######## block 1 ########
Fig. 1: block 1, ports around the boundary
Scale: 4 px per um. Pins as bars across the die edge, other pins in grey.
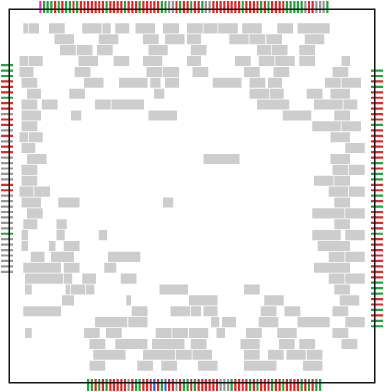
Fig. 2: block 1, placement by cell class
Scale: 4 px per um.
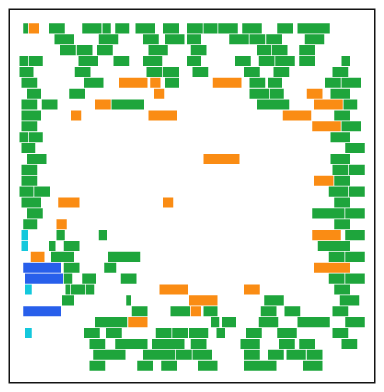
[src/rtl/tlp_rx_arbiter_if.sv]
// AXI4-Stream bundle around the TLP receive arbiter: NUM_REQ upstream streams in, one merged stream out.
// The slave modport is the arbiter's view; the master modport is the environment that feeds and drains it.
interface tlp_rx_arbiter_if #(
  parameter int NUM_REQ = 2,
  parameter int DATA_W  = 64,
  parameter int KEEP_W  = 8
);
  logic [NUM_REQ-1:0]        s_axis_tvalid;
  logic [NUM_REQ-1:0]        s_axis_tready;
  logic [NUM_REQ*DATA_W-1:0] s_axis_tdata;
  logic [NUM_REQ*KEEP_W-1:0] s_axis_tkeep;
  logic [NUM_REQ-1:0]        s_axis_tlast;
  logic                      m_axis_tvalid;
  logic                      m_axis_tready;
  logic [DATA_W-1:0]         m_axis_tdata;
  logic [KEEP_W-1:0]         m_axis_tkeep;
  logic                      m_axis_tlast;

  modport slave (
    input  s_axis_tvalid, s_axis_tdata, s_axis_tkeep, s_axis_tlast, m_axis_tready,
    output s_axis_tready, m_axis_tvalid, m_axis_tdata, m_axis_tkeep, m_axis_tlast
  );

  modport master (
    output s_axis_tvalid, s_axis_tdata, s_axis_tkeep, s_axis_tlast, m_axis_tready,
    input  s_axis_tready, m_axis_tvalid, m_axis_tdata, m_axis_tkeep, m_axis_tlast
  );
endinterface

[src/rtl/tlp_rx_arbiter.sv]
// Packet-granular round-robin merge of NUM_REQ TLP streams; a grant is held from first beat to tlast.
// Optional stall watchdog enabled by defining TLP_ARB_TIMEOUT_EN.
//   state  | meaning
//   S_IDLE | no grant; outputs quiet; registers the next round-robin winner
//   S_XFER | granted requester's stream passed through combinationally until tlast (or watchdog abort)
module tlp_rx_arbiter #(
  parameter int NUM_REQ     = 2,
  parameter int DATA_W      = 64,
  parameter int KEEP_W      = 8,
  parameter int TIMEOUT_CYC = 256
) (
  input  logic                       clk,
  input  logic                       reset_n,
  tlp_rx_arbiter_if.slave            axis,
  output logic [$clog2(NUM_REQ)-1:0] grant_id,
  output logic                       busy,
  output logic                       timeout_err
);
  localparam int GW = $clog2(NUM_REQ);
  localparam int NP = 1 << GW;

  typedef enum logic {S_IDLE = 1'b0, S_XFER = 1'b1} state_t;

  state_t            state_q, state_d;
  logic [GW-1:0]     grant_q, grant_d;
  logic [GW-1:0]     last_q, last_d;
  logic [NP-1:0]     vld_pad, lst_pad;
  logic [DATA_W-1:0] dat_arr [NP];
  logic [KEEP_W-1:0] kep_arr [NP];
  logic              pick_found;
  logic [GW-1:0]     pick_idx, cand;
  logic              beat, abort;

  // Pad requester slices to a power of two so the grant index selects with exact width.
  for (genvar i = 0; i < NP; i++) begin : g_pad
    if (i < NUM_REQ) begin : g_real
      assign vld_pad[i] = axis.s_axis_tvalid[i];
      assign lst_pad[i] = axis.s_axis_tlast[i];
      assign dat_arr[i] = axis.s_axis_tdata[i*DATA_W +: DATA_W];
      assign kep_arr[i] = axis.s_axis_tkeep[i*KEEP_W +: KEEP_W];
    end else begin : g_none
      assign vld_pad[i] = 1'b0;
      assign lst_pad[i] = 1'b0;
      assign dat_arr[i] = '0;
      assign kep_arr[i] = '0;
    end
  end

  always_comb begin
    pick_found = 1'b0;
    pick_idx   = last_q;
    cand       = last_q;
    for (int k = 0; k < NUM_REQ; k++) begin
      cand = (cand == GW'(NUM_REQ - 1)) ? '0 : cand + GW'(1);
      if (!pick_found && vld_pad[cand]) begin
        pick_found = 1'b1;
        pick_idx   = cand;
      end
    end
  end

  assign beat = vld_pad[grant_q] & axis.m_axis_tready;

`ifdef TLP_ARB_TIMEOUT_EN
  localparam int CW = $clog2(TIMEOUT_CYC + 1);
  logic [CW-1:0] stall_q, stall_d;
  logic          tout_q, tout_d;

  // Only an absent requester counts as a stall; downstream backpressure just holds the count.
  always_comb begin
    stall_d = '0;
    tout_d  = tout_q;
    abort   = 1'b0;
    if (state_q == S_XFER && !vld_pad[grant_q]) begin
      if (stall_q == CW'(TIMEOUT_CYC - 1)) begin
        abort  = 1'b1;
        tout_d = 1'b1;
      end else begin
        stall_d = stall_q + CW'(1);
      end
    end else if (state_q == S_XFER && !beat) begin
      stall_d = stall_q;
    end
  end

  always_ff @(posedge clk or negedge reset_n) begin
    if (!reset_n) begin
      stall_q <= '0;
      tout_q  <= 1'b0;
    end else begin
      stall_q <= stall_d;
      tout_q  <= tout_d;
    end
  end

  assign timeout_err = tout_q;
`else
  assign abort       = 1'b0;
  assign timeout_err = 1'b0;
`endif

  always_ff @(posedge clk or negedge reset_n) begin
    if (!reset_n) begin
      state_q <= S_IDLE;
      grant_q <= '0;
      last_q  <= GW'(NUM_REQ - 1);
    end else begin
      state_q <= state_d;
      grant_q <= grant_d;
      last_q  <= last_d;
    end
  end

  always_comb begin
    state_d = state_q;
    grant_d = grant_q;
    last_d  = last_q;
    case (state_q)
      S_IDLE: begin
        if (pick_found) begin
          grant_d = pick_idx;
          state_d = S_XFER;
        end
      end
      S_XFER: begin
        if ((beat && lst_pad[grant_q]) || abort) begin
          last_d  = grant_q;
          state_d = S_IDLE;
        end
      end
    endcase
  end

  always_comb begin
    axis.m_axis_tvalid = 1'b0;
    axis.m_axis_tdata  = '0;
    axis.m_axis_tkeep  = '0;
    axis.m_axis_tlast  = 1'b0;
    axis.s_axis_tready = '0;
    if (state_q == S_XFER) begin
      axis.m_axis_tvalid = vld_pad[grant_q];
      axis.m_axis_tdata  = dat_arr[grant_q];
      axis.m_axis_tkeep  = kep_arr[grant_q];
      axis.m_axis_tlast  = lst_pad[grant_q];
      axis.s_axis_tready = {{(NUM_REQ-1){1'b0}}, axis.m_axis_tready} << grant_q;
    end
  end

  assign busy     = (state_q == S_XFER);
  assign grant_id = grant_q;
endmodule
[src/flat_wrapper.sv]
// flat-port wrapper written by rule: the top's interface ports become plain ports
module tlp_rx_arbiter_flat 
#(
  parameter int NUM_REQ     = 2,
  parameter int DATA_W      = 64,
  parameter int KEEP_W      = 8,
  parameter int TIMEOUT_CYC = 256
)
  (clk, reset_n, grant_id, busy, timeout_err, axis_s_axis_tvalid, axis_s_axis_tdata, axis_s_axis_tkeep, axis_s_axis_tlast, axis_m_axis_tready, axis_s_axis_tready, axis_m_axis_tvalid, axis_m_axis_tdata, axis_m_axis_tkeep, axis_m_axis_tlast);
  tlp_rx_arbiter_if #(.NUM_REQ(NUM_REQ), .DATA_W(DATA_W), .KEEP_W(KEEP_W)) axis_i ();
  input  logic clk;
  input  logic reset_n;
  output logic [$clog2(NUM_REQ)-1:0] grant_id;
  output logic busy;
  output logic timeout_err;
  input wire logic [$bits(axis_i.s_axis_tvalid)-1:0] axis_s_axis_tvalid;
  input wire logic [$bits(axis_i.s_axis_tdata)-1:0] axis_s_axis_tdata;
  input wire logic [$bits(axis_i.s_axis_tkeep)-1:0] axis_s_axis_tkeep;
  input wire logic [$bits(axis_i.s_axis_tlast)-1:0] axis_s_axis_tlast;
  input wire logic [$bits(axis_i.m_axis_tready)-1:0] axis_m_axis_tready;
  output wire logic [$bits(axis_i.s_axis_tready)-1:0] axis_s_axis_tready;
  output wire logic [$bits(axis_i.m_axis_tvalid)-1:0] axis_m_axis_tvalid;
  output wire logic [$bits(axis_i.m_axis_tdata)-1:0] axis_m_axis_tdata;
  output wire logic [$bits(axis_i.m_axis_tkeep)-1:0] axis_m_axis_tkeep;
  output wire logic [$bits(axis_i.m_axis_tlast)-1:0] axis_m_axis_tlast;
  assign axis_i.s_axis_tvalid = axis_s_axis_tvalid;
  assign axis_i.s_axis_tdata = axis_s_axis_tdata;
  assign axis_i.s_axis_tkeep = axis_s_axis_tkeep;
  assign axis_i.s_axis_tlast = axis_s_axis_tlast;
  assign axis_i.m_axis_tready = axis_m_axis_tready;
  assign axis_s_axis_tready = axis_i.s_axis_tready;
  assign axis_m_axis_tvalid = axis_i.m_axis_tvalid;
  assign axis_m_axis_tdata = axis_i.m_axis_tdata;
  assign axis_m_axis_tkeep = axis_i.m_axis_tkeep;
  assign axis_m_axis_tlast = axis_i.m_axis_tlast;
  tlp_rx_arbiter #(.NUM_REQ(NUM_REQ), .DATA_W(DATA_W), .KEEP_W(KEEP_W), .TIMEOUT_CYC(TIMEOUT_CYC)) u_core (.clk(clk), .reset_n(reset_n), .axis(axis_i), .grant_id(grant_id), .busy(busy), .timeout_err(timeout_err));
endmodule
[config.mk]
export PLATFORM = sky130hd
export DESIGN_NAME = tlp_rx_arbiter_flat
export DESIGN_NICKNAME = d
export VERILOG_FILES = /design/src/rtl/tlp_rx_arbiter_if.sv /design/src/rtl/tlp_rx_arbiter.sv /design/src/flat_wrapper.sv
export SDC_FILE = /design/constraint.sdc
export NUM_CORES = 1
export LEC_CHECK = 0
export CORE_AREA = 2 2 89 91
export CTS_BUF_LIST = sky130_fd_sc_hd__clkbuf_2
export DETAILED_ROUTE_END_ITERATION = 12
export DIE_AREA = 0 0 91 93
export DONT_BUFFER_PORTS = 1
export GPL_TIMING_DRIVEN = 0
export PLACE_DENSITY_LB_ADDON = 0.1
export SETUP_SLACK_MARGIN = 0.2
export SYNTH_ARGS = -nofsm -noshare
export SYNTH_HDL_FRONTEND = slang
export SYNTH_SLANG_ARGS = --single-unit
export TNS_END_PERCENT = 5
[constraint.sdc]
create_clock -name clk -period 1.1 [get_ports clk]
set_input_delay 0.22 -clock clk [delete_from_list [all_inputs] [get_ports clk]]
set_output_delay 0.22 -clock clk [all_outputs]
set_load 0.02 [all_outputs]
==> flow_metrics.tcl <==
# flow metrics
set metrics [dict create \
    crit_path_end_kind "output port" \
    outcome "finished with violations" \
    setup_violations 79 \
    seq_area_um2 78.8 \
    wl_per_cell_um 18.9 \
    failed_checks "negative setup slack" \
    antenna_left 0 \
    cts_num_sinks 3 \
    fp_util_pct 18.1 \
    taps 102 \
    ios 230 \
    aoi_share_pct 3.31 \
    yosysWarnings 0 \
    drv_cap 0 \
    n_clock_buffer 4 \
    nonClkBufAreaFrac_pct 14.5 \
    adder_share_pct 0 \
    tns_ps -41730 \
    antenna_found_initial 0 \
    synthFlopType "dfrtp_1" \
    nNetsFinal 345 \
    rsz0062_at_grt "true" \
    track_usage_pct 10.7 \
    cts.reportedPaths.clkPinSlew_ps 40 \
    hpwl_mm 4.12 \
    grt_max_degree 11 \
    signal_buffers 25 \
    power_leader "combinational cells" \
    rrSetupSlack_ps -150 \
    route.detailed.drc 0 \
    power_mw 7.43 \
    skew_ps 1.26 \
    crit_required_ps 880 \
    grt_use_met1_pct 12.5 \
    pg_seq_mw 0.244 \
    cp.depth 5 \
    crit_arrival_ps 1490 \
    ir_drop_mv 0.871 \
    cts_hold_buf 1 \
    cts_buffer_depth 2 \
    finalHoldViolCount 0 \
    place_congestion 0.752 \
    fin_ws_ps -612 \
    globalRoute.busiestLayer "met2" \
    final.fill_count 781 \
]
## Picture notes: Fig. 1
port	colour	pins	direction	edge
axis_m_axis_tdata	green	64	output	24 north, 19 south, 16 east, 5 west
axis_s_axis_tdata	red	128	input	46 north, 38 south, 32 east, 12 west
axis_s_axis_tready	blue	2	output	south
timeout_err	magenta	1	output	north
all pins by edge	79 north, 64 south, 48 east, 39 west
die width: 91 um
port bufs: 0
die span in y: 93 um

## Picture notes: Fig. 2
class	colour	cells	share of their area
clock drivers and dummy loads	cyan	4	0.83%
combinational and other logic	green	161	81%
sequential cells	blue	3	3.2%
remaining buffers and delay cells	orange	25	15%
post-route cell area: 2550 um2
Seq/total area: 3.09%
final core utilization: 33.9%
FP Rows: 32
core footprint: 7530 um2


######## block 2 ########
[config.mk]
export PLATFORM = sky130hd
export DESIGN_NAME = seg_scan_display
export DESIGN_NICKNAME = d
export VERILOG_FILES = /design/src/rtl/seg_display_pkg.sv /design/src/rtl/seg_scan_display_conv.sv /design/src/rtl/seg_scan_display.sv
export SDC_FILE = /design/constraint.sdc
export NUM_CORES = 1
export LEC_CHECK = 0
export CELL_PAD_IN_SITES_DETAIL_PLACEMENT = 0
export CELL_PAD_IN_SITES_GLOBAL_PLACEMENT = 2
export CORE_ASPECT_RATIO = 2
export CORE_MARGIN = 5
export CORE_UTILIZATION = 31
export CTS_CLUSTER_DIAMETER = 30
export DETAILED_ROUTE_END_ITERATION = 8
export PLACE_DENSITY_LB_ADDON = 0.08
export SYNTH_ARGS = -nofsm -noshare
export SYNTH_HDL_FRONTEND = slang
export SYNTH_SLANG_ARGS = --single-unit
[constraint.sdc]
create_clock -name clock -period 2.1 [get_ports clock]
set_input_delay 0.21 -clock clock [delete_from_list [all_inputs] [get_ports clock]]
set_output_delay 0.21 -clock clock [all_outputs]
set_load 0.02 [all_outputs]
[src/rtl/seg_display_pkg.sv]
// Shared types, segment patterns and BCD helpers for the
// multiplexed seven-segment display path.
package seg_display_pkg;

    typedef enum logic [1:0] {
        IDLE    = 2'd0,
        CONVERT = 2'd1,
        UPDATE  = 2'd2
    } state_t;

    // Bit order {dp,g,f,e,d,c,b,a}, active-high.
    localparam logic [7:0] SEG_BLANK = 8'h00;
    localparam logic [7:0] SEG_DASH  = 8'h40;

    localparam logic [7:0] SEG_DIGIT [0:9] = '{
        8'h3F, 8'h06, 8'h5B, 8'h4F, 8'h66,
        8'h6D, 8'h7D, 8'h07, 8'h7F, 8'h6F
    };

    function automatic logic [3:0] bcd_adj3(input logic [3:0] nib);
        return (nib >= 4'd5) ? nib + 4'd3 : nib;
    endfunction

    function automatic logic [7:0] seg_decode(input logic [3:0] nib);
        logic [7:0] r;
        r = SEG_BLANK;
        for (int i = 0; i < 10; i++) begin
            if (nib == 4'(i)) begin
                r = SEG_DIGIT[i];
            end
        end
        return r;
    endfunction

endpackage

[src/rtl/seg_scan_display_conv.sv]
// Sequential double-dabble converter: one shift per clock,
// flags any BCD carry lost off the top digit.
module bcd_seq_converter
    import seg_display_pkg::*;
#(
    parameter int DATA_W = 8,
    parameter int DIGITS = 3
) (
    input  logic                  clock,
    input  logic                  reset_n,
    input  logic                  start,
    input  logic [DATA_W-1:0]     value,
    output logic                  done,
    output logic [4*DIGITS-1:0]   bcd_out,
    output logic                  ovf
);

    localparam int BCD_W = 4 * DIGITS;
    localparam int CNT_W = $clog2(DATA_W + 1);

    logic [DATA_W-1:0] bin_q;
    logic [BCD_W-1:0]  bcd_q;
    logic [BCD_W-1:0]  adj;
    logic [CNT_W-1:0]  cnt_q;
    logic              ovf_q;

    always_comb begin
        adj = bcd_q;
        for (int k = 0; k < DIGITS; k++) begin
            adj[4*k +: 4] = bcd_adj3(bcd_q[4*k +: 4]);
        end
    end

    always_ff @(posedge clock or negedge reset_n) begin
        if (!reset_n) begin
            bin_q <= '0;
            bcd_q <= '0;
            cnt_q <= '0;
            ovf_q <= 1'b0;
        end else if (start) begin
            bin_q <= value;
            bcd_q <= '0;
            cnt_q <= CNT_W'(DATA_W);
            ovf_q <= 1'b0;
        end else if (cnt_q != '0) begin
            bin_q <= {bin_q[DATA_W-2:0], 1'b0};
            bcd_q <= {adj[BCD_W-2:0], bin_q[DATA_W-1]};
            ovf_q <= ovf_q | adj[BCD_W-1];
            cnt_q <= cnt_q - 1'b1;
        end
    end

    // High during the final iteration so the caller can step on.
    assign done    = (cnt_q == CNT_W'(1));
    assign bcd_out = bcd_q;
    assign ovf     = ovf_q;

endmodule

[src/rtl/seg_scan_display.sv]
// Binary-to-BCD display driver: accept handshake, sticky ALU
// status LEDs and a time-multiplexed seven-segment scanner.
module seg_scan_display
    import seg_display_pkg::*;
#(
    parameter int DATA_W     = 8,
    parameter int DIGITS     = 3,
    parameter int SCAN_DIV   = 1000,
    parameter int ACTIVE_LOW = 0
) (
    input  logic              clock,
    input  logic              reset_n,
    input  logic              in_valid,
    output logic              in_ready,
    input  logic [DATA_W-1:0] in_value,
    input  logic              in_zero,
    input  logic              in_overflow,
    input  logic              in_carry,
    input  logic              blank_lz,
    input  logic              leds_clear,
    output logic [7:0]        seg,
    output logic [DIGITS-1:0] digit_en,
    output logic [1:0]        leds,
    output logic              busy
);

    localparam int BCD_W = 4 * DIGITS;
    localparam int PRE_W = $clog2(SCAN_DIV);
    localparam int IDX_W = (DIGITS > 1) ? $clog2(DIGITS) : 1;

    localparam logic [7:0] SEG_INV =
        (ACTIVE_LOW != 0) ? 8'hFF : 8'h00;
    localparam logic [DIGITS-1:0] EN_INV =
        (ACTIVE_LOW != 0) ? {DIGITS{1'b1}} : {DIGITS{1'b0}};

    state_t            state_q;
    state_t            state_d;
    logic              accept;
    logic              conv_done;
    logic              conv_ovf;
    logic [DATA_W-1:0] conv_value;
    logic [BCD_W-1:0]  conv_bcd;
    logic [BCD_W-1:0]  disp_q;
    logic              range_err_q;
    logic [1:0]        leds_q;
    logic [PRE_W-1:0]  pre_q;
    logic [IDX_W-1:0]  idx_q;
    logic [DIGITS-1:0] lz;
    logic              zrun;
    logic [DIGITS-1:0] en_d;
    logic [DIGITS-1:0] en_q;
    logic [7:0]        seg_d;
    logic [7:0]        seg_q;

    always_ff @(posedge clock or negedge reset_n) begin
        if (!reset_n) begin
            state_q <= IDLE;
        end else begin
            state_q <= state_d;
        end
    end

    always_comb begin
        state_d = state_q;
        unique case (state_q)
            IDLE:    if (accept) state_d = CONVERT;
            CONVERT: if (conv_done) state_d = UPDATE;
            UPDATE:  state_d = IDLE;
            default: state_d = IDLE;
        endcase
    end

    always_comb begin
        in_ready = (state_q == IDLE);
        busy     = (state_q != IDLE);
        accept   = (state_q == IDLE) && in_valid;
    end

    assign conv_value = in_zero ? '0 : in_value;

    bcd_seq_converter #(
        .DATA_W (DATA_W),
        .DIGITS (DIGITS)
    ) u_conv (
        .clock   (clock),
        .reset_n (reset_n),
        .start   (accept),
        .value   (conv_value),
        .done    (conv_done),
        .bcd_out (conv_bcd),
        .ovf     (conv_ovf)
    );

    always_ff @(posedge clock or negedge reset_n) begin
        if (!reset_n) begin
            disp_q      <= '0;
            range_err_q <= 1'b0;
        end else if (state_q == UPDATE) begin
            disp_q      <= conv_bcd;
            range_err_q <= conv_ovf;
        end
    end

    // A flag arriving with an accept beats a simultaneous clear.
    always_ff @(posedge clock or negedge reset_n) begin
        if (!reset_n) begin
            leds_q <= 2'b00;
        end else begin
            leds_q[0] <= (accept & in_overflow)
                       | (leds_q[0] & ~leds_clear);
            leds_q[1] <= (accept & in_carry)
                       | (leds_q[1] & ~leds_clear);
        end
    end

    always_ff @(posedge clock or negedge reset_n) begin
        if (!reset_n) begin
            pre_q <= '0;
            idx_q <= '0;
        end else if (pre_q == PRE_W'(SCAN_DIV - 1)) begin
            pre_q <= '0;
            if (idx_q == IDX_W'(DIGITS - 1)) begin
                idx_q <= '0;
            end else begin
                idx_q <= idx_q + 1'b1;
            end
        end else begin
            pre_q <= pre_q + 1'b1;
        end
    end

    // lz[i]: digit i and everything above it are zero.
    always_comb begin
        zrun = 1'b1;
        lz   = '0;
        for (int i = DIGITS - 1; i >= 0; i--) begin
            zrun  = zrun & (disp_q[4*i +: 4] == 4'd0);
            lz[i] = zrun;
        end
    end

    always_comb begin
        seg_d = SEG_BLANK;
        en_d  = '0;
        for (int i = 0; i < DIGITS; i++) begin
            if (idx_q == IDX_W'(i)) begin
                en_d[i] = 1'b1;
                if (range_err_q) begin
                    seg_d = SEG_DASH;
                end else if (blank_lz && (i > 0) && lz[i]) begin
                    seg_d = SEG_BLANK;
                end else begin
                    seg_d = seg_decode(disp_q[4*i +: 4]);
                end
            end
        end
    end

    always_ff @(posedge clock or negedge reset_n) begin
        if (!reset_n) begin
            seg_q <= SEG_INV;
            en_q  <= EN_INV;
        end else begin
            seg_q <= seg_d ^ SEG_INV;
            en_q  <= en_d ^ EN_INV;
        end
    end

    assign seg      = seg_q;
    assign digit_en = en_q;
    assign leds     = leds_q;

endmodule

==> flow_metrics.tcl <==
# flow metrics
set metrics [dict create \
    outcome "completed" \
    root_buffer "clkbuf_16" \
    area_delta_synth_final_pct 21.7 \
    track_usage_pct 12.9 \
    signal_buffers 42 \
    finalHoldViolCount 0 \
    critPathTopFamily "simple AND/OR/NAND/NOR gates" \
    seq_area_um2 1600 \
    logic_gates 269 \
    route.met3.wl_um 232 \
    final_core_util_pct 38.2 \
    p_clk_mw 1.52 \
    hpwl_mm 5.74 \
    power_frac_comb_pct 40.6 \
    seqPwrFrac_pct 34.6 \
    cts.repair.resized 0 \
    dp.cells 532 \
    drive_above_1_share_pct 12.0 \
    die_area_um2 13800 \
    h-tree-depth 3 \
    dp_slack_ps 155 \
    drt_first_iter_violations 105 \
    hold_ws_ps 433 \
    wl_per_cell_um 14.7 \
    postSynthSeqShare_pct 45.2 \
    taps 142 \
    synth_area_um2 3540 \
    finalWirelength_mm 8.08 \
    fin_crit_ps 1780 \
    r2r_start "disp_q[5]" \
    top_layer_used "met4" \
    rrSetupSlack_ps 320 \
]
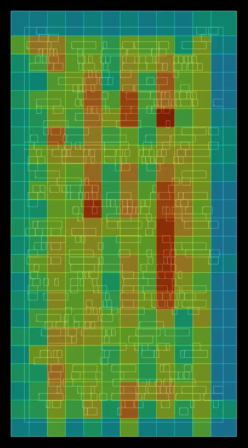
Fig. 3. Routing congestion map (block 2).
busiest grt layer: met2
met3 Usage GRT: 2.65%

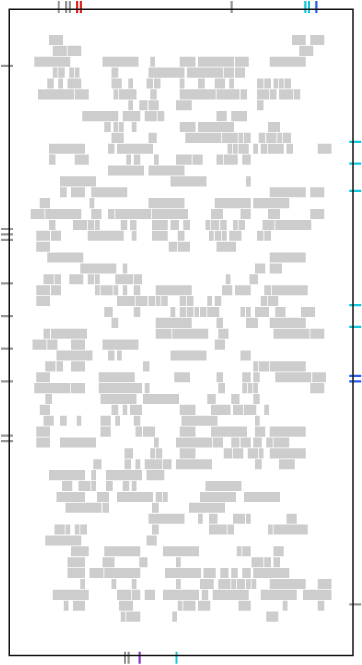
Fig. 4. Ports around the boundary (block 2).
Scale: 4 px per um. Pins as bars across the die edge, other pins in grey.
port	colour	pins	direction	edge
seg	cyan	8	output	5 east, 2 north, 1 south
leds	red	2	output	north
busy	purple	1	output	south
digit_en	blue	3	output	2 east, 1 north
all pins by edge	10 west, 9 north, 8 east, 4 south
port bufs: 29
die width: 85.6 um

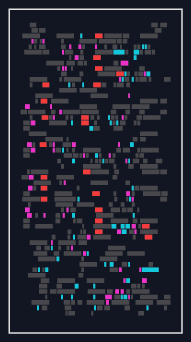
Fig. 5. Logic cells by family (block 2).
Scale: 2 px per um.
family	colour	cells	most used
nor cells	cyan	53	nor2_1
mux cells	red	21	mux2_2
nand cells	magenta	54	nand2_1
combinational fraction of the cell area: 40.7%
Commonest Layout Cell: dfrtp_1
Final Non-Filler Cells: 549


######## block 3 ########
Fig. 6: block 3, ports around the boundary
Scale: 8 px per um. Pins as bars across the die edge, other pins in grey.
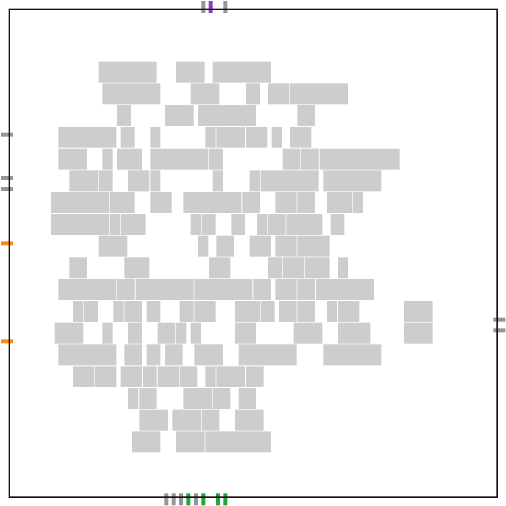
Fig. 7: block 3, routing congestion map
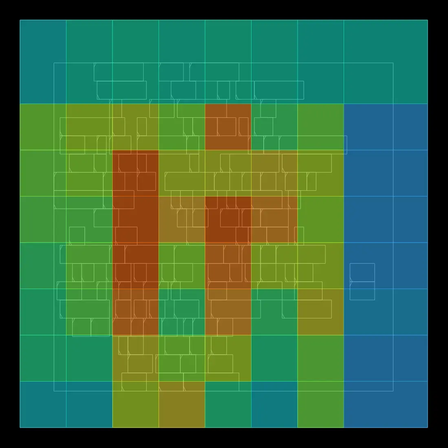
`src/rtl/bus_arbiter4.sv`:
```
// Round-robin arbiter for the shared 4:1 operand/bus mux: grants one requester at
// a time and holds the grant until completion, request drop, or the hold limit.
module bus_arbiter4 #(
  parameter int MAX_HOLD = 16
) (
  input  logic       clk,
  input  logic       rst,
  input  logic [3:0] req,
  input  logic [3:0] done,
  output logic [3:0] gnt,
  output logic [1:0] sel,
  output logic       busy,
  output logic       timeout
);

  typedef enum logic {IDLE, GRANT} state_t;

  localparam logic [7:0] HOLD_LAST = 8'(MAX_HOLD - 1);

  state_t     state_q, state_d;
  logic [1:0] last_q, last_d;
  logic [7:0] hold_q, hold_d;
  logic [3:0] gnt_q, gnt_d;
  logic [1:0] sel_q, sel_d;
  logic       busy_q, busy_d;
  logic       timeout_q, timeout_d;

  logic [1:0] winner;
  logic [1:0] owner;
  logic       release_c;

  // First set request bit scanning last+1, last+2, last+3, last (mod 4).
  function automatic logic [1:0] rr_pick(input logic [3:0] r, input logic [1:0] last);
    logic [1:0] idx;
    logic       found;
    rr_pick = last;
    found   = 1'b0;
    for (int k = 1; k <= 4; k++) begin
      idx = last + 2'(k);
      if (!found && r[idx]) begin
        rr_pick = idx;
        found   = 1'b1;
      end
    end
  endfunction

  always_comb begin
    state_d   = state_q;
    last_d    = last_q;
    hold_d    = hold_q;
    gnt_d     = gnt_q;
    sel_d     = sel_q;
    timeout_d = 1'b0;
    winner    = rr_pick(req, last_q);
    owner     = last_q;
    release_c = done[owner] | ~req[owner] | (hold_q == HOLD_LAST);

    case (state_q)
      IDLE: begin
        gnt_d = 4'b0000;
        if (|req) begin
          gnt_d   = 4'b0001 << winner;
          sel_d   = winner;
          last_d  = winner;
          hold_d  = 8'd0;
          state_d = GRANT;
        end
      end
      GRANT: begin
        if (release_c) begin
          gnt_d     = 4'b0000;
          state_d   = IDLE;
          // Only a pure hold-limit release is reported as a timeout.
          timeout_d = ~done[owner] & req[owner];
        end else begin
          hold_d = hold_q + 8'd1;
        end
      end
      default: begin
        gnt_d   = 4'b0000;
        state_d = IDLE;
      end
    endcase

    busy_d = |gnt_d;
  end

  always_ff @(posedge clk) begin
    if (rst) begin
      state_q   <= IDLE;
      last_q    <= 2'd3;
      hold_q    <= 8'd0;
      gnt_q     <= 4'b0000;
      sel_q     <= 2'd0;
      busy_q    <= 1'b0;
      timeout_q <= 1'b0;
    end else begin
      state_q   <= state_d;
      last_q    <= last_d;
      hold_q    <= hold_d;
      gnt_q     <= gnt_d;
      sel_q     <= sel_d;
      busy_q    <= busy_d;
      timeout_q <= timeout_d;
    end
  end

  assign gnt     = gnt_q;
  assign sel     = sel_q;
  assign busy    = busy_q;
  assign timeout = timeout_q;

endmodule

```
`config.mk`:
```
export PLATFORM = sky130hd
export DESIGN_NAME = bus_arbiter4
export DESIGN_NICKNAME = d
export VERILOG_FILES = /design/src/rtl/bus_arbiter4.sv
export SDC_FILE = /design/constraint.sdc
export NUM_CORES = 1
export LEC_CHECK = 0
export CAP_MARGIN = 5
export CORE_MARGIN = 5
export CORE_UTILIZATION = 37
export DETAILED_ROUTE_END_ITERATION = 8
export GPL_TIMING_DRIVEN = 0
export PLACE_DENSITY = 0.71
export SYNTH_ARGS = -nofsm -noshare
export SYNTH_HDL_FRONTEND = slang
export SYNTH_SLANG_ARGS = --single-unit
```
`constraint.sdc`:
```
create_clock -name clk -period 4.74 [get_ports clk]
set_input_delay 0.948 -clock clk [delete_from_list [all_inputs] [get_ports clk]]
set_output_delay 0.948 -clock clk [all_outputs]
set_load 0.01 [all_outputs]
```
==> flow_metrics.tcl <==
# flow metrics
set metrics [dict create \
    outcome "completed" \
    root_buffer "clkbuf_4" \
    taps 30 \
    cts_setup_buffers 0 \
    reg2reg_depth 8 \
    grt_pass1_vias 865 \
    seq_area_um2 380 \
    r2r_start "hold_q[0]" \
    grt_use_met1_pct 14.4 \
    top_layer_used "met4" \
    largest_cell_class "combinational gates" \
    comb_area_share_pct 45.9 \
    period_used_pct 54.6 \
    crit_path_end_kind "flip-flop" \
    largest_register_ff_count 8 \
    final_core_util_pct 48.1 \
    path_buffers 3 \
    finalWirelength_mm 2.14 \
    pg_comb_mw 0.0726 \
    nNetsFinal 140 \
    ys_types 39 \
    crit_chain "clkdlybuf4s50_1, nor2b_1, mux4_2, and2_4, buf_6, buf_2, a32oi_1, nor2_1" \
    finalHoldViolCount 0 \
    nonClkBufAreaFrac_pct 16.3 \
    slowest_stage "mux4_2" \
    setup.worst_path.start_class "input port" \
    placed_cell_area_um2 1160 \
    stdcell_count 158 \
    track_usage_pct 13.0 \
    worstSetupPathType "input port to flip-flop" \
    route.met3.wl_um 89 \
    cp.depth 8 \
    multiInputGateArea_um2 547 \
    critPathTopFamily "buffers and inverters" \
    worst_pin_slew_ps 746 \
    warnings 26 \
]
About Fig. 6:
port	colour	pins	direction	edge
sel	orange	2	output	west
busy	purple	1	output	north
done	green	4	input	south
port bufs: 17
die width: 60.8 um
die span in y: 60.8 um

About Fig. 7:
busiest grt layer: met2
routed len/inst: 13.5 um


######## block 4 ########
Fig. 8: block 4, routing congestion map
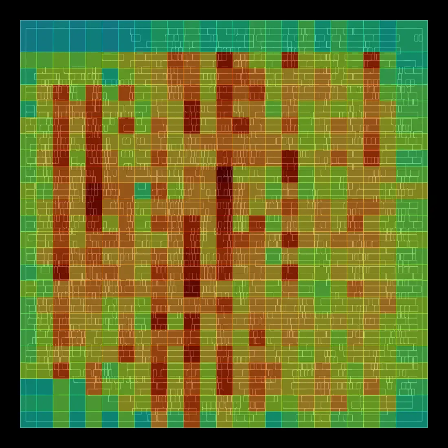
Fig. 9: block 4, logic cells by family
Scale: 1.5 px per um.
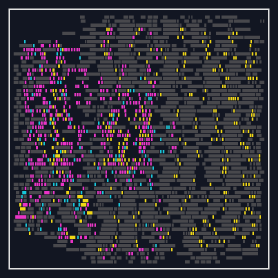
==> config.mk <==
export PLATFORM = sky130hd
export DESIGN_NAME = fetch_prefetch_flat
export DESIGN_NICKNAME = d
export VERILOG_FILES = /design/src/rtl/fetch_prefetch_pkg.sv /design/src/rtl/fetch_prefetch_if.sv /design/src/rtl/fetch_prefetch_fifo.sv /design/src/rtl/fetch_prefetch.sv /design/src/flat_wrapper.sv
export SDC_FILE = /design/constraint.sdc
export NUM_CORES = 1
export LEC_CHECK = 0
export ABC_AREA = 1
export CORE_MARGIN = 2
export CORE_UTILIZATION = 55
export DETAILED_ROUTE_END_ITERATION = 12
export PLACE_DENSITY = 0.77
export SYNTH_ARGS = -nofsm -noshare
export SYNTH_HDL_FRONTEND = slang
export SYNTH_SLANG_ARGS = --single-unit
export TNS_END_PERCENT = 5
==> constraint.sdc <==
create_clock -name clk -period 4.8 [get_ports clk]
set_input_delay 1.2 -clock clk [delete_from_list [all_inputs] [get_ports clk]]
set_output_delay 1.2 -clock clk [all_outputs]
set_load 0.01 [all_outputs]
==> src/rtl/fetch_prefetch_pkg.sv <==
// Shared definitions for the prefetching fetch stage.
//   EX_INSTR_ADDR_MISALIGN : exception code reported for a misaligned redirect
//   fetch_state_e          : RUN (fetching), EXC (exception entry at head),
//                            HALT (parked until the next redirect)
//   *_DEF                  : default bus widths shared by the interface and top
package fetch_prefetch_pkg;

  localparam int ADDR_W_DEF  = 32;
  localparam int INSTR_W_DEF = 32;
  localparam int EX_W_DEF    = 4;

  // Instruction address misaligned (RISC-V cause 0).
  localparam logic [3:0] EX_INSTR_ADDR_MISALIGN = 4'd0;

  typedef enum logic [1:0] {
    ST_RUN  = 2'd0,
    ST_EXC  = 2'd1,
    ST_HALT = 2'd2
  } fetch_state_e;

endpackage

==> src/rtl/fetch_prefetch_if.sv <==
// Bus bundle between the fetch stage, instruction memory and decode.
//   Memory side : mem_req_valid/mem_req_addr/mem_req_ready (request handshake),
//                 mem_resp_valid/mem_resp_data (in-order read data, always taken)
//   Decode side : instr/PC/pipeline_valid/exception/exception_valid (FIFO head),
//                 stall (head held), flush/flush_addr (redirect)
// modport master : the fetch stage
// modport slave  : the environment (memory + decode)
interface fetch_prefetch_if import fetch_prefetch_pkg::*; #(
  parameter int ADDR_W  = ADDR_W_DEF,
  parameter int INSTR_W = INSTR_W_DEF,
  parameter int EX_W    = EX_W_DEF
);

  logic               mem_req_valid;
  logic [ADDR_W-1:0]  mem_req_addr;
  logic               mem_req_ready;
  logic               mem_resp_valid;
  logic [INSTR_W-1:0] mem_resp_data;
  logic [INSTR_W-1:0] instr;
  logic [ADDR_W-1:0]  PC;
  logic               pipeline_valid;
  logic [EX_W-1:0]    exception;
  logic               exception_valid;
  logic               stall;
  logic               flush;
  logic [ADDR_W-1:0]  flush_addr;

  modport master (
    output mem_req_valid, mem_req_addr, instr, PC, pipeline_valid,
           exception, exception_valid,
    input  mem_req_ready, mem_resp_valid, mem_resp_data, stall, flush,
           flush_addr
  );

  modport slave (
    input  mem_req_valid, mem_req_addr, instr, PC, pipeline_valid,
           exception, exception_valid,
    output mem_req_ready, mem_resp_valid, mem_resp_data, stall, flush,
           flush_addr
  );

endinterface

==> src/rtl/fetch_prefetch_fifo.sv <==
// fetch_fifo: synchronous FIFO holding {PC, instr} entries for the fetch stage.
//   clk, reset_n : clock, asynchronous active-low reset (pointers/count only)
//   clear        : drop all entries (wins over push/pop)
//   push, wdata  : write an entry
//   pop          : advance the head (ignored when empty)
//   rdata        : head entry, read straight from storage
//   count, full, empty : occupancy
// DEPTH must be a power of two so the pointers wrap naturally.
module fetch_fifo #(
  parameter int WIDTH = 64,
  parameter int DEPTH = 4,
  localparam int CNT_W = $clog2(DEPTH + 1),
  localparam int PTR_W = $clog2(DEPTH)
) (
  input  logic             clk,
  input  logic             reset_n,
  input  logic             clear,
  input  logic             push,
  input  logic [WIDTH-1:0] wdata,
  input  logic             pop,
  output logic [WIDTH-1:0] rdata,
  output logic [CNT_W-1:0] count,
  output logic             full,
  output logic             empty
);

  logic [WIDTH-1:0] mem_q [DEPTH];
  logic [PTR_W-1:0] wr_ptr_q, wr_ptr_d;
  logic [PTR_W-1:0] rd_ptr_q, rd_ptr_d;
  logic [CNT_W-1:0] count_q, count_d;
  logic             push_ok, pop_ok;

  assign empty   = (count_q == '0);
  assign full    = (count_q == CNT_W'(DEPTH));
  assign pop_ok  = pop & ~empty;
  // A push into a full FIFO is fine when the head leaves in the same cycle.
  assign push_ok = push & (~full | pop_ok);

  always_comb begin
    wr_ptr_d = wr_ptr_q;
    rd_ptr_d = rd_ptr_q;
    count_d  = count_q;
    if (clear) begin
      wr_ptr_d = '0;
      rd_ptr_d = '0;
      count_d  = '0;
    end else begin
      if (push_ok) wr_ptr_d = wr_ptr_q + PTR_W'(1);
      if (pop_ok)  rd_ptr_d = rd_ptr_q + PTR_W'(1);
      case ({push_ok, pop_ok})
        2'b10:   count_d = count_q + CNT_W'(1);
        2'b01:   count_d = count_q - CNT_W'(1);
        default: count_d = count_q;
      endcase
    end
  end

  always_ff @(posedge clk or negedge reset_n) begin
    if (!reset_n) begin
      wr_ptr_q <= '0;
      rd_ptr_q <= '0;
      count_q  <= '0;
    end else begin
      wr_ptr_q <= wr_ptr_d;
      rd_ptr_q <= rd_ptr_d;
      count_q  <= count_d;
    end
  end

  // Storage carries no reset; occupancy alone decides what is valid.
  always_ff @(posedge clk) begin
    if (push_ok && !clear) mem_q[wr_ptr_q] <= wdata;
  end

  assign rdata = mem_q[rd_ptr_q];
  assign count = count_q;

endmodule

==> src/rtl/fetch_prefetch.sv <==
// fetch_prefetch: prefetching instruction fetch stage.
// Keeps up to DEPTH requests in flight or buffered, queues returned
// instructions with their PCs and presents one per cycle to decode.
//   clk     : clock, rising edge
//   reset_n : asynchronous active-low reset
//   bus     : fetch_prefetch_if.master (memory request/response, decode head,
//             stall, flush/flush_addr)
// A flush turns every in-flight request into a stale response that is
// counted off in drop_cnt_q; a misaligned target parks an exception entry at
// the head, then the stage halts until the next flush.
module fetch_prefetch import fetch_prefetch_pkg::*; #(
  parameter int                ADDR_W   = ADDR_W_DEF,
  parameter int                INSTR_W  = INSTR_W_DEF,
  parameter int                DEPTH    = 4,
  parameter logic [ADDR_W-1:0] RESET_PC = '0,
  parameter int                EX_W     = EX_W_DEF
) (
  input  logic              clk,
  input  logic              reset_n,
  fetch_prefetch_if.master  bus
);

  localparam int CNT_W  = $clog2(DEPTH + 1);
  localparam int FIFO_W = ADDR_W + INSTR_W;
  localparam logic [CNT_W:0] DEPTH_C = (CNT_W + 1)'(DEPTH);

  fetch_state_e      state_q, state_d;
  logic [ADDR_W-1:0] fetch_pc_q, fetch_pc_d;
  logic [ADDR_W-1:0] pc_q, pc_d;
  logic [CNT_W-1:0]  outstanding_q, outstanding_d;
  logic [CNT_W-1:0]  drop_cnt_q, drop_cnt_d;

  logic              issue_en, exc_active;
  logic              credit_ok, fire, resp_drop;
  logic              fifo_push, fifo_pop;
  logic [FIFO_W-1:0] fifo_rdata;
  logic [CNT_W-1:0]  fifo_count;
  logic              fifo_full, fifo_empty;

  // Buffered plus outstanding never exceeds DEPTH, so responses always fit.
  assign credit_ok = ({1'b0, fifo_count} + {1'b0, outstanding_q}) < DEPTH_C;

  // reset_n gates the request combinationally so it drops the instant reset hits.
  assign bus.mem_req_valid = reset_n & issue_en & ~bus.flush & credit_ok & ~fifo_full;
  assign bus.mem_req_addr  = fetch_pc_q;
  assign fire              = bus.mem_req_valid & bus.mem_req_ready;

  assign resp_drop = bus.mem_resp_valid & (drop_cnt_q != '0);
  assign fifo_push = bus.mem_resp_valid & ~bus.flush & (drop_cnt_q == '0);
  assign fifo_pop  = ~fifo_empty & ~bus.stall & ~bus.flush;

  fetch_fifo #(
    .WIDTH (FIFO_W),
    .DEPTH (DEPTH)
  ) u_fifo (
    .clk     (clk),
    .reset_n (reset_n),
    .clear   (bus.flush),
    .push    (fifo_push),
    .wdata   ({pc_q, bus.mem_resp_data}),
    .pop     (fifo_pop),
    .rdata   (fifo_rdata),
    .count   (fifo_count),
    .full    (fifo_full),
    .empty   (fifo_empty)
  );

  always_ff @(posedge clk or negedge reset_n) begin
    if (!reset_n) state_q <= ST_RUN;
    else          state_q <= state_d;
  end

  always_comb begin
    state_d = state_q;
    if (bus.flush) begin
      state_d = (bus.flush_addr[1:0] == 2'b00) ? ST_RUN : ST_EXC;
    end else begin
      case (state_q)
        ST_RUN:  state_d = ST_RUN;
        ST_EXC:  state_d = bus.stall ? ST_EXC : ST_HALT;
        ST_HALT: state_d = ST_HALT;
        default: state_d = ST_HALT;
      endcase
    end
  end

  always_comb begin
    issue_en   = 1'b0;
    exc_active = 1'b0;
    case (state_q)
      ST_RUN:  issue_en   = 1'b1;
      ST_EXC:  exc_active = 1'b1;
      default: ;
    endcase
  end

  always_comb begin
    fetch_pc_d = fetch_pc_q;
    pc_d       = pc_q;
    drop_cnt_d = drop_cnt_q;
    if (bus.flush) begin
      fetch_pc_d = bus.flush_addr;
      pc_d       = bus.flush_addr;
      // The response landing in the flush cycle is already discarded.
      drop_cnt_d = outstanding_q - CNT_W'(bus.mem_resp_valid);
    end else begin
      if (fire)      fetch_pc_d = fetch_pc_q + ADDR_W'(4);
      if (fifo_push) pc_d       = pc_q + ADDR_W'(4);
      if (resp_drop) drop_cnt_d = drop_cnt_q - CNT_W'(1);
    end
    case ({fire, bus.mem_resp_valid})
      2'b10:   outstanding_d = outstanding_q + CNT_W'(1);
      2'b01:   outstanding_d = outstanding_q - CNT_W'(1);
      default: outstanding_d = outstanding_q;
    endcase
  end

  always_ff @(posedge clk or negedge reset_n) begin
    if (!reset_n) begin
      fetch_pc_q    <= RESET_PC;
      pc_q          <= RESET_PC;
      outstanding_q <= '0;
      drop_cnt_q    <= '0;
    end else begin
      fetch_pc_q    <= fetch_pc_d;
      pc_q          <= pc_d;
      outstanding_q <= outstanding_d;
      drop_cnt_q    <= drop_cnt_d;
    end
  end

  // In EXC the FIFO is empty and pc_q still holds the redirect target.
  assign bus.pipeline_valid  = exc_active | ~fifo_empty;
  assign bus.exception_valid = exc_active;
  assign bus.exception       = exc_active ? EX_W'(EX_INSTR_ADDR_MISALIGN) : '0;
  assign bus.PC              = exc_active ? pc_q :
                               (fifo_empty ? '0 : fifo_rdata[FIFO_W-1 -: ADDR_W]);
  assign bus.instr           = (exc_active | fifo_empty) ? '0 : fifo_rdata[INSTR_W-1:0];

endmodule
==> src/flat_wrapper.sv <==
// flat-port wrapper written by rule: the top's interface ports become plain ports
module fetch_prefetch_flat import fetch_prefetch_pkg::*;
#(
  parameter int                ADDR_W   = ADDR_W_DEF,
  parameter int                INSTR_W  = INSTR_W_DEF,
  parameter int                DEPTH    = 4,
  parameter logic [ADDR_W-1:0] RESET_PC = '0,
  parameter int                EX_W     = EX_W_DEF
)
  (clk, reset_n, bus_mem_req_valid, bus_mem_req_addr, bus_instr, bus_PC, bus_pipeline_valid, bus_exception, bus_exception_valid, bus_mem_req_ready, bus_mem_resp_valid, bus_mem_resp_data, bus_stall, bus_flush, bus_flush_addr);
  fetch_prefetch_if #(.ADDR_W(ADDR_W), .INSTR_W(INSTR_W), .EX_W(EX_W)) bus_i ();
  input  logic clk;
  input  logic reset_n;
  output wire logic [$bits(bus_i.mem_req_valid)-1:0] bus_mem_req_valid;
  output wire logic [$bits(bus_i.mem_req_addr)-1:0] bus_mem_req_addr;
  output wire logic [$bits(bus_i.instr)-1:0] bus_instr;
  output wire logic [$bits(bus_i.PC)-1:0] bus_PC;
  output wire logic [$bits(bus_i.pipeline_valid)-1:0] bus_pipeline_valid;
  output wire logic [$bits(bus_i.exception)-1:0] bus_exception;
  output wire logic [$bits(bus_i.exception_valid)-1:0] bus_exception_valid;
  input wire logic [$bits(bus_i.mem_req_ready)-1:0] bus_mem_req_ready;
  input wire logic [$bits(bus_i.mem_resp_valid)-1:0] bus_mem_resp_valid;
  input wire logic [$bits(bus_i.mem_resp_data)-1:0] bus_mem_resp_data;
  input wire logic [$bits(bus_i.stall)-1:0] bus_stall;
  input wire logic [$bits(bus_i.flush)-1:0] bus_flush;
  input wire logic [$bits(bus_i.flush_addr)-1:0] bus_flush_addr;
  assign bus_mem_req_valid = bus_i.mem_req_valid;
  assign bus_mem_req_addr = bus_i.mem_req_addr;
  assign bus_instr = bus_i.instr;
  assign bus_PC = bus_i.PC;
  assign bus_pipeline_valid = bus_i.pipeline_valid;
  assign bus_exception = bus_i.exception;
  assign bus_exception_valid = bus_i.exception_valid;
  assign bus_i.mem_req_ready = bus_mem_req_ready;
  assign bus_i.mem_resp_valid = bus_mem_resp_valid;
  assign bus_i.mem_resp_data = bus_mem_resp_data;
  assign bus_i.stall = bus_stall;
  assign bus_i.flush = bus_flush;
  assign bus_i.flush_addr = bus_flush_addr;
  fetch_prefetch #(.ADDR_W(ADDR_W), .INSTR_W(INSTR_W), .DEPTH(DEPTH), .RESET_PC(RESET_PC), .EX_W(EX_W)) u_core (.clk(clk), .reset_n(reset_n), .bus(bus_i));
endmodule
==> flow_metrics.tcl <==
# flow metrics
set metrics [dict create \
    p_sw_share_pct 33.0 \
    simple_gate_share_pct 20.5 \
    setup.worst_path.start_class "flip-flop" \
    io_buffers 168 \
    top_logic_kind "simple AND/OR/NAND/NOR gates" \
    cts.repair.resized 0 \
    antenna_left 0 \
    area_delta_synth_final_pct 20.4 \
    nNetsFinal 1845 \
    grt_pass1_vias 11600 \
    crit_required_ps 3600 \
    design_area_um2 18700 \
    vias 12100 \
    ir_drop_mv 0.265 \
    largest_register_ff_count 256 \
    root_buffer "clkbuf_16" \
    worst_pin_slew_ps 1100 \
    coreArea_um2 27800 \
    min_path_cells 2 \
    placed_cell_area_um2 17600 \
    hpwl_mm 26.1 \
    setup_violations 0 \
    cpMostUsedCell "o21ai_0" \
    worstSetupPathType "flip-flop to output port" \
    synth_area_um2 15500 \
    synth_area_leader_cell "edfxtp_1" \
    outcome "completed" \
    seq_share_pct 51.7 \
]
About Fig. 8:
met1 usage: 38.0%
grt met2 use: 46.8%
busiest grt layer: met2

About Fig. 9:
family	colour	cells	most used
nor cells	yellow	305	nor2_1
nand cells	magenta	465	nand2_1
inv cells	cyan	103	inv_1
combinational fraction of the cell area: 27.5%
Commonest Layout Cell: nand2_1
Final Non-Filler Cells: 2,164


######## block 5 ########
Fig. 10: block 5, sequential cells coloured by netlist name
Scale: 3 px per um. Other sequential cells in the stronger grey, the rest of the logic in the fainter grey.
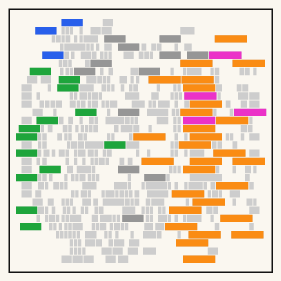
### config.mk
export PLATFORM = sky130hd
export DESIGN_NAME = ps2_note_decoder
export DESIGN_NICKNAME = d
export VERILOG_FILES = /design/src/rtl/ps2_note_decoder.sv
export SDC_FILE = /design/constraint.sdc
export NUM_CORES = 1
export LEC_CHECK = 0
export ABC_AREA = 1
export CORE_MARGIN = 1.5
export CORE_UTILIZATION = 45
export DETAILED_ROUTE_END_ITERATION = 10
export PLACE_DENSITY = 0.68
export SLEW_MARGIN = 20
export SYNTH_ARGS = -nofsm -noshare
export SYNTH_HDL_FRONTEND = slang
export SYNTH_SLANG_ARGS = --single-unit
### constraint.sdc
create_clock -name Clock -period 4.1 [get_ports Clock]
set_input_delay 1.23 -clock Clock [delete_from_list [all_inputs] [get_ports Clock]]
set_output_delay 1.23 -clock Clock [all_outputs]
set_load 0.02 [all_outputs]
### src/rtl/ps2_note_decoder.sv
// PS/2 scan-code set 2 to piano note event decoder.
// Turns make/break sequences into note-on/off events, which wait in a small FIFO
// behind a valid/ready handshake. It also tracks which keys are held and keeps an
// octave register.
// Optional build macro: TYPEMATIC_FILTER_EN. When defined, a repeated make code for a
// key that is already held produces no event.
module ps2_note_decoder #(
  parameter int unsigned FIFO_DEPTH   = 4,
  parameter int unsigned OCTAVE_RESET = 4
) (
  input  logic        Clock,
  input  logic        Reset,
  input  logic [7:0]  KCode,
  input  logic        isValid,
  input  logic        EventReady,
  output logic        EventValid,
  output logic [6:0]  EventNote,
  output logic        EventOn,
  output logic [12:0] HeldKeys,
  output logic [2:0]  Octave,
  output logic        Overflow
);

  localparam int unsigned PtrW = (FIFO_DEPTH > 1) ? $clog2(FIFO_DEPTH) : 1;
  localparam logic [PtrW:0] FullCount = (PtrW + 1)'(FIFO_DEPTH);

  typedef enum logic [1:0] {StIdle, StBrk, StExt, StExtBrk} state_e;

  state_e          state;
  logic [6:0]      mem_note [FIFO_DEPTH];
  logic            mem_on   [FIFO_DEPTH];
  logic [PtrW-1:0] wr_ptr, rd_ptr;
  logic [PtrW:0]   count;

  logic            key_hit;
  logic [3:0]      key_idx;
  logic            is_make, is_break, repeat_blocked;
  logic            push, pop, full, write;
  logic [6:0]      push_note;

  // Map a set-2 code onto a piano key index.
  always_comb begin
    key_hit = 1'b1;
    key_idx = 4'd0;
    case (KCode)
      8'h1C: key_idx = 4'd0;
      8'h1D: key_idx = 4'd1;
      8'h1B: key_idx = 4'd2;
      8'h24: key_idx = 4'd3;
      8'h23: key_idx = 4'd4;
      8'h2B: key_idx = 4'd5;
      8'h2C: key_idx = 4'd6;
      8'h34: key_idx = 4'd7;
      8'h35: key_idx = 4'd8;
      8'h33: key_idx = 4'd9;
      8'h3C: key_idx = 4'd10;
      8'h3B: key_idx = 4'd11;
      8'h42: key_idx = 4'd12;
      default: key_hit = 1'b0;
    endcase
  end

`ifdef TYPEMATIC_FILTER_EN
  assign repeat_blocked = HeldKeys[key_idx];
`else
  assign repeat_blocked = 1'b0;
`endif

  // Classify the incoming byte and work out whether it produces an event.
  always_comb begin
    is_make   = isValid && (state == StIdle) && (KCode != 8'hF0) && (KCode != 8'hE0);
    is_break  = isValid && (state == StBrk);
    push      = key_hit && ((is_make && !repeat_blocked) || is_break);
    push_note = {4'd0, Octave} * 7'd12 + {3'd0, key_idx};
    pop       = EventValid && EventReady;
    full      = (count == FullCount);
    // A full FIFO still accepts a push when the head leaves in the same cycle.
    write     = push && (!full || pop);
  end

  assign EventValid = (count != '0);
  assign EventNote  = mem_note[rd_ptr];
  assign EventOn    = mem_on[rd_ptr];

  // Prefix FSM, held keys, octave, and FIFO state.
  always_ff @(posedge Clock) begin
    if (Reset) begin
      state    <= StIdle;
      HeldKeys <= '0;
      Octave   <= 3'(OCTAVE_RESET);
      Overflow <= 1'b0;
      wr_ptr   <= '0;
      rd_ptr   <= '0;
      count    <= '0;
      for (int i = 0; i < int'(FIFO_DEPTH); i++) begin
        mem_note[i] <= '0;
        mem_on[i]   <= 1'b0;
      end
    end else begin
      if (isValid) begin
        case (state)
          StIdle:   if (KCode == 8'hF0) state <= StBrk;
                    else if (KCode == 8'hE0) state <= StExt;
          StBrk:    state <= StIdle;
          StExt:    state <= (KCode == 8'hF0) ? StExtBrk : StIdle;
          default:  state <= StIdle;
        endcase
      end

      if (is_make && key_hit) HeldKeys[key_idx] <= 1'b1;
      if (is_break && key_hit) HeldKeys[key_idx] <= 1'b0;

      // Octave only moves with no keys held, so note-offs always match their note-ons.
      if (is_make && (HeldKeys == '0)) begin
        if (KCode == 8'h22 && Octave != 3'd7) Octave <= Octave + 3'd1;
        if (KCode == 8'h1A && Octave != 3'd0) Octave <= Octave - 3'd1;
      end

      if (push && !write) Overflow <= 1'b1;

      if (write) begin
        mem_note[wr_ptr] <= push_note;
        mem_on[wr_ptr]   <= is_make;
        wr_ptr           <= wr_ptr + 1'b1;
      end
      if (pop) rd_ptr <= rd_ptr + 1'b1;

      case ({write, pop})
        2'b10:   count <= count + 1'b1;
        2'b01:   count <= count - 1'b1;
        default: count <= count;
      endcase
    end
  end

endmodule

==> flow_metrics.tcl <==
# flow metrics
set metrics [dict create \
    setup.worst_path.start_class "input port" \
    flops 60 \
    period_used_pct 86.5 \
    final_layout_top_logic_cells "nor2_1 (92), nand2_1 (67), inv_1 (44)" \
    worstHoldStart "rd_ptr[1]" \
    cpMostUsedCell "nand2_1" \
    worstSetupPathType "input port to flip-flop" \
    crit_required_ps 4180 \
    crit_chain "clkdlybuf4s50_1, inv_1, nand2_1, nor2_1, nand2_1, inv_1, nor2_1, nand3_1, ha_1, fa_1, nand2_1, inv_1, nand2_1, xnor2_1, nor2_1" \
    use_met2_pct 35.0 \
    cts_buffers 9 \
    antenna_cells 0 \
    fp-row-count 30 \
    fin_ws_ps 552 \
    fp_util_pct 46.6 \
    p_clk_mw 0.542 \
    clk_share_pct 5.19 \
    yosysWarnings 0 \
    power_leader "registers" \
    mux_area_share_pct 0 \
    outcome "completed" \
    min_path_cells 2 \
    chipWidth_um 87.2 \
    io_buffers 37 \
    antenna_left 0 \
    worst_pin_slew_ps 589 \
    dp.cells 525 \
    edf_count 32 \
    cts_num_sinks 60 \
    adder_share_pct 4.87 \
    cts_hold_buf 0 \
    hp-class "flip-flop to flip-flop" \
    grt_pass1_vias 2664 \
    finalHoldViolCount 0 \
    r2r_end "mem_note[3][6]" \
]
About Fig. 10:
signal	colour	placed flops
mem_on	magenta	4
count	blue	3
mem_note	orange	28
HeldKeys	green	13
not coloured	12
final core utilization: 56.9%
Seq/total area: 39.2%


######## block 6 ########
Fig. 11: block 6, sequential cells coloured by netlist name
Scale: 2 px per um. Other sequential cells in the stronger grey, the rest of the logic in the fainter grey.
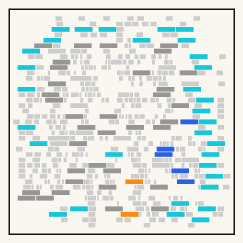
`config.mk`:
```
export PLATFORM = sky130hd
export DESIGN_NAME = int_to_fp_seq
export DESIGN_NICKNAME = d
export VERILOG_FILES = /design/src/rtl/int_to_fp_seq.sv
export SDC_FILE = /design/constraint.sdc
export NUM_CORES = 1
export LEC_CHECK = 0
export CORE_UTILIZATION = 35
export DETAILED_ROUTE_END_ITERATION = 16
export PLACE_DENSITY_LB_ADDON = 0.08
export SETUP_SLACK_MARGIN = 0.1
export SLEW_MARGIN = 0
export SYNTH_ARGS = -nofsm -noshare
export SYNTH_HDL_FRONTEND = slang
export SYNTH_SLANG_ARGS = --single-unit
```
`constraint.sdc`:
```
create_clock -name clk_i -period 4.3 [get_ports clk_i]
set_input_delay 0.86 -clock clk_i [delete_from_list [all_inputs] [get_ports clk_i]]
set_output_delay 0.86 -clock clk_i [all_outputs]
set_load 0.005 [all_outputs]
```
`src/rtl/int_to_fp_seq.sv`:
```
// Iterative signed-integer to IEEE-754 single converter; one normalize shift per cycle, then round, then hold.
// Latency: accept edge to vld_o is sh+2 cycles (2..INT_W+1). Rounding mode set by INT2FP_ROUND_EN (RNE) else truncate.
// Backpressure: rdy_o only in IDLE; result held stable in HOLD until rdy_i, one conversion in flight.

package float_types_pkg;
    typedef struct packed {
        logic        sign;
        logic [7:0]  exp;
        logic [22:0] mant;
    } float_point_num;
endpackage

module int_to_fp_seq
    import float_types_pkg::*;
#(
    parameter int INT_W = 32
) (
    input  logic             clk_i,
    input  logic             rst_ni,
    input  logic [INT_W-1:0] int_i,
    input  logic             vld_i,
    output logic             rdy_o,
    output float_point_num   result_o,
    output logic             zero_o,
    output logic             inexact_o,
    output logic             vld_o,
    input  logic             rdy_i
);

    typedef enum logic [1:0] {IDLE, NORM, ROUND, HOLD} state_t;

    state_t         state_q, state_d;
    logic           sign_q;
    logic [INT_W-1:0] mag_q;
    logic [INT_W-1:0] mag_in;
    logic [4:0]     sh_q;
    float_point_num result_q, res_d;
    logic           zero_q, inexact_q;

    logic           mag_zero;
    logic [30:0]    frac_al;
    logic [22:0]    mant;
    logic           guard_bit, sticky_bit, inc;
    logic [23:0]    mant_sum;
    logic [7:0]     exp_base, exp_fin;

    // Two's-complement magnitude; the most negative value maps to 2^(INT_W-1) unsigned.
    assign mag_in   = int_i[INT_W-1] ? ('0 - int_i) : int_i;
    assign mag_zero = (mag_q == '0);

    always_ff @(posedge clk_i or negedge rst_ni) begin
        if (!rst_ni) state_q <= IDLE;
        else         state_q <= state_d;
    end

    always_comb begin
        state_d = state_q;
        case (state_q)
            IDLE:    if (vld_i) state_d = NORM;
            NORM:    if (mag_zero || mag_q[INT_W-1]) state_d = ROUND;
            ROUND:   state_d = HOLD;
            HOLD:    if (rdy_i) state_d = IDLE;
            default: state_d = IDLE;
        endcase
    end

    // Fraction bits below the hidden one, left-aligned so bit 30 is the first mantissa bit.
    always_comb begin
        frac_al    = 31'(mag_q[INT_W-2:0]) << (32 - INT_W);
        mant       = frac_al[30:8];
        guard_bit  = frac_al[7];
        sticky_bit = |frac_al[6:0];
`ifdef INT2FP_ROUND_EN
        inc        = guard_bit & (sticky_bit | mant[0]);
`else
        inc        = 1'b0;
`endif
        mant_sum   = {1'b0, mant} + {23'd0, inc};
        exp_base   = 8'(127 + INT_W - 1) - {3'b000, sh_q};
        exp_fin    = exp_base + {7'd0, mant_sum[23]};
        res_d.sign = sign_q;
        res_d.exp  = exp_fin;
        res_d.mant = mant_sum[23] ? 23'd0 : mant_sum[22:0];
        if (mag_zero) res_d = '0;
    end

    always_ff @(posedge clk_i or negedge rst_ni) begin
        if (!rst_ni) begin
            sign_q    <= 1'b0;
            mag_q     <= '0;
            sh_q      <= '0;
            result_q  <= '0;
            zero_q    <= 1'b0;
            inexact_q <= 1'b0;
        end else begin
            case (state_q)
                IDLE: begin
                    if (vld_i) begin
                        sign_q <= int_i[INT_W-1];
                        mag_q  <= mag_in;
                        sh_q   <= '0;
                    end
                end
                NORM: begin
                    if (!mag_zero && !mag_q[INT_W-1]) begin
                        mag_q <= mag_q << 1;
                        sh_q  <= sh_q + 5'd1;
                    end
                end
                ROUND: begin
                    result_q  <= res_d;
                    zero_q    <= mag_zero;
                    inexact_q <= mag_zero ? 1'b0 : (guard_bit | sticky_bit);
                end
                default: ;
            endcase
        end
    end

    // rdy_o is low for the whole reset assertion even though the state register already reads IDLE.
    assign rdy_o     = rst_ni & (state_q == IDLE);
    assign vld_o     = (state_q == HOLD);
    assign result_o  = result_q;
    assign zero_o    = zero_q;
    assign inexact_o = inexact_q;

endmodule

```
==> flow_metrics.tcl <==
# flow metrics
set metrics [dict create \
    worstHoldStart "result_o[27]" \
    post_synth_most_frequent_cells "dfrtp_1 (74), mux2_2 (42), nand2_1 (35)" \
    fp_util_pct 36.4 \
    mux_area_share_pct 12.8 \
    taps 143 \
    p_int_mw 2.36 \
    endpoint "mag_q[22]" \
    rsz0062_at_grt "false" \
    tritoncts "built" \
    signal_buffers 79 \
    xor_share_pct 4.78 \
    final.fill_count 1146 \
    nonClkBufAreaFrac_pct 14.4 \
    p_leak_nw 2.09 \
    grt_max_degree 75 \
    r2r_start "mag_q[22]" \
    failed_checks "design-rule violations" \
    route.detailed.drc 4 \
    route.met3.wl_um 428 \
    worst_pin_slew_ps 970 \
    grt_use_met1_pct 24.9 \
    stdcell_count 622 \
    synth_stat.cells 417 \
    place_congestion 0.804 \
    outcome "finished with violations" \
]
Notes on Fig. 11 above:
signal	colour	placed flops
sh_q	blue	5
state_q	orange	2
result_o	cyan	32
final core utilization: 46.0%
total sequential power: 1.27 mW
Seq/total area: 34.8%


######## block 7 ########
Fig. 12: block 7, logic cells by family
Scale: 4 px per um.
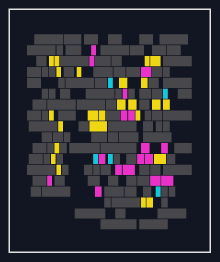
Fig. 13: block 7, sequential cells coloured by netlist name
Scale: 4 px per um. Other sequential cells in the stronger grey, the rest of the logic in the fainter grey.
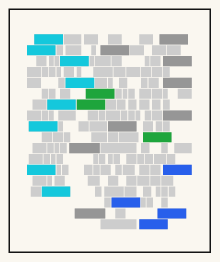
$ cat config.mk
export PLATFORM = sky130hd
export DESIGN_NAME = fifo_uart_tx_flat
export DESIGN_NICKNAME = d
export VERILOG_FILES = /design/src/rtl/fifo_uart_tx_if.sv /design/src/rtl/fifo_uart_tx.sv /design/src/flat_wrapper.sv
export SDC_FILE = /design/constraint.sdc
export NUM_CORES = 1
export LEC_CHECK = 0
export CAP_MARGIN = 15
export CORE_ASPECT_RATIO = 1.25
export CORE_MARGIN = 4
export CORE_UTILIZATION = 50
export CTS_BUF_LIST = sky130_fd_sc_hd__clkbuf_8
export DETAILED_ROUTE_END_ITERATION = 16
export PLACE_DENSITY = 0.81
export SLEW_MARGIN = 15
export SYNTH_ARGS = -nofsm -noshare
export SYNTH_HDL_FRONTEND = slang
export SYNTH_SLANG_ARGS = --single-unit
$ cat constraint.sdc
create_clock -name clk -period 1.8 [get_ports clk]
set_input_delay 0.36 -clock clk [delete_from_list [all_inputs] [get_ports clk]]
set_output_delay 0.36 -clock clk [all_outputs]
set_load 0.005 [all_outputs]
$ cat src/rtl/fifo_uart_tx_if.sv
// ---------------------------------------------------------------------------
// fifo_uart_tx_if
// Read-port bundle between a byte FIFO and the fifo_uart_tx serialiser.
//   empty : FIFO empty flag (FIFO -> consumer)
//   din   : FIFO read data, valid the cycle after rd (FIFO -> consumer)
//   rd    : single-cycle pop strobe (consumer -> FIFO)
// Modports:
//   master : the consumer that issues pops (fifo_uart_tx)
//   slave  : the FIFO that answers them
// ---------------------------------------------------------------------------
interface fifo_uart_tx_if;
    logic       empty;
    logic [7:0] din;
    logic       rd;

    modport master (
        input  empty,
        input  din,
        output rd
    );

    modport slave (
        output empty,
        output din,
        input  rd
    );
endinterface

$ cat src/rtl/fifo_uart_tx.sv
// ---------------------------------------------------------------------------
// fifo_uart_tx
// Pops bytes from a FIFO (one rd strobe per byte) and serialises each one as
// an asynchronous UART frame: start bit, 8 data bits LSB first, optional even
// parity bit, STOP_BITS stop bits.
//
// Optional feature macro: FIFO_UART_TX_PARITY_EN
//   defined   -> an even-parity bit is sent between the data and stop bits
//   undefined -> no parity state or logic
//
// Parameters:
//   CLKS_PER_BIT : clk cycles per serial bit (>= 2)
//   STOP_BITS    : 1 or 2
// Ports:
//   clk   : system clock, posedge
//   rst   : synchronous active-high reset
//   en    : fetch enable, only gates the start of a new frame
//   fifo  : FIFO read port (empty, din in; rd out)
//   tx    : serial line, idle high
//   busy  : high whenever the FSM is not idle
//   done  : one-cycle pulse in the last cycle of the final stop bit
// ---------------------------------------------------------------------------
module fifo_uart_tx #(
    parameter int CLKS_PER_BIT = 16,
    parameter int STOP_BITS    = 1
) (
    input  logic                  clk,
    input  logic                  rst,
    input  logic                  en,
    fifo_uart_tx_if.master        fifo,
    output logic                  tx,
    output logic                  busy,
    output logic                  done
);

    localparam int CW = (CLKS_PER_BIT > 1) ? $clog2(CLKS_PER_BIT) : 1;
    localparam logic [CW-1:0] CNT_LAST  = CW'(CLKS_PER_BIT - 1);
    localparam logic          STOP_LAST = (STOP_BITS == 2);

    typedef enum logic [2:0] {
        S_IDLE,
        S_FETCH,
        S_LOAD,
        S_START,
        S_DATA,
`ifdef FIFO_UART_TX_PARITY_EN
        S_PARITY,
`endif
        S_STOP
    } state_t;

    state_t        state_q, state_d;
    logic [CW-1:0] cnt_q, cnt_d;
    logic [2:0]    idx_q, idx_d;
    logic          stop_idx_q, stop_idx_d;
    logic [7:0]    shreg_q, shreg_d;
    logic          rd_q, rd_d;
    logic          tx_q, tx_d;
    logic          busy_q, busy_d;
    logic          done_q, done_d;
    logic          bit_end;
`ifdef FIFO_UART_TX_PARITY_EN
    logic          parity_q, parity_d;
`endif

    always_ff @(posedge clk) begin
        if (rst) begin
            state_q    <= S_IDLE;
            cnt_q      <= '0;
            idx_q      <= '0;
            stop_idx_q <= 1'b0;
            shreg_q    <= '0;
            rd_q       <= 1'b0;
            tx_q       <= 1'b1;
            busy_q     <= 1'b0;
            done_q     <= 1'b0;
`ifdef FIFO_UART_TX_PARITY_EN
            parity_q   <= 1'b0;
`endif
        end else begin
            state_q    <= state_d;
            cnt_q      <= cnt_d;
            idx_q      <= idx_d;
            stop_idx_q <= stop_idx_d;
            shreg_q    <= shreg_d;
            rd_q       <= rd_d;
            tx_q       <= tx_d;
            busy_q     <= busy_d;
            done_q     <= done_d;
`ifdef FIFO_UART_TX_PARITY_EN
            parity_q   <= parity_d;
`endif
        end
    end

    // Next-state logic. The bit timer is cleared on every bit boundary and
    // held at zero in the untimed states, so each timed state starts at 0.
    always_comb begin
        state_d    = state_q;
        cnt_d      = cnt_q;
        idx_d      = idx_q;
        stop_idx_d = stop_idx_q;
        shreg_d    = shreg_q;
`ifdef FIFO_UART_TX_PARITY_EN
        parity_d   = parity_q;
`endif
        bit_end    = (cnt_q == CNT_LAST);

        case (state_q)
            S_IDLE: begin
                cnt_d      = '0;
                idx_d      = '0;
                stop_idx_d = 1'b0;
                if (en && !fifo.empty) begin
                    state_d = S_FETCH;
                end
            end
            S_FETCH: begin
                cnt_d   = '0;
                state_d = S_LOAD;
            end
            S_LOAD: begin
                // din is valid now, one cycle after the pop strobe.
                cnt_d   = '0;
                shreg_d = fifo.din;
`ifdef FIFO_UART_TX_PARITY_EN
                parity_d = ^fifo.din;
`endif
                state_d = S_START;
            end
            S_START: begin
                if (bit_end) begin
                    cnt_d   = '0;
                    idx_d   = '0;
                    state_d = S_DATA;
                end else begin
                    cnt_d = cnt_q + 1'b1;
                end
            end
            S_DATA: begin
                if (bit_end) begin
                    cnt_d = '0;
                    if (idx_q == 3'd7) begin
`ifdef FIFO_UART_TX_PARITY_EN
                        state_d = S_PARITY;
`else
                        state_d = S_STOP;
`endif
                        stop_idx_d = 1'b0;
                    end else begin
                        idx_d   = idx_q + 3'd1;
                        shreg_d = {1'b0, shreg_q[7:1]};
                    end
                end else begin
                    cnt_d = cnt_q + 1'b1;
                end
            end
`ifdef FIFO_UART_TX_PARITY_EN
            S_PARITY: begin
                if (bit_end) begin
                    cnt_d      = '0;
                    stop_idx_d = 1'b0;
                    state_d    = S_STOP;
                end else begin
                    cnt_d = cnt_q + 1'b1;
                end
            end
`endif
            S_STOP: begin
                if (bit_end) begin
                    cnt_d = '0;
                    if (stop_idx_q == STOP_LAST) begin
                        state_d = S_IDLE;
                    end else begin
                        stop_idx_d = stop_idx_q + 1'b1;
                    end
                end else begin
                    cnt_d = cnt_q + 1'b1;
                end
            end
            default: begin
                state_d = S_IDLE;
                cnt_d   = '0;
            end
        endcase
    end

    // Outputs are decoded from the next state and registered, so each
    // registered output lines up exactly with the state it describes.
    always_comb begin
        rd_d   = (state_d == S_FETCH);
        busy_d = (state_d != S_IDLE);
        done_d = (state_d == S_STOP) && (cnt_d == CNT_LAST) &&
                 (stop_idx_d == STOP_LAST);
        case (state_d)
            S_START:  tx_d = 1'b0;
            S_DATA:   tx_d = shreg_d[0];
`ifdef FIFO_UART_TX_PARITY_EN
            S_PARITY: tx_d = parity_d;
`endif
            default:  tx_d = 1'b1;
        endcase
    end

    assign fifo.rd = rd_q;
    assign tx      = tx_q;
    assign busy    = busy_q;
    assign done    = done_q;

endmodule
$ cat src/flat_wrapper.sv
// flat-port wrapper written by rule: the top's interface ports become plain ports
module fifo_uart_tx_flat 
#(
    parameter int CLKS_PER_BIT = 16,
    parameter int STOP_BITS    = 1
)
  (clk, rst, en, tx, busy, done, fifo_empty, fifo_din, fifo_rd);
  fifo_uart_tx_if fifo_i ();
  input  logic clk;
  input  logic rst;
  input  logic en;
  output logic tx;
  output logic busy;
  output logic done;
  input wire logic [$bits(fifo_i.empty)-1:0] fifo_empty;
  input wire logic [$bits(fifo_i.din)-1:0] fifo_din;
  output wire logic [$bits(fifo_i.rd)-1:0] fifo_rd;
  assign fifo_i.empty = fifo_empty;
  assign fifo_i.din = fifo_din;
  assign fifo_rd = fifo_i.rd;
  fifo_uart_tx #(.CLKS_PER_BIT(CLKS_PER_BIT), .STOP_BITS(STOP_BITS)) u_core (.clk(clk), .rst(rst), .en(en), .fifo(fifo_i), .tx(tx), .busy(busy), .done(done));
endmodule
==> flow_metrics.tcl <==
# flow metrics
set metrics [dict create \
    regMostFlops "u_core.shreg_q" \
    grt_pass1_vias 983 \
    synth_stat.cells 130 \
    skew_ps 2.84 \
    p_int_mw 0.772 \
    outcome "completed" \
    flops 23 \
    pg_comb_mw 0.158 \
    chipWidth_um 49.9 \
    crit_chain "ha_4, ha_4, nand4b_1, a211o_1, or4_4, a21oi_2" \
    period_used_pct 99.5 \
    top_logic_kind "simple AND/OR/NAND/NOR gates" \
    synth_area_um2 1100 \
    route.met3.wl_um 85 \
    nonClkBufAreaFrac_pct 17.4 \
    worstSkewPairLatency_ps 270 \
    relSlewSlack_pct 68.1 \
    root_buffer "clkbuf_8" \
    antenna_found_initial 0 \
    post_synth_most_frequent_cells "dfxtp_1 (23), a21oi_1 (15), nor2_1 (12)" \
    synth_top_area_share_pct 42.0 \
    hpwl_mm 1.84 \
    r2r_end "u_core.idx_q[1]" \
    cpMostUsedCell "ha_4" \
    track_usage_pct 17.7 \
    seqPwrFrac_pct 52.7 \
    finalHoldViolCount 0 \
    reg_top3 "u_core.shreg_q x8, u_core.cnt_q x4" \
    edf_count 0 \
    use_met3_pct 2.95 \
    avgViaCountPerCell 5.96 \
    cp_max_fo 3 \
    grt_use_met1_pct 18.7 \
    power_frac_comb_pct 15.3 \
    yosys_area_um2 1100 \
    maxSlewViolCount 0 \
]
## Picture notes: Fig. 12
family	colour	cells	most used
nor cells	yellow	24	nor2_1
inv cells	cyan	5	inv_1
nand cells	magenta	17	nand3_1
Commonest Layout Cell: dfxtp_1
combinational fraction of the cell area: 43.9%

## Picture notes: Fig. 13
signal	colour	placed flops
u_core.cnt_q	blue	4
u_core.shreg_q	cyan	8
u_core.state_q	green	3
not coloured	8
Reg area: 463 um2
Seq/total area: 32.4%


######## block 8 ########
Fig. 14: block 8, routing congestion map
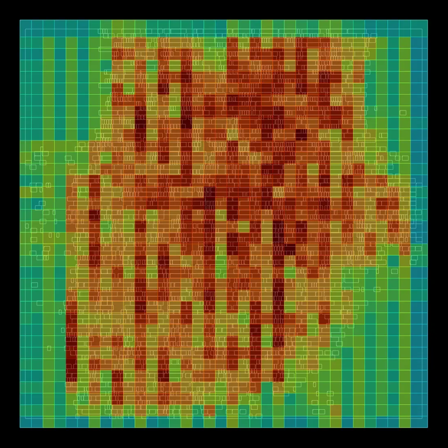
Fig. 15: block 8, ports around the boundary
Scale: 2 px per um. Pins as bars across the die edge, other pins in grey.
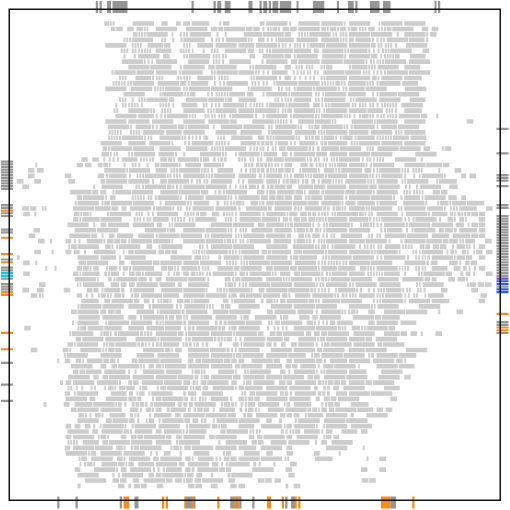
$ cat src/rtl/mips_isa_pkg.sv
`default_nettype none
// ============================================================================
// Module   : mips_isa_pkg
// Brief    : MIPS opcode/function field constants and branch/jump classifier
//            shared by the decode queue predecoder and the ID control decoder.
// Revision : 1.0 - initial release
// ============================================================================
package mips_isa_pkg;

    localparam logic [5:0] OP_SPECIAL = 6'b000000;
    localparam logic [5:0] OP_REGIMM  = 6'b000001;
    localparam logic [5:0] OP_J       = 6'b000010;
    localparam logic [5:0] OP_JAL     = 6'b000011;
    localparam logic [5:0] OP_BEQ     = 6'b000100;
    localparam logic [5:0] OP_BNE     = 6'b000101;
    localparam logic [5:0] OP_BLEZ    = 6'b000110;
    localparam logic [5:0] OP_BGTZ    = 6'b000111;

    localparam logic [5:0] FN_JR      = 6'b001000;
    localparam logic [5:0] FN_JALR    = 6'b001001;

    function automatic logic [5:0] inst_opcode(input logic [31:0] inst);
        return inst[31:26];
    endfunction

    function automatic logic [5:0] inst_func(input logic [31:0] inst);
        return inst[5:0];
    endfunction

    // Any instruction that owns a delay slot.
    function automatic logic is_bj(input logic [31:0] inst);
        logic r_hit;
        r_hit = 1'b0;
        case (inst_opcode(inst))
            OP_REGIMM, OP_J, OP_JAL,
            OP_BEQ, OP_BNE, OP_BLEZ, OP_BGTZ: r_hit = 1'b1;
            OP_SPECIAL: r_hit = (inst_func(inst) == FN_JR) ||
                                (inst_func(inst) == FN_JALR);
            default:    r_hit = 1'b0;
        endcase
        return r_hit;
    endfunction

endpackage
`default_nettype wire

$ cat src/rtl/mips_predecode.sv
`default_nettype none
// ============================================================================
// Module   : mips_predecode
// Brief    : Combinational single-lane predecoder flagging branch/jump class.
// Revision : 1.0 - initial release
// ============================================================================
module mips_predecode
    import mips_isa_pkg::*;
(
    input  logic [31:0] inst,
    output logic        bj
);

    assign bj = is_bj(inst);

endmodule
`default_nettype wire

$ cat src/rtl/decode_queue.sv
`default_nettype none
// ============================================================================
// Module   : decode_queue
// Brief    : Circular fetch-to-ID instruction queue with branch/delay-slot
//            pairing at the head and full / keep-head flush.
// Revision : 1.0 - initial release
// ============================================================================
module decode_queue
    import mips_isa_pkg::*;
#(
    parameter  int FETCH_W = 2,
    parameter  int DEPTH   = 8,
    localparam int PTR_W   = $clog2(DEPTH)
) (
    input  logic                         clk,
    input  logic                         resetn,
    input  logic                         in_valid,
    input  logic [$clog2(FETCH_W+1)-1:0] in_count,
    input  logic [31:0]                  in_pc,
    input  logic [32*FETCH_W-1:0]        in_inst,
    input  logic [FETCH_W-1:0]           in_exc,
    output logic                         in_ready,
    output logic                         out_valid,
    input  logic                         out_ready,
    output logic [31:0]                  out_pc,
    output logic [31:0]                  out_inst,
    output logic                         out_exc,
    output logic                         out_is_bj,
    input  logic                         flush,
    input  logic                         flush_keep_head,
    output logic [PTR_W:0]               count
);

    localparam logic [PTR_W:0]   C_DEPTH   = (PTR_W+1)'(DEPTH);
    localparam logic [PTR_W:0]   C_FETCH_W = (PTR_W+1)'(FETCH_W);
    localparam logic [PTR_W:0]   C_CNT_ONE = (PTR_W+1)'(1);
    localparam logic [PTR_W:0]   C_CNT_TWO = (PTR_W+1)'(2);
    localparam logic [PTR_W-1:0] C_PTR_ONE = PTR_W'(1);

    logic [31:0]        r_inst [DEPTH];
    logic [31:0]        r_pc   [DEPTH];
    logic               r_exc  [DEPTH];
    logic               r_bj   [DEPTH];

    logic [PTR_W-1:0]   r_rd_ptr;
    logic [PTR_W-1:0]   r_wr_ptr;
    logic [PTR_W:0]     r_count;

    logic [FETCH_W-1:0] w_lane_bj;
    logic               w_empty;
    logic               w_push;
    logic               w_pop;
    logic [PTR_W:0]     w_push_n;
    logic [PTR_W:0]     w_pop_n;
    logic               w_head_bj;
    logic               w_head_exc;

    generate
        for (genvar g = 0; g < FETCH_W; g++) begin : g_predecode
            mips_predecode u_predecode (
                .inst (in_inst[32*g +: 32]),
                .bj   (w_lane_bj[g])
            );
        end
    endgenerate

    assign w_empty    = (r_count == '0);
    assign w_head_bj  = r_bj[r_rd_ptr];
    assign w_head_exc = r_exc[r_rd_ptr];

    assign in_ready   = (C_DEPTH - r_count) >= C_FETCH_W;

    // A branch at the head waits for its delay slot unless it already faulted.
    assign out_valid  = ~w_empty & (~w_head_bj | w_head_exc | (r_count >= C_CNT_TWO));

    assign w_push     = in_valid & in_ready & ~flush & (in_count != '0);
    assign w_pop      = out_valid & out_ready & ~flush;
    assign w_push_n   = w_push ? (PTR_W+1)'(in_count) : '0;
    assign w_pop_n    = w_pop ? C_CNT_ONE : '0;

    assign out_pc     = w_empty ? 32'd0 : r_pc[r_rd_ptr];
    assign out_inst   = w_empty ? 32'd0 : r_inst[r_rd_ptr];
    assign out_exc    = w_empty ? 1'b0  : w_head_exc;
    assign out_is_bj  = w_empty ? 1'b0  : w_head_bj;
    assign count      = r_count;

    always_ff @(posedge clk) begin
        if (w_push) begin
            for (int i = 0; i < FETCH_W; i++) begin
                if (i < int'(in_count)) begin
                    r_inst[r_wr_ptr + PTR_W'(i)] <= in_inst[32*i +: 32];
                    r_pc  [r_wr_ptr + PTR_W'(i)] <= in_pc + 32'(4*i);
                    r_exc [r_wr_ptr + PTR_W'(i)] <= in_exc[i];
                    r_bj  [r_wr_ptr + PTR_W'(i)] <= w_lane_bj[i];
                end
            end
        end
    end

    always_ff @(posedge clk or negedge resetn) begin
        if (!resetn) begin
            r_rd_ptr <= '0;
            r_wr_ptr <= '0;
            r_count  <= '0;
        end else if (flush) begin
            if (flush_keep_head && !w_empty) begin
                r_wr_ptr <= r_rd_ptr + C_PTR_ONE;
                r_count  <= C_CNT_ONE;
            end else begin
                r_rd_ptr <= r_wr_ptr;
                r_count  <= '0;
            end
        end else begin
            r_wr_ptr <= r_wr_ptr + w_push_n[PTR_W-1:0];
            r_rd_ptr <= r_rd_ptr + w_pop_n[PTR_W-1:0];
            r_count  <= r_count + w_push_n - w_pop_n;
        end
    end

    a_in_count_legal : assert property (@(posedge clk) disable iff (!resetn)
        in_valid |-> (int'(in_count) <= FETCH_W));

endmodule
`default_nettype wire

$ cat config.mk
export PLATFORM = sky130hd
export DESIGN_NAME = decode_queue
export DESIGN_NICKNAME = d
export VERILOG_FILES = /design/src/rtl/mips_isa_pkg.sv /design/src/rtl/mips_predecode.sv /design/src/rtl/decode_queue.sv
export SDC_FILE = /design/constraint.sdc
export NUM_CORES = 1
export LEC_CHECK = 0
export CAP_MARGIN = 20
export CORE_MARGIN = 3
export CORE_UTILIZATION = 50
export CTS_CLUSTER_DIAMETER = 40
export CTS_CLUSTER_SIZE = 16
export DETAILED_ROUTE_END_ITERATION = 7
export GPL_TIMING_DRIVEN = 0
export PLACE_DENSITY = 0.81
export SLEW_MARGIN = 20
export SYNTH_ARGS = -nofsm -noshare
export SYNTH_HDL_FRONTEND = slang
export SYNTH_HIERARCHICAL = 1
export SYNTH_SLANG_ARGS = --single-unit
$ cat constraint.sdc
create_clock -name clk -period 7.4 [get_ports clk]
set_input_delay 0.74 -clock clk [delete_from_list [all_inputs] [get_ports clk]]
set_output_delay 0.74 -clock clk [all_outputs]
set_load 0.02 [all_outputs]
==> flow_metrics.tcl <==
# flow metrics
set metrics [dict create \
    outcome "completed" \
    ir_drop_mv 0.224 \
    min_path_cells 3 \
    coreArea_um2 55700 \
    pg_comb_mw 4.68 \
    relSlewSlack_pct 28.6 \
    area_delta_synth_final_pct 19.0 \
    warnings 28 \
    dp.cells 3440 \
    cts_buffer_depth 3 \
    top_logic_kind "simple AND/OR/NAND/NOR gates" \
    antenna_cells 9 \
    setup_violations 0 \
    drv_cap 0 \
    multiInputGateArea_um2 11200 \
    rrSetupSlack_ps 3070 \
    nonClkBufAreaFrac_pct 9.55 \
    p_sw_share_pct 35.2 \
    tritoncts "built" \
    drt_first_iter_violations 3616 \
    grt_max_degree 19 \
    logic_gates 1731 \
    slowest_stage "clkbuf_1" \
    cts.reportedPaths.clkPinSlew_ps 60 \
    cts_num_sinks 538 \
    crit_required_ps 6660 \
    ios 178 \
    r2r_start "r_rd_ptr[0]" \
]
About Fig. 14:
All-Layer GR Usage: 29.6%
final core utilization: 60.9%
routed len/inst: 25.1 um
grt met2 use: 46.6%

About Fig. 15:
port	colour	pins	direction	edge
out_exc	purple	1	output	east
count	blue	4	output	east
in_exc	cyan	2	input	west
out_pc	orange	32	output	21 south, 8 west, 3 east
die span in y: 245 um
die width: 245 um


######## block 9 ########
Fig. 16: block 9, routing congestion map
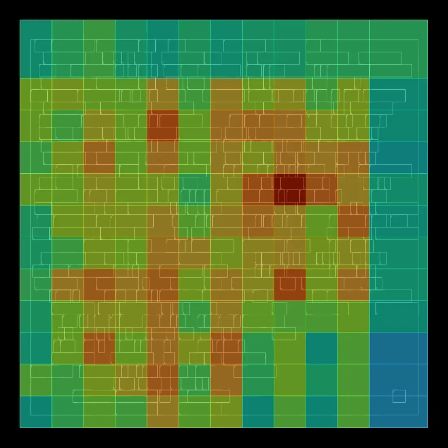
Fig. 17: block 9, ports around the boundary
Scale: 6 px per um. Pins as bars across the die edge, other pins in grey.
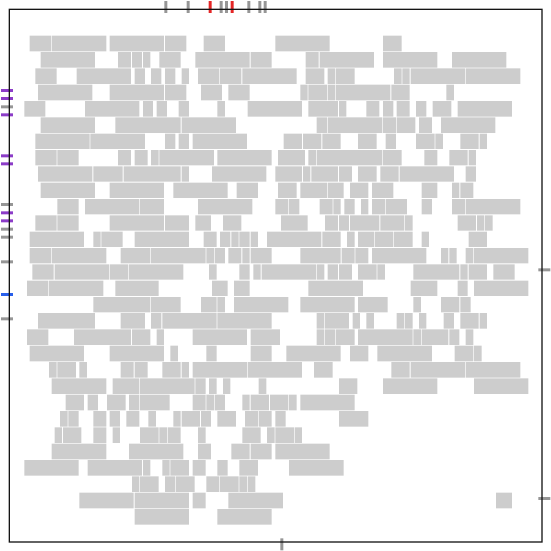
Fig. 18: block 9, logic cells by family
Scale: 3 px per um.
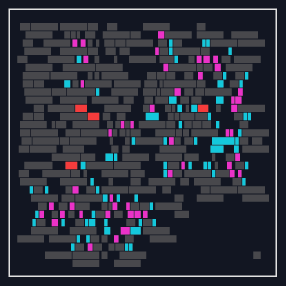
## config.mk

```make
export PLATFORM = sky130hd
export DESIGN_NAME = day_tick_controller
export DESIGN_NICKNAME = d
export VERILOG_FILES = /design/src/rtl/day_tick_pkg.sv /design/src/rtl/day_tick_controller_debounce.sv /design/src/rtl/day_tick_controller.sv
export SDC_FILE = /design/constraint.sdc
export NUM_CORES = 1
export LEC_CHECK = 0
export CAP_MARGIN = 30
export CORE_MARGIN = 2
export CORE_UTILIZATION = 50
export CTS_CLUSTER_SIZE = 10
export DETAILED_ROUTE_END_ITERATION = 8
export PLACE_DENSITY = 0.74
export SLEW_MARGIN = 20
export SYNTH_ARGS = -nofsm -noshare
export SYNTH_HDL_FRONTEND = slang
export SYNTH_SLANG_ARGS = --single-unit
```

## constraint.sdc

```tcl
create_clock -name ADC_CLK_10 -period 2.7 [get_ports ADC_CLK_10]
set_clock_uncertainty 0.05 [all_clocks]
set_input_delay 0.54 -clock ADC_CLK_10 [delete_from_list [all_inputs] [get_ports ADC_CLK_10]]
set_output_delay 0.54 -clock ADC_CLK_10 [all_outputs]
set_load 0.01 [all_outputs]
```

## src/rtl/day_tick_pkg.sv

```systemverilog
// Shared definitions for the day tick controller: FSM state codes, rate-select codes,
// day range limits and the preset clamp helper.
package day_tick_pkg;

    typedef enum logic [1:0] {
        ST_PAUSE     = 2'b00,
        ST_RUN       = 2'b01,
        ST_STEP_HOLD = 2'b10,
        ST_LOAD      = 2'b11
    } state_t;

    localparam logic [1:0] RATE_1HZ   = 2'b00;
    localparam logic [1:0] RATE_2HZ   = 2'b01;
    localparam logic [1:0] RATE_10HZ  = 2'b10;
    localparam logic [1:0] RATE_100HZ = 2'b11;

    localparam logic [6:0] DAY_MIN = 7'd1;
    localparam logic [6:0] DAY_MAX = 7'd99;

    function automatic logic [6:0] clamp_day(input logic [6:0] value);
        logic [6:0] result;
        if (value == 7'd0) begin
            result = DAY_MIN;
        end else if (value > DAY_MAX) begin
            result = DAY_MAX;
        end else begin
            result = value;
        end
        return result;
    endfunction

    function automatic int rate_hz(input logic [1:0] sel);
        int hz;
        case (sel)
            RATE_1HZ:   hz = 1;
            RATE_2HZ:   hz = 2;
            RATE_10HZ:  hz = 10;
            RATE_100HZ: hz = 100;
            default:    hz = 1;
        endcase
        return hz;
    endfunction

endpackage

```

## src/rtl/day_tick_controller_debounce.sv

```systemverilog
// Step-key conditioner: 2-flop synchronizer, stability counter and a one-cycle
// press event on each accepted 1->0 transition of the active-low key.
module key_debounce #(
    parameter int DEBOUNCE_CYCLES = 200_000
) (
    input  logic i_clk,
    input  logic i_rst_n,
    input  logic i_key_n,
    output logic o_key_level,
    output logic o_press
);

    localparam int             CW       = $clog2(DEBOUNCE_CYCLES + 1);
    localparam logic [CW-1:0]  CNT_LAST = CW'(DEBOUNCE_CYCLES - 1);

    logic [1:0]    r_sync;
    logic [CW-1:0] r_cnt;
    logic          r_level;
    logic          r_press;

    // Counter only runs while the synchronized key disagrees with the accepted level
    always_ff @(posedge i_clk or negedge i_rst_n) begin
        if (!i_rst_n) begin
            r_sync  <= 2'b11;
            r_cnt   <= '0;
            r_level <= 1'b1;
            r_press <= 1'b0;
        end else begin
            r_sync <= {r_sync[0], i_key_n};
            if (r_sync[1] == r_level) begin
                r_cnt   <= '0;
                r_press <= 1'b0;
            end else if (r_cnt == CNT_LAST) begin
                r_cnt   <= '0;
                r_level <= r_sync[1];
                r_press <= ~r_sync[1];
            end else begin
                r_cnt   <= r_cnt + CW'(1);
                r_press <= 1'b0;
            end
        end
    end

    assign o_key_level = r_level;
    assign o_press     = r_press;

endmodule

```

## src/rtl/day_tick_controller.sv

```systemverilog
// Day counter sequencer: free-run / pause / single-step / preset-load control
// producing registered one-cycle tick and load strobes.
module day_tick_controller
    import day_tick_pkg::*;
#(
    parameter int CLK_HZ          = 10_000_000,
    parameter int DEBOUNCE_CYCLES = 200_000
) (
    input  logic       ADC_CLK_10,
    input  logic       reset,
    input  logic       key_step_n,
    input  logic       sw_run,
    input  logic       sw_load,
    input  logic [1:0] sw_rate,
    input  logic [6:0] sw_preset,
    output logic       day_tick,
    output logic       load_pulse,
    output logic [6:0] load_value,
    output logic       running,
    output logic [1:0] state_o
);

    localparam int            PW         = $clog2(CLK_HZ);
    localparam logic [PW-1:0] TERM_1HZ   = PW'(CLK_HZ / rate_hz(RATE_1HZ) - 1);
    localparam logic [PW-1:0] TERM_2HZ   = PW'(CLK_HZ / rate_hz(RATE_2HZ) - 1);
    localparam logic [PW-1:0] TERM_10HZ  = PW'(CLK_HZ / rate_hz(RATE_10HZ) - 1);
    localparam logic [PW-1:0] TERM_100HZ = PW'(CLK_HZ / rate_hz(RATE_100HZ) - 1);

    logic [1:0]    r_rst_sync;
    logic          r_run_m, r_run_s;
    logic          r_load_m, r_load_s;
    logic [1:0]    r_rate_m, r_rate_s, r_rate_prev;
    logic [6:0]    r_preset_m, r_preset_s;
    logic [PW-1:0] r_presc;
    state_t        r_state;
    logic          r_day_tick;
    logic          r_load_pulse;
    logic [6:0]    r_load_value;
    logic          r_running;

    logic          w_key_level;
    logic          w_press;
    logic          w_rate_chg;
    logic          w_wrap;
    logic [PW-1:0] w_term;

    key_debounce #(
        .DEBOUNCE_CYCLES(DEBOUNCE_CYCLES)
    ) u_key_debounce (
        .i_clk      (ADC_CLK_10),
        .i_rst_n    (reset),
        .i_key_n    (key_step_n),
        .o_key_level(w_key_level),
        .o_press    (w_press)
    );

    // Two-flop synchronizers for switches and for the reset release
    always_ff @(posedge ADC_CLK_10 or negedge reset) begin
        if (!reset) begin
            r_rst_sync  <= 2'b00;
            r_run_m     <= 1'b0;
            r_run_s     <= 1'b0;
            r_load_m    <= 1'b0;
            r_load_s    <= 1'b0;
            r_rate_m    <= 2'b00;
            r_rate_s    <= 2'b00;
            r_rate_prev <= 2'b00;
            r_preset_m  <= 7'd0;
            r_preset_s  <= 7'd0;
        end else begin
            r_rst_sync  <= {r_rst_sync[0], 1'b1};
            r_run_m     <= sw_run;
            r_run_s     <= r_run_m;
            r_load_m    <= sw_load;
            r_load_s    <= r_load_m;
            r_rate_m    <= sw_rate;
            r_rate_s    <= r_rate_m;
            r_rate_prev <= r_rate_s;
            r_preset_m  <= sw_preset;
            r_preset_s  <= r_preset_m;
        end
    end

    // Terminal count for the currently selected tick rate
    always_comb begin
        w_term = TERM_1HZ;
        case (r_rate_s)
            RATE_1HZ:   w_term = TERM_1HZ;
            RATE_2HZ:   w_term = TERM_2HZ;
            RATE_10HZ:  w_term = TERM_10HZ;
            RATE_100HZ: w_term = TERM_100HZ;
            default:    w_term = TERM_1HZ;
        endcase
    end

    assign w_rate_chg = (r_rate_s != r_rate_prev);
    assign w_wrap     = (r_state == ST_RUN) && !w_rate_chg && (r_presc == w_term);

    // Prescaler runs only in RUN; a rate change restarts the period without a strobe
    always_ff @(posedge ADC_CLK_10 or negedge reset) begin
        if (!reset) begin
            r_presc <= '0;
        end else if ((r_state != ST_RUN) || w_rate_chg || w_wrap) begin
            r_presc <= '0;
        end else begin
            r_presc <= r_presc + PW'(1);
        end
    end

    // Control FSM with registered strobes; load always pre-empts a tick
    always_ff @(posedge ADC_CLK_10 or negedge reset) begin
        if (!reset) begin
            r_state      <= ST_PAUSE;
            r_day_tick   <= 1'b0;
            r_load_pulse <= 1'b0;
            r_load_value <= DAY_MIN;
            r_running    <= 1'b0;
        end else if (!r_rst_sync[1]) begin
            r_state      <= ST_PAUSE;
            r_day_tick   <= 1'b0;
            r_load_pulse <= 1'b0;
            r_running    <= 1'b0;
        end else begin
            r_day_tick   <= 1'b0;
            r_load_pulse <= 1'b0;
            case (r_state)
                ST_PAUSE, ST_RUN, ST_STEP_HOLD: begin
                    if (r_load_s) begin
                        r_state      <= ST_LOAD;
                        r_load_pulse <= 1'b1;
                        r_load_value <= clamp_day(r_preset_s);
                        r_running    <= 1'b0;
                    end else if (r_state == ST_PAUSE) begin
                        if (r_run_s) begin
                            r_state   <= ST_RUN;
                            r_running <= 1'b1;
                        end else if (w_press) begin
                            r_state    <= ST_STEP_HOLD;
                            r_day_tick <= 1'b1;
                        end else begin
                            r_state <= ST_PAUSE;
                        end
                    end else if (r_state == ST_RUN) begin
                        if (!r_run_s) begin
                            r_state   <= ST_PAUSE;
                            r_running <= 1'b0;
                        end else begin
                            r_day_tick <= w_wrap;
                            r_running  <= 1'b1;
                        end
                    end else begin
                        if (w_key_level) begin
                            r_state <= ST_PAUSE;
                        end else begin
                            r_state <= ST_STEP_HOLD;
                        end
                    end
                end
                ST_LOAD: begin
                    if (r_load_s) begin
                        r_state <= ST_LOAD;
                    end else if (r_run_s) begin
                        r_state   <= ST_RUN;
                        r_running <= 1'b1;
                    end else begin
                        r_state <= ST_PAUSE;
                    end
                end
                default: begin
                    r_state   <= ST_PAUSE;
                    r_running <= 1'b0;
                end
            endcase
        end
    end

    assign day_tick   = r_day_tick;
    assign load_pulse = r_load_pulse;
    assign load_value = r_load_value;
    assign running    = r_running;
    assign state_o    = r_state;

endmodule
```

==> flow_metrics.tcl <==
# flow metrics
set metrics [dict create \
    worstSetupPathType "flip-flop to flip-flop" \
    largest_cell_class "flip-flops and latches" \
    dp_slack_ps 381 \
    cpPeakStageDelay_ps 460 \
    pg_seq_mw 1.34 \
    crit_required_ps 2870 \
    reg_top3 "r_presc x24, u_key_debounce.r_cnt x18" \
    async_flop_share_pct 100 \
    top_logic_kind "simple AND/OR/NAND/NOR gates" \
    coreArea_um2 6870 \
    nNetsFinal 368 \
    tritoncts "built" \
    seqPwrFrac_pct 53.1 \
    route.detailed.drc 0 \
    grt_max_degree 44 \
    aoi_share_pct 4.48 \
    setup_violations 0 \
    outcome "completed" \
    synth_stat.cells 316 \
    power.switching_mw 0.597 \
    post_synth_most_frequent_cells "dfrtp_1 (80), nor2_1 (49), xor2_1 (27)" \
    yosysMostFrequentCell "dfrtp_1" \
    cts.repair.resized 0 \
    synth_top_area_share_pct 56.0 \
    cts_num_sinks 84 \
    final_layout_top_logic_cells "dfrtp_1 (80), nor2_1 (49), xor2_1 (27)" \
    multiInputGateArea_um2 1380 \
    largest_register_ff_count 24 \
    grt_use_met1_pct 23.3 \
    path_buffers 1 \
    rrSetupSlack_ps 380 \
    h-tree-depth 3 \
    power_frac_comb_pct 6.6 \
    route.met3.wl_um 219 \
    r2r_end "r_presc[8]" \
    clk_share_pct 5.54 \
    inv_count 13 \
    synth_flops 84 \
    cp-startpoint "r_rate_s[1]" \
    ys_types 43 \
]
Notes on Fig. 16 above:
final core utilization: 60.5%
grt met2 use: 29.5%
busiest grt layer: met2
All-Layer GR Usage: 18.2%
met3 Usage GRT: 4.10%

Notes on Fig. 17 above:
port	colour	pins	direction	edge
sw_preset	purple	7	input	west
sw_run	blue	1	input	west
sw_rate	red	2	input	north
all pins by edge	14 west, 9 north, 2 east, 1 south
die width: 88.5 um
port bufs: 25
die span in y: 88.5 um

Notes on Fig. 18 above:
family	colour	cells	most used
mux cells	red	4	mux2_2
nor cells	cyan	66	nor2_1
nand cells	magenta	47	nand3_1
combinational fraction of the cell area: 33.1%
Final Non-Filler Cells: 449
Commonest Layout Cell: dfrtp_1


######## block 10 ########
Fig. 19: block 10, close-up of the layout
Window x 35 to 60, y 16 to 41 um. Cells in grey, sequential cells in the stronger grey; small squares are vias.
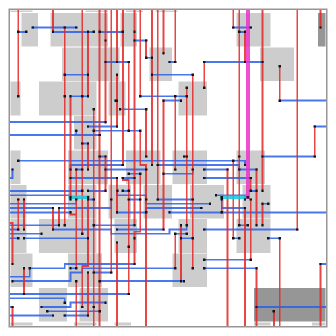
Fig. 20: block 10, sequential cells coloured by netlist name
Scale: 3 px per um. Other sequential cells in the stronger grey, the rest of the logic in the fainter grey.
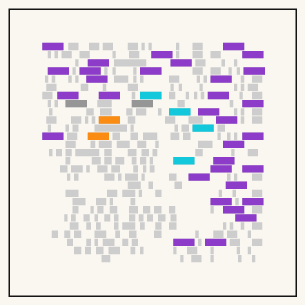
**config.mk**
```make
export PLATFORM = sky130hd
export DESIGN_NAME = cdb_arbiter_flat
export DESIGN_NICKNAME = d
export VERILOG_FILES = /design/src/rtl/tomasulo_pkg.sv /design/src/rtl/cdb_arbiter_if.sv /design/src/rtl/cdb_arbiter_rr_pick.sv /design/src/rtl/cdb_arbiter.sv /design/src/flat_wrapper.sv
export SDC_FILE = /design/constraint.sdc
export NUM_CORES = 1
export LEC_CHECK = 0
export CELL_PAD_IN_SITES_DETAIL_PLACEMENT = 1
export CELL_PAD_IN_SITES_GLOBAL_PLACEMENT = 1
export CORE_MARGIN = 10
export CORE_UTILIZATION = 41
export DETAILED_ROUTE_END_ITERATION = 8
export DONT_BUFFER_PORTS = 1
export GPL_ROUTABILITY_DRIVEN = 0
export PLACE_DENSITY_LB_ADDON = 0.1
export SLEW_MARGIN = 20
export SYNTH_ARGS = -nofsm -noshare
export SYNTH_HDL_FRONTEND = slang
export SYNTH_SLANG_ARGS = --single-unit
```
**constraint.sdc**
```tcl
create_clock -name clk -period 4.81 [get_ports clk]
set_input_delay 0.962 -clock clk [delete_from_list [all_inputs] [get_ports clk]]
set_output_delay 0.962 -clock clk [all_outputs]
set_load 0.01 [all_outputs]
```
**src/rtl/tomasulo_pkg.sv**
```systemverilog
// Shared Tomasulo datapath constants: bus widths, CDB source indices, null tag.
package tomasulo_pkg;

   localparam int unsigned DATA_W      = 32;
   localparam int unsigned LABEL_W     = 4;
   localparam int unsigned NUM_CDB_SRC = 4;

   // Result producers feeding the common data bus, by request-vector position.
   typedef enum logic [1:0] {
      SRC_ALU = 2'd0,
      SRC_MUL = 2'd1,
      SRC_DIV = 2'd2,
      SRC_LS  = 2'd3
   } cdb_src_e;

   // Reservation-station tag 0 means "no label".
   localparam int unsigned LABEL_NONE = 0;

endpackage

```
**src/rtl/cdb_arbiter_if.sv**
```systemverilog
// Producer-to-CDB handshake and broadcast bus bundle.
interface cdb_arbiter_if #(
   parameter int unsigned NUM_SRC = tomasulo_pkg::NUM_CDB_SRC,
   parameter int unsigned DATA_W  = tomasulo_pkg::DATA_W,
   parameter int unsigned LABEL_W = tomasulo_pkg::LABEL_W
);
   logic [NUM_SRC-1:0]         require;
   logic [NUM_SRC*DATA_W-1:0]  data_in;
   logic [NUM_SRC*LABEL_W-1:0] label_in;
   logic                       flush;
   logic [NUM_SRC-1:0]         requireAC;
   logic                       BCEN;
   logic [DATA_W-1:0]          BCdata;
   logic [LABEL_W-1:0]         BClabel;
   logic                       err_label0;

   // Producer / environment side.
   modport master (
      output require, data_in, label_in, flush,
      input  requireAC, BCEN, BCdata, BClabel, err_label0
   );

   // Arbiter side.
   modport slave (
      input  require, data_in, label_in, flush,
      output requireAC, BCEN, BCdata, BClabel, err_label0
   );
endinterface

```
**src/rtl/cdb_arbiter_rr_pick.sv**
```systemverilog
// Combinational round-robin one-hot picker: first set req bit at or after ptr, circularly.
module rr_pick #(
   parameter int unsigned N     = 4,
   parameter int unsigned PTR_W = (N > 1) ? $clog2(N) : 1
) (
   input  logic [N-1:0]     req,
   input  logic [PTR_W-1:0] ptr,
   output logic [N-1:0]     grant,
   output logic [PTR_W-1:0] grant_idx
);

   // Circular scan from ptr; the first requester found wins.
   always_comb begin
      int unsigned idx;
      logic        found;
      grant     = '0;
      grant_idx = '0;
      found     = 1'b0;
      idx       = 0;
      for (int unsigned off = 0; off < N; off++) begin
         idx = int'(ptr) + off;
         if (idx >= N) idx = idx - N;
         if (!found && req[idx[PTR_W-1:0]]) begin
            found                  = 1'b1;
            grant[idx[PTR_W-1:0]]  = 1'b1;
            grant_idx              = idx[PTR_W-1:0];
         end
      end
   end

endmodule

```
**src/rtl/cdb_arbiter.sv**
```systemverilog
// Registered, round-robin, flushable common-data-bus arbiter.
module cdb_arbiter #(
   parameter int unsigned NUM_SRC = tomasulo_pkg::NUM_CDB_SRC,
   parameter int unsigned DATA_W  = tomasulo_pkg::DATA_W,
   parameter int unsigned LABEL_W = tomasulo_pkg::LABEL_W
) (
   input  logic         clk,
   input  logic         nRST,
   cdb_arbiter_if.slave bus
);
   import tomasulo_pkg::*;

   localparam int unsigned PTR_W = (NUM_SRC > 1) ? $clog2(NUM_SRC) : 1;

   logic [PTR_W-1:0]   rr_ptr;
   logic [NUM_SRC-1:0] req_eff;
   logic [NUM_SRC-1:0] grant;
   logic [PTR_W-1:0]   grant_idx;
   logic               any_grant;
   logic [DATA_W-1:0]  win_data;
   logic [LABEL_W-1:0] win_label;
   logic               bc_en;
   logic [DATA_W-1:0]  bc_data;
   logic [LABEL_W-1:0] bc_label;
   logic               err_l0;

   // Reset (active-high here) and flush both mask every request.
   assign req_eff = (nRST || bus.flush) ? '0 : bus.require;

   rr_pick #(.N(NUM_SRC), .PTR_W(PTR_W)) u_pick (
      .req       (req_eff),
      .ptr       (rr_ptr),
      .grant     (grant),
      .grant_idx (grant_idx)
   );

   assign any_grant = |grant;

   // One-hot AND-OR mux selecting the winner's data and label.
   always_comb begin
      win_data  = '0;
      win_label = '0;
      for (int unsigned i = 0; i < NUM_SRC; i++) begin
         if (grant[i]) begin
            win_data  = win_data  | bus.data_in[i*DATA_W +: DATA_W];
            win_label = win_label | bus.label_in[i*LABEL_W +: LABEL_W];
         end
      end
   end

   // Broadcast register, round-robin pointer advance and sticky null-tag error.
   always_ff @(posedge clk) begin
      if (nRST) begin
         rr_ptr   <= '0;
         bc_en    <= 1'b0;
         bc_data  <= '0;
         bc_label <= '0;
         err_l0   <= 1'b0;
      end else if (any_grant) begin
         bc_en    <= 1'b1;
         bc_data  <= win_data;
         bc_label <= win_label;
         rr_ptr   <= (grant_idx == PTR_W'(NUM_SRC - 1)) ? '0 : grant_idx + PTR_W'(1);
         if (win_label == LABEL_W'(LABEL_NONE)) err_l0 <= 1'b1;
      end else begin
         bc_en    <= 1'b0;
         bc_data  <= '0;
         bc_label <= '0;
      end
   end

   assign bus.requireAC  = grant;
   assign bus.BCEN       = bc_en;
   assign bus.BCdata     = bc_data;
   assign bus.BClabel    = bc_label;
   assign bus.err_label0 = err_l0;

endmodule

```
**src/flat_wrapper.sv**
```systemverilog
// flat-port wrapper written by rule: the top's interface ports become plain ports
module cdb_arbiter_flat import tomasulo_pkg::*;
#(
   parameter int unsigned NUM_SRC = tomasulo_pkg::NUM_CDB_SRC,
   parameter int unsigned DATA_W  = tomasulo_pkg::DATA_W,
   parameter int unsigned LABEL_W = tomasulo_pkg::LABEL_W
)
  (clk, nRST, bus_require, bus_data_in, bus_label_in, bus_flush, bus_requireAC, bus_BCEN, bus_BCdata, bus_BClabel, bus_err_label0);
  cdb_arbiter_if #(.NUM_SRC(NUM_SRC), .DATA_W(DATA_W), .LABEL_W(LABEL_W)) bus_i ();
  input  logic clk;
  input  logic nRST;
  input wire logic [$bits(bus_i.require)-1:0] bus_require;
  input wire logic [$bits(bus_i.data_in)-1:0] bus_data_in;
  input wire logic [$bits(bus_i.label_in)-1:0] bus_label_in;
  input wire logic [$bits(bus_i.flush)-1:0] bus_flush;
  output wire logic [$bits(bus_i.requireAC)-1:0] bus_requireAC;
  output wire logic [$bits(bus_i.BCEN)-1:0] bus_BCEN;
  output wire logic [$bits(bus_i.BCdata)-1:0] bus_BCdata;
  output wire logic [$bits(bus_i.BClabel)-1:0] bus_BClabel;
  output wire logic [$bits(bus_i.err_label0)-1:0] bus_err_label0;
  assign bus_i.require = bus_require;
  assign bus_i.data_in = bus_data_in;
  assign bus_i.label_in = bus_label_in;
  assign bus_i.flush = bus_flush;
  assign bus_requireAC = bus_i.requireAC;
  assign bus_BCEN = bus_i.BCEN;
  assign bus_BCdata = bus_i.BCdata;
  assign bus_BClabel = bus_i.BClabel;
  assign bus_err_label0 = bus_i.err_label0;
  cdb_arbiter #(.NUM_SRC(NUM_SRC), .DATA_W(DATA_W), .LABEL_W(LABEL_W)) u_core (.clk(clk), .nRST(nRST), .bus(bus_i));
endmodule
```
==> flow_metrics.tcl <==
# flow metrics
set metrics [dict create \
    reg2reg_depth 10 \
    crit_required_ps 3850 \
    globalRoute.busiestLayer "met2" \
    yosysWarnings 0 \
    powerDensity_nw_per_um2 584 \
    synth_stat.cells 278 \
    fp_nets 437 \
    period_used_pct 85.4 \
    ys_types 45 \
    hold_ws_ps 586 \
    edf_count 0 \
    slowest_stage "dfxtp_1" \
    tns_ps 0 \
    inv_count 5 \
    clk_share_pct 5.22 \
    mux_area_share_pct 4.54 \
    placed_cell_area_um2 2340 \
    synthFlopType "dfxtp_1" \
    cts.repair.resized 0 \
    fp.dieH_um 95.1 \
    fin_crit_ps 4110 \
    fp-row-count 27 \
    use_met2_pct 32.1 \
    outcome "completed" \
    async_flop_share_pct 0 \
    worstSkewPairLatency_ps 290 \
    grt_max_degree 21 \
    route.detailed.drc 0 \
]
About Fig. 19:
layer	colour
metal 1	blue
metal 3	cyan
metal 2	red
metal 4	magenta
sequential cells in the window	1
netlist names of flops here include	u_core.bus.BCdata (1)
most frequent	a21oi_1 (5)
cells with their middle in the window	32

About Fig. 20:
signal	colour	placed flops
u_core.rr_ptr	orange	2
u_core.bus.BClabel	cyan	4
u_core.bus.BCdata	purple	32
not coloured	2
final core utilization: 44.9%
Reg area: 801 um2
total sequential power: 0.594 mW


######## block 11 ########
Fig. 21: block 11, routing congestion map
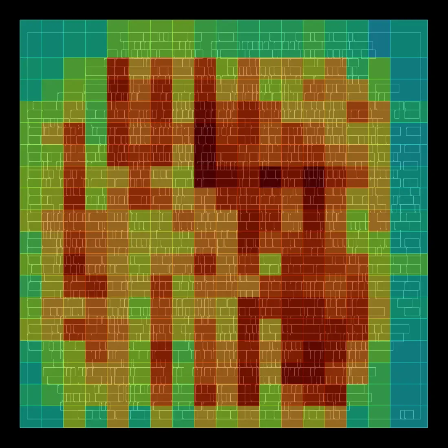
Fig. 22: block 11, close-up of the layout
Window x 52 to 77, y 26 to 51 um. Cells in grey, sequential cells in the stronger grey; small squares are vias.
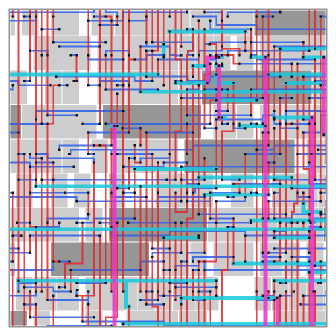
Fig. 23: block 11, logic cells by family
Scale: 2 px per um.
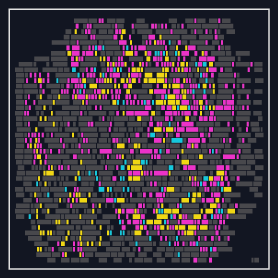
--- src/rtl/cargador_instrucciones_if.sv ---
// Loader bus: UART byte stream and start pulse in,
// instruction-memory write port and load status out.
interface cargador_instrucciones_if #(
    parameter int NBITS = 32
);
    logic             i_Start;
    logic [7:0]       i_RxDato;
    logic             i_RxDone;
    logic [NBITS-1:0] o_DirecDebug;
    logic [NBITS-1:0] o_DatoDebug;
    logic             o_WriteDebug;
    logic             o_Cargando;
    logic             o_Listo;
    logic             o_Overflow;
    logic [NBITS-1:0] o_Palabras;

    modport master (
        output i_Start, i_RxDato, i_RxDone,
        input  o_DirecDebug, o_DatoDebug, o_WriteDebug,
        input  o_Cargando, o_Listo, o_Overflow, o_Palabras
    );

    modport slave (
        input  i_Start, i_RxDato, i_RxDone,
        output o_DirecDebug, o_DatoDebug, o_WriteDebug,
        output o_Cargando, o_Listo, o_Overflow, o_Palabras
    );
endinterface

--- src/rtl/cargador_instrucciones.sv ---
// Program loader: packs UART bytes MSB-first into words and writes
// them to instruction memory until a halt word or memory is full.
module cargador_instrucciones #(
    parameter int NBITS  = 32,
    parameter int CELDAS = 256
) (
    input  logic                     i_clk,
    input  logic                     i_reset,
    cargador_instrucciones_if.slave  bus
);
    localparam logic [2:0] IDLE  = 3'd0;
    localparam logic [2:0] RECV  = 3'd1;
    localparam logic [2:0] SETUP = 3'd2;
    localparam logic [2:0] WRITE = 3'd3;
    localparam logic [2:0] DONE  = 3'd4;

    localparam logic [NBITS-1:0] LAST = NBITS'(CELDAS - 4);
    localparam logic [NBITS-1:0] STEP = NBITS'(4);
    localparam logic [NBITS-1:0] ONE  = NBITS'(1);

    logic [2:0]       state;
    logic [1:0]       cnt;
    logic [NBITS-1:0] asm_reg;
    logic [NBITS-1:0] addr;
    logic [NBITS-1:0] direc;
    logic [NBITS-1:0] dato;
    logic [NBITS-1:0] palabras;
    logic             overflow;
    logic [NBITS-1:0] next_asm;

    assign next_asm = {asm_reg[NBITS-9:0], bus.i_RxDato};

    always_ff @(posedge i_clk) begin
        if (i_reset) begin
            state    <= IDLE;
            cnt      <= 2'd0;
            asm_reg  <= '0;
            addr     <= '0;
            direc    <= '0;
            dato     <= '0;
            palabras <= '0;
            overflow <= 1'b0;
        end else begin
            case (state)
                IDLE, DONE: begin
                    if (bus.i_Start) begin
                        state    <= RECV;
                        cnt      <= 2'd0;
                        addr     <= '0;
                        direc    <= '0;
                        palabras <= '0;
                        overflow <= 1'b0;
                    end
                end
                RECV: begin
                    if (bus.i_RxDone) begin
                        asm_reg <= next_asm;
                        cnt     <= cnt + 2'd1;
                        // Latch the write port here so it is stable for all of SETUP.
                        if (cnt == 2'd3) begin
                            state <= SETUP;
                            dato  <= next_asm;
                            direc <= addr;
                        end
                    end
                end
                SETUP: state <= WRITE;
                WRITE: begin
                    palabras <= palabras + ONE;
                    if (&dato) begin
                        state <= DONE;
                    end else if (addr == LAST) begin
                        state    <= DONE;
                        overflow <= 1'b1;
                    end else begin
                        addr  <= addr + STEP;
                        state <= RECV;
                    end
                end
                default: state <= IDLE;
            endcase
        end
    end

    // The write port (direc/dato) only moves at the next word or a restart,
    // so it holds well past the fall of the strobe.
    assign bus.o_DirecDebug = direc;
    assign bus.o_DatoDebug  = dato;
    assign bus.o_WriteDebug = (state == WRITE);
    assign bus.o_Cargando   = (state == RECV) || (state == SETUP) ||
                              (state == WRITE);
    assign bus.o_Listo      = (state == DONE);
    assign bus.o_Overflow   = overflow;
    assign bus.o_Palabras   = palabras;
endmodule

--- src/flat_wrapper.sv ---
// flat-port wrapper written by rule: the top's interface ports become plain ports
module cargador_instrucciones_flat 
#(
    parameter int NBITS  = 32,
    parameter int CELDAS = 256
)
  (i_clk, i_reset, bus_i_Start, bus_i_RxDato, bus_i_RxDone, bus_o_DirecDebug, bus_o_DatoDebug, bus_o_WriteDebug, bus_o_Cargando, bus_o_Listo, bus_o_Overflow, bus_o_Palabras);
  cargador_instrucciones_if #(.NBITS(NBITS)) bus_i ();
  input  logic i_clk;
  input  logic i_reset;
  input wire logic [$bits(bus_i.i_Start)-1:0] bus_i_Start;
  input wire logic [$bits(bus_i.i_RxDato)-1:0] bus_i_RxDato;
  input wire logic [$bits(bus_i.i_RxDone)-1:0] bus_i_RxDone;
  output wire logic [$bits(bus_i.o_DirecDebug)-1:0] bus_o_DirecDebug;
  output wire logic [$bits(bus_i.o_DatoDebug)-1:0] bus_o_DatoDebug;
  output wire logic [$bits(bus_i.o_WriteDebug)-1:0] bus_o_WriteDebug;
  output wire logic [$bits(bus_i.o_Cargando)-1:0] bus_o_Cargando;
  output wire logic [$bits(bus_i.o_Listo)-1:0] bus_o_Listo;
  output wire logic [$bits(bus_i.o_Overflow)-1:0] bus_o_Overflow;
  output wire logic [$bits(bus_i.o_Palabras)-1:0] bus_o_Palabras;
  assign bus_i.i_Start = bus_i_Start;
  assign bus_i.i_RxDato = bus_i_RxDato;
  assign bus_i.i_RxDone = bus_i_RxDone;
  assign bus_o_DirecDebug = bus_i.o_DirecDebug;
  assign bus_o_DatoDebug = bus_i.o_DatoDebug;
  assign bus_o_WriteDebug = bus_i.o_WriteDebug;
  assign bus_o_Cargando = bus_i.o_Cargando;
  assign bus_o_Listo = bus_i.o_Listo;
  assign bus_o_Overflow = bus_i.o_Overflow;
  assign bus_o_Palabras = bus_i.o_Palabras;
  cargador_instrucciones #(.NBITS(NBITS), .CELDAS(CELDAS)) u_core (.i_clk(i_clk), .i_reset(i_reset), .bus(bus_i));
endmodule
--- config.mk ---
export PLATFORM = sky130hd
export DESIGN_NAME = cargador_instrucciones_flat
export DESIGN_NICKNAME = d
export VERILOG_FILES = /design/src/rtl/cargador_instrucciones_if.sv /design/src/rtl/cargador_instrucciones.sv /design/src/flat_wrapper.sv
export SDC_FILE = /design/constraint.sdc
export NUM_CORES = 1
export LEC_CHECK = 0
export ABC_AREA = 1
export CAP_MARGIN = 20
export CORE_MARGIN = 2
export CORE_UTILIZATION = 49
export DETAILED_ROUTE_END_ITERATION = 16
export GPL_TIMING_DRIVEN = 0
export PLACE_DENSITY = 0.81
export SKIP_CTS_REPAIR_TIMING = 1
export SLEW_MARGIN = 15
export SYNTH_ARGS = -nofsm -noshare
export SYNTH_HDL_FRONTEND = slang
export SYNTH_SLANG_ARGS = --single-unit
--- constraint.sdc ---
create_clock -name i_clk -period 1.5 [get_ports i_clk]
set_input_delay 0.3 -clock i_clk [delete_from_list [all_inputs] [get_ports i_clk]]
set_output_delay 0.3 -clock i_clk [all_outputs]
set_load 0.01 [all_outputs]
==> flow_metrics.tcl <==
# flow metrics
set metrics [dict create \
    slowest_stage "dfxtp_4" \
    min_path_cells 4 \
    failed_checks "negative setup slack" \
    crit_required_ps 1790 \
    cp-startpoint "u_core.addr[3]" \
    powerDensity_nw_per_um2 1030 \
    track_usage_pct 27.9 \
    yosysWarnings 0 \
    wl_met2_mm 13.3 \
    outcome "finished with violations" \
    post_synth_most_frequent_cells "nand2_1 (365), nor2_1 (189), dfxtp_1 (154)" \
    ios 112 \
    power_mw 11.9 \
    setup_violations 78 \
    finalWirelength_mm 28.4 \
    seq_area_um2 3240 \
    fin_ws_ps -429 \
    chipWidth_um 129 \
    drive_above_1_share_pct 30.6 \
    m1WireLength_mm 10.9 \
    min_to "u_core.bus.o_Overflow" \
    antenna_found_initial 0 \
    crit_arrival_ps 2220 \
    cp.depth 11 \
    placed_cell_area_um2 9030 \
    fp.dieH_um 129 \
]
Notes on Fig. 21 above:
final core utilization: 76.0%
routed len/inst: 18.0 um
met1 usage: 37.8%

Notes on Fig. 22 above:
layer	colour
metal 1	blue
metal 3	cyan
metal 4	magenta
metal 2	red
netlist names of flops here include	u_core.bus.o_Palabras (6)
cells with their middle in the window	69
sequential cells in the window	6
most frequent	nand2_1 (12), inv_1 (7)

Notes on Fig. 23 above:
family	colour	cells	most used
nand cells	magenta	463	nand2_1
nor cells	yellow	215	nor2_1
inv cells	cyan	83	inv_1
combinational fraction of the cell area: 42.2%
Commonest Layout Cell: nand2_1
Final Non-Filler Cells: 1,576


######## block 12 ########
Fig. 24: block 12, logic cells by family
Scale: 4 px per um.
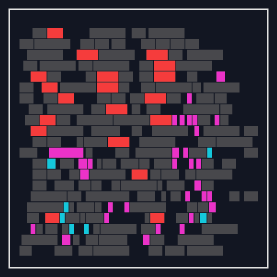
Fig. 25: block 12, sequential cells coloured by netlist name
Scale: 4 px per um. Other sequential cells in the stronger grey, the rest of the logic in the fainter grey.
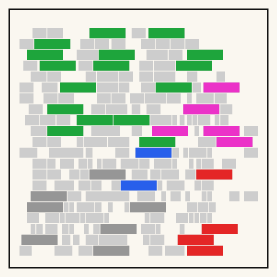
Fig. 26: block 12, routing congestion map
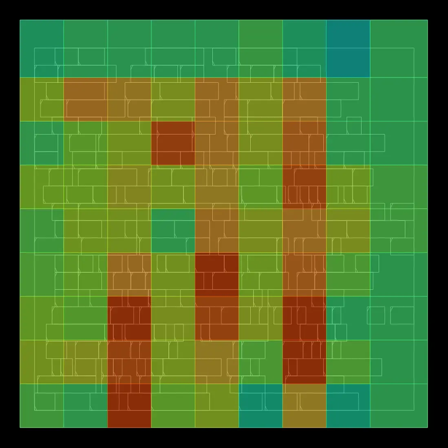
### config.mk
export PLATFORM = sky130hd
export DESIGN_NAME = trade_order_ctrl
export DESIGN_NICKNAME = d
export VERILOG_FILES = /design/src/rtl/trade_pkg.sv /design/src/rtl/trade_cooldown_timer.sv /design/src/rtl/trade_order_ctrl.sv
export SDC_FILE = /design/constraint.sdc
export NUM_CORES = 1
export LEC_CHECK = 0
export CAP_MARGIN = 20
export CORE_MARGIN = 2
export CORE_UTILIZATION = 48
export DETAILED_ROUTE_END_ITERATION = 8
export GPL_ROUTABILITY_DRIVEN = 0
export PLACE_DENSITY = 0.8
export SLEW_MARGIN = 30
export SYNTH_ARGS = -nofsm -noshare
export SYNTH_HDL_FRONTEND = slang
export SYNTH_SLANG_ARGS = --single-unit
### constraint.sdc
create_clock -name clk -period 2.52 [get_ports clk]
set_clock_uncertainty 0.2 [all_clocks]
set_input_delay 0.63 -clock clk [delete_from_list [all_inputs] [get_ports clk]]
set_output_delay 0.63 -clock clk [all_outputs]
set_load 0.05 [all_outputs]
### src/rtl/trade_pkg.sv
// trade_pkg: shared types and sizing helpers for the order sequencing controller.
//   ctrl_state_t : FSM state encoding (WARMUP=0, IDLE=1, ISSUE=2, COOLDOWN=3)
//   order_side_t : order direction (SIDE_BUY=0, SIDE_SELL=1)
//   pos_width()  : width of the signed net-position register
//   cnt_width()  : width of a counter holding 0..n-1 (at least 1 bit)
package trade_pkg;

  typedef enum logic [1:0] {
    WARMUP   = 2'd0,
    IDLE     = 2'd1,
    ISSUE    = 2'd2,
    COOLDOWN = 2'd3
  } ctrl_state_t;

  typedef enum logic {
    SIDE_BUY  = 1'b0,
    SIDE_SELL = 1'b1
  } order_side_t;

  // Two extra bits: one for the sign, one so +MAX_POSITION is representable
  // when MAX_POSITION is a power of two.
  function automatic int pos_width(input int max_position);
    return $clog2(max_position) + 2;
  endfunction

  function automatic int cnt_width(input int n);
    return (n < 2) ? 1 : $clog2(n);
  endfunction

endpackage

### src/rtl/trade_cooldown_timer.sv
// trade_cooldown_timer: loadable up/down counter with a terminal-count flag.
//   Parameters: W (counter width), COUNT_UP (1 = increment, 0 = decrement),
//               TERMINAL (value at which done is asserted).
//   Ports: clk, rst_n (async active-low, clears count to 0),
//          load / load_value (synchronous load, has priority over tick),
//          tick (advance one step), done (count == TERMINAL).
module trade_cooldown_timer #(
  parameter int             W        = 4,
  parameter bit             COUNT_UP = 1'b0,
  parameter logic [W-1:0]   TERMINAL = '0
) (
  input  logic         clk,
  input  logic         rst_n,
  input  logic         load,
  input  logic [W-1:0] load_value,
  input  logic         tick,
  output logic         done
);

  localparam logic [W-1:0] ONE = 1;

  logic [W-1:0] count_reg;

  always_ff @(posedge clk or negedge rst_n) begin
    if (!rst_n) begin
      count_reg <= '0;
    end else if (load) begin
      count_reg <= load_value;
    end else if (tick) begin
      count_reg <= COUNT_UP ? (count_reg + ONE) : (count_reg - ONE);
    end
  end

  assign done = (count_reg == TERMINAL);

endmodule

### src/rtl/trade_order_ctrl.sv
// trade_order_ctrl: sequences Z-score buy/sell decisions into single
// outstanding orders over a valid/ready handshake, with a warm-up phase,
// a signed position limit and a post-order cooldown.
//   Inputs : clk, rst_n (async active-low), enable, data_valid_z,
//            buy_signal, sell_signal, current_data, order_ready
//   Outputs: order_valid, order_side (0 buy / 1 sell), order_price,
//            position (signed net filled lots), ctrl_state
//   Build option TRADE_STATS_EN adds orders_issued, signals_dropped and
//   conflict_count counters (wrap on overflow, reset to 0).
module trade_order_ctrl
  import trade_pkg::*;
#(
  parameter int  data_width      = 16,
  parameter int  MAX_POSITION    = 8,
  parameter int  COOLDOWN_CYCLES = 16,
  parameter int  WARMUP_SAMPLES  = 32,
  localparam int PW              = pos_width(MAX_POSITION)
) (
  input  logic                  clk,
  input  logic                  rst_n,
  input  logic                  enable,
  input  logic                  data_valid_z,
  input  logic                  buy_signal,
  input  logic                  sell_signal,
  input  logic [data_width-1:0] current_data,
  output logic                  order_valid,
  input  logic                  order_ready,
  output logic                  order_side,
  output logic [data_width-1:0] order_price,
  output logic signed [PW-1:0]  position,
  output logic [1:0]            ctrl_state
`ifdef TRADE_STATS_EN
  ,
  output logic [31:0]           orders_issued,
  output logic [31:0]           signals_dropped,
  output logic [15:0]           conflict_count
`endif
);

  localparam int WW = cnt_width(WARMUP_SAMPLES);
  localparam int CW = cnt_width(COOLDOWN_CYCLES);
  localparam logic [WW-1:0] WARM_LAST = WW'(WARMUP_SAMPLES - 1);
  localparam logic [CW-1:0] CD_LOAD   = CW'((COOLDOWN_CYCLES > 0) ? COOLDOWN_CYCLES - 1 : 0);
  localparam logic signed [PW-1:0] POS_MAX = PW'(MAX_POSITION);
  localparam logic signed [PW-1:0] POS_MIN = PW'(-MAX_POSITION);
  localparam logic signed [PW-1:0] POS_ONE = PW'(1);

  ctrl_state_t state_reg;
  order_side_t side_reg;

  logic buy_ok, sell_ok, accept, handshake;
  logic warm_done, cd_done;

  // Exactly one direction must be asserted and the limit must leave room.
  assign buy_ok    = buy_signal && !sell_signal && (position < POS_MAX);
  assign sell_ok   = sell_signal && !buy_signal && (position > POS_MIN);
  assign accept    = (state_reg == IDLE) && data_valid_z && enable && (buy_ok || sell_ok);
  // order_valid is only ever high in ISSUE, so no state qualifier is needed.
  assign handshake = order_valid && order_ready;

  // Warm-up counts qualified samples up to WARMUP_SAMPLES-1; the pulse that
  // arrives while done is set is the last warm-up sample.
  trade_cooldown_timer #(
    .W        (WW),
    .COUNT_UP (1'b1),
    .TERMINAL (WARM_LAST)
  ) u_warmup (
    .clk        (clk),
    .rst_n      (rst_n),
    .load       (1'b0),
    .load_value ('0),
    .tick       ((state_reg == WARMUP) && data_valid_z && !warm_done),
    .done       (warm_done)
  );

  // Loaded on the handshake so the count is ready on the first COOLDOWN cycle.
  trade_cooldown_timer #(
    .W        (CW),
    .COUNT_UP (1'b0),
    .TERMINAL ('0)
  ) u_cooldown (
    .clk        (clk),
    .rst_n      (rst_n),
    .load       (handshake),
    .load_value (CD_LOAD),
    .tick       ((state_reg == COOLDOWN) && !cd_done),
    .done       (cd_done)
  );

  always_ff @(posedge clk or negedge rst_n) begin
    if (!rst_n) begin
      state_reg   <= WARMUP;
      order_valid <= 1'b0;
      side_reg    <= SIDE_BUY;
      order_price <= '0;
      position    <= '0;
    end else begin
      case (state_reg)
        WARMUP: begin
          if (data_valid_z && warm_done) state_reg <= IDLE;
        end
        IDLE: begin
          if (accept) begin
            order_valid <= 1'b1;
            side_reg    <= sell_ok ? SIDE_SELL : SIDE_BUY;
            order_price <= current_data;
            state_reg   <= ISSUE;
          end
        end
        ISSUE: begin
          if (handshake) begin
            order_valid <= 1'b0;
            position    <= (side_reg == SIDE_SELL) ? (position - POS_ONE) : (position + POS_ONE);
            state_reg   <= (COOLDOWN_CYCLES == 0) ? IDLE : COOLDOWN;
          end
        end
        COOLDOWN: begin
          if (cd_done) state_reg <= IDLE;
        end
        default: state_reg <= WARMUP;
      endcase
    end
  end

  assign order_side = side_reg;
  assign ctrl_state = state_reg;

`ifdef TRADE_STATS_EN
  logic sig_present, conflict;
  assign sig_present = data_valid_z && (buy_signal || sell_signal) && (state_reg != WARMUP);
  assign conflict    = data_valid_z && buy_signal && sell_signal && (state_reg != WARMUP);

  always_ff @(posedge clk or negedge rst_n) begin
    if (!rst_n) begin
      orders_issued   <= '0;
      signals_dropped <= '0;
      conflict_count  <= '0;
    end else begin
      if (handshake)             orders_issued   <= orders_issued + 32'd1;
      if (sig_present && !accept) signals_dropped <= signals_dropped + 32'd1;
      if (conflict)              conflict_count  <= conflict_count + 16'd1;
    end
  end
`endif

endmodule

==> flow_metrics.tcl <==
# flow metrics
set metrics [dict create \
    cp_max_fo 5 \
    pg_comb_mw 2.00 \
    endpoint "position[1]" \
    synth_top_area_share_pct 48.8 \
    grt_pass1_wl_mm 6.38 \
    route.met3.wl_um 198 \
    seqPwrFrac_pct 28.8 \
    drv_cap 0 \
    rrSetupSlack_ps 320 \
    power_frac_comb_pct 59.1 \
    coreArea_um2 3420 \
    cp-startpoint "position[1]" \
    mux_area_share_pct 14.3 \
    pwr-share-clk_pct 12.1 \
    edf_count 0 \
    maxSlewViolCount 0 \
    power_mw 3.39 \
    hp-class "flip-flop to flip-flop" \
    track_usage_pct 20.1 \
    aoi_share_pct 7.82 \
    seq_area_um2 851 \
    post_synth_most_frequent_cells "dfrtp_1 (34), nand2_1 (22), ha_1 (10), mux2_4 (10), inv_1 (8)" \
    synthFlopType "dfrtp_1" \
    logic_gates 101 \
    powerDensity_nw_per_um2 1430 \
    antenna_found_initial 0 \
    p_int_mw 1.82 \
    wl_met2_mm 1.98 \
    use_met2_pct 35.0 \
    multiInputGateArea_um2 842 \
    outcome "completed" \
    cts_buffers 5 \
]
## Picture notes: Fig. 24
family	colour	cells	most used
mux cells	red	19	mux2_4
nor cells	cyan	7	nor2_1
nand cells	magenta	31	nand2_1
combinational fraction of the cell area: 35.4%
Commonest Layout Cell: clkdlybuf4s50_1
Final Non-Filler Cells: 247

## Picture notes: Fig. 25
signal	colour	placed flops
ctrl_state	blue	2
order_price	green	16
u_warmup.count_reg	magenta	5
u_cooldown.count_reg	red	4
total sequential power: 0.977 mW
Seq/total area: 35.8%

## Picture notes: Fig. 26
busiest grt layer: met2
met3 Usage GRT: 5.99%


######## block 13 ########
## config.mk

```make
export PLATFORM = sky130hd
export DESIGN_NAME = part_hist_multi
export DESIGN_NICKNAME = d
export VERILOG_FILES = /design/src/rtl/part_hist_multi.sv
export SDC_FILE = /design/constraint.sdc
export NUM_CORES = 2
export LEC_CHECK = 0
export ABC_AREA = 0
export CORE_UTILIZATION = 60
export DETAILED_ROUTE_END_ITERATION = 6
export PLACE_DENSITY_LB_ADDON = 0.05
export SYNTH_ARGS = -nofsm -noshare
export SYNTH_HDL_FRONTEND = slang
export SYNTH_HIERARCHICAL = 1
export SYNTH_SLANG_ARGS = --single-unit
```

## constraint.sdc

```tcl
create_clock -name ap_clk -period 12.6 [get_ports ap_clk]
set_input_delay 1.26 -clock ap_clk [delete_from_list [all_inputs] [get_ports ap_clk]]
set_output_delay 1.26 -clock ap_clk [all_outputs]
set_load 0.02 [all_outputs]
```

## src/rtl/part_hist_multi.sv

```systemverilog
// Multi-channel partial-histogram engine: N_CH packed lanes accumulate into per-channel
// bin counters over a programmable window, then drain counts and per-channel modes.

module part_hist_lane #(
    parameter int SAMPLE_W = 8,
    parameter int BIN_W    = 4,
    parameter int CNT_W    = 16
) (
    input  logic             clk,
    input  logic             rst,
    input  logic             acc_en,
    input  logic [BIN_W-1:0] acc_bin,
    input  logic             clr_en,
    input  logic [BIN_W-1:0] rd_bin,
    output logic [CNT_W-1:0] rd_cnt,
    output logic             sat_hit
);
    localparam int NB = 1 << BIN_W;

    logic [CNT_W-1:0] cnt [NB];

    assign rd_cnt  = cnt[rd_bin];
    // A hit on an already-full counter is the saturating event; the count holds.
    assign sat_hit = acc_en && (cnt[acc_bin] == {CNT_W{1'b1}});

    always_ff @(posedge clk) begin
        if (rst) begin
            for (int b = 0; b < NB; b++) cnt[b] <= '0;
        end else if (acc_en) begin
            if (!sat_hit) cnt[acc_bin] <= cnt[acc_bin] + CNT_W'(1);
        end else if (clr_en) begin
            cnt[rd_bin] <= '0;
        end
    end
endmodule

module part_hist_multi #(
    parameter int N_CH     = 4,
    parameter int SAMPLE_W = 8,
    parameter int BIN_W    = 4,
    parameter int CNT_W    = 16,
    parameter int MODE_W   = 16
) (
    input  logic                     ap_clk,
    input  logic                     ap_rst,
    input  logic                     ap_start,
    output logic                     ap_done,
    output logic                     ap_idle,
    output logic                     ap_ready,
    input  logic [N_CH*SAMPLE_W-1:0] data_in_V,
    input  logic                     input_valid_V,
    output logic                     input_ready,
    input  logic [31:0]              accumulation_V,
    output logic [CNT_W-1:0]         frequency_out_V_V_din,
    input  logic                     frequency_out_V_V_full_n,
    output logic                     frequency_out_V_V_write,
    output logic [MODE_W-1:0]        mode_out_V_V_din,
    input  logic                     mode_out_V_V_full_n,
    output logic                     mode_out_V_V_write,
    output logic [N_CH-1:0]          sat_flags
);
    localparam int CH_W = (N_CH > 1) ? $clog2(N_CH) : 1;

    typedef enum logic [2:0] {IDLE, ACCUM, DRAIN_FREQ, DRAIN_MODE, DONE} state_t;

    state_t                        state;
    logic [31:0]                   win_len;
    logic [31:0]                   win_cnt;
    logic [CH_W-1:0]               ch;
    logic [BIN_W-1:0]              bin;
    logic [CNT_W-1:0]              max_cnt;
    logic [BIN_W-1:0]              argmax;
    logic [N_CH-1:0][CNT_W-1:0]    lane_cnt;
    logic [N_CH-1:0]               sat_hit;
    logic [CNT_W-1:0]              cur_cnt;
    logic                          accept;
    logic                          freq_wr;
    logic                          mode_wr;
    logic                          unused_low_bits;

    assign accept  = input_valid_V && input_ready;
    assign freq_wr = (state == DRAIN_FREQ) && frequency_out_V_V_full_n;
    assign mode_wr = (state == DRAIN_MODE) && mode_out_V_V_full_n;
    assign cur_cnt = lane_cnt[ch];

    assign frequency_out_V_V_din   = (state == DRAIN_FREQ) ? cur_cnt : '0;
    assign frequency_out_V_V_write = freq_wr;
    assign mode_out_V_V_din        = (state == DRAIN_MODE) ? MODE_W'(argmax) : '0;
    assign mode_out_V_V_write      = mode_wr;

    // Only the top BIN_W bits of each lane select a bin.
    assign unused_low_bits = ^data_in_V;

    for (genvar i = 0; i < N_CH; i++) begin : g_lane
        part_hist_lane #(
            .SAMPLE_W (SAMPLE_W),
            .BIN_W    (BIN_W),
            .CNT_W    (CNT_W)
        ) u_lane (
            .clk     (ap_clk),
            .rst     (ap_rst),
            .acc_en  (accept),
            .acc_bin (data_in_V[i*SAMPLE_W + SAMPLE_W - 1 -: BIN_W]),
            .clr_en  (freq_wr && (ch == CH_W'(i))),
            .rd_bin  (bin),
            .rd_cnt  (lane_cnt[i]),
            .sat_hit (sat_hit[i])
        );
    end

    always_ff @(posedge ap_clk) begin
        if (ap_rst) begin
            state       <= IDLE;
            win_len     <= '0;
            win_cnt     <= '0;
            ch          <= '0;
            bin         <= '0;
            max_cnt     <= '0;
            argmax      <= '0;
            sat_flags   <= '0;
            ap_idle     <= 1'b1;
            ap_done     <= 1'b0;
            ap_ready    <= 1'b0;
            input_ready <= 1'b0;
        end else begin
            ap_done  <= 1'b0;
            ap_ready <= 1'b0;
            case (state)
                IDLE: begin
                    if (ap_start) begin
                        state       <= ACCUM;
                        ap_idle     <= 1'b0;
                        input_ready <= 1'b1;
                        win_len     <= (accumulation_V == 32'd0) ? 32'd1 : accumulation_V;
                        win_cnt     <= '0;
                        sat_flags   <= '0;
                    end
                end
                ACCUM: begin
                    if (accept) begin
                        sat_flags <= sat_flags | sat_hit;
                        win_cnt   <= win_cnt + 32'd1;
                        if (win_cnt + 32'd1 == win_len) begin
                            state       <= DRAIN_FREQ;
                            input_ready <= 1'b0;
                            ch          <= '0;
                            bin         <= '0;
                            max_cnt     <= '0;
                            argmax      <= '0;
                        end
                    end
                end
                DRAIN_FREQ: begin
                    if (freq_wr) begin
                        // Strict compare keeps the lowest bin on ties.
                        if (cur_cnt > max_cnt) begin
                            max_cnt <= cur_cnt;
                            argmax  <= bin;
                        end
                        bin <= bin + BIN_W'(1);
                        if (bin == {BIN_W{1'b1}}) state <= DRAIN_MODE;
                    end
                end
                DRAIN_MODE: begin
                    if (mode_wr) begin
                        if (ch == CH_W'(N_CH - 1)) begin
                            state    <= DONE;
                            ap_done  <= 1'b1;
                            ap_ready <= 1'b1;
                        end else begin
                            ch      <= ch + CH_W'(1);
                            bin     <= '0;
                            max_cnt <= '0;
                            argmax  <= '0;
                            state   <= DRAIN_FREQ;
                        end
                    end
                end
                DONE: begin
                    if (ap_start) begin
                        state       <= ACCUM;
                        input_ready <= 1'b1;
                        win_len     <= (accumulation_V == 32'd0) ? 32'd1 : accumulation_V;
                        win_cnt     <= '0;
                        sat_flags   <= '0;
                    end else begin
                        state   <= IDLE;
                        ap_idle <= 1'b1;
                    end
                end
                default: begin
                    state       <= IDLE;
                    ap_idle     <= 1'b1;
                    input_ready <= 1'b0;
                end
            endcase
        end
    end
endmodule

```

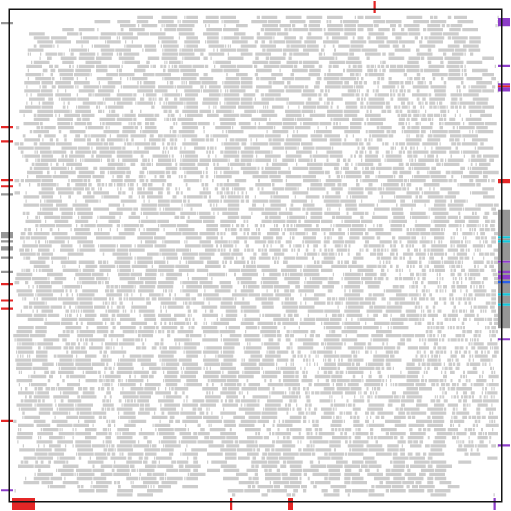
Fig. 27. Ports around the boundary (block 13).
Scale: 1.5 px per um. Pins as bars across the die edge, other pins in grey.
port	colour	pins	direction	edge
mode_out_V_V_din	purple	16	output	14 east, 1 west, 1 south
data_in_V	red	32	input	20 south, 8 west, 3 east, 1 north
ap_ready	blue	1	output	east
sat_flags	cyan	4	output	east
port bufs: 83
die width: 327 um
die span in y: 327 um

==> flow_metrics.tcl <==
# flow metrics
set metrics [dict create \
    outcome "completed" \
    cpMostUsedCell "mux4_2" \
    synth_area_leader_cell "edfxtp_1" \
    h-tree-depth 3 \
    regMostFlops "g_lane.u_lane/cnt" \
    layout_top_cell "edfxtp_1" \
    dp.cells 5923 \
    xor_share_pct 0.897 \
    antenna_cells 4 \
    clk_share_pct 5.69 \
    yosysWarnings 6 \
    hp-class "flip-flop to flip-flop" \
    pg_comb_mw 0.913 \
    grt_use_met1_pct 50.6 \
    final_layout_top_logic_cells "edfxtp_1 (1,024), nor2_1 (824), mux4_2 (501)" \
    edf_count 1024 \
    power_leader "registers" \
]
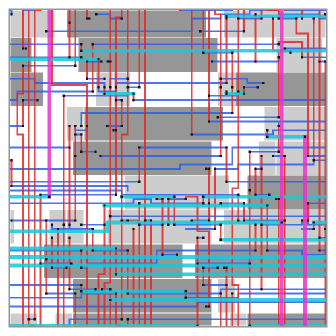
Fig. 28. Close-up of the layout (block 13).
Window x 151 to 176, y 86 to 111 um. Cells in grey, sequential cells in the stronger grey; small squares are vias.
layer	colour
metal 4	magenta
metal 1	blue
metal 3	cyan
metal 2	red
sequential cells in the window	9
netlist names of flops here include	g_lane.u_lane/cnt (9)
cells with their middle in the window	25
most frequent	nor2_1 (9), edfxtp_1 (9), mux4_2 (4)


######## block 14 ########
Fig. 29: block 14, sequential cells coloured by netlist name
Scale: 1 px per um. Other sequential cells in the stronger grey, the rest of the logic in the fainter grey.
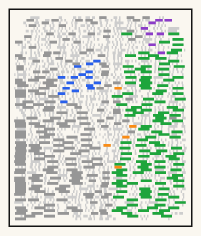
Fig. 30: block 14, routing congestion map
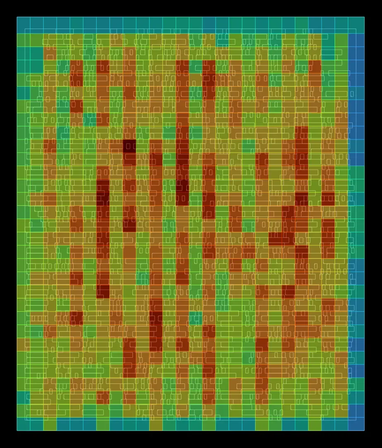
Fig. 31: block 14, close-up of the layout
Window x 78 to 103, y 52 to 77 um. Cells in grey, sequential cells in the stronger grey; small squares are vias.
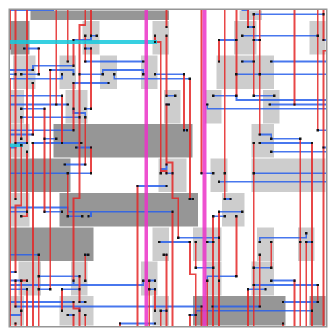
File: config.mk
export PLATFORM = sky130hd
export DESIGN_NAME = z80_uart_fifo
export DESIGN_NICKNAME = d
export VERILOG_FILES = /design/src/rtl/z80_uart_fifo_pkg.sv /design/src/rtl/z80_uart_fifo_sync_fifo.sv /design/src/rtl/z80_uart_fifo.sv
export SDC_FILE = /design/constraint.sdc
export NUM_CORES = 1
export LEC_CHECK = 0
export ABC_AREA = 1
export ABC_CLOCK_PERIOD_IN_PS = 7400
export CAP_MARGIN = 20
export CELL_PAD_IN_SITES_DETAIL_PLACEMENT = 2
export CELL_PAD_IN_SITES_GLOBAL_PLACEMENT = 2
export CORE_ASPECT_RATIO = 1.2
export CORE_MARGIN = 4
export CORE_UTILIZATION = 44
export CTS_CLUSTER_DIAMETER = 50
export DETAILED_ROUTE_END_ITERATION = 12
export GPL_TIMING_DRIVEN = 1
export PLACE_DENSITY_LB_ADDON = 0.1
export SYNTH_ARGS = -nofsm -noshare
export SYNTH_HDL_FRONTEND = slang
export SYNTH_SLANG_ARGS = --single-unit
File: constraint.sdc
create_clock -name clk -period 7.4 [get_ports clk]
set_clock_uncertainty 0.15 [all_clocks]
set_input_delay 0.74 -clock clk [delete_from_list [all_inputs] [get_ports clk]]
set_output_delay 0.74 -clock clk [all_outputs]
set_load 0.02 [all_outputs]
File: src/rtl/z80_uart_fifo_pkg.sv
// Shared register map, STATUS/CTRL bit positions and serial FSM state type
// for the Z80 I/O-port UART.
package z80_uart_fifo_pkg;
   localparam logic [1:0] REG_STAT = 2'd0;
   localparam logic [1:0] REG_DATA = 2'd1;
   localparam logic [1:0] REG_DIVL = 2'd2;
   localparam logic [1:0] REG_DIVH = 2'd3;

   localparam int ST_RX_NE   = 0;
   localparam int ST_TX_NF   = 1;
   localparam int ST_OVR     = 2;
   localparam int ST_FE      = 3;
   localparam int ST_TX_OVF  = 4;
   localparam int ST_TX_IDLE = 5;
   localparam int ST_IRQ     = 7;

   localparam int CT_RX_IE   = 0;
   localparam int CT_TX_IE   = 1;
   localparam int CT_LOOP    = 2;
   localparam int CT_FLUSH   = 7;

   localparam int DEFAULT_DIV = 162;

   typedef enum logic [1:0] {S_IDLE, S_START, S_DATA, S_STOP} uart_state_t;
endpackage

File: src/rtl/z80_uart_fifo_sync_fifo.sv
// Single-clock FIFO; full/empty from an extra pointer wrap bit.
module sync_fifo #(
   parameter int WIDTH = 8,
   parameter int AW    = 4
) (
   input  logic             clk,
   input  logic             reset,
   input  logic             flush,
   input  logic             push,
   input  logic [WIDTH-1:0] din,
   input  logic             pop,
   output logic [WIDTH-1:0] head,
   output logic             empty,
   output logic             full
);
   logic [WIDTH-1:0] mem [2**AW];
   logic [AW:0]      wptr;
   logic [AW:0]      rptr;

   assign empty = (wptr == rptr);
   assign full  = (wptr[AW] != rptr[AW]) && (wptr[AW-1:0] == rptr[AW-1:0]);
   assign head  = mem[rptr[AW-1:0]];

   always_ff @(posedge clk) begin
      if (push && !full)
         mem[wptr[AW-1:0]] <= din;
   end

   always_ff @(posedge clk) begin
      if (reset || flush) begin
         wptr <= '0;
         rptr <= '0;
      end else begin
         if (push && !full)
            wptr <= wptr + 1'b1;
         if (pop && !empty)
            rptr <= rptr + 1'b1;
      end
   end
endmodule

File: src/rtl/z80_uart_fifo.sv
// Z80 I/O-port UART: RX/TX FIFOs, programmable x16 baud divisor, maskable IRQ.
// state   | meaning
// S_IDLE  | line idle, waiting (RX: low sample, TX: tick with data queued)
// S_START | start bit (RX: mid-bit verify after 8 ticks, TX: 16 ticks low)
// S_DATA  | 8 data bits, LSB first, 16 ticks each
// S_STOP  | stop bit (RX: sample/push after 16 ticks, TX: 16 ticks high)
module z80_uart_fifo
   import z80_uart_fifo_pkg::*;
#(
   parameter int FIFO_AW   = 4,
   parameter int DIV_W     = 16,
   parameter int RESET_DIV = DEFAULT_DIV
) (
   input  logic       clk,
   input  logic       reset,
   input  logic       cs,
   input  logic [1:0] addr,
   input  logic       rd,
   input  logic       wr,
   input  logic [7:0] din,
   output logic [7:0] dout,
   output logic       n_int,
   input  logic       rxd,
   output logic       txd
);
   logic wr_q, rd_q, wr_go, rd_done, flush, stat_clr;
   logic [1:0] rd_addr;
   logic [2:0] ctrl;
   logic ovr, fe, tx_ovf, irq, tx_idle;
   logic [DIV_W-1:0] div, div_n, baud_cnt;
   logic [15:0] div_ext;
   logic tick16, div_wr;
   logic rx_push, rx_pop, rx_empty, rx_full, rx_ovr_set, rx_fe_set;
   logic tx_push, tx_pop, tx_empty, tx_full, txd_n;
   logic [7:0] rx_head, tx_head;
   logic rx_s1, rx_s2;
   uart_state_t rx_state, rx_next, tx_state, tx_next;
   logic [3:0] rx_tcnt, rx_tcnt_n, tx_tcnt, tx_tcnt_n;
   logic [2:0] rx_bit, rx_bit_n, tx_bit, tx_bit_n;
   logic [7:0] rx_sh, rx_sh_n, tx_sh, tx_sh_n;

   // Writes commit on the strobe's rising edge, reads act on its falling edge.
   assign wr_go    = cs & wr & ~wr_q;
   assign rd_done  = rd_q & ~(cs & rd);
   assign flush    = wr_go && (addr == REG_STAT) && din[CT_FLUSH];
   assign stat_clr = rd_done && (rd_addr == REG_STAT);
   assign rx_pop   = rd_done && (rd_addr == REG_DATA) && !rx_empty;
   assign tx_push  = wr_go && (addr == REG_DATA) && !tx_full;
   assign div_wr   = wr_go && ((addr == REG_DIVL) || (addr == REG_DIVH));
   assign div_ext  = 16'(div);
   assign tick16   = (baud_cnt == '0);
   assign tx_idle  = tx_empty && (tx_state == S_IDLE);
   assign irq      = (ctrl[CT_RX_IE] & ~rx_empty) | (ctrl[CT_TX_IE] & tx_idle);

   always_ff @(posedge clk) begin
      if (reset) begin
         wr_q    <= 1'b0;
         rd_q    <= 1'b0;
         rd_addr <= '0;
         ctrl    <= '0;
         n_int   <= 1'b1;
      end else begin
         wr_q  <= cs & wr;
         rd_q  <= cs & rd;
         n_int <= ~irq;
         if (cs & rd)
            rd_addr <= addr;
         if (wr_go && (addr == REG_STAT))
            ctrl <= din[2:0];
      end
   end

   always_comb begin
      div_n = div;
      if (wr_go && (addr == REG_DIVL))
         div_n = DIV_W'({div_ext[15:8], din});
      else if (wr_go && (addr == REG_DIVH))
         div_n = DIV_W'({din, div_ext[7:0]});
   end

   always_ff @(posedge clk) begin
      if (reset) begin
         div      <= DIV_W'(RESET_DIV);
         baud_cnt <= DIV_W'(RESET_DIV);
      end else begin
         div <= div_n;
         if (div_wr || tick16)
            baud_cnt <= div_n;
         else
            baud_cnt <= baud_cnt - 1'b1;
      end
   end

   always_ff @(posedge clk) begin
      if (reset || flush) begin
         ovr    <= 1'b0;
         fe     <= 1'b0;
         tx_ovf <= 1'b0;
      end else begin
         ovr    <= rx_ovr_set | (ovr & ~stat_clr);
         fe     <= rx_fe_set | (fe & ~stat_clr);
         tx_ovf <= (wr_go && (addr == REG_DATA) && tx_full) | (tx_ovf & ~stat_clr);
      end
   end

   sync_fifo #(.WIDTH(8), .AW(FIFO_AW)) u_rx_fifo (
      .clk(clk), .reset(reset), .flush(flush), .push(rx_push), .din(rx_sh_n),
      .pop(rx_pop), .head(rx_head), .empty(rx_empty), .full(rx_full)
   );

   sync_fifo #(.WIDTH(8), .AW(FIFO_AW)) u_tx_fifo (
      .clk(clk), .reset(reset), .flush(flush), .push(tx_push), .din(din),
      .pop(tx_pop), .head(tx_head), .empty(tx_empty), .full(tx_full)
   );

   always_comb begin
      rx_next    = rx_state;
      rx_tcnt_n  = rx_tcnt;
      rx_bit_n   = rx_bit;
      rx_sh_n    = rx_sh;
      rx_push    = 1'b0;
      rx_ovr_set = 1'b0;
      rx_fe_set  = 1'b0;
      if (tick16) begin
         case (rx_state)
            S_IDLE: if (!rx_s2) begin
               rx_next   = S_START;
               rx_tcnt_n = '0;
            end
            S_START: if (rx_tcnt == 4'd7) begin
               rx_tcnt_n = '0;
               rx_bit_n  = '0;
               rx_next   = rx_s2 ? S_IDLE : S_DATA;
            end else begin
               rx_tcnt_n = rx_tcnt + 4'd1;
            end
            S_DATA: begin
               rx_tcnt_n = rx_tcnt + 4'd1;
               if (rx_tcnt == 4'd15) begin
                  rx_sh_n  = {rx_s2, rx_sh[7:1]};
                  rx_bit_n = rx_bit + 3'd1;
                  if (rx_bit == 3'd7)
                     rx_next = S_STOP;
               end
            end
            S_STOP: begin
               rx_tcnt_n = rx_tcnt + 4'd1;
               if (rx_tcnt == 4'd15) begin
                  rx_next = S_IDLE;
                  if (!rx_s2)
                     rx_fe_set = 1'b1;
                  else if (rx_full)
                     rx_ovr_set = 1'b1;
                  else
                     rx_push = 1'b1;
               end
            end
         endcase
      end
      if (flush)
         rx_next = S_IDLE;
   end

   always_ff @(posedge clk) begin
      if (reset) begin
         rx_s1    <= 1'b1;
         rx_s2    <= 1'b1;
         rx_state <= S_IDLE;
         rx_tcnt  <= '0;
         rx_bit   <= '0;
         rx_sh    <= '0;
      end else begin
         rx_s1    <= ctrl[CT_LOOP] ? txd : rxd;
         rx_s2    <= rx_s1;
         rx_state <= rx_next;
         rx_tcnt  <= rx_tcnt_n;
         rx_bit   <= rx_bit_n;
         rx_sh    <= rx_sh_n;
      end
   end

   // Stop-bit end reloads straight from the FIFO so back-to-back bytes have no gap.
   always_comb begin
      tx_next   = tx_state;
      tx_tcnt_n = tx_tcnt;
      tx_bit_n  = tx_bit;
      tx_sh_n   = tx_sh;
      tx_pop    = 1'b0;
      case (tx_state)
         S_IDLE: if (tick16 && !tx_empty) begin
            tx_pop    = 1'b1;
            tx_sh_n   = tx_head;
            tx_tcnt_n = '0;
            tx_next   = S_START;
         end
         S_START: if (tick16) begin
            tx_tcnt_n = tx_tcnt + 4'd1;
            if (tx_tcnt == 4'd15) begin
               tx_bit_n = '0;
               tx_next  = S_DATA;
            end
         end
         S_DATA: if (tick16) begin
            tx_tcnt_n = tx_tcnt + 4'd1;
            if (tx_tcnt == 4'd15) begin
               tx_sh_n  = {1'b0, tx_sh[7:1]};
               tx_bit_n = tx_bit + 3'd1;
               if (tx_bit == 3'd7)
                  tx_next = S_STOP;
            end
         end
         S_STOP: if (tick16) begin
            tx_tcnt_n = tx_tcnt + 4'd1;
            if (tx_tcnt == 4'd15) begin
               if (!tx_empty) begin
                  tx_pop  = 1'b1;
                  tx_sh_n = tx_head;
                  tx_next = S_START;
               end else begin
                  tx_next = S_IDLE;
               end
            end
         end
      endcase
      if (flush) begin
         tx_next = S_IDLE;
         tx_pop  = 1'b0;
      end
      txd_n = (tx_next == S_START) ? 1'b0 :
              (tx_next == S_DATA)  ? tx_sh_n[0] : 1'b1;
   end

   always_ff @(posedge clk) begin
      if (reset) begin
         tx_state <= S_IDLE;
         tx_tcnt  <= '0;
         tx_bit   <= '0;
         tx_sh    <= '0;
         txd      <= 1'b1;
      end else begin
         tx_state <= tx_next;
         tx_tcnt  <= tx_tcnt_n;
         tx_bit   <= tx_bit_n;
         tx_sh    <= tx_sh_n;
         txd      <= txd_n;
      end
   end

   always_comb begin
      dout = 8'h00;
      if (cs) begin
         case (addr)
            REG_STAT: dout = {irq, 1'b0, tx_idle, tx_ovf, fe, ovr, ~tx_full, ~rx_empty};
            REG_DATA: dout = rx_empty ? 8'h00 : rx_head;
            REG_DIVL: dout = div_ext[7:0];
            REG_DIVH: dout = div_ext[15:8];
         endcase
      end
   end
endmodule
==> flow_metrics.tcl <==
# flow metrics
set metrics [dict create \
    setup.worst_path.start_class "flip-flop" \
    antenna_cells 0 \
    vias 11700 \
    drt_first_pass_iters 4 \
    wl_met2_mm 25.9 \
    worstHoldStart "baud_cnt[0]" \
    outcome "completed" \
    antenna_left 0 \
    comb_area_share_pct 29.3 \
    finalWirelength_mm 49.4 \
    route.detailed.drc 0 \
    cts_buffer_depth 3 \
    design_area_um2 17800 \
    chipWidth_um 181 \
    power_mw 4.34 \
    drv_cap 0 \
    tns_ps 0 \
    xor_share_pct 0.997 \
    synth_area_um2 15800 \
    nNetsFinal 1647 \
    crit_path_end_kind "output port" \
]
Notes on Fig. 29 above:
signal	colour	placed flops
tx_sh	purple	8
u_tx_fifo.mem	green	128
u_tx_fifo.wptr	orange	5
div	blue	16
final core utilization: 50.7%
Seq/total area: 55.3%
total sequential power: 2.19 mW

Notes on Fig. 30 above:
routed len/inst: 23.5 um
met1 usage: 29.6%
met3 Usage GRT: 3.64%

Notes on Fig. 31 above:
layer	colour
metal 3	cyan
metal 2	red
metal 4	magenta
metal 1	blue
cells with their middle in the window	35
most frequent	nor2_1 (7), nand2_1 (6), o21ai_0 (5)
sequential cells in the window	4
netlist names of flops here include	u_rx_fifo.mem (3), u_rx_fifo.rptr (1)


######## block 15 ########
## src/rtl/seqgen_pkg.sv

```systemverilog
// Shared types and constants for the sequence-generator burst arbiter.
// The optional per-burst generator restart is built when SEQGEN_ARB_RESTART_EN is defined.
package seqgen_pkg;

   typedef enum logic [1:0] {
      IDLE    = 2'd0,
      RESTART = 2'd1,
      BURST   = 2'd2
   } seqgen_arb_state_t;

   localparam logic [7:0] SEQ_FIRST = 8'hAF;
   localparam int         SEQ_LEN   = 8;

   // Word sequence the generator produces after a reset, in order.
   localparam logic [7:0] SEQ_REF [SEQ_LEN] = '{
      8'hAF, 8'hBC, 8'hE2, 8'h78, 8'hFF, 8'hE2, 8'h0B, 8'h8D
   };

endpackage

```

## src/rtl/rr_arbiter.sv

```systemverilog
// Combinational round-robin pick: the first set request at or after rr_ptr, wrapping.
module rr_arbiter
   import seqgen_pkg::*;
#(
   parameter int NUM_REQ = 4,
   parameter int ID_W    = $clog2(NUM_REQ)
) (
   input  logic [NUM_REQ-1:0] req,
   input  logic [ID_W-1:0]    rr_ptr,
   output logic [NUM_REQ-1:0] gnt,
   output logic [ID_W-1:0]    idx,
   output logic               found
);

   int cand;

   // Walk the requesters starting at rr_ptr; the first hit wins and masks later ones.
   always_comb begin
      gnt   = '0;
      idx   = '0;
      found = 1'b0;
      cand  = 0;
      for (int k = 0; k < NUM_REQ; k++) begin
         cand = k + int'(rr_ptr);
         if (cand >= NUM_REQ) cand = cand - NUM_REQ;
         if (!found && req[cand[ID_W-1:0]]) begin
            found                = 1'b1;
            idx                  = cand[ID_W-1:0];
            gnt[cand[ID_W-1:0]]  = 1'b1;
         end
      end
   end

endmodule

```

## src/rtl/seqgen_burst_arbiter.sv

```systemverilog
// Round-robin burst scheduler sharing one sequence generator between NUM_REQ requesters.
// Define SEQGEN_ARB_RESTART_EN to restart the generator before every burst.
module seqgen_burst_arbiter
   import seqgen_pkg::*;
#(
   parameter int NUM_REQ = 4,
   parameter int LEN_W   = 4,
   parameter int ID_W    = $clog2(NUM_REQ)
) (
   input  logic                     clk,
   input  logic                     rst_n,
   input  logic [NUM_REQ-1:0]       req,
   input  logic [NUM_REQ*LEN_W-1:0] req_len,
   output logic [NUM_REQ-1:0]       gnt,
   output logic                     gen_enable,
   output logic                     gen_rst,
   input  logic [7:0]               gen_data,
   output logic [7:0]               out_data,
   output logic                     out_valid,
   input  logic                     out_ready,
   output logic [ID_W-1:0]          out_id,
   output logic                     out_last,
   output logic                     busy
);

   seqgen_arb_state_t  state;
   logic [LEN_W-1:0]   remaining;
   logic [ID_W-1:0]    rr_ptr;
   logic [NUM_REQ-1:0] req_valid;
   logic [NUM_REQ-1:0] arb_gnt;
   logic [ID_W-1:0]    arb_idx;
   logic               arb_found;
   logic [LEN_W-1:0]   len_sel;

   // Zero-length requests are invisible to the arbiter so they can never win.
   always_comb begin
      req_valid = '0;
      for (int i = 0; i < NUM_REQ; i++) begin
         req_valid[i] = req[i] & (req_len[i*LEN_W +: LEN_W] != '0);
      end
   end

   assign len_sel = req_len[arb_idx*LEN_W +: LEN_W];

   rr_arbiter #(
      .NUM_REQ (NUM_REQ),
      .ID_W    (ID_W)
   ) u_rr_arbiter (
      .req    (req_valid),
      .rr_ptr (rr_ptr),
      .gnt    (arb_gnt),
      .idx    (arb_idx),
      .found  (arb_found)
   );

   // The generator steps only on an accepted word, so a stall freezes out_data.
   assign out_data   = gen_data;
   assign gen_enable = out_valid & out_ready;
   assign out_last   = out_valid & (remaining == LEN_W'(1));

`ifdef SEQGEN_ARB_RESTART_EN
   assign gen_rst = rst_n | (state == RESTART);
`else
   assign gen_rst = rst_n;
`endif

   always_ff @(posedge clk) begin
      if (rst_n) begin
         state     <= IDLE;
         gnt       <= '0;
         out_id    <= '0;
         remaining <= '0;
         rr_ptr    <= '0;
         out_valid <= 1'b0;
         busy      <= 1'b0;
      end else begin
         case (state)
            IDLE: begin
               if (arb_found) begin
                  gnt       <= arb_gnt;
                  out_id    <= arb_idx;
                  remaining <= len_sel;
                  busy      <= 1'b1;
`ifdef SEQGEN_ARB_RESTART_EN
                  state     <= RESTART;
`else
                  state     <= BURST;
                  out_valid <= 1'b1;
`endif
               end
            end
`ifdef SEQGEN_ARB_RESTART_EN
            RESTART: begin
               state     <= BURST;
               out_valid <= 1'b1;
            end
`endif
            BURST: begin
               // Pointer moves past the finished requester so everyone else goes first.
               if (out_ready && remaining == LEN_W'(1)) begin
                  state     <= IDLE;
                  gnt       <= '0;
                  out_id    <= '0;
                  remaining <= '0;
                  out_valid <= 1'b0;
                  busy      <= 1'b0;
                  rr_ptr    <= (out_id == ID_W'(NUM_REQ - 1)) ? '0 : out_id + 1'b1;
               end else if (out_ready) begin
                  remaining <= remaining - 1'b1;
               end
            end
            default: begin
               state <= IDLE;
            end
         endcase
      end
   end

endmodule

```

## config.mk

```make
export PLATFORM = sky130hd
export DESIGN_NAME = seqgen_burst_arbiter
export DESIGN_NICKNAME = d
export VERILOG_FILES = /design/src/rtl/seqgen_pkg.sv /design/src/rtl/rr_arbiter.sv /design/src/rtl/seqgen_burst_arbiter.sv
export SDC_FILE = /design/constraint.sdc
export NUM_CORES = 1
export LEC_CHECK = 0
export CORE_ASPECT_RATIO = 0.8
export CORE_MARGIN = 8
export CORE_UTILIZATION = 40
export CTS_CLUSTER_DIAMETER = 100
export DETAILED_ROUTE_END_ITERATION = 7
export PLACE_DENSITY = 0.81
export SETUP_SLACK_MARGIN = 0.1
export SYNTH_ARGS = -nofsm -noshare
export SYNTH_HDL_FRONTEND = slang
export SYNTH_HIERARCHICAL = 1
export SYNTH_SLANG_ARGS = --single-unit
```

## constraint.sdc

```tcl
create_clock -name clk -period 7.85 [get_ports clk]
set_input_delay 1.1775 -clock clk [delete_from_list [all_inputs] [get_ports clk]]
set_output_delay 1.1775 -clock clk [all_outputs]
set_load 0.02 [all_outputs]
```

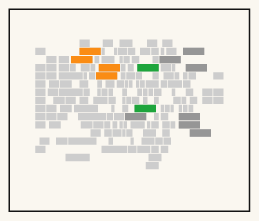
Fig. 32. Sequential cells coloured by netlist name (block 15).
Scale: 3 px per um. Other sequential cells in the stronger grey, the rest of the logic in the fainter grey.
signal	colour	placed flops
remaining	orange	4
rr_ptr	green	2
not coloured	7
final core utilization: 51.2%
Reg area: 260 um2

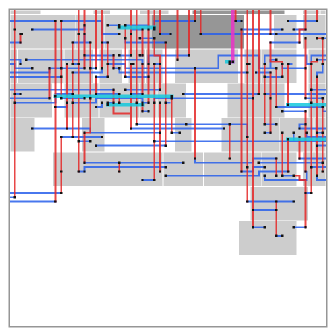
Fig. 33. Close-up of the layout (block 15).
Window x 27 to 52, y 8 to 33 um. Cells in grey, sequential cells in the stronger grey; small squares are vias.
layer	colour
metal 4	magenta
metal 3	cyan
metal 2	red
metal 1	blue
sequential cells in the window	1
most frequent	a22oi_1 (7), ha_1 (5), inv_1 (3)
cells with their middle in the window	33
netlist names of flops here include	out_id (1)

==> flow_metrics.tcl <==
# flow metrics
set metrics [dict create \
    cpMostUsedCell "nor2_1" \
    outcome "completed" \
    cts_setup_buffers 0 \
    grt_overflow 0 \
    final_layout_top_logic_cells "clkdlybuf4s50_1 (33), dfxtp_1 (13), a21oi_1 (8), ha_1 (8), a22oi_1 (8)" \
    nNetsFinal 203 \
    pwr-share-clk_pct 27.3 \
    power_mw 0.219 \
    root_buffer "clkbuf_8" \
    slowest_stage "o31ai_1" \
    path_buffers 1 \
    async_flop_share_pct 0 \
    n_clock_buffer 4 \
    synth_top_area_share_pct 20.1 \
    worstHoldStart "gnt[2]" \
    inv_count 6 \
    worstSkewPairLatency_ps 250 \
    drt_first_iter_violations 72 \
    ir_drop_mv 0.0722 \
    reg2reg_depth 9 \
    use_met2_pct 20.6 \
]

######## block 16 ########
Fig. 34: block 16, logic cells by family
Scale: 6 px per um.
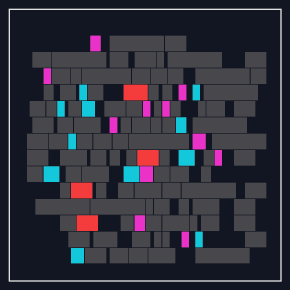
Fig. 35: block 16, routing congestion map
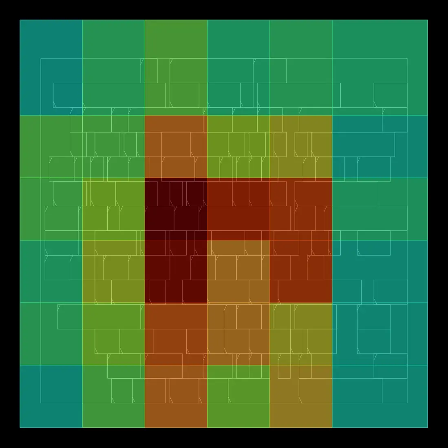
`config.mk`:
```
export PLATFORM = sky130hd
export DESIGN_NAME = coin_vend_ctrl
export DESIGN_NICKNAME = d
export VERILOG_FILES = /design/src/rtl/coin_vend_ctrl.sv
export SDC_FILE = /design/constraint.sdc
export NUM_CORES = 1
export LEC_CHECK = 0
export CAP_MARGIN = 0
export CORE_MARGIN = 2
export CORE_UTILIZATION = 50
export CTS_CLUSTER_DIAMETER = 150
export DETAILED_ROUTE_END_ITERATION = 8
export PLACE_DENSITY = 0.88
export SLEW_MARGIN = 20
export SYNTH_ARGS = -nofsm -noshare
export SYNTH_HDL_FRONTEND = slang
export SYNTH_SLANG_ARGS = --single-unit
```
`constraint.sdc`:
```
create_clock -name clk -period 2.28 [get_ports clk]
set_input_delay 0.228 -clock clk [delete_from_list [all_inputs] [get_ports clk]]
set_output_delay 0.228 -clock clk [all_outputs]
set_load 0.03 [all_outputs]
```
`src/rtl/coin_vend_ctrl.sv`:
```
// -----------------------------------------------------------------------------
// coin_vend_ctrl
//
// Purpose:
//   Coin-operated vending controller for a single product priced at PRICE
//   credit units. It accepts 1/2/5-unit coins and vends once credit reaches
//   PRICE. It then pays any remainder back one unit at a time through a
//   handshaked coin-return mechanism. A cancel request while collecting
//   refunds all stored credit.
//
// Ports:
//   clk          in   clock, all state changes on the rising edge
//   rst_n        in   asynchronous active-low reset
//   coin_in[2:0] in   one-cycle coin strobes: bit0=1, bit1=2, bit2=5 units
//   cancel       in   one-cycle refund request (honoured in COLLECT only)
//   change_ready in   coin-return mechanism can take one unit this cycle
//   coin_accept  out  one-cycle pulse, coin added to credit
//   coin_reject  out  one-cycle pulse, coin refused and returned
//   vend         out  one-cycle product-dispense pulse
//   change_pulse out  one-cycle pulse, one unit of change returned
//   credit       out  current stored credit
//   busy         out  high while in VEND or CHANGE
//
// All outputs come straight from registers.
// -----------------------------------------------------------------------------
module coin_vend_ctrl #(
    parameter int PRICE      = 3,
    parameter int CREDIT_W   = 4,
    parameter int MAX_CREDIT = 15
) (
    input  logic                clk,
    input  logic                rst_n,
    input  logic [2:0]          coin_in,
    input  logic                cancel,
    input  logic                change_ready,
    output logic                coin_accept,
    output logic                coin_reject,
    output logic                vend,
    output logic                change_pulse,
    output logic [CREDIT_W-1:0] credit,
    output logic                busy
);

    // One extra bit so credit + coin can never wrap before the ceiling check.
    localparam int SUM_W = CREDIT_W + 1;

    localparam logic [SUM_W-1:0]    PRICE_S = SUM_W'(PRICE);
    localparam logic [SUM_W-1:0]    MAX_S   = SUM_W'(MAX_CREDIT);
    localparam logic [CREDIT_W-1:0] PRICE_C = CREDIT_W'(PRICE);
    localparam logic [CREDIT_W-1:0] ONE_C   = CREDIT_W'(1);

    typedef enum logic [1:0] {
        S_IDLE    = 2'd0,
        S_COLLECT = 2'd1,
        S_VEND    = 2'd2,
        S_CHANGE  = 2'd3
    } state_t;

    state_t              r_state;
    logic [CREDIT_W-1:0] r_credit;
    logic                r_accept;
    logic                r_reject;
    logic                r_vend;
    logic                r_change;
    logic                r_busy;

    logic [SUM_W-1:0]    w_coin_val;
    logic                w_onehot;
    logic [SUM_W-1:0]    w_sum;
    logic                w_fits;
    logic                w_coin_any;

    // Decode the coin strobe. Multi-bit patterns are not a coin.
    always_comb begin
        w_coin_val = '0;
        w_onehot   = 1'b0;
        case (coin_in)
            3'b001: begin w_coin_val = SUM_W'(1); w_onehot = 1'b1; end
            3'b010: begin w_coin_val = SUM_W'(2); w_onehot = 1'b1; end
            3'b100: begin w_coin_val = SUM_W'(5); w_onehot = 1'b1; end
            default: begin w_coin_val = '0; w_onehot = 1'b0; end
        endcase
    end

    assign w_coin_any = |coin_in;
    assign w_sum      = {1'b0, r_credit} + w_coin_val;
    assign w_fits     = (w_sum <= MAX_S);

    always_ff @(posedge clk or negedge rst_n) begin
        if (!rst_n) begin
            r_state  <= S_IDLE;
            r_credit <= '0;
            r_accept <= 1'b0;
            r_reject <= 1'b0;
            r_vend   <= 1'b0;
            r_change <= 1'b0;
            r_busy   <= 1'b0;
        end else begin
            // Pulses default low; each branch raises only what it needs.
            r_accept <= 1'b0;
            r_reject <= 1'b0;
            r_vend   <= 1'b0;
            r_change <= 1'b0;

            case (r_state)
                S_IDLE, S_COLLECT: begin
                    if (w_coin_any) begin
                        // A coin arriving with cancel is returned, never banked.
                        if (cancel || !w_onehot || !w_fits) begin
                            r_reject <= 1'b1;
                        end else begin
                            r_accept <= 1'b1;
                            r_credit <= w_sum[CREDIT_W-1:0];
                            if (w_sum >= PRICE_S) begin
                                r_state <= S_VEND;
                                r_busy  <= 1'b1;
                            end else begin
                                r_state <= S_COLLECT;
                            end
                        end
                    end
                    // Cancel refunds the whole credit via the change path.
                    if (cancel && (r_state == S_COLLECT)) begin
                        r_state <= S_CHANGE;
                        r_busy  <= 1'b1;
                    end
                end

                S_VEND: begin
                    r_reject <= w_coin_any;
                    r_vend   <= 1'b1;
                    r_credit <= r_credit - PRICE_C;
                    if (r_credit == PRICE_C) begin
                        r_state <= S_IDLE;
                        r_busy  <= 1'b0;
                    end else begin
                        r_state <= S_CHANGE;
                        r_busy  <= 1'b1;
                    end
                end

                S_CHANGE: begin
                    r_reject <= w_coin_any;
                    if (r_credit == '0) begin
                        // Defensive exit; change is never entered with zero credit.
                        r_state <= S_IDLE;
                        r_busy  <= 1'b0;
                    end else if (change_ready) begin
                        r_change <= 1'b1;
                        r_credit <= r_credit - ONE_C;
                        if (r_credit == ONE_C) begin
                            r_state <= S_IDLE;
                            r_busy  <= 1'b0;
                        end
                    end
                end

                default: begin
                    r_state  <= S_IDLE;
                    r_credit <= '0;
                    r_busy   <= 1'b0;
                end
            endcase
        end
    end

    assign coin_accept  = r_accept;
    assign coin_reject  = r_reject;
    assign vend         = r_vend;
    assign change_pulse = r_change;
    assign credit       = r_credit;
    assign busy         = r_busy;

endmodule

```
==> flow_metrics.tcl <==
# flow metrics
set metrics [dict create \
    p_clk_mw 0.134 \
    simple_gate_share_pct 16.0 \
    drv_cap 0 \
    n_clock_buffer 4 \
    async_flop_share_pct 100 \
    p_leak_nw 0.527 \
    crit_chain "clkdlybuf4s50_1, xnor2_1, nor2_1, ha_1, fa_2, buf_4, xor2_1, and3b_1, o21ai_0, o21a_1" \
    top_layer_used "met4" \
    setup.worst_path.start_class "input port" \
    cp.depth 10 \
    xor_share_pct 6.24 \
    reg2reg_depth 7 \
    fp.dieH_um 45.0 \
    synth_area_um2 842 \
    cts_buffers 3 \
    root_buffer "clkbuf_4" \
    mux_area_share_pct 4.90 \
    nNetsFinal 135 \
    aoi_share_pct 22.6 \
    worstSetupPathType "input port to flip-flop" \
    inv_count 6 \
    top_logic_kind "AND-OR/OR-AND gates" \
    taps 16 \
    edf_count 0 \
    antenna_found_initial 0 \
    pg_comb_mw 1.00 \
    ys_top_cells_by_area "dfrtp_1 (33%), ha_1 (8.9%), xor2_1 (5.2%), o21ai_0 (4.8%), a21oi_1 (3.6%)" \
    die_area_um2 2030 \
    power_frac_comb_pct 63.6 \
    placed_cell_area_um2 1080 \
    cts_num_sinks 11 \
    warnings 28 \
    yosysMostFrequentCell "dfrtp_1" \
    nonClkBufAreaFrac_pct 22.3 \
    slowest_stage "clkdlybuf4s50_1" \
    hp-class "input port to async pin" \
    flops 11 \
    outcome "completed" \
]
Notes on Fig. 34 above:
family	colour	cells	most used
mux cells	red	4	mux2i_1
nand cells	magenta	11	nand2_1
nor cells	cyan	11	nor2_1
Final Non-Filler Cells: 136
combinational fraction of the cell area: 47.1%
Commonest Layout Cell: clkdlybuf4s50_1

Notes on Fig. 35 above:
busiest grt layer: met2
All-Layer GR Usage: 22.9%
met1 usage: 28.0%
met3 Usage GRT: 3.20%
routed len/inst: 14.8 um


######## block 17 ########
Fig. 36: block 17, close-up of the layout
Window x 23 to 48, y 9 to 34 um. Cells in grey, sequential cells in the stronger grey; small squares are vias.
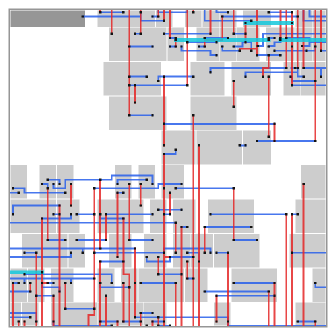
Fig. 37: block 17, ports around the boundary
Scale: 6 px per um. Pins as bars across the die edge, other pins in grey.
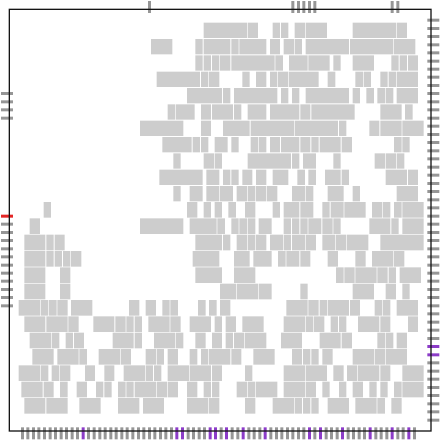
**src/rtl/mem_arbiter.sv**
```systemverilog
// Two-port arbiter sharing one memory port between the I-cache (port 0) and D-cache (port 1).
// Ownership is held across locked bursts, and accepted reads are tagged so their data returns to the right cache.
module mem_arbiter #(
    parameter int RD_LAT   = 2,
    parameter int MAX_HOLD = 16
) (
    input  logic        clk,
    input  logic        rst,
    input  logic        req0_rd,
    input  logic        req1_rd,
    input  logic        req0_wr,
    input  logic        req1_wr,
    input  logic [15:0] req0_addr,
    input  logic [15:0] req1_addr,
    input  logic [15:0] req0_wdata,
    input  logic [15:0] req1_wdata,
    input  logic        req0_lock,
    input  logic        req1_lock,
    output logic        req0_gnt,
    output logic        req1_gnt,
    output logic        req0_stall,
    output logic        req1_stall,
    output logic        req0_rvalid,
    output logic        req1_rvalid,
    output logic [15:0] rdata,
    output logic        mem_rd,
    output logic        mem_wr,
    output logic [15:0] mem_addr,
    output logic [15:0] mem_wdata,
    input  logic [15:0] mem_rdata,
    input  logic        mem_stall,
    output logic        err
);

    localparam int HW = $clog2(MAX_HOLD + 1);
    localparam logic [HW-1:0] HOLD_MAX = HW'(MAX_HOLD);

    typedef enum logic [1:0] {
        IDLE = 2'd0,
        OWN0 = 2'd1,
        OWN1 = 2'd2
    } state_t;

    state_t state, state_next;

    logic          last_owner;
    logic [HW-1:0] hold_cnt, hold_next;
    logic          out_en;
    logic [RD_LAT-1:0] tag_valid, tag_owner;

    logic req0, req1;
    logic owning, owner;
    logic own_req, own_lock, oth_req;
    logic acc;

    assign req0 = req0_rd | req0_wr;
    assign req1 = req1_rd | req1_wr;

    assign owning   = (state != IDLE);
    assign owner    = (state == OWN1);
    assign own_req  = owner ? req1 : req0;
    assign own_lock = owner ? req1_lock : req0_lock;
    assign oth_req  = owner ? req0 : req1;

    assign req0_gnt = (state == OWN0);
    assign req1_gnt = (state == OWN1);

    // Only the owner's request reaches memory; a write wins over a simultaneous read.
    always_comb begin
        mem_rd    = 1'b0;
        mem_wr    = 1'b0;
        mem_addr  = 16'h0000;
        mem_wdata = 16'h0000;
        if (state == OWN0) begin
            mem_wr    = req0_wr;
            mem_rd    = req0_rd & ~req0_wr;
            mem_addr  = req0_addr;
            mem_wdata = req0_wdata;
        end else if (state == OWN1) begin
            mem_wr    = req1_wr;
            mem_rd    = req1_rd & ~req1_wr;
            mem_addr  = req1_addr;
            mem_wdata = req1_wdata;
        end
    end

    assign acc = owning & own_req & ~mem_stall;

    // out_en keeps the stalls quiet in the first cycle after a reset edge.
    assign req0_stall = out_en & req0 & ~(req0_gnt & ~mem_stall);
    assign req1_stall = out_en & req1 & ~(req1_gnt & ~mem_stall);

    assign req0_rvalid = tag_valid[RD_LAT-1] & ~tag_owner[RD_LAT-1];
    assign req1_rvalid = tag_valid[RD_LAT-1] &  tag_owner[RD_LAT-1];
    assign rdata       = mem_rdata;

    always_comb begin
        state_next = state;
        case (state)
            IDLE: begin
                if (req0 && req1)
                    state_next = last_owner ? OWN0 : OWN1;
                else if (req0)
                    state_next = OWN0;
                else if (req1)
                    state_next = OWN1;
            end
            OWN0, OWN1: begin
                if (mem_stall && own_req)
                    state_next = state;
                else if (own_lock)
                    state_next = state;
                else if (oth_req)
                    state_next = owner ? OWN0 : OWN1;
                else if (own_req)
                    state_next = state;
                else
                    state_next = IDLE;
            end
            default: state_next = IDLE;
        endcase
    end

    // Starvation counter: restarts on every ownership change, saturates at the limit.
    always_comb begin
        hold_next = hold_cnt;
        if (state_next != state)
            hold_next = '0;
        else if (owning && oth_req && (hold_cnt != HOLD_MAX))
            hold_next = hold_cnt + HW'(1);
    end

    always_ff @(posedge clk) begin
        if (!rst) begin
            state      <= IDLE;
            last_owner <= 1'b0;
            hold_cnt   <= '0;
            err        <= 1'b0;
            tag_valid  <= '0;
            tag_owner  <= '0;
            out_en     <= 1'b0;
        end else begin
            state    <= state_next;
            hold_cnt <= hold_next;
            out_en   <= 1'b1;
            if (owning && (state_next != state))
                last_owner <= owner;
            if (hold_next == HOLD_MAX)
                err <= 1'b1;
            tag_valid[0] <= acc & mem_rd;
            tag_owner[0] <= owner;
            for (int i = 1; i < RD_LAT; i++) begin
                tag_valid[i] <= tag_valid[i-1];
                tag_owner[i] <= tag_owner[i-1];
            end
        end
    end

endmodule

```
**config.mk**
```make
export PLATFORM = sky130hd
export DESIGN_NAME = mem_arbiter
export DESIGN_NICKNAME = d
export VERILOG_FILES = /design/src/rtl/mem_arbiter.sv
export SDC_FILE = /design/constraint.sdc
export NUM_CORES = 1
export LEC_CHECK = 0
export ABC_AREA = 1
export ABC_CLOCK_PERIOD_IN_PS = 3350
export CAP_MARGIN = 20
export CORE_MARGIN = 1
export CORE_UTILIZATION = 33
export CTS_BUF_LIST = sky130_fd_sc_hd__clkbuf_8 sky130_fd_sc_hd__clkbuf_16
export DETAILED_ROUTE_END_ITERATION = 10
export HOLD_SLACK_MARGIN = 0.05
export PLACE_DENSITY = 0.87
export RECOVER_POWER = 100
export SLEW_MARGIN = 20
export SYNTH_ARGS = -nofsm -noshare
export SYNTH_HDL_FRONTEND = slang
export SYNTH_SLANG_ARGS = --single-unit
```
**constraint.sdc**
```tcl
create_clock -name clk -period 3.35 [get_ports clk]
set_input_delay 0.8375 -clock clk [delete_from_list [all_inputs] [get_ports clk]]
set_output_delay 0.8375 -clock clk [all_outputs]
set_load 0.05 [all_outputs]
```
==> flow_metrics.tcl <==
# flow metrics
set metrics [dict create \
    tritoncts "built" \
    track_usage_pct 18.9 \
    synth_stat.cells 261 \
    power_mw 1.54 \
    rsz0062_at_grt "false" \
    top_logic_kind "simple AND/OR/NAND/NOR gates" \
    crit_required_ps 2510 \
    final.fill_count 427 \
    ios 146 \
    m1WireLength_mm 1.88 \
    post_synth_most_frequent_cells "nand2_1 (84), nand3_1 (46), inv_1 (29)" \
    worstHoldStart "tag_valid[0]" \
    fp_util_pct 34.6 \
    p_leak_nw 1.22 \
    power_frac_comb_pct 77.9 \
    nNetsFinal 451 \
    postSynthSeqShare_pct 18.3 \
    grt_pass1_vias 1718 \
    avgSynthCellArea_um2 5.85 \
    cp_max_fo 4 \
    outcome "completed" \
    final_core_util_pct 55.2 \
]
About Fig. 36:
layer	colour
metal 1	blue
metal 3	cyan
metal 2	red
sequential cells in the window	0
most frequent	nand2_1 (15), clkdlybuf4s50_1 (15), nand3_1 (9)
cells with their middle in the window	55

About Fig. 37:
port	colour	pins	direction	edge
mem_wdata	purple	16	output	14 south, 2 east
req0_gnt	red	1	output	west
all pins by edge	72 south, 50 east, 16 west, 8 north
port bufs: 113
die width: 70.0 um
die span in y: 70.0 um


######## block 18 ########
`config.mk`:
```
export PLATFORM = sky130hd
export DESIGN_NAME = core_sequencer
export DESIGN_NICKNAME = d
export VERILOG_FILES = /design/src/rtl/core_sequencer.sv
export SDC_FILE = /design/constraint.sdc
export NUM_CORES = 1
export LEC_CHECK = 0
export CELL_PAD_IN_SITES_DETAIL_PLACEMENT = 0
export CELL_PAD_IN_SITES_GLOBAL_PLACEMENT = 1
export CORE_MARGIN = 3
export CORE_UTILIZATION = 37
export CTS_BUF_LIST = sky130_fd_sc_hd__clkbuf_4 sky130_fd_sc_hd__clkbuf_8 sky130_fd_sc_hd__clkbuf_16
export DETAILED_ROUTE_END_ITERATION = 10
export PLACE_DENSITY = 0.87
export SKIP_LAST_GASP = 1
export SLEW_MARGIN = 20
export SYNTH_ARGS = -nofsm -noshare
export SYNTH_HDL_FRONTEND = slang
export SYNTH_SLANG_ARGS = --single-unit
```
`constraint.sdc`:
```
create_clock -name i_clk -period 2.6 [get_ports i_clk]
set_clock_uncertainty 0.05 [all_clocks]
set_input_delay 0.52 -clock i_clk [delete_from_list [all_inputs] [get_ports i_clk]]
set_output_delay 0.52 -clock i_clk [all_outputs]
set_load 0.05 [all_outputs]
```
`src/rtl/core_sequencer.sv`:
```
// Multi-cycle core control sequencer: fetch/exec/mem phases with bus-fault timeout,
// N-instruction debug stepping and burst abstract register/memory access.
module core_sequencer #(
    parameter int unsigned TIMEOUT = 255,
    parameter int unsigned STEP_W  = 8,
    parameter int unsigned BURST_W = 4
) (
    input  logic               i_clk,
    input  logic               i_rst_n,
    input  logic [2:0]         i_instr_class,
    input  logic               i_mem_complete,
    input  logic               i_exception,
    input  logic               i_interrupt_pending,
    input  logic               i_debug,
    input  logic               i_step_en,
    input  logic [STEP_W-1:0]  i_step_count,
    input  logic               i_abstract,
    input  logic [1:0]         i_abs_cmd,
    input  logic               i_abs_csr,
    input  logic [BURST_W-1:0] i_abs_count,
    output logic               o_write_ir,
    output logic               o_write_pc,
    output logic               o_pc_sel,
    output logic               o_write_rd,
    output logic [1:0]         o_rd_sel,
    output logic               o_write_csr,
    output logic               o_mem_read,
    output logic               o_mem_write,
    output logic [1:0]         o_addr_sel,
    output logic               o_abs_addr_inc,
    output logic               o_abstract_write,
    output logic               o_abstract_done,
    output logic               o_abs_error,
    output logic               o_bus_fault,
    output logic               o_halted,
    output logic               o_step_done
);
    localparam int unsigned TmoW = (TIMEOUT > 0) ? $clog2(TIMEOUT + 1) : 1;

    localparam logic [2:0] ClsAlu    = 3'd0;
    localparam logic [2:0] ClsJump   = 3'd1;
    localparam logic [2:0] ClsBranch = 3'd2;
    localparam logic [2:0] ClsLoad   = 3'd3;
    localparam logic [2:0] ClsStore  = 3'd4;
    localparam logic [2:0] ClsCsr    = 3'd5;
    localparam logic [2:0] ClsWfi    = 3'd6;
    localparam logic [2:0] ClsFence  = 3'd7;

    typedef enum logic [3:0] {
        StResetChk, StFetch, StExec, StMem, StMemWb, StWait,
        StHalted, StAbsReg, StAbsMem, StAbsNext, StAbsDone
    } state_e;

    state_e             r_state;
    state_e             w_state_nxt;
    logic [TmoW-1:0]    r_tmo_cnt;
    logic [STEP_W-1:0]  r_step_cnt;
    logic               r_step_act;
    logic [1:0]         r_abs_cmd;
    logic               r_abs_csr;
    logic [BURST_W-1:0] r_burst;
    logic               r_abs_err;
    logic               r_mem_store;

    logic w_core, w_req, w_fault, w_retire, w_trap, w_step_ev, w_tmo_clr;

    assign w_core  = r_state inside {StFetch, StExec, StMem, StMemWb, StWait};
    assign w_req   = r_state inside {StFetch, StMem, StAbsMem};
    assign w_fault = (TIMEOUT != 0) && w_req && !i_mem_complete &&
                     (r_tmo_cnt == TmoW'(TIMEOUT));
    assign w_tmo_clr = !w_req || i_mem_complete || w_fault || w_step_ev ||
                       (w_state_nxt != r_state);

    always_comb begin
        o_write_ir       = 1'b0;
        o_write_pc       = 1'b0;
        o_pc_sel         = 1'b0;
        o_write_rd       = 1'b0;
        o_rd_sel         = 2'd0;
        o_write_csr      = 1'b0;
        o_mem_read       = 1'b0;
        o_mem_write      = 1'b0;
        o_addr_sel       = 2'd0;
        o_abs_addr_inc   = 1'b0;
        o_abstract_write = 1'b0;
        o_abstract_done  = 1'b0;
        o_abs_error      = 1'b0;
        o_bus_fault      = 1'b0;
        o_halted         = 1'b0;
        o_step_done      = 1'b0;
        w_state_nxt      = r_state;
        w_retire         = 1'b0;
        w_trap           = 1'b0;
        w_step_ev        = 1'b0;
        // Outputs stay quiet while reset is held so no request leaks out mid-reset
        if (i_rst_n) begin
            unique case (r_state)
                StResetChk: w_state_nxt = i_debug ? StHalted : StFetch;
                StFetch: begin
                    if (!w_fault) begin
                        o_mem_read = 1'b1;
                        if (i_mem_complete) begin
                            o_write_ir  = 1'b1;
                            w_state_nxt = StExec;
                        end
                    end
                end
                StExec: begin
                    case (i_instr_class)
                        ClsAlu, ClsJump: begin
                            o_write_rd = 1'b1;
                            w_retire   = 1'b1;
                        end
                        ClsBranch, ClsFence: w_retire = 1'b1;
                        ClsCsr: begin
                            o_write_rd  = 1'b1;
                            o_rd_sel    = 2'd2;
                            o_write_csr = 1'b1;
                            w_retire    = 1'b1;
                        end
                        ClsLoad, ClsStore: w_state_nxt = StMem;
                        ClsWfi: begin
                            if (i_interrupt_pending || i_debug || r_step_act) w_retire = 1'b1;
                            else w_state_nxt = StWait;
                        end
                        default: w_retire = 1'b1;
                    endcase
                end
                StMem: begin
                    o_addr_sel = 2'd1;
                    if (!w_fault) begin
                        o_mem_read  = !r_mem_store;
                        o_mem_write = r_mem_store;
                        if (i_mem_complete) begin
                            if (r_mem_store) w_retire = 1'b1;
                            else w_state_nxt = StMemWb;
                        end
                    end
                end
                StMemWb: begin
                    o_write_rd = 1'b1;
                    o_rd_sel   = 2'd1;
                    w_retire   = 1'b1;
                end
                StWait: w_retire = i_interrupt_pending || i_debug;
                StHalted: begin
                    o_halted = 1'b1;
                    if (i_abstract) w_state_nxt = i_abs_cmd[1] ? StAbsMem : StAbsReg;
                    else if (!i_debug) w_state_nxt = StFetch;
                end
                StAbsReg: begin
                    if (!r_abs_cmd[0]) begin
                        o_abstract_write = 1'b1;
                        o_rd_sel         = r_abs_csr ? 2'd2 : 2'd0;
                    end else if (r_abs_csr) begin
                        o_write_csr = 1'b1;
                    end else begin
                        o_write_rd = 1'b1;
                        o_rd_sel   = 2'd3;
                    end
                    w_state_nxt = StAbsDone;
                end
                StAbsMem: begin
                    o_addr_sel = 2'd2;
                    if (w_fault) begin
                        w_state_nxt = StAbsDone;
                    end else begin
                        o_mem_read  = !r_abs_cmd[0];
                        o_mem_write = r_abs_cmd[0];
                        if (i_mem_complete) begin
                            o_abstract_write = !r_abs_cmd[0];
                            o_rd_sel         = r_abs_cmd[0] ? 2'd0 : 2'd1;
                            w_state_nxt      = (r_burst == '0) ? StAbsDone : StAbsNext;
                        end
                    end
                end
                StAbsNext: begin
                    o_abs_addr_inc = 1'b1;
                    w_state_nxt    = StAbsMem;
                end
                StAbsDone: begin
                    o_abstract_done = 1'b1;
                    o_abs_error     = r_abs_err;
                    w_state_nxt     = StHalted;
                end
                default: w_state_nxt = StResetChk;
            endcase

            // A trap overrides whatever the phase wanted to commit this cycle
            w_trap = w_core && (i_exception || w_fault);
            if (w_trap) begin
                o_write_rd  = 1'b0;
                o_write_csr = 1'b0;
                o_mem_write = 1'b0;
                o_write_pc  = 1'b1;
                o_pc_sel    = 1'b1;
            end else if (w_retire) begin
                o_write_pc = 1'b1;
            end
            w_step_ev = w_trap || w_retire;
            if (w_step_ev) begin
                o_step_done = r_step_act && (r_step_cnt <= STEP_W'(1));
                w_state_nxt = (i_debug || o_step_done) ? StHalted : StFetch;
            end
            o_bus_fault = w_fault;
        end
    end

    always_ff @(posedge i_clk) begin
        if (!i_rst_n) begin
            r_state     <= StResetChk;
            r_tmo_cnt   <= '0;
            r_step_cnt  <= '0;
            r_step_act  <= 1'b0;
            r_abs_cmd   <= 2'd0;
            r_abs_csr   <= 1'b0;
            r_burst     <= '0;
            r_abs_err   <= 1'b0;
            r_mem_store <= 1'b0;
        end else begin
            r_state <= w_state_nxt;
            if (w_tmo_clr) r_tmo_cnt <= '0;
            else if (r_tmo_cnt != TmoW'(TIMEOUT)) r_tmo_cnt <= r_tmo_cnt + TmoW'(1);
            if (r_state == StExec) r_mem_store <= (i_instr_class == ClsStore);
            if (r_state == StHalted && w_state_nxt == StFetch) begin
                r_step_act <= i_step_en;
                r_step_cnt <= !i_step_en ? '0 :
                              (i_step_count == '0) ? STEP_W'(1) : i_step_count;
            end else if (w_step_ev && r_step_act) begin
                r_step_cnt <= r_step_cnt - STEP_W'(1);
                if (r_step_cnt <= STEP_W'(1)) r_step_act <= 1'b0;
            end
            if (r_state == StHalted && i_abstract) begin
                r_abs_cmd <= i_abs_cmd;
                r_abs_csr <= i_abs_csr;
                r_burst   <= i_abs_count;
                r_abs_err <= 1'b0;
            end else if (r_state == StAbsNext) begin
                r_burst <= r_burst - BURST_W'(1);
            end else if (r_state == StAbsMem && w_fault) begin
                r_abs_err <= 1'b1;
            end
        end
    end
endmodule
```
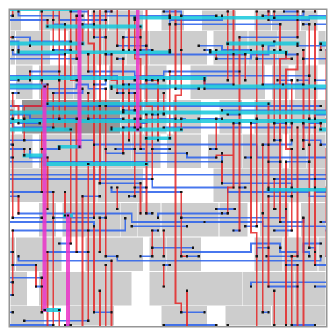
Fig. 38. Close-up of the layout (block 18).
Window x 29 to 54, y 12 to 37 um. Cells in grey, sequential cells in the stronger grey; small squares are vias.
layer	colour
metal 1	blue
metal 3	cyan
metal 4	magenta
metal 2	red
cells with their middle in the window	69
netlist names of flops here include	r_state (1)
most frequent	buf_4 (9), nor2_1 (7), nand2b_1 (5)
sequential cells in the window	1

==> flow_metrics.tcl <==
# flow metrics
set metrics [dict create \
    taps 72 \
    outcome "completed" \
    area_delta_synth_final_pct 51.2 \
    top_logic_kind "simple AND/OR/NAND/NOR gates" \
    cts_num_sinks 29 \
    adder_share_pct 3.43 \
    crit_path_end_kind "output port" \
    clk_share_pct 2.61 \
    power_leader "combinational cells" \
    yosys_area_um2 2190 \
    fp.dieH_um 82.9 \
    antenna_cells 0 \
    yosysWarnings 0 \
    warnings 30 \
    root_buffer "clkbuf_8" \
    final_layout_top_logic_cells "buf_4 (37), nand2_1 (34), nor2_1 (27)" \
    slowest_stage "clkdlybuf4s50_1" \
    pg_seq_mw 0.597 \
    coreArea_um2 5610 \
    dp.cells 425 \
    route.detailed.drc 0 \
    io_buffers 43 \
    avgSynthCellArea_um2 7.49 \
    setup.worst_path.start_class "input port" \
    antenna_left 0 \
    antenna_found_initial 0 \
    cpPeakStageDelay_ps 470 \
    cts_buffer_depth 2 \
    period_used_pct 99.5 \
    crit_required_ps 2030 \
    cts.reportedPaths.clkPinSlew_ps 70 \
    critPathTopFamily "buffers and inverters" \
    crit_arrival_ps 2020 \
    n_clock_buffer 5 \
    post_synth_most_frequent_cells "nand2_1 (34), dfxtp_1 (29), nor2_1 (29)" \
    synth_area_um2 2190 \
    seq_area_um2 596 \
    comb_area_share_pct 47.7 \
    cp-startpoint "i_interrupt_pending" \
    route.met3.wl_um 444 \
    die_area_um2 6870 \
    cts.repair.resized 17 \
    finalHoldViolCount 0 \
]

######## block 19 ########
Fig. 39: block 19, close-up of the layout
Window x 57 to 82, y 29 to 54 um. Cells in grey, sequential cells in the stronger grey; small squares are vias.
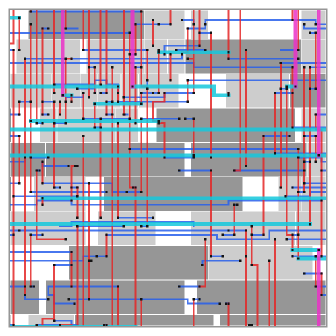
Fig. 40: block 19, routing congestion map
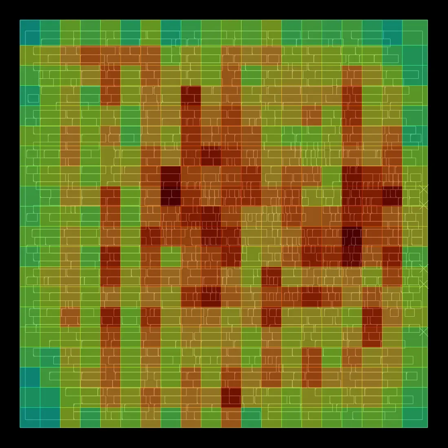
==> src/rtl/switch_event_sequencer_pkg.sv <==
`default_nettype none
// +--------------------------------------------------------------------+
// | switch_seq_pkg - shared types and helpers for the event sequencer  |
// | Rev 1.0                                                            |
// +--------------------------------------------------------------------+
package switch_seq_pkg;

  typedef enum logic [1:0] {
    IDLE   = 2'd0,
    RUN    = 2'd1,
    FINISH = 2'd2
  } state_t;

  localparam logic INIT_ON  = 1'b1;
  localparam logic INIT_OFF = 1'b0;

  // Width of an event counter able to hold the value N itself.
  function automatic int idx_w(input int n);
    return $clog2(n) + 1;
  endfunction

endpackage
`default_nettype wire

==> src/rtl/switch_event_sequencer_if.sv <==
`default_nettype none
// +--------------------------------------------------------------------+
// | switch_event_sequencer_if - config/run/status bundle, Rev 1.0      |
// +--------------------------------------------------------------------+
interface switch_event_sequencer_if #(
  parameter int N_EVENTS = 8,
  parameter int TW       = 32
);
  localparam int AW = $clog2(N_EVENTS);
  localparam int IW = switch_seq_pkg::idx_w(N_EVENTS);

  logic          cfg_we;
  logic [AW-1:0] cfg_addr;
  logic [TW-1:0] cfg_time;
  logic [IW-1:0] cfg_count;
  logic          start;
  logic          abort;
  logic          sw_ctrl;
  logic          sw_edge;
  logic [IW-1:0] event_idx;
  logic          busy;
  logic          done;
  logic          err;

  modport master (
    output cfg_we, cfg_addr, cfg_time, cfg_count, start, abort,
    input  sw_ctrl, sw_edge, event_idx, busy, done, err
  );

  modport slave (
    input  cfg_we, cfg_addr, cfg_time, cfg_count, start, abort,
    output sw_ctrl, sw_edge, event_idx, busy, done, err
  );

endinterface
`default_nettype wire

==> src/rtl/switch_event_sequencer_table.sv <==
`default_nettype none
// +--------------------------------------------------------------------+
// | switch_seq_table - toggle-time register file, write locked in run  |
// | Rev 1.0                                                            |
// +--------------------------------------------------------------------+
module switch_seq_table #(
  parameter int N_EVENTS = 8,
  parameter int TW       = 32
) (
  input  logic                        clk,
  input  logic                        we,
  input  logic                        busy,
  input  logic [$clog2(N_EVENTS)-1:0] waddr,
  input  logic [TW-1:0]               wdata,
  input  logic [$clog2(N_EVENTS)-1:0] raddr,
  output logic [TW-1:0]               rdata
);

  // Contents are don't-care after reset, so the array carries no reset.
  logic [TW-1:0] r_mem [N_EVENTS];

  always_ff @(posedge clk) begin
    if (we && !busy) begin
      r_mem[waddr] <= wdata;
    end
  end

  assign rdata = r_mem[raddr];

endmodule
`default_nettype wire

==> src/rtl/switch_event_sequencer.sv <==
`default_nettype none
// +--------------------------------------------------------------------+
// | switch_event_sequencer - timed toggle schedule to switch control   |
// | Rev 1.0                                                            |
// +--------------------------------------------------------------------+
module switch_event_sequencer
  import switch_seq_pkg::*;
#(
  parameter int   N_EVENTS = 8,
  parameter int   TW       = 32,
  parameter logic INIT     = INIT_OFF
) (
  input  logic                     clk,
  input  logic                     rst_n,
  switch_event_sequencer_if.slave  bus
);

  localparam int            AW          = $clog2(N_EVENTS);
  localparam int            IW          = idx_w(N_EVENTS);
  localparam logic [IW-1:0] C_MAX_COUNT = IW'(N_EVENTS);

  state_t        r_state;
  logic [TW-1:0] r_cnt;
  logic [IW-1:0] r_n;
  logic [IW-1:0] r_event_idx;
  logic          r_sw_ctrl;
  logic          r_sw_edge;
  logic          r_done;
  logic          r_busy;
  logic          r_err;

  logic [TW-1:0] w_ev_time;
  logic          w_hit;
  logic          w_late;
  logic          w_last;
  logic          w_wrap;
  logic          w_start_ok;

  switch_seq_table #(
    .N_EVENTS (N_EVENTS),
    .TW       (TW)
  ) u_table (
    .clk   (clk),
    .we    (bus.cfg_we),
    .busy  (r_busy),
    .waddr (bus.cfg_addr),
    .wdata (bus.cfg_time),
    .raddr (r_event_idx[AW-1:0]),
    .rdata (w_ev_time)
  );

  // A late entry (time already passed) still fires so a bad table cannot stall the run.
  assign w_hit      = (r_cnt >= w_ev_time);
  assign w_late     = (r_cnt >  w_ev_time);
  assign w_last     = ((r_event_idx + IW'(1)) == r_n);
  assign w_wrap     = &r_cnt;
  assign w_start_ok = bus.start && !r_busy;

  always_ff @(posedge clk or negedge rst_n) begin
    if (!rst_n) begin
      r_state     <= IDLE;
      r_cnt       <= '0;
      r_n         <= '0;
      r_event_idx <= '0;
      r_sw_ctrl   <= INIT;
      r_sw_edge   <= 1'b0;
      r_done      <= 1'b0;
      r_busy      <= 1'b0;
      r_err       <= 1'b0;
    end else begin
      r_sw_edge <= 1'b0;
      r_done    <= 1'b0;
      if (bus.abort) begin
        r_state     <= IDLE;
        r_cnt       <= '0;
        r_event_idx <= '0;
        r_sw_ctrl   <= INIT;
        r_busy      <= 1'b0;
      end else begin
        case (r_state)
          IDLE, FINISH: begin
            // busy lingers for the done cycle, then drops here
            if (r_state == FINISH) r_busy <= 1'b0;
            if (w_start_ok) begin
              if (bus.cfg_count > C_MAX_COUNT) begin
                r_err <= 1'b1;
              end else begin
                r_n         <= bus.cfg_count;
                r_cnt       <= '0;
                r_event_idx <= '0;
                r_sw_ctrl   <= INIT;
                r_busy      <= 1'b1;
                if (bus.cfg_count == '0) begin
                  r_done  <= 1'b1;
                  r_state <= FINISH;
                end else begin
                  r_state <= RUN;
                end
              end
            end
          end
          RUN: begin
            r_cnt <= r_cnt + TW'(1);
            if (w_hit && (w_last || !w_wrap)) begin
              r_sw_ctrl   <= ~r_sw_ctrl;
              r_sw_edge   <= 1'b1;
              r_event_idx <= r_event_idx + IW'(1);
              if (w_late) r_err <= 1'b1;
              if (w_last) begin
                r_done  <= 1'b1;
                r_state <= FINISH;
              end
            end else if (w_wrap) begin
              r_err   <= 1'b1;
              r_state <= FINISH;
            end
          end
          default: r_state <= IDLE;
        endcase
      end
    end
  end

  assign bus.sw_ctrl   = r_sw_ctrl;
  assign bus.sw_edge   = r_sw_edge;
  assign bus.event_idx = r_event_idx;
  assign bus.busy      = r_busy;
  assign bus.done      = r_done;
  assign bus.err       = r_err;

endmodule
`default_nettype wire

==> src/flat_wrapper.sv <==
// flat-port wrapper written by rule: the top's interface ports become plain ports
module switch_event_sequencer_flat import switch_seq_pkg::*;
#(
  parameter int   N_EVENTS = 8,
  parameter int   TW       = 32,
  parameter logic INIT     = INIT_OFF
)
  (clk, rst_n, bus_cfg_we, bus_cfg_addr, bus_cfg_time, bus_cfg_count, bus_start, bus_abort, bus_sw_ctrl, bus_sw_edge, bus_event_idx, bus_busy, bus_done, bus_err);
  switch_event_sequencer_if #(.N_EVENTS(N_EVENTS), .TW(TW)) bus_i ();
  input  logic clk;
  input  logic rst_n;
  input wire logic [$bits(bus_i.cfg_we)-1:0] bus_cfg_we;
  input wire logic [$bits(bus_i.cfg_addr)-1:0] bus_cfg_addr;
  input wire logic [$bits(bus_i.cfg_time)-1:0] bus_cfg_time;
  input wire logic [$bits(bus_i.cfg_count)-1:0] bus_cfg_count;
  input wire logic [$bits(bus_i.start)-1:0] bus_start;
  input wire logic [$bits(bus_i.abort)-1:0] bus_abort;
  output wire logic [$bits(bus_i.sw_ctrl)-1:0] bus_sw_ctrl;
  output wire logic [$bits(bus_i.sw_edge)-1:0] bus_sw_edge;
  output wire logic [$bits(bus_i.event_idx)-1:0] bus_event_idx;
  output wire logic [$bits(bus_i.busy)-1:0] bus_busy;
  output wire logic [$bits(bus_i.done)-1:0] bus_done;
  output wire logic [$bits(bus_i.err)-1:0] bus_err;
  assign bus_i.cfg_we = bus_cfg_we;
  assign bus_i.cfg_addr = bus_cfg_addr;
  assign bus_i.cfg_time = bus_cfg_time;
  assign bus_i.cfg_count = bus_cfg_count;
  assign bus_i.start = bus_start;
  assign bus_i.abort = bus_abort;
  assign bus_sw_ctrl = bus_i.sw_ctrl;
  assign bus_sw_edge = bus_i.sw_edge;
  assign bus_event_idx = bus_i.event_idx;
  assign bus_busy = bus_i.busy;
  assign bus_done = bus_i.done;
  assign bus_err = bus_i.err;
  switch_event_sequencer #(.N_EVENTS(N_EVENTS), .TW(TW), .INIT(INIT)) u_core (.clk(clk), .rst_n(rst_n), .bus(bus_i));
endmodule
==> config.mk <==
export PLATFORM = sky130hd
export DESIGN_NAME = switch_event_sequencer_flat
export DESIGN_NICKNAME = d
export VERILOG_FILES = /design/src/rtl/switch_event_sequencer_pkg.sv /design/src/rtl/switch_event_sequencer_if.sv /design/src/rtl/switch_event_sequencer_table.sv /design/src/rtl/switch_event_sequencer.sv /design/src/flat_wrapper.sv
export SDC_FILE = /design/constraint.sdc
export NUM_CORES = 1
export LEC_CHECK = 0
export CAP_MARGIN = 10
export CORE_MARGIN = 1.5
export CORE_UTILIZATION = 68
export CTS_BUF_LIST = sky130_fd_sc_hd__clkbuf_8
export DETAILED_ROUTE_END_ITERATION = 6
export PLACE_DENSITY = 0.91
export SYNTH_ARGS = -nofsm -noshare
export SYNTH_HDL_FRONTEND = slang
export SYNTH_SLANG_ARGS = --single-unit
==> constraint.sdc <==
create_clock -name clk -period 9.35 [get_ports clk]
set_clock_uncertainty 0.05 [all_clocks]
set_input_delay 2.3375 -clock clk [delete_from_list [all_inputs] [get_ports clk]]
set_output_delay 2.3375 -clock clk [all_outputs]
set_load 0.01 [all_outputs]
==> flow_metrics.tcl <==
# flow metrics
set metrics [dict create \
    cts.reportedPaths.clkPinSlew_ps 60 \
    drv_cap 0 \
    design_area_um2 14500 \
    route.detailed.drc 5 \
    synth_stat.cells 724 \
    aoi_share_pct 3.47 \
    mux_area_share_pct 14.3 \
    multiInputGateArea_um2 3780 \
    seq_area_um2 8870 \
    signal_buffers 63 \
    pg_comb_mw 0.106 \
    worst_pin_slew_ps 1080 \
    flops 303 \
    post_synth_most_frequent_cells "edfxtp_1 (256), mux4_2 (64), dfrtp_1 (47)" \
    failed_checks "design-rule violations" \
    outcome "finished with violations" \
    fp_nets 802 \
    drive_above_1_share_pct 19.8 \
    p_leak_nw 4.85 \
    relSlewSlack_pct 28.2 \
    slowest_stage "o31ai_4" \
]
## Picture notes: Fig. 39
layer	colour
metal 3	cyan
metal 1	blue
metal 2	red
metal 4	magenta
netlist names of flops here include	u_core.u_table.r_mem (6), u_core.r_cnt (3)
most frequent	edfxtp_1 (6), nor2_1 (4)
sequential cells in the window	9
cells with their middle in the window	32

## Picture notes: Fig. 40
routed len/inst: 24.2 um
grt met2 use: 46.6%
busiest grt layer: met2
met3 Usage GRT: 4.85%
final core utilization: 79.8%


######## block 20 ########
Fig. 41: block 20, logic cells by family
Scale: 6 px per um.
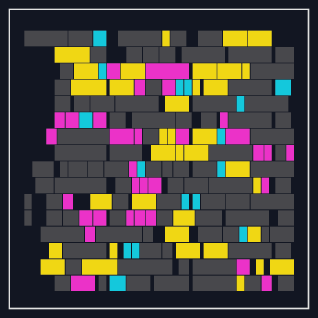
Fig. 42: block 20, ports around the boundary
Scale: 10 px per um. Pins as bars across the die edge, other pins in grey.
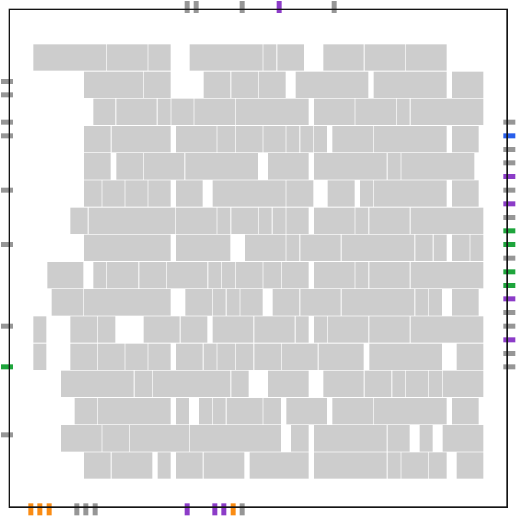
File: config.mk
export PLATFORM = sky130hd
export DESIGN_NAME = instr_sequencer_flat
export DESIGN_NICKNAME = d
export VERILOG_FILES = /design/src/rtl/instr_sequencer_if.sv /design/src/rtl/instr_sequencer.sv /design/src/flat_wrapper.sv
export SDC_FILE = /design/constraint.sdc
export NUM_CORES = 1
export LEC_CHECK = 0
export ABC_AREA = 1
export CORE_MARGIN = 2
export CORE_UTILIZATION = 31
export CTS_CLUSTER_DIAMETER = 120
export DETAILED_ROUTE_END_ITERATION = 8
export PLACE_DENSITY = 0.75
export SLEW_MARGIN = 30
export SYNTH_ARGS = -nofsm -noshare
export SYNTH_HDL_FRONTEND = slang
export SYNTH_SLANG_ARGS = --single-unit
File: constraint.sdc
create_clock -name clk -period 1.45 [get_ports clk]
set_clock_uncertainty 0.05 [all_clocks]
set_input_delay 0.29 -clock clk [delete_from_list [all_inputs] [get_ports clk]]
set_output_delay 0.29 -clock clk [all_outputs]
set_load 0.05 [all_outputs]
File: src/rtl/instr_sequencer_if.sv
// instr_sequencer_if: control-bus bundle between the instruction sequencer and the CPU datapath
interface instr_sequencer_if #(
  parameter int ID_W   = 5,
  parameter int AMID_W = 2
);
  logic              hlt;
  logic [7:0]        ir0;
  logic [3:0]        alu_status;
  logic [ID_W-1:0]   mid;
  logic [ID_W-1:0]   sid;
  logic              mid_en;
  logic              sid_en;
  logic [AMID_W-1:0] amid;
  logic              pc_inr;
  logic [4:0]        alu_opcode;
  logic [7:0]        T;
  logic              halted;
  modport master (
    input  hlt, ir0, alu_status,
    output mid, sid, mid_en, sid_en, amid, pc_inr, alu_opcode, T, halted
  );
  modport slave (
    output hlt, ir0, alu_status,
    input  mid, sid, mid_en, sid_en, amid, pc_inr, alu_opcode, T, halted
  );
endinterface

File: src/rtl/instr_sequencer.sv
// instr_sequencer: fetch/decode/execute step FSM driving the CPU control bus from IR0 and the zero flag
module instr_sequencer #(
  parameter int ID_W   = 5,
  parameter int AMID_W = 2,
  parameter int Z_BIT  = 0
) (
  input logic clk,
  input logic reset,
  instr_sequencer_if.master bus
);
  typedef enum logic [2:0] {FETCH, EX1, EX2, EX3, EX4, PAUSED, HALTED} state_e;
  state_e     state_q, state_d;
  logic       taken_q, taken_d;
  logic [2:0] cls;
  logic       jmp, done, en, pc, am;
  logic [4:0] m, s;
  always_ff @(posedge clk) begin
    state_q <= reset ? FETCH : state_d;
    taken_q <= reset ? 1'b0 : taken_d;
  end
  always_comb begin
    cls     = bus.ir0[7:5];
    taken_d = (state_q == EX1) ? bus.alu_status[Z_BIT] : taken_q;
    // JZ taken behaves exactly like JMP from EX1 onward
    jmp     = (cls == 3'd5) || (cls == 3'd6 && taken_d);
    state_d = state_q;
    done    = 1'b0;
    en      = 1'b0;
    pc      = 1'b0;
    am      = 1'b0;
    m       = 5'd0;
    s       = 5'd0;
    case (state_q)
      FETCH: begin
        state_d = EX1;
        en      = 1'b1;
        pc      = 1'b1;
        m       = 5'd4;
      end
      EX1: begin
        state_d = (cls == 3'd7) ? HALTED : EX2;
        done    = cls <= 3'd3;
        en      = (cls != 3'd0 && cls <= 3'd4) || jmp;
        pc      = cls inside {3'd1, 3'd2, 3'd4, 3'd5, 3'd6};
        m       = (cls == 3'd3) ? 5'd18 : 5'd4;
        s       = (cls == 3'd1 || cls == 3'd3) ? 5'd2 : (cls == 3'd2) ? 5'd3 : 5'd7;
      end
      EX2: begin
        state_d = EX3;
        done    = cls == 3'd6 && !taken_q;
        en      = cls == 3'd4 || jmp;
        pc      = 1'b1;
        m       = 5'd4;
        s       = 5'd8;
      end
      EX3: begin
        state_d = EX4;
        done    = cls == 3'd4;
        en      = 1'b1;
        am      = cls == 3'd4;
        m       = (cls == 3'd4) ? 5'd2 : 5'd7;
        s       = (cls == 3'd4) ? 5'd4 : 5'd9;
      end
      EX4: begin
        done = 1'b1;
        en   = 1'b1;
        m    = 5'd8;
        s    = 5'd10;
      end
      PAUSED:  state_d = bus.hlt ? PAUSED : FETCH;
      default: state_d = HALTED;
    endcase
    // pause is only honoured at the instruction boundary
    if (done) state_d = bus.hlt ? PAUSED : FETCH;
  end
  assign bus.mid_en     = en && !reset;
  assign bus.sid_en     = en && !reset;
  assign bus.mid        = bus.mid_en ? ID_W'(m) : '0;
  assign bus.sid        = bus.sid_en ? ID_W'(s) : '0;
  assign bus.amid       = (am && !reset) ? AMID_W'(1) : '0;
  assign bus.pc_inr     = pc && !reset;
  assign bus.alu_opcode = bus.ir0[4:0];
  assign bus.T          = (reset || state_q > EX4) ? 8'd0 : 8'd1 << state_q;
  assign bus.halted     = state_q == HALTED && !reset;
endmodule

File: src/flat_wrapper.sv
// flat-port wrapper written by rule: the top's interface ports become plain ports
module instr_sequencer_flat 
#(
  parameter int ID_W   = 5,
  parameter int AMID_W = 2,
  parameter int Z_BIT  = 0
)
  (clk, reset, bus_hlt, bus_ir0, bus_alu_status, bus_mid, bus_sid, bus_mid_en, bus_sid_en, bus_amid, bus_pc_inr, bus_alu_opcode, bus_T, bus_halted);
  instr_sequencer_if #(.ID_W(ID_W), .AMID_W(AMID_W)) bus_i ();
  input logic clk;
  input logic reset;
  input wire logic [$bits(bus_i.hlt)-1:0] bus_hlt;
  input wire logic [$bits(bus_i.ir0)-1:0] bus_ir0;
  input wire logic [$bits(bus_i.alu_status)-1:0] bus_alu_status;
  output wire logic [$bits(bus_i.mid)-1:0] bus_mid;
  output wire logic [$bits(bus_i.sid)-1:0] bus_sid;
  output wire logic [$bits(bus_i.mid_en)-1:0] bus_mid_en;
  output wire logic [$bits(bus_i.sid_en)-1:0] bus_sid_en;
  output wire logic [$bits(bus_i.amid)-1:0] bus_amid;
  output wire logic [$bits(bus_i.pc_inr)-1:0] bus_pc_inr;
  output wire logic [$bits(bus_i.alu_opcode)-1:0] bus_alu_opcode;
  output wire logic [$bits(bus_i.T)-1:0] bus_T;
  output wire logic [$bits(bus_i.halted)-1:0] bus_halted;
  assign bus_i.hlt = bus_hlt;
  assign bus_i.ir0 = bus_ir0;
  assign bus_i.alu_status = bus_alu_status;
  assign bus_mid = bus_i.mid;
  assign bus_sid = bus_i.sid;
  assign bus_mid_en = bus_i.mid_en;
  assign bus_sid_en = bus_i.sid_en;
  assign bus_amid = bus_i.amid;
  assign bus_pc_inr = bus_i.pc_inr;
  assign bus_alu_opcode = bus_i.alu_opcode;
  assign bus_T = bus_i.T;
  assign bus_halted = bus_i.halted;
  instr_sequencer #(.ID_W(ID_W), .AMID_W(AMID_W), .Z_BIT(Z_BIT)) u_core (.clk(clk), .reset(reset), .bus(bus_i));
endmodule
==> flow_metrics.tcl <==
# flow metrics
set metrics [dict create \
    largest_cell_class "buffers" \
    largest_register_ff_count 3 \
    setup_violations 21 \
    mux_area_share_pct 0 \
    netlist_instances 114 \
    grt_pass1_wl_mm 6.04 \
    r2r_start "u_core.state_q[0]" \
    fin_ws_ps -609 \
    xor_share_pct 0 \
    cts_buffers 3 \
    failed_checks "negative setup slack" \
    grt_overflow 0 \
    fmax_mhz 486 \
    worstSkewPairLatency_ps 240 \
    synthFlopType "dfxtp_1" \
    fp-row-count 16 \
    track_usage_pct 32.4 \
    endpoint "bus_mid[1]" \
    power.switching_mw 1.64 \
    nonClkBufAreaFrac_pct 47.8 \
    postSynthSeqShare_pct 12.4 \
    final_core_util_pct 87.1 \
    synth_area_um2 646 \
    aoi_share_pct 11.4 \
    wl_per_cell_um 22.2 \
    adder_share_pct 1.94 \
    placed_cell_area_um2 1330 \
    outcome "finished with violations" \
    taps 27 \
    p_clk_mw 0.140 \
    use_met3_pct 5.76 \
    clk_share_pct 1.32 \
    route.detailed.drc 0 \
    grt_use_met1_pct 38.9 \
    antenna_cells 0 \
    power_mw 3.06 \
    cts_num_sinks 4 \
    critPathTopFamily "buffers and inverters" \
    ir_drop_mv 1.32 \
]
Notes on Fig. 41 above:
family	colour	cells
inv cells	cyan	16
nor cells	yellow	36
nand cells	magenta	31
Final Non-Filler Cells: 201
combinational fraction of the cell area: 39.3%
Commonest Layout Cell: buf_4

Notes on Fig. 42 above:
port	colour	pins	direction	edge
bus_sid	green	5	output	4 east, 1 west
bus_sid_en	blue	1	output	east
bus_alu_status	orange	4	input	south
bus_T	purple	8	output	4 east, 3 south, 1 north
die span in y: 49.6 um
port bufs: 25
die width: 49.6 um


######## block 21 ########
### src/rtl/izero_pkg.sv
// Shared definitions for the iZero instruction-memory slice.
package izero_pkg;

  // Loader FSM: clear memory, serve fetches, accept program words.
  typedef enum logic [1:0] {
    LIMPA    = 2'd0,
    EXECUCAO = 2'd1,
    CARGA    = 2'd2
  } estado_t;

  localparam int DATA_WIDTH_PADRAO = 32;
  localparam int PC_WIDTH_PADRAO   = 26;

  // All-zero word doubles as the core's NOP.
  localparam logic [DATA_WIDTH_PADRAO-1:0] NOP_WORD_PADRAO = '0;

endpackage

### src/rtl/memoria_sincrona_1w1r.sv
// Single-write, registered-read RAM; no reset so it maps onto block RAM.
module memoria_sincrona_1w1r #(
  parameter int DATA_WIDTH = 32,
  parameter int MEM_SIZE   = 32,
  parameter int ADDR_WIDTH = $clog2(MEM_SIZE)
) (
  input  logic                  i_clk,
  input  logic                  i_we,
  input  logic [ADDR_WIDTH-1:0] i_waddr,
  input  logic [DATA_WIDTH-1:0] i_wdata,
  input  logic [ADDR_WIDTH-1:0] i_raddr,
  output logic [DATA_WIDTH-1:0] o_rdata
);

  logic [DATA_WIDTH-1:0] r_mem [MEM_SIZE];

  // Write port plus registered read; caller guarantees no overlap of use.
  always_ff @(posedge i_clk) begin
    if (i_we) r_mem[i_waddr] <= i_wdata;
    o_rdata <= r_mem[i_raddr];
  end

endmodule

### src/rtl/memoria_de_instrucoes_carregavel.sv
// Instruction memory with self-clear after reset and a valid/ready loader port.
module memoria_de_instrucoes_carregavel
  import izero_pkg::*;
#(
  parameter int DATA_WIDTH = DATA_WIDTH_PADRAO,
  parameter int PC_WIDTH   = PC_WIDTH_PADRAO,
  parameter int MEM_SIZE   = 32,
  parameter int ADDR_WIDTH = $clog2(MEM_SIZE),
  parameter logic [DATA_WIDTH-1:0] NOP_WORD = {DATA_WIDTH{1'b0}}
) (
  input  logic                  clock,
  input  logic                  reset,
  input  logic [PC_WIDTH-1:0]   pc,
  output logic [DATA_WIDTH-1:0] instrucao,
  output logic                  instrucao_valida,
  output logic                  pc_invalido,
  input  logic                  carga_inicio,
  input  logic [ADDR_WIDTH-1:0] carga_base,
  input  logic [DATA_WIDTH-1:0] carga_dado,
  input  logic                  carga_valida,
  input  logic                  carga_fim,
  output logic                  carga_pronta,
  output logic                  carregando,
  output logic [ADDR_WIDTH:0]   palavras_carregadas,
  output logic                  carga_estouro
);

  localparam logic [ADDR_WIDTH:0]   PTR_FIM    = (ADDR_WIDTH+1)'(MEM_SIZE);
  localparam logic [ADDR_WIDTH:0]   PTR_ULTIMO = (ADDR_WIDTH+1)'(MEM_SIZE-1);
  localparam logic [ADDR_WIDTH:0]   UM         = (ADDR_WIDTH+1)'(1);
  localparam logic [PC_WIDTH-1:0]   PC_LIMITE  = PC_WIDTH'(MEM_SIZE);

  estado_t               r_estado, w_prox;
  logic [ADDR_WIDTH:0]   r_ponteiro;   // one extra bit so it can sit at MEM_SIZE
  logic [ADDR_WIDTH:0]   r_palavras;
  logic                  r_estouro;
  logic                  r_valida;
  logic                  r_pc_inv;

  logic                  w_we;
  logic [DATA_WIDTH-1:0] w_wdata;
  logic [DATA_WIDTH-1:0] w_rdata;
  logic                  w_cheio;
  logic                  w_aceita;

  assign w_cheio  = (r_ponteiro == PTR_FIM);
  assign w_aceita = (r_estado == CARGA) && carga_valida && !carga_inicio;

  // Next state and RAM write control.
  always_comb begin
    w_prox  = r_estado;
    w_we    = 1'b0;
    w_wdata = NOP_WORD;
    case (r_estado)
      LIMPA: begin
        w_we = 1'b1;
        if (r_ponteiro == PTR_ULTIMO) w_prox = EXECUCAO;
      end
      EXECUCAO: begin
        if (carga_inicio) w_prox = CARGA;
      end
      CARGA: begin
        if (!carga_inicio) begin
          if (w_aceita && !w_cheio) begin
            w_we    = 1'b1;
            w_wdata = carga_dado;
          end
          if (carga_fim) w_prox = EXECUCAO;
        end
      end
      default: w_prox = LIMPA;
    endcase
  end

  // State, pointer and load bookkeeping.
  always_ff @(posedge clock or negedge reset) begin
    if (!reset) begin
      r_estado   <= LIMPA;
      r_ponteiro <= '0;
      r_palavras <= '0;
      r_estouro  <= 1'b0;
    end else begin
      r_estado <= w_prox;
      case (r_estado)
        LIMPA: begin
          r_ponteiro <= (r_ponteiro == PTR_ULTIMO) ? '0 : r_ponteiro + UM;
        end
        EXECUCAO, CARGA: begin
          if (carga_inicio) begin
            r_ponteiro <= {1'b0, carga_base};
            r_palavras <= '0;
            r_estouro  <= 1'b0;
          end else if (w_aceita) begin
            if (w_cheio) begin
              r_estouro <= 1'b1;            // word dropped, pointer stays saturated
            end else begin
              r_ponteiro <= r_ponteiro + UM;
              r_palavras <= r_palavras + UM;
            end
          end
        end
        default: r_ponteiro <= '0;
      endcase
    end
  end

  // Fetch qualifiers, aligned with the RAM's registered read data.
  always_ff @(posedge clock or negedge reset) begin
    if (!reset) begin
      r_valida <= 1'b0;
      r_pc_inv <= 1'b0;
    end else begin
      r_valida <= (r_estado == EXECUCAO) && !carga_inicio;
      r_pc_inv <= (r_estado == EXECUCAO) && !carga_inicio && (pc >= PC_LIMITE);
    end
  end

  memoria_sincrona_1w1r #(
    .DATA_WIDTH (DATA_WIDTH),
    .MEM_SIZE   (MEM_SIZE),
    .ADDR_WIDTH (ADDR_WIDTH)
  ) u_mem (
    .i_clk   (clock),
    .i_we    (w_we),
    .i_waddr (r_ponteiro[ADDR_WIDTH-1:0]),
    .i_wdata (w_wdata),
    .i_raddr (pc[ADDR_WIDTH-1:0]),
    .o_rdata (w_rdata)
  );

  // Out-of-range fetches and non-fetch cycles present NOP.
  assign instrucao           = (r_valida && !r_pc_inv) ? w_rdata : NOP_WORD;
  assign instrucao_valida    = r_valida;
  assign pc_invalido         = r_pc_inv;
  assign carregando          = (r_estado == CARGA);
  assign carga_pronta        = (r_estado == CARGA);
  assign palavras_carregadas = r_palavras;
  assign carga_estouro       = r_estouro;

endmodule

### config.mk
export PLATFORM = sky130hd
export DESIGN_NAME = memoria_de_instrucoes_carregavel
export DESIGN_NICKNAME = d
export VERILOG_FILES = /design/src/rtl/izero_pkg.sv /design/src/rtl/memoria_sincrona_1w1r.sv /design/src/rtl/memoria_de_instrucoes_carregavel.sv
export SDC_FILE = /design/constraint.sdc
export NUM_CORES = 1
export LEC_CHECK = 0
export CAP_MARGIN = 25
export CORE_MARGIN = 1
export CORE_UTILIZATION = 40
export CTS_BUF_LIST = sky130_fd_sc_hd__clkbuf_16
export DETAILED_ROUTE_END_ITERATION = 8
export GPL_ROUTABILITY_DRIVEN = 0
export PLACE_DENSITY_LB_ADDON = 0.3
export SYNTH_ARGS = -nofsm -noshare
export SYNTH_HDL_FRONTEND = slang
export SYNTH_SLANG_ARGS = --single-unit
### constraint.sdc
create_clock -name clock -period 4.52 [get_ports clock]
set_input_delay 0.904 -clock clock [delete_from_list [all_inputs] [get_ports clock]]
set_output_delay 0.904 -clock clock [all_outputs]
set_load 0.01 [all_outputs]
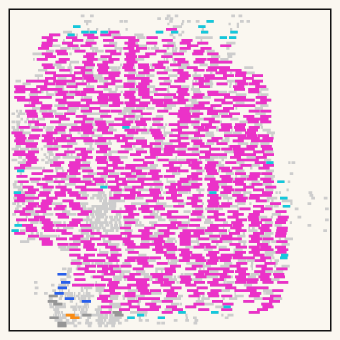
Fig. 43. Sequential cells coloured by netlist name (block 21).
Scale: 1 px per um. Other sequential cells in the stronger grey, the rest of the logic in the fainter grey.
signal	colour	placed flops
u_mem.r_mem	magenta	1,024
r_estado	orange	2
u_mem.o_rdata	cyan	32
r_ponteiro	blue	6
not coloured	9
total sequential power: 11.9 mW
final core utilization: 47.4%
Reg area: 31,800 um2
Seq/total area: 67.0%

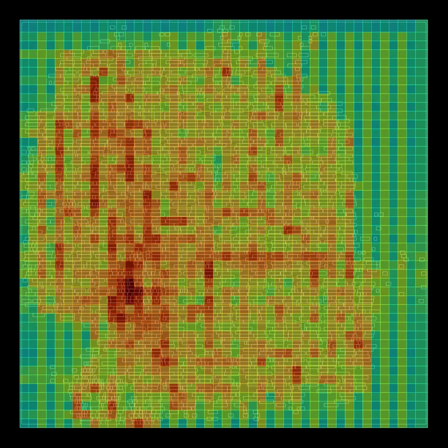
Fig. 44. Routing congestion map (block 21).
All-Layer GR Usage: 19.7%
routed len/inst: 29.4 um
met3 Usage GRT: 3.52%
busiest grt layer: met2

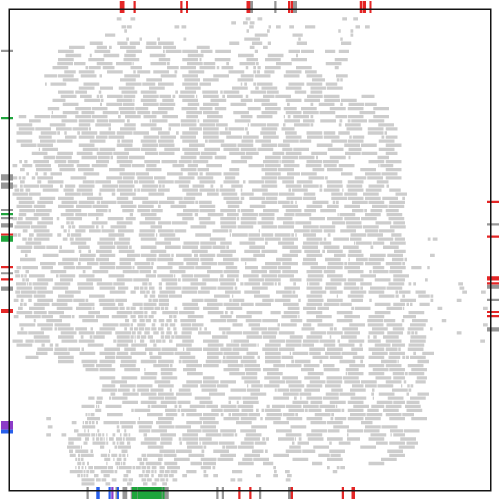
Fig. 45. Ports around the boundary (block 21).
Scale: 1.5 px per um. Pins as bars across the die edge, other pins in grey.
port	colour	pins	direction	edge
instrucao	red	32	output	14 north, 7 east, 6 south, 5 west
carga_base	purple	5	input	4 west, 1 south
palavras_carregadas	blue	6	output	4 south, 2 west
pc	green	26	input	21 south, 5 west
port bufs: 110
die span in y: 320 um
die width: 320 um

==> flow_metrics.tcl <==
# flow metrics
set metrics [dict create \
    worstHoldStart "carga_estouro" \
    post_synth_most_frequent_cells "edfxtp_1 (1,024), mux4_2 (256), o22ai_1 (128)" \
    power_frac_comb_pct 10.0 \
    cts_num_sinks 1073 \
    power_leader "registers" \
    relSlewSlack_pct 30.3 \
    period_used_pct 81.7 \
    power.switching_mw 5.36 \
    reg2reg_depth 6 \
    regMostFlops "u_mem.r_mem" \
    rrSetupSlack_ps 1250 \
    endpoint "instrucao[8]" \
    slowest_stage "nor2b_4" \
    fp_util_pct 40.4 \
    fmax_mhz 271 \
    fp_nets 1878 \
    rsz0062_at_grt "false" \
    coreArea_um2 100000 \
    finalWirelength_mm 100 \
    n_clock_buffer 108 \
    powerDensity_nw_per_um2 479 \
    top_layer_used "met4" \
    path_buffers 2 \
    synthFlopType "edfxtp_1" \
    mux_area_share_pct 14.3 \
    p_leak_nw 13.1 \
    synth_stat.cells 1801 \
    drv_cap 0 \
    hp-class "flip-flop to flip-flop" \
    crit_path_end_kind "output port" \
    drt_first_pass_iters 7 \
    fin_ws_ps 827 \
    signal_buffers 204 \
    antenna_cells 0 \
    inv_count 8 \
    top_logic_kind "multiplexers" \
    root_buffer "clkbuf_16" \
    largest_register_ff_count 1024 \
    grt_max_degree 80 \
    outcome "completed" \
    grt_pass1_wl_mm 144 \
]

######## block 22 ########
Fig. 46: block 22, placement by cell class
Scale: 2 px per um.
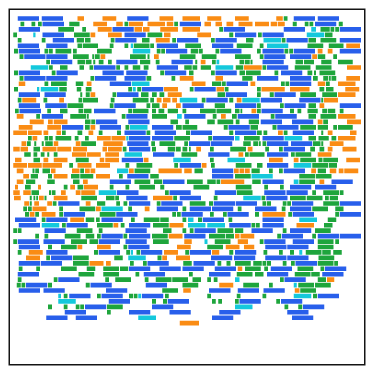
Fig. 47: block 22, routing congestion map
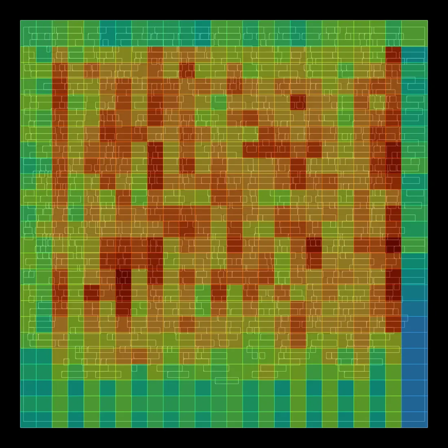
Fig. 48: block 22, close-up of the layout
Window x 76 to 101, y 41 to 66 um. Cells in grey, sequential cells in the stronger grey; small squares are vias.
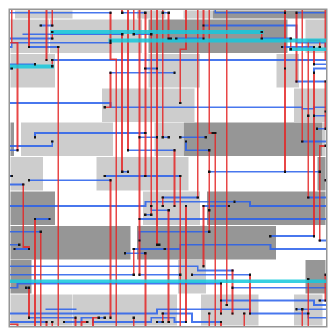
### config.mk
export PLATFORM = sky130hd
export DESIGN_NAME = wb_regfile
export DESIGN_NICKNAME = d
export VERILOG_FILES = /design/src/rtl/wb_regfile.sv
export SDC_FILE = /design/constraint.sdc
export NUM_CORES = 1
export LEC_CHECK = 0
export CORE_UTILIZATION = 42
export DETAILED_ROUTE_END_ITERATION = 8
export SLEW_MARGIN = 30
export SYNTH_ARGS = -nofsm -noshare
export SYNTH_HDL_FRONTEND = slang
export SYNTH_SLANG_ARGS = --single-unit
### constraint.sdc
create_clock -name clk -period 3.22 [get_ports clk]
set_input_delay 0.966 -clock clk [delete_from_list [all_inputs] [get_ports clk]]
set_output_delay 0.966 -clock clk [all_outputs]
set_load 0.05 [all_outputs]
### src/rtl/wb_regfile.sv
// wb_regfile: NREG x DSIZE register file with R0 hardwired to zero, two combinational read ports
// Optional same-cycle write-through bypass when WB_REGFILE_BYPASS_EN is defined
module wb_regfile #(
    parameter int DSIZE = 16,
    parameter int ASIZE = 4
) (
    input  logic             clk,
    input  logic             rst,
    input  logic             wen,
    input  logic [ASIZE-1:0] waddr,
    input  logic [DSIZE-1:0] wdata,
    input  logic [ASIZE-1:0] raddr1,
    input  logic [ASIZE-1:0] raddr2,
    output logic [DSIZE-1:0] rdata1,
    output logic [DSIZE-1:0] rdata2
);
    localparam int NREG = 1 << ASIZE;

    logic [DSIZE-1:0] regs [NREG];
    logic             wr_ok;

    assign wr_ok = wen && (waddr != '0);

    always_ff @(posedge clk) begin
        if (rst) begin
            for (int i = 0; i < NREG; i++) regs[i] <= '0;
        end else if (wr_ok) begin
            regs[waddr] <= wdata;
        end
    end

    always_comb begin
`ifdef WB_REGFILE_BYPASS_EN
        rdata1 = (rst || raddr1 == '0) ? '0 : (wr_ok && raddr1 == waddr) ? wdata : regs[raddr1];
        rdata2 = (rst || raddr2 == '0) ? '0 : (wr_ok && raddr2 == waddr) ? wdata : regs[raddr2];
`else
        rdata1 = (rst || raddr1 == '0) ? '0 : regs[raddr1];
        rdata2 = (rst || raddr2 == '0) ? '0 : regs[raddr2];
`endif
    end
endmodule
==> flow_metrics.tcl <==
# flow metrics
set metrics [dict create \
    reg_top3 "regs x240" \
    avgSynthCellArea_um2 14.9 \
    powerDensity_nw_per_um2 476 \
    setup_violations 32 \
    synth_top_area_share_pct 56.0 \
    cp_max_fo 8 \
    comb_area_share_pct 33.5 \
    xor_share_pct 0 \
    maxSlewViolCount 0 \
    outcome "finished with violations" \
    synth_stat.cells 862 \
    die_area_um2 31300 \
    aoi_share_pct 5.76 \
    ios 63 \
    drive_above_1_share_pct 42.7 \
    vias 8399 \
    path_buffers 3 \
    failed_checks "negative setup slack" \
    antenna_cells 0 \
    placed_cell_area_um2 15500 \
    clk_share_pct 5.00 \
    hp-class "input port to flip-flop" \
    grt_overflow 0 \
    fin_ws_ps -259 \
    cp.depth 6 \
    top_layer_used "met4" \
]
Notes on Fig. 46 above:
class	colour	cells	share of their area
combinational and other logic	green	542	35%
sequential cells	blue	240	43%
remaining buffers and delay cells	orange	198	17%
clock drivers and dummy loads	cyan	48	5.1%
core footprint: 29,900 um2
post-route cell area: 17,200 um2
Seq/total area: 42.0%
FP Rows: 63

Notes on Fig. 47 above:
routed len/inst: 27.6 um
met1 usage: 34.7%

Notes on Fig. 48 above:
layer	colour
metal 2	red
metal 1	blue
metal 3	cyan
most frequent	edfxtp_1 (5), buf_12 (4), and2_1 (3)
cells with their middle in the window	19
netlist names of flops here include	regs (5)
sequential cells in the window	5


######## block 23 ########
Fig. 49: block 23, ports around the boundary
Scale: 4 px per um. Pins as bars across the die edge, other pins in grey.
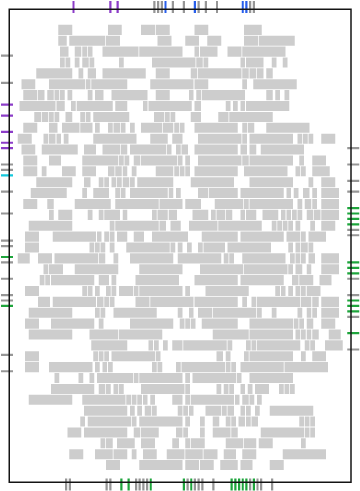
--- config.mk ---
export PLATFORM = sky130hd
export DESIGN_NAME = butterfly_writeback_packer_flat
export DESIGN_NICKNAME = d
export VERILOG_FILES = /design/src/rtl/butterfly_writeback_packer_pkg.sv /design/src/rtl/butterfly_writeback_packer_if.sv /design/src/rtl/butterfly_writeback_packer_fifo.sv /design/src/rtl/butterfly_writeback_packer.sv /design/src/flat_wrapper.sv
export SDC_FILE = /design/constraint.sdc
export NUM_CORES = 1
export LEC_CHECK = 0
export ABC_AREA = 1
export CORE_ASPECT_RATIO = 1.4
export CORE_MARGIN = 1.5
export CORE_UTILIZATION = 46
export DETAILED_ROUTE_END_ITERATION = 12
export PLACE_DENSITY_LB_ADDON = 0.3
export SLEW_MARGIN = 20
export SYNTH_ARGS = -nofsm -noshare
export SYNTH_HDL_FRONTEND = slang
export SYNTH_SLANG_ARGS = --single-unit
--- constraint.sdc ---
create_clock -name clk -period 3.1 [get_ports clk]
set_input_delay 0.775 -clock clk [delete_from_list [all_inputs] [get_ports clk]]
set_output_delay 0.775 -clock clk [all_outputs]
set_load 0.01 [all_outputs]
--- src/rtl/butterfly_writeback_packer_pkg.sv ---
// Shared memory-word layout, write masks, write FSM encodings and the field packer
// used on the butterfly write-back path into the 24-bit data memory.
package butterfly_writeback_packer_pkg;

  localparam int MEM_W   = 24;
  localparam int FP8_MSB = 23;
  localparam int FP8_LSB = 8;
  localparam int FP4_MSB = 7;
  localparam int FP4_LSB = 0;

  localparam logic [1:0] MASK_FP8 = 2'b10;
  localparam logic [1:0] MASK_FP4 = 2'b01;
  localparam logic [1:0] MASK_ALL = 2'b11;

  localparam logic [1:0] ST_IDLE = 2'd0;
  localparam logic [1:0] ST_WR_X = 2'd1;
  localparam logic [1:0] ST_WR_Y = 2'd2;

  typedef struct packed {
    logic [MEM_W-1:0] wdata;
    logic [1:0]       wmask;
  } mem_word_t;

  // With clear_other the idle field is written as zero instead of being masked off.
  function automatic mem_word_t pack_word(input logic [15:0] v, input logic is_fp8,
                                          input logic clear_other);
    mem_word_t w;
    w.wdata = '0;
    if (is_fp8) begin
      w.wdata[FP8_MSB:FP8_LSB] = v;
      w.wmask = clear_other ? MASK_ALL : MASK_FP8;
    end else begin
      w.wdata[FP4_MSB:FP4_LSB] = v[7:0];
      w.wmask = clear_other ? MASK_ALL : MASK_FP4;
    end
    return w;
  endfunction

endpackage

--- src/rtl/butterfly_writeback_packer_if.sv ---
// Result-pair input handshake plus single-port memory write bus; master = producer/memory
// side, slave = the packer.
interface butterfly_writeback_packer_if #(parameter int ADDR_W = 4);
  import butterfly_writeback_packer_pkg::*;

  logic              in_valid;
  logic              in_ready;
  logic [15:0]       in_x;
  logic [15:0]       in_y;
  logic              in_is_fp8;
  logic [ADDR_W-1:0] in_addr_x;
  logic [ADDR_W-1:0] in_addr_y;

  logic              mem_we;
  logic              mem_gnt;
  logic [ADDR_W-1:0] mem_addr;
  logic [MEM_W-1:0]  mem_wdata;
  logic [1:0]        mem_wmask;

  modport master (
    output in_valid, in_x, in_y, in_is_fp8, in_addr_x, in_addr_y, mem_gnt,
    input  in_ready, mem_we, mem_addr, mem_wdata, mem_wmask
  );

  modport slave (
    input  in_valid, in_x, in_y, in_is_fp8, in_addr_x, in_addr_y, mem_gnt,
    output in_ready, mem_we, mem_addr, mem_wdata, mem_wmask
  );

endinterface

--- src/rtl/butterfly_writeback_packer_fifo.sv ---
// Synchronous pair FIFO, zero-latency head (dout = oldest entry); push ignored when full,
// pop ignored when empty, simultaneous push+pop allowed when not full.
module butterfly_writeback_packer_fifo #(
  parameter int WIDTH = 41,
  parameter int DEPTH = 2
) (
  input  logic                     clk,
  input  logic                     rst_n,
  input  logic                     push,
  input  logic [WIDTH-1:0]         din,
  input  logic                     pop,
  output logic [WIDTH-1:0]         dout,
  output logic                     full,
  output logic                     empty,
  output logic [$clog2(DEPTH):0]   count
);

  localparam int PW = $clog2(DEPTH);
  localparam logic [PW:0] FULL_CNT = (PW+1)'(DEPTH);
  localparam logic [PW:0] PTR_ONE  = (PW+1)'(1);

  logic [WIDTH-1:0] store [DEPTH];
  logic [PW:0]      wr_ptr;
  logic [PW:0]      rd_ptr;
  logic             do_push;
  logic             do_pop;

  // Pointers carry one extra wrap bit so full and empty stay distinguishable.
  assign count   = wr_ptr - rd_ptr;
  assign full    = (count == FULL_CNT);
  assign empty   = (count == '0);
  assign do_push = push && !full;
  assign do_pop  = pop && !empty;
  assign dout    = store[rd_ptr[PW-1:0]];

  always_ff @(posedge clk or negedge rst_n) begin
    if (!rst_n) begin
      wr_ptr <= '0;
      rd_ptr <= '0;
    end else begin
      if (do_push) wr_ptr <= wr_ptr + PTR_ONE;
      if (do_pop)  rd_ptr <= rd_ptr + PTR_ONE;
    end
  end

  always_ff @(posedge clk) begin
    if (do_push) store[wr_ptr[PW-1:0]] <= din;
  end

endmodule

--- src/rtl/butterfly_writeback_packer.sv ---
// Buffers butterfly result pairs and writes X then Y into the 24-bit memory; first write one
// cycle after an accept into an empty FIFO; in_ready drops while the FIFO is full.
module butterfly_writeback_packer
  import butterfly_writeback_packer_pkg::*;
#(
  parameter int ADDR_W      = 4,
  parameter int FIFO_DEPTH  = 2,
  parameter int CLEAR_OTHER = 0,
  parameter int CNT_W       = 8
) (
  input  logic                         clk,
  input  logic                         rst_n,
  butterfly_writeback_packer_if.slave  bus,
  input  logic                         stat_clr,
  output logic                         busy,
  output logic [CNT_W-1:0]             pairs_written,
  output logic                         fmt_err
);

  localparam logic CLR_OTHER = (CLEAR_OTHER != 0);
  localparam int   CW        = $clog2(FIFO_DEPTH) + 1;
  localparam logic [CW-1:0] CNT_ONE = CW'(1);

  typedef struct packed {
    logic [15:0]       x;
    logic [15:0]       y;
    logic              is_fp8;
    logic [ADDR_W-1:0] addr_x;
    logic [ADDR_W-1:0] addr_y;
  } entry_t;

  entry_t        in_entry;
  entry_t        head;
  logic          full;
  logic          empty;
  logic [CW-1:0] count;
  logic          push;
  logic          pop;
  logic          has_next;
  logic [1:0]    state;
  logic [1:0]    state_nxt;
  mem_word_t     word;

  assign in_entry     = '{x: bus.in_x, y: bus.in_y, is_fp8: bus.in_is_fp8,
                          addr_x: bus.in_addr_x, addr_y: bus.in_addr_y};
  assign bus.in_ready = !full;
  assign push         = bus.in_valid && !full;
  assign pop          = (state == ST_WR_Y) && bus.mem_gnt;
  // The head is the entry being popped, so another pair remains if a second one is queued or arriving now.
  assign has_next     = (count != CNT_ONE) || push;
  assign busy         = !empty || (state != ST_IDLE);

  butterfly_writeback_packer_fifo #(
    .WIDTH (33 + 2*ADDR_W),
    .DEPTH (FIFO_DEPTH)
  ) u_fifo (
    .clk   (clk),
    .rst_n (rst_n),
    .push  (push),
    .din   (in_entry),
    .pop   (pop),
    .dout  (head),
    .full  (full),
    .empty (empty),
    .count (count)
  );

  always_comb begin
    state_nxt = state;
    case (state)
      ST_IDLE: if (!empty)      state_nxt = ST_WR_X;
      ST_WR_X: if (bus.mem_gnt) state_nxt = ST_WR_Y;
      ST_WR_Y: if (bus.mem_gnt) state_nxt = has_next ? ST_WR_X : ST_IDLE;
      default:                  state_nxt = ST_IDLE;
    endcase
  end

  always_ff @(posedge clk or negedge rst_n) begin
    if (!rst_n) state <= ST_IDLE;
    else        state <= state_nxt;
  end

  // Write bus is purely state + FIFO head, so it holds steady while the grant is withheld.
  always_comb begin
    word          = '0;
    bus.mem_we    = 1'b0;
    bus.mem_addr  = '0;
    case (state)
      ST_WR_X: begin
        bus.mem_we   = 1'b1;
        bus.mem_addr = head.addr_x;
        word         = pack_word(head.x, head.is_fp8, CLR_OTHER);
      end
      ST_WR_Y: begin
        bus.mem_we   = 1'b1;
        bus.mem_addr = head.addr_y;
        word         = pack_word(head.y, head.is_fp8, CLR_OTHER);
      end
      default: ;
    endcase
    bus.mem_wdata = word.wdata;
    bus.mem_wmask = word.wmask;
  end

  always_ff @(posedge clk or negedge rst_n) begin
    if (!rst_n) begin
      pairs_written <= '0;
      fmt_err       <= 1'b0;
    end else if (stat_clr) begin
      pairs_written <= '0;
      fmt_err       <= 1'b0;
    end else begin
      if (pop) pairs_written <= pairs_written + CNT_W'(1);
      if (push && !bus.in_is_fp8 && ((bus.in_x[15:8] | bus.in_y[15:8]) != 8'h00))
        fmt_err <= 1'b1;
    end
  end

endmodule

--- src/flat_wrapper.sv ---
// flat-port wrapper written by rule: the top's interface ports become plain ports
module butterfly_writeback_packer_flat import butterfly_writeback_packer_pkg::*;
#(
  parameter int ADDR_W      = 4,
  parameter int FIFO_DEPTH  = 2,
  parameter int CLEAR_OTHER = 0,
  parameter int CNT_W       = 8
)
  (clk, rst_n, stat_clr, busy, pairs_written, fmt_err, bus_in_valid, bus_in_x, bus_in_y, bus_in_is_fp8, bus_in_addr_x, bus_in_addr_y, bus_mem_gnt, bus_in_ready, bus_mem_we, bus_mem_addr, bus_mem_wdata, bus_mem_wmask);
  butterfly_writeback_packer_if #(.ADDR_W(ADDR_W)) bus_i ();
  input  logic clk;
  input  logic rst_n;
  input  logic stat_clr;
  output logic busy;
  output logic [CNT_W-1:0] pairs_written;
  output logic fmt_err;
  input wire logic [$bits(bus_i.in_valid)-1:0] bus_in_valid;
  input wire logic [$bits(bus_i.in_x)-1:0] bus_in_x;
  input wire logic [$bits(bus_i.in_y)-1:0] bus_in_y;
  input wire logic [$bits(bus_i.in_is_fp8)-1:0] bus_in_is_fp8;
  input wire logic [$bits(bus_i.in_addr_x)-1:0] bus_in_addr_x;
  input wire logic [$bits(bus_i.in_addr_y)-1:0] bus_in_addr_y;
  input wire logic [$bits(bus_i.mem_gnt)-1:0] bus_mem_gnt;
  output wire logic [$bits(bus_i.in_ready)-1:0] bus_in_ready;
  output wire logic [$bits(bus_i.mem_we)-1:0] bus_mem_we;
  output wire logic [$bits(bus_i.mem_addr)-1:0] bus_mem_addr;
  output wire logic [$bits(bus_i.mem_wdata)-1:0] bus_mem_wdata;
  output wire logic [$bits(bus_i.mem_wmask)-1:0] bus_mem_wmask;
  assign bus_i.in_valid = bus_in_valid;
  assign bus_i.in_x = bus_in_x;
  assign bus_i.in_y = bus_in_y;
  assign bus_i.in_is_fp8 = bus_in_is_fp8;
  assign bus_i.in_addr_x = bus_in_addr_x;
  assign bus_i.in_addr_y = bus_in_addr_y;
  assign bus_i.mem_gnt = bus_mem_gnt;
  assign bus_in_ready = bus_i.in_ready;
  assign bus_mem_we = bus_i.mem_we;
  assign bus_mem_addr = bus_i.mem_addr;
  assign bus_mem_wdata = bus_i.mem_wdata;
  assign bus_mem_wmask = bus_i.mem_wmask;
  butterfly_writeback_packer #(.ADDR_W(ADDR_W), .FIFO_DEPTH(FIFO_DEPTH), .CLEAR_OTHER(CLEAR_OTHER), .CNT_W(CNT_W)) u_core (.clk(clk), .rst_n(rst_n), .bus(bus_i), .stat_clr(stat_clr), .busy(busy), .pairs_written(pairs_written), .fmt_err(fmt_err));
endmodule
==> flow_metrics.tcl <==
# flow metrics
set metrics [dict create \
    outcome "finished with violations" \
    failed_checks "design-rule violations" \
    route.detailed.drc 4 \
    endpoint "bus_mem_wmask[0]" \
    aoi_share_pct 6.47 \
    h-tree-depth 3 \
    crit_chain "inv_2, ha_4, clkinvlp_4, buf_6, nor2_1, clkdlybuf4s50_1" \
    cts.reportedPaths.clkPinSlew_ps 60 \
    antenna_left 0 \
    nonClkBufAreaFrac_pct 18.6 \
    placed_cell_area_um2 5370 \
    power_frac_comb_pct 41.1 \
    track_usage_pct 20.3 \
    wl_per_cell_um 14.8 \
    fp_nets 480 \
    fin_ws_ps 135 \
]
## Picture notes: Fig. 49
port	colour	pins	direction	edge
bus_in_addr_y	blue	4	input	north
bus_mem_wdata	green	24	output	11 south, 11 east, 2 west
bus_in_valid	cyan	1	input	west
pairs_written	purple	8	output	5 west, 3 north
die span in y: 118 um
port bufs: 87
die width: 85.0 um


######## block 24 ########
Fig. 50: block 24, close-up of the layout
Window x 38 to 63, y 18 to 43 um. Cells in grey, sequential cells in the stronger grey; small squares are vias.
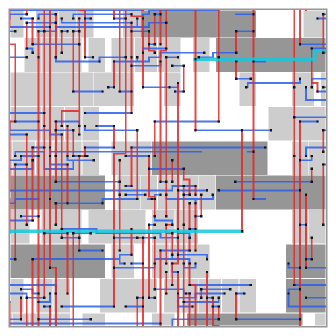
## config.mk

```make
export PLATFORM = sky130hd
export DESIGN_NAME = led_blink_controller
export DESIGN_NICKNAME = d
export VERILOG_FILES = /design/src/rtl/led_blink_controller.sv
export SDC_FILE = /design/constraint.sdc
export NUM_CORES = 1
export LEC_CHECK = 0
export ABC_AREA = 1
export CORE_MARGIN = 4
export CORE_UTILIZATION = 60
export DETAILED_ROUTE_END_ITERATION = 8
export PLACE_DENSITY = 0.79
export SLEW_MARGIN = 20
export SYNTH_ARGS = -nofsm -noshare
export SYNTH_HDL_FRONTEND = slang
export SYNTH_SLANG_ARGS = --single-unit
export TNS_END_PERCENT = 100
```

## constraint.sdc

```tcl
create_clock -name CLK -period 2.8 [get_ports CLK]
set_input_delay 0.42 -clock CLK [delete_from_list [all_inputs] [get_ports CLK]]
set_output_delay 0.42 -clock CLK [all_outputs]
set_load 0.05 [all_outputs]
```

## src/rtl/led_blink_controller.sv

```systemverilog
// Command-driven two-channel LED sequencer: OFF, ON, continuous BLINK or counted BURST,
// all paced by a shared free-running tick prescaler.
module led_blink_controller #(
    parameter int CLK_HZ  = 100000000,
    parameter int TICK_HZ = 10,
    parameter int CNT_W   = 8
) (
    input  logic             CLK,
    input  logic             RST,
    input  logic             CMD_VALID,
    output logic             CMD_READY,
    input  logic             CMD_LED,
    input  logic [1:0]       CMD_MODE,
    input  logic [CNT_W-1:0] CMD_HALF,
    input  logic [CNT_W-1:0] CMD_REPS,
    output logic             DONE,
    output logic             LED1,
    output logic             LED2
);

    localparam int TICK_DIV = CLK_HZ / TICK_HZ;
    localparam int PRESC_W  = (TICK_DIV > 1) ? $clog2(TICK_DIV) : 1;

    localparam logic [PRESC_W-1:0] PRESC_MAX  = PRESC_W'(TICK_DIV - 1);
    localparam logic [PRESC_W-1:0] PRESC_ZERO = PRESC_W'(0);
    localparam logic [PRESC_W-1:0] PRESC_ONE  = PRESC_W'(1);
    localparam logic [CNT_W-1:0]   CNT_ZERO   = CNT_W'(0);
    localparam logic [CNT_W-1:0]   CNT_ONE    = CNT_W'(1);

    localparam logic [1:0] MODE_OFF   = 2'd0;
    localparam logic [1:0] MODE_ON    = 2'd1;
    localparam logic [1:0] MODE_BLINK = 2'd2;
    localparam logic [1:0] MODE_BURST = 2'd3;

    typedef enum logic [2:0] {
        ST_OFF     = 3'd0,
        ST_ON      = 3'd1,
        ST_BLINK_H = 3'd2,
        ST_BLINK_L = 3'd3,
        ST_BURST_H = 3'd4,
        ST_BURST_L = 3'd5
    } chan_state_e;

    typedef struct packed {
        chan_state_e      state;
        logic [CNT_W-1:0] half;
        logic [CNT_W-1:0] reps;
        logic [CNT_W-1:0] phase;
    } chan_t;

    localparam chan_t CHAN_RESET = '{state: ST_OFF, half: CNT_W'(1), reps: CNT_W'(0), phase: CNT_W'(0)};

    // Static channels hold their phase so that no per-channel counter ever wraps.
    function automatic logic is_timed(input chan_state_e s);
        logic r;
        case (s)
            ST_BLINK_H, ST_BLINK_L, ST_BURST_H, ST_BURST_L: r = 1'b1;
            default:                                        r = 1'b0;
        endcase
        return r;
    endfunction

    function automatic logic is_burst(input chan_state_e s);
        logic r;
        case (s)
            ST_BURST_H, ST_BURST_L: r = 1'b1;
            default:                r = 1'b0;
        endcase
        return r;
    endfunction

    function automatic logic led_of(input chan_state_e s);
        logic r;
        case (s)
            ST_ON, ST_BLINK_H, ST_BURST_H: r = 1'b1;
            default:                       r = 1'b0;
        endcase
        return r;
    endfunction

    function automatic chan_t chan_next(
        input  chan_t            cur,
        input  logic             tick,
        input  logic             load,
        input  logic [1:0]       mode,
        input  logic [CNT_W-1:0] half,
        input  logic [CNT_W-1:0] reps,
        output logic             done
    );
        chan_t nxt;
        nxt  = cur;
        done = 1'b0;
        if (load) begin
            nxt.phase = CNT_ZERO;
            nxt.half  = (half == CNT_ZERO) ? CNT_ONE : half;
            nxt.reps  = reps;
            case (mode)
                MODE_OFF:   nxt.state = ST_OFF;
                MODE_ON:    nxt.state = ST_ON;
                MODE_BLINK: nxt.state = ST_BLINK_H;
                MODE_BURST: begin
                    // A zero-length burst completes on the accepting edge.
                    if (reps == CNT_ZERO) begin
                        nxt.state = ST_OFF;
                        done      = 1'b1;
                    end else begin
                        nxt.state = ST_BURST_H;
                    end
                end
                default:    nxt.state = ST_OFF;
            endcase
        end else if (tick && is_timed(cur.state)) begin
            if (cur.phase == (cur.half - CNT_ONE)) begin
                nxt.phase = CNT_ZERO;
                case (cur.state)
                    ST_BLINK_H: nxt.state = ST_BLINK_L;
                    ST_BLINK_L: nxt.state = ST_BLINK_H;
                    ST_BURST_H: nxt.state = ST_BURST_L;
                    ST_BURST_L: begin
                        if (cur.reps > CNT_ONE) begin
                            nxt.state = ST_BURST_H;
                            nxt.reps  = cur.reps - CNT_ONE;
                        end else begin
                            nxt.state = ST_OFF;
                            done      = 1'b1;
                        end
                    end
                    default:    nxt.state = cur.state;
                endcase
            end else begin
                nxt.phase = cur.phase + CNT_ONE;
            end
        end else begin
            nxt = cur;
        end
        return nxt;
    endfunction

    logic [PRESC_W-1:0] presc_q;
    logic [PRESC_W-1:0] presc_d;
    chan_t              chan_q [2];
    chan_t              chan_d [2];
    logic [1:0]         led_q;
    logic [1:0]         led_d;
    logic               done_q;
    logic               done_d;
    logic [1:0]         done_ch_s;
    logic               tick_s;
    logic               accept_s;
    logic               cmd_ready_s;

    assign tick_s      = (presc_q == PRESC_MAX);
    assign cmd_ready_s = !(is_burst(chan_q[0].state) || is_burst(chan_q[1].state));
    assign accept_s    = CMD_VALID && cmd_ready_s;

    // Next-state for prescaler, both channels and the registered outputs.
    always_comb begin
        presc_d   = tick_s ? PRESC_ZERO : (presc_q + PRESC_ONE);
        done_ch_s = 2'b00;
        chan_d[0] = chan_next(chan_q[0], tick_s, accept_s && (CMD_LED == 1'b0),
                              CMD_MODE, CMD_HALF, CMD_REPS, done_ch_s[0]);
        chan_d[1] = chan_next(chan_q[1], tick_s, accept_s && (CMD_LED == 1'b1),
                              CMD_MODE, CMD_HALF, CMD_REPS, done_ch_s[1]);
        done_d    = |done_ch_s;
        led_d[0]  = led_of(chan_d[0].state);
        led_d[1]  = led_of(chan_d[1].state);
    end

    // State register; reset clears everything, so an aborted burst never reports DONE.
    always_ff @(posedge CLK or posedge RST) begin
        if (RST) begin
            presc_q   <= PRESC_ZERO;
            chan_q[0] <= CHAN_RESET;
            chan_q[1] <= CHAN_RESET;
            led_q     <= 2'b00;
            done_q    <= 1'b0;
        end else begin
            presc_q   <= presc_d;
            chan_q[0] <= chan_d[0];
            chan_q[1] <= chan_d[1];
            led_q     <= led_d;
            done_q    <= done_d;
        end
    end

    assign CMD_READY = cmd_ready_s;
    assign DONE      = done_q;
    assign LED1      = led_q[0];
    assign LED2      = led_q[1];

endmodule

```

==> flow_metrics.tcl <==
# flow metrics
set metrics [dict create \
    fin_ws_ps 361 \
    synth_stat.cells 721 \
    fp.dieH_um 102 \
    signal_buffers 30 \
    h-tree-depth 3 \
    chipWidth_um 102 \
    largest_register_ff_count 54 \
    simple_gate_share_pct 33.7 \
    ir_drop_mv 0.396 \
    regMostFlops "chan_q" \
    synthFlopType "dfrtp_1" \
    seqPwrFrac_pct 39.8 \
    skew_ps 7.62 \
    outcome "completed" \
    edf_count 0 \
    maxSlewViolCount 0 \
    use_met3_pct 5.44 \
    adder_share_pct 2.13 \
    stdcell_count 863 \
    reg_top3 "chan_q x54, presc_q x24, led_q x2" \
]
About Fig. 50:
layer	colour
metal 2	red
metal 1	blue
metal 3	cyan
netlist names of flops here include	chan_q (4), presc_q (2)
cells with their middle in the window	60
most frequent	nand2_1 (12), inv_1 (8), dfrtp_1 (6)
sequential cells in the window	6


######## block 25 ########
## src/rtl/uart_pkg.sv

```systemverilog
// Shared definitions for the UART byte-processing blocks: transform modes,
// ASCII letter bounds and the per-byte transform.
package uart_pkg;

    localparam logic [1:0] MODE_PASS = 2'd0;
    localparam logic [1:0] MODE_ADD  = 2'd1;
    localparam logic [1:0] MODE_CASE = 2'd2;
    localparam logic [1:0] MODE_INV  = 2'd3;

    localparam logic [7:0] ASCII_UPPER_LO = 8'h41;
    localparam logic [7:0] ASCII_UPPER_HI = 8'h5A;
    localparam logic [7:0] ASCII_LOWER_LO = 8'h61;
    localparam logic [7:0] ASCII_LOWER_HI = 8'h7A;
    localparam logic [7:0] ASCII_CASE_BIT = 8'h20;

    function automatic logic [7:0] byte_xform(input logic [1:0] mode,
                                              input logic [7:0] d,
                                              input logic [7:0] inc);
        logic [7:0] r;
        r = d;
        case (mode)
            MODE_ADD:  r = d + inc;
            MODE_CASE: begin
                // Upper and lower case letters differ only in bit 5
                if ((d >= ASCII_UPPER_LO && d <= ASCII_UPPER_HI) ||
                    (d >= ASCII_LOWER_LO && d <= ASCII_LOWER_HI))
                    r = d ^ ASCII_CASE_BIT;
            end
            MODE_INV:  r = ~d;
            default:   r = d;
        endcase
        return r;
    endfunction

endpackage

```

## src/rtl/sync_fifo.sv

```systemverilog
// First-word-fall-through synchronous FIFO with occupancy output.
// Pointers carry one extra wrap bit so full and empty are distinguishable.
module sync_fifo #(
    parameter int DATA_W = 8,
    parameter int DEPTH  = 16
) (
    input  logic                      clk,
    input  logic                      rst,
    input  logic                      push,
    input  logic [DATA_W-1:0]         push_data,
    input  logic                      pop,
    output logic [DATA_W-1:0]         pop_data,
    output logic                      full,
    output logic                      empty,
    output logic [$clog2(DEPTH):0]    level
);

    localparam int AW = $clog2(DEPTH);

    logic [DATA_W-1:0] mem [DEPTH];
    logic [AW:0]       wr_ptr;
    logic [AW:0]       rd_ptr;
    logic              do_push;
    logic              do_pop;

    // A push into a full FIFO is only legal when the head leaves in the same cycle
    assign do_pop  = pop && !empty;
    assign do_push = push && (!full || do_pop);

    assign empty    = (wr_ptr == rd_ptr);
    assign full     = (wr_ptr[AW] != rd_ptr[AW]) && (wr_ptr[AW-1:0] == rd_ptr[AW-1:0]);
    assign level    = wr_ptr - rd_ptr;
    assign pop_data = mem[rd_ptr[AW-1:0]];

    always_ff @(posedge clk) begin
        if (rst) begin
            wr_ptr <= '0;
            rd_ptr <= '0;
        end else begin
            if (do_push) wr_ptr <= wr_ptr + 1'b1;
            if (do_pop)  rd_ptr <= rd_ptr + 1'b1;
        end
    end

    always_ff @(posedge clk) begin
        if (!rst && do_push) mem[wr_ptr[AW-1:0]] <= push_data;
    end

endmodule

```

## src/rtl/uart_echo_fifo.sv

```systemverilog
// Buffered UART echo path: transform each received byte by mode, queue it,
// and present it to the transmitter; counts bytes lost while full.
module uart_echo_fifo
    import uart_pkg::*;
#(
    parameter int          DATA_W       = 8,
    parameter int          DEPTH        = 16,
    parameter int          BACKPRESSURE = 0,
    parameter logic [7:0]  INC_DEFAULT  = 8'd1
) (
    input  logic                      clk_48,
    input  logic                      rst,
    input  logic [DATA_W-1:0]         rx_data,
    input  logic                      rx_data_valid,
    output logic                      rx_data_ready,
    output logic [DATA_W-1:0]         tx_data,
    output logic                      tx_data_valid,
    input  logic                      tx_data_ready,
    input  logic [1:0]                mode,
    input  logic                      inc_load,
    input  logic [DATA_W-1:0]         inc_value,
    output logic [$clog2(DEPTH):0]    level,
    output logic [15:0]               drop_count,
    output logic                      activity
);

    localparam int LW = $clog2(DEPTH) + 1;

    // Handshake: a byte moves on either side only in a cycle where valid && ready
    // are both high; tx_data_valid holds with stable tx_data until tx_data_ready.
    logic              full;
    logic              empty;
    logic              push;
    logic              pop;
    logic              drop;
    logic              ready_q;
    logic [DATA_W-1:0] inc;
    logic [DATA_W-1:0] xformed;
    logic [LW-1:0]     level_next;

    assign tx_data_valid = !empty;
    assign pop           = !empty && tx_data_ready;
    assign rx_data_ready = (BACKPRESSURE != 0) ? ready_q : 1'b1;
    assign push          = rx_data_valid && rx_data_ready && (!full || pop);
    assign drop          = rx_data_valid && rx_data_ready && full && !pop;
    assign xformed       = byte_xform(mode, rx_data, inc);
    assign level_next    = level + LW'(push) - LW'(pop);

    sync_fifo #(
        .DATA_W (DATA_W),
        .DEPTH  (DEPTH)
    ) u_fifo (
        .clk       (clk_48),
        .rst       (rst),
        .push      (push),
        .push_data (xformed),
        .pop       (pop),
        .pop_data  (tx_data),
        .full      (full),
        .empty     (empty),
        .level     (level)
    );

    // ready_q looks one cycle ahead so it never depends on tx_data_ready combinationally
    always_ff @(posedge clk_48) begin
        if (rst) begin
            ready_q    <= 1'b1;
            inc        <= INC_DEFAULT;
            drop_count <= '0;
            activity   <= 1'b0;
        end else begin
            ready_q  <= (level_next != LW'(DEPTH));
            activity <= push;
            if (inc_load) inc <= inc_value;
            if (drop && drop_count != 16'hFFFF) drop_count <= drop_count + 16'd1;
        end
    end

endmodule

```

## config.mk

```make
export PLATFORM = sky130hd
export DESIGN_NAME = uart_echo_fifo
export DESIGN_NICKNAME = d
export VERILOG_FILES = /design/src/rtl/uart_pkg.sv /design/src/rtl/sync_fifo.sv /design/src/rtl/uart_echo_fifo.sv
export SDC_FILE = /design/constraint.sdc
export NUM_CORES = 1
export LEC_CHECK = 0
export CORE_MARGIN = 2
export CORE_UTILIZATION = 50
export DETAILED_ROUTE_END_ITERATION = 6
export PLACE_DENSITY_LB_ADDON = 0.08
export SYNTH_ARGS = -nofsm -noshare
export SYNTH_HDL_FRONTEND = slang
export SYNTH_SLANG_ARGS = --single-unit
```

## constraint.sdc

```tcl
create_clock -name clk_48 -period 3.6 [get_ports clk_48]
set_clock_uncertainty 0.1 [all_clocks]
set_input_delay 0.72 -clock clk_48 [delete_from_list [all_inputs] [get_ports clk_48]]
set_output_delay 0.72 -clock clk_48 [all_outputs]
set_load 0.02 [all_outputs]
```

==> flow_metrics.tcl <==
# flow metrics
set metrics [dict create \
    pwr-share-clk_pct 36.8 \
    fmax_mhz 287 \
    n_clock_buffer 20 \
    route.met3.wl_um 814 \
    yosys_area_um2 7190 \
    logic_gates 258 \
    grt_use_met1_pct 28.8 \
    fin_ws_ps 119 \
    power_mw 4.59 \
    comb_area_share_pct 27.7 \
    min_to "drop_count[9]" \
    powerDensity_nw_per_um2 528 \
    ys_top_cells_by_area "edfxtp_1 (53%), mux4_2 (13%), dfxtp_1 (11%), ha_1 (3.0%), nor2_1 (2.0%)" \
    cts_hold_buf 0 \
    cts_buffers 17 \
    vias 4206 \
    place_congestion 0.840 \
    final.fill_count 1068 \
    grt_pass1_vias 4294 \
    wl_met2_mm 7.35 \
    outcome "completed" \
    final_core_util_pct 62.3 \
    mux_area_share_pct 13.9 \
    synth_area_leader_cell "edfxtp_1" \
    postSynthSeqShare_pct 64.4 \
    critPathTopFamily "multiplexers" \
    dp.cells 709 \
    crit_path_end_kind "output port" \
    p_clk_mw 1.69 \
    crit_arrival_ps 2660 \
    use_met2_pct 34.7 \
    die_area_um2 15300 \
    async_flop_share_pct 0 \
    worstHoldStart "drop_count[9]" \
    flops 167 \
    cts_buffer_depth 2 \
    edf_count 128 \
]
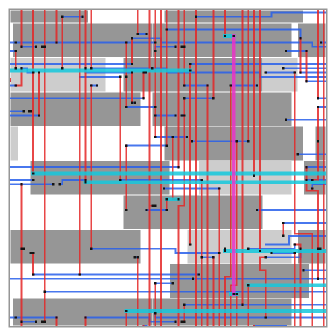
Fig. 51. Close-up of the layout (block 25).
Window x 49 to 74, y 25 to 50 um. Cells in grey, sequential cells in the stronger grey; small squares are vias.
layer	colour
metal 4	magenta
metal 2	red
metal 1	blue
metal 3	cyan
cells with their middle in the window	16
most frequent	edfxtp_1 (12), mux4_2 (2)
sequential cells in the window	12
netlist names of flops here include	u_fifo.mem (12)



==> screenshots <==
Sequential cells coloured by netlist name.
image #1
Scale: 1.5 px per um. Other sequential cells in the stronger grey, the rest of the logic in the fainter grey.
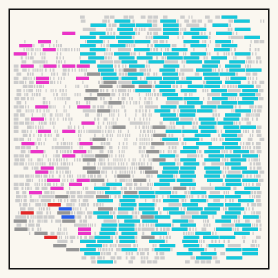
image #2
Scale: 2 px per um. Other sequential cells in the stronger grey, the rest of the logic in the fainter grey.
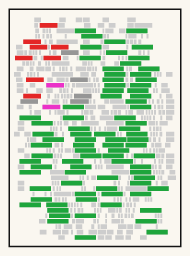
image #3
Scale: 4 px per um. Other sequential cells in the stronger grey, the rest of the logic in the fainter grey.
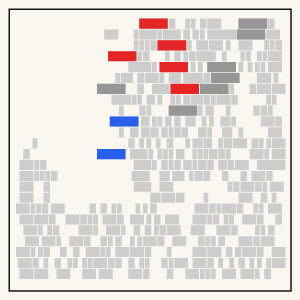
image #4
Scale: 1 px per um. Other sequential cells in the stronger grey, the rest of the logic in the fainter grey.
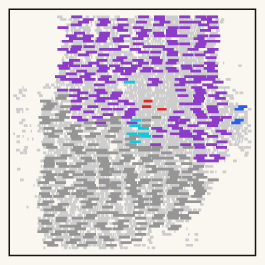
image #5
Scale: 2 px per um. Other sequential cells in the stronger grey, the rest of the logic in the fainter grey.
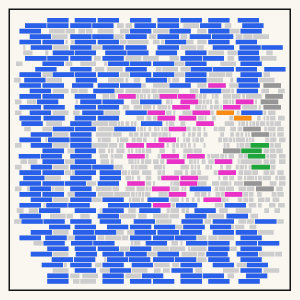
image #6
Scale: 2 px per um. Other sequential cells in the stronger grey, the rest of the logic in the fainter grey.
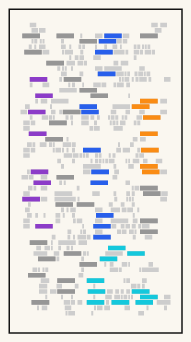
- block 17 = image #3
- block 19 = image #5
- block 23 = image #2
- block 4 = image #1
- block 8 = image #4
- block 2 = image #6
- fewest sequential cells: image #3

Key to image #2:
signal	colour	placed flops
u_core.u_fifo.wr_ptr	magenta	2
u_core.u_fifo.store	green	82
u_core.pairs_written	red	8


==> screenshots <==
Close-up of the layout.
shot_01.png
Window x 31 to 56, y 14 to 39 um. Cells in grey, sequential cells in the stronger grey; small squares are vias.
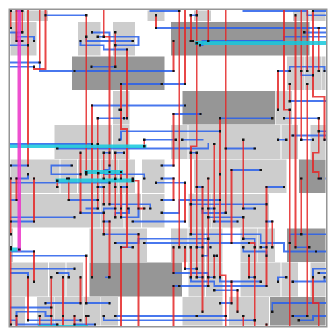
shot_02.png
Window x 33 to 58, y 15 to 40 um. Cells in grey, sequential cells in the stronger grey; small squares are vias.
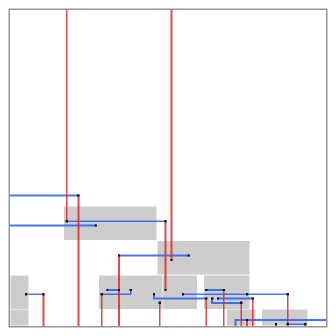
shot_03.png
Window x 110 to 135, y 61 to 86 um. Cells in grey, sequential cells in the stronger grey; small squares are vias.
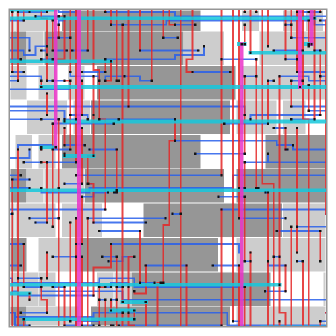
shot_04.png
Window x 43 to 68, y 21 to 46 um. Cells in grey, sequential cells in the stronger grey; small squares are vias.
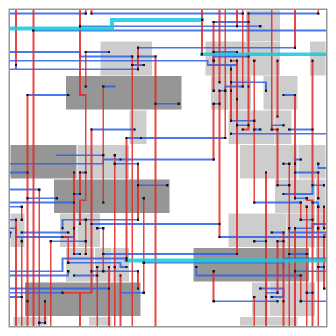
shot_05.png
Window x 148 to 173, y 84 to 109 um. Cells in grey, sequential cells in the stronger grey; small squares are vias.
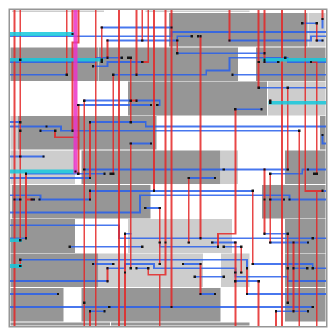
shot_06.png
Window x 30 to 55, y 36 to 61 um. Cells in grey, sequential cells in the stronger grey; small squares are vias.
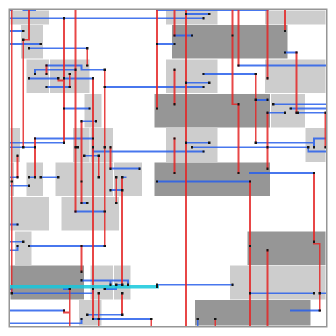
Block 5 is shot_01.png.
Block 8 is shot_03.png.
Block 6 is shot_04.png.
Block 2 is shot_06.png.
Block 1 is shot_02.png.
Block 21 is shot_05.png.

Key to shot_01.png:
layer	colour
metal 2	red
metal 4	magenta
metal 1	blue
metal 3	cyan
sequential cells in the window	4
netlist names of flops here include	Octave (3), mem_note (1)
most frequent	nand2_1 (10), nor2_1 (10), inv_1 (8)
cells with their middle in the window	52

Power figures rest on the tool's default switching activity, not on a simulated workload.
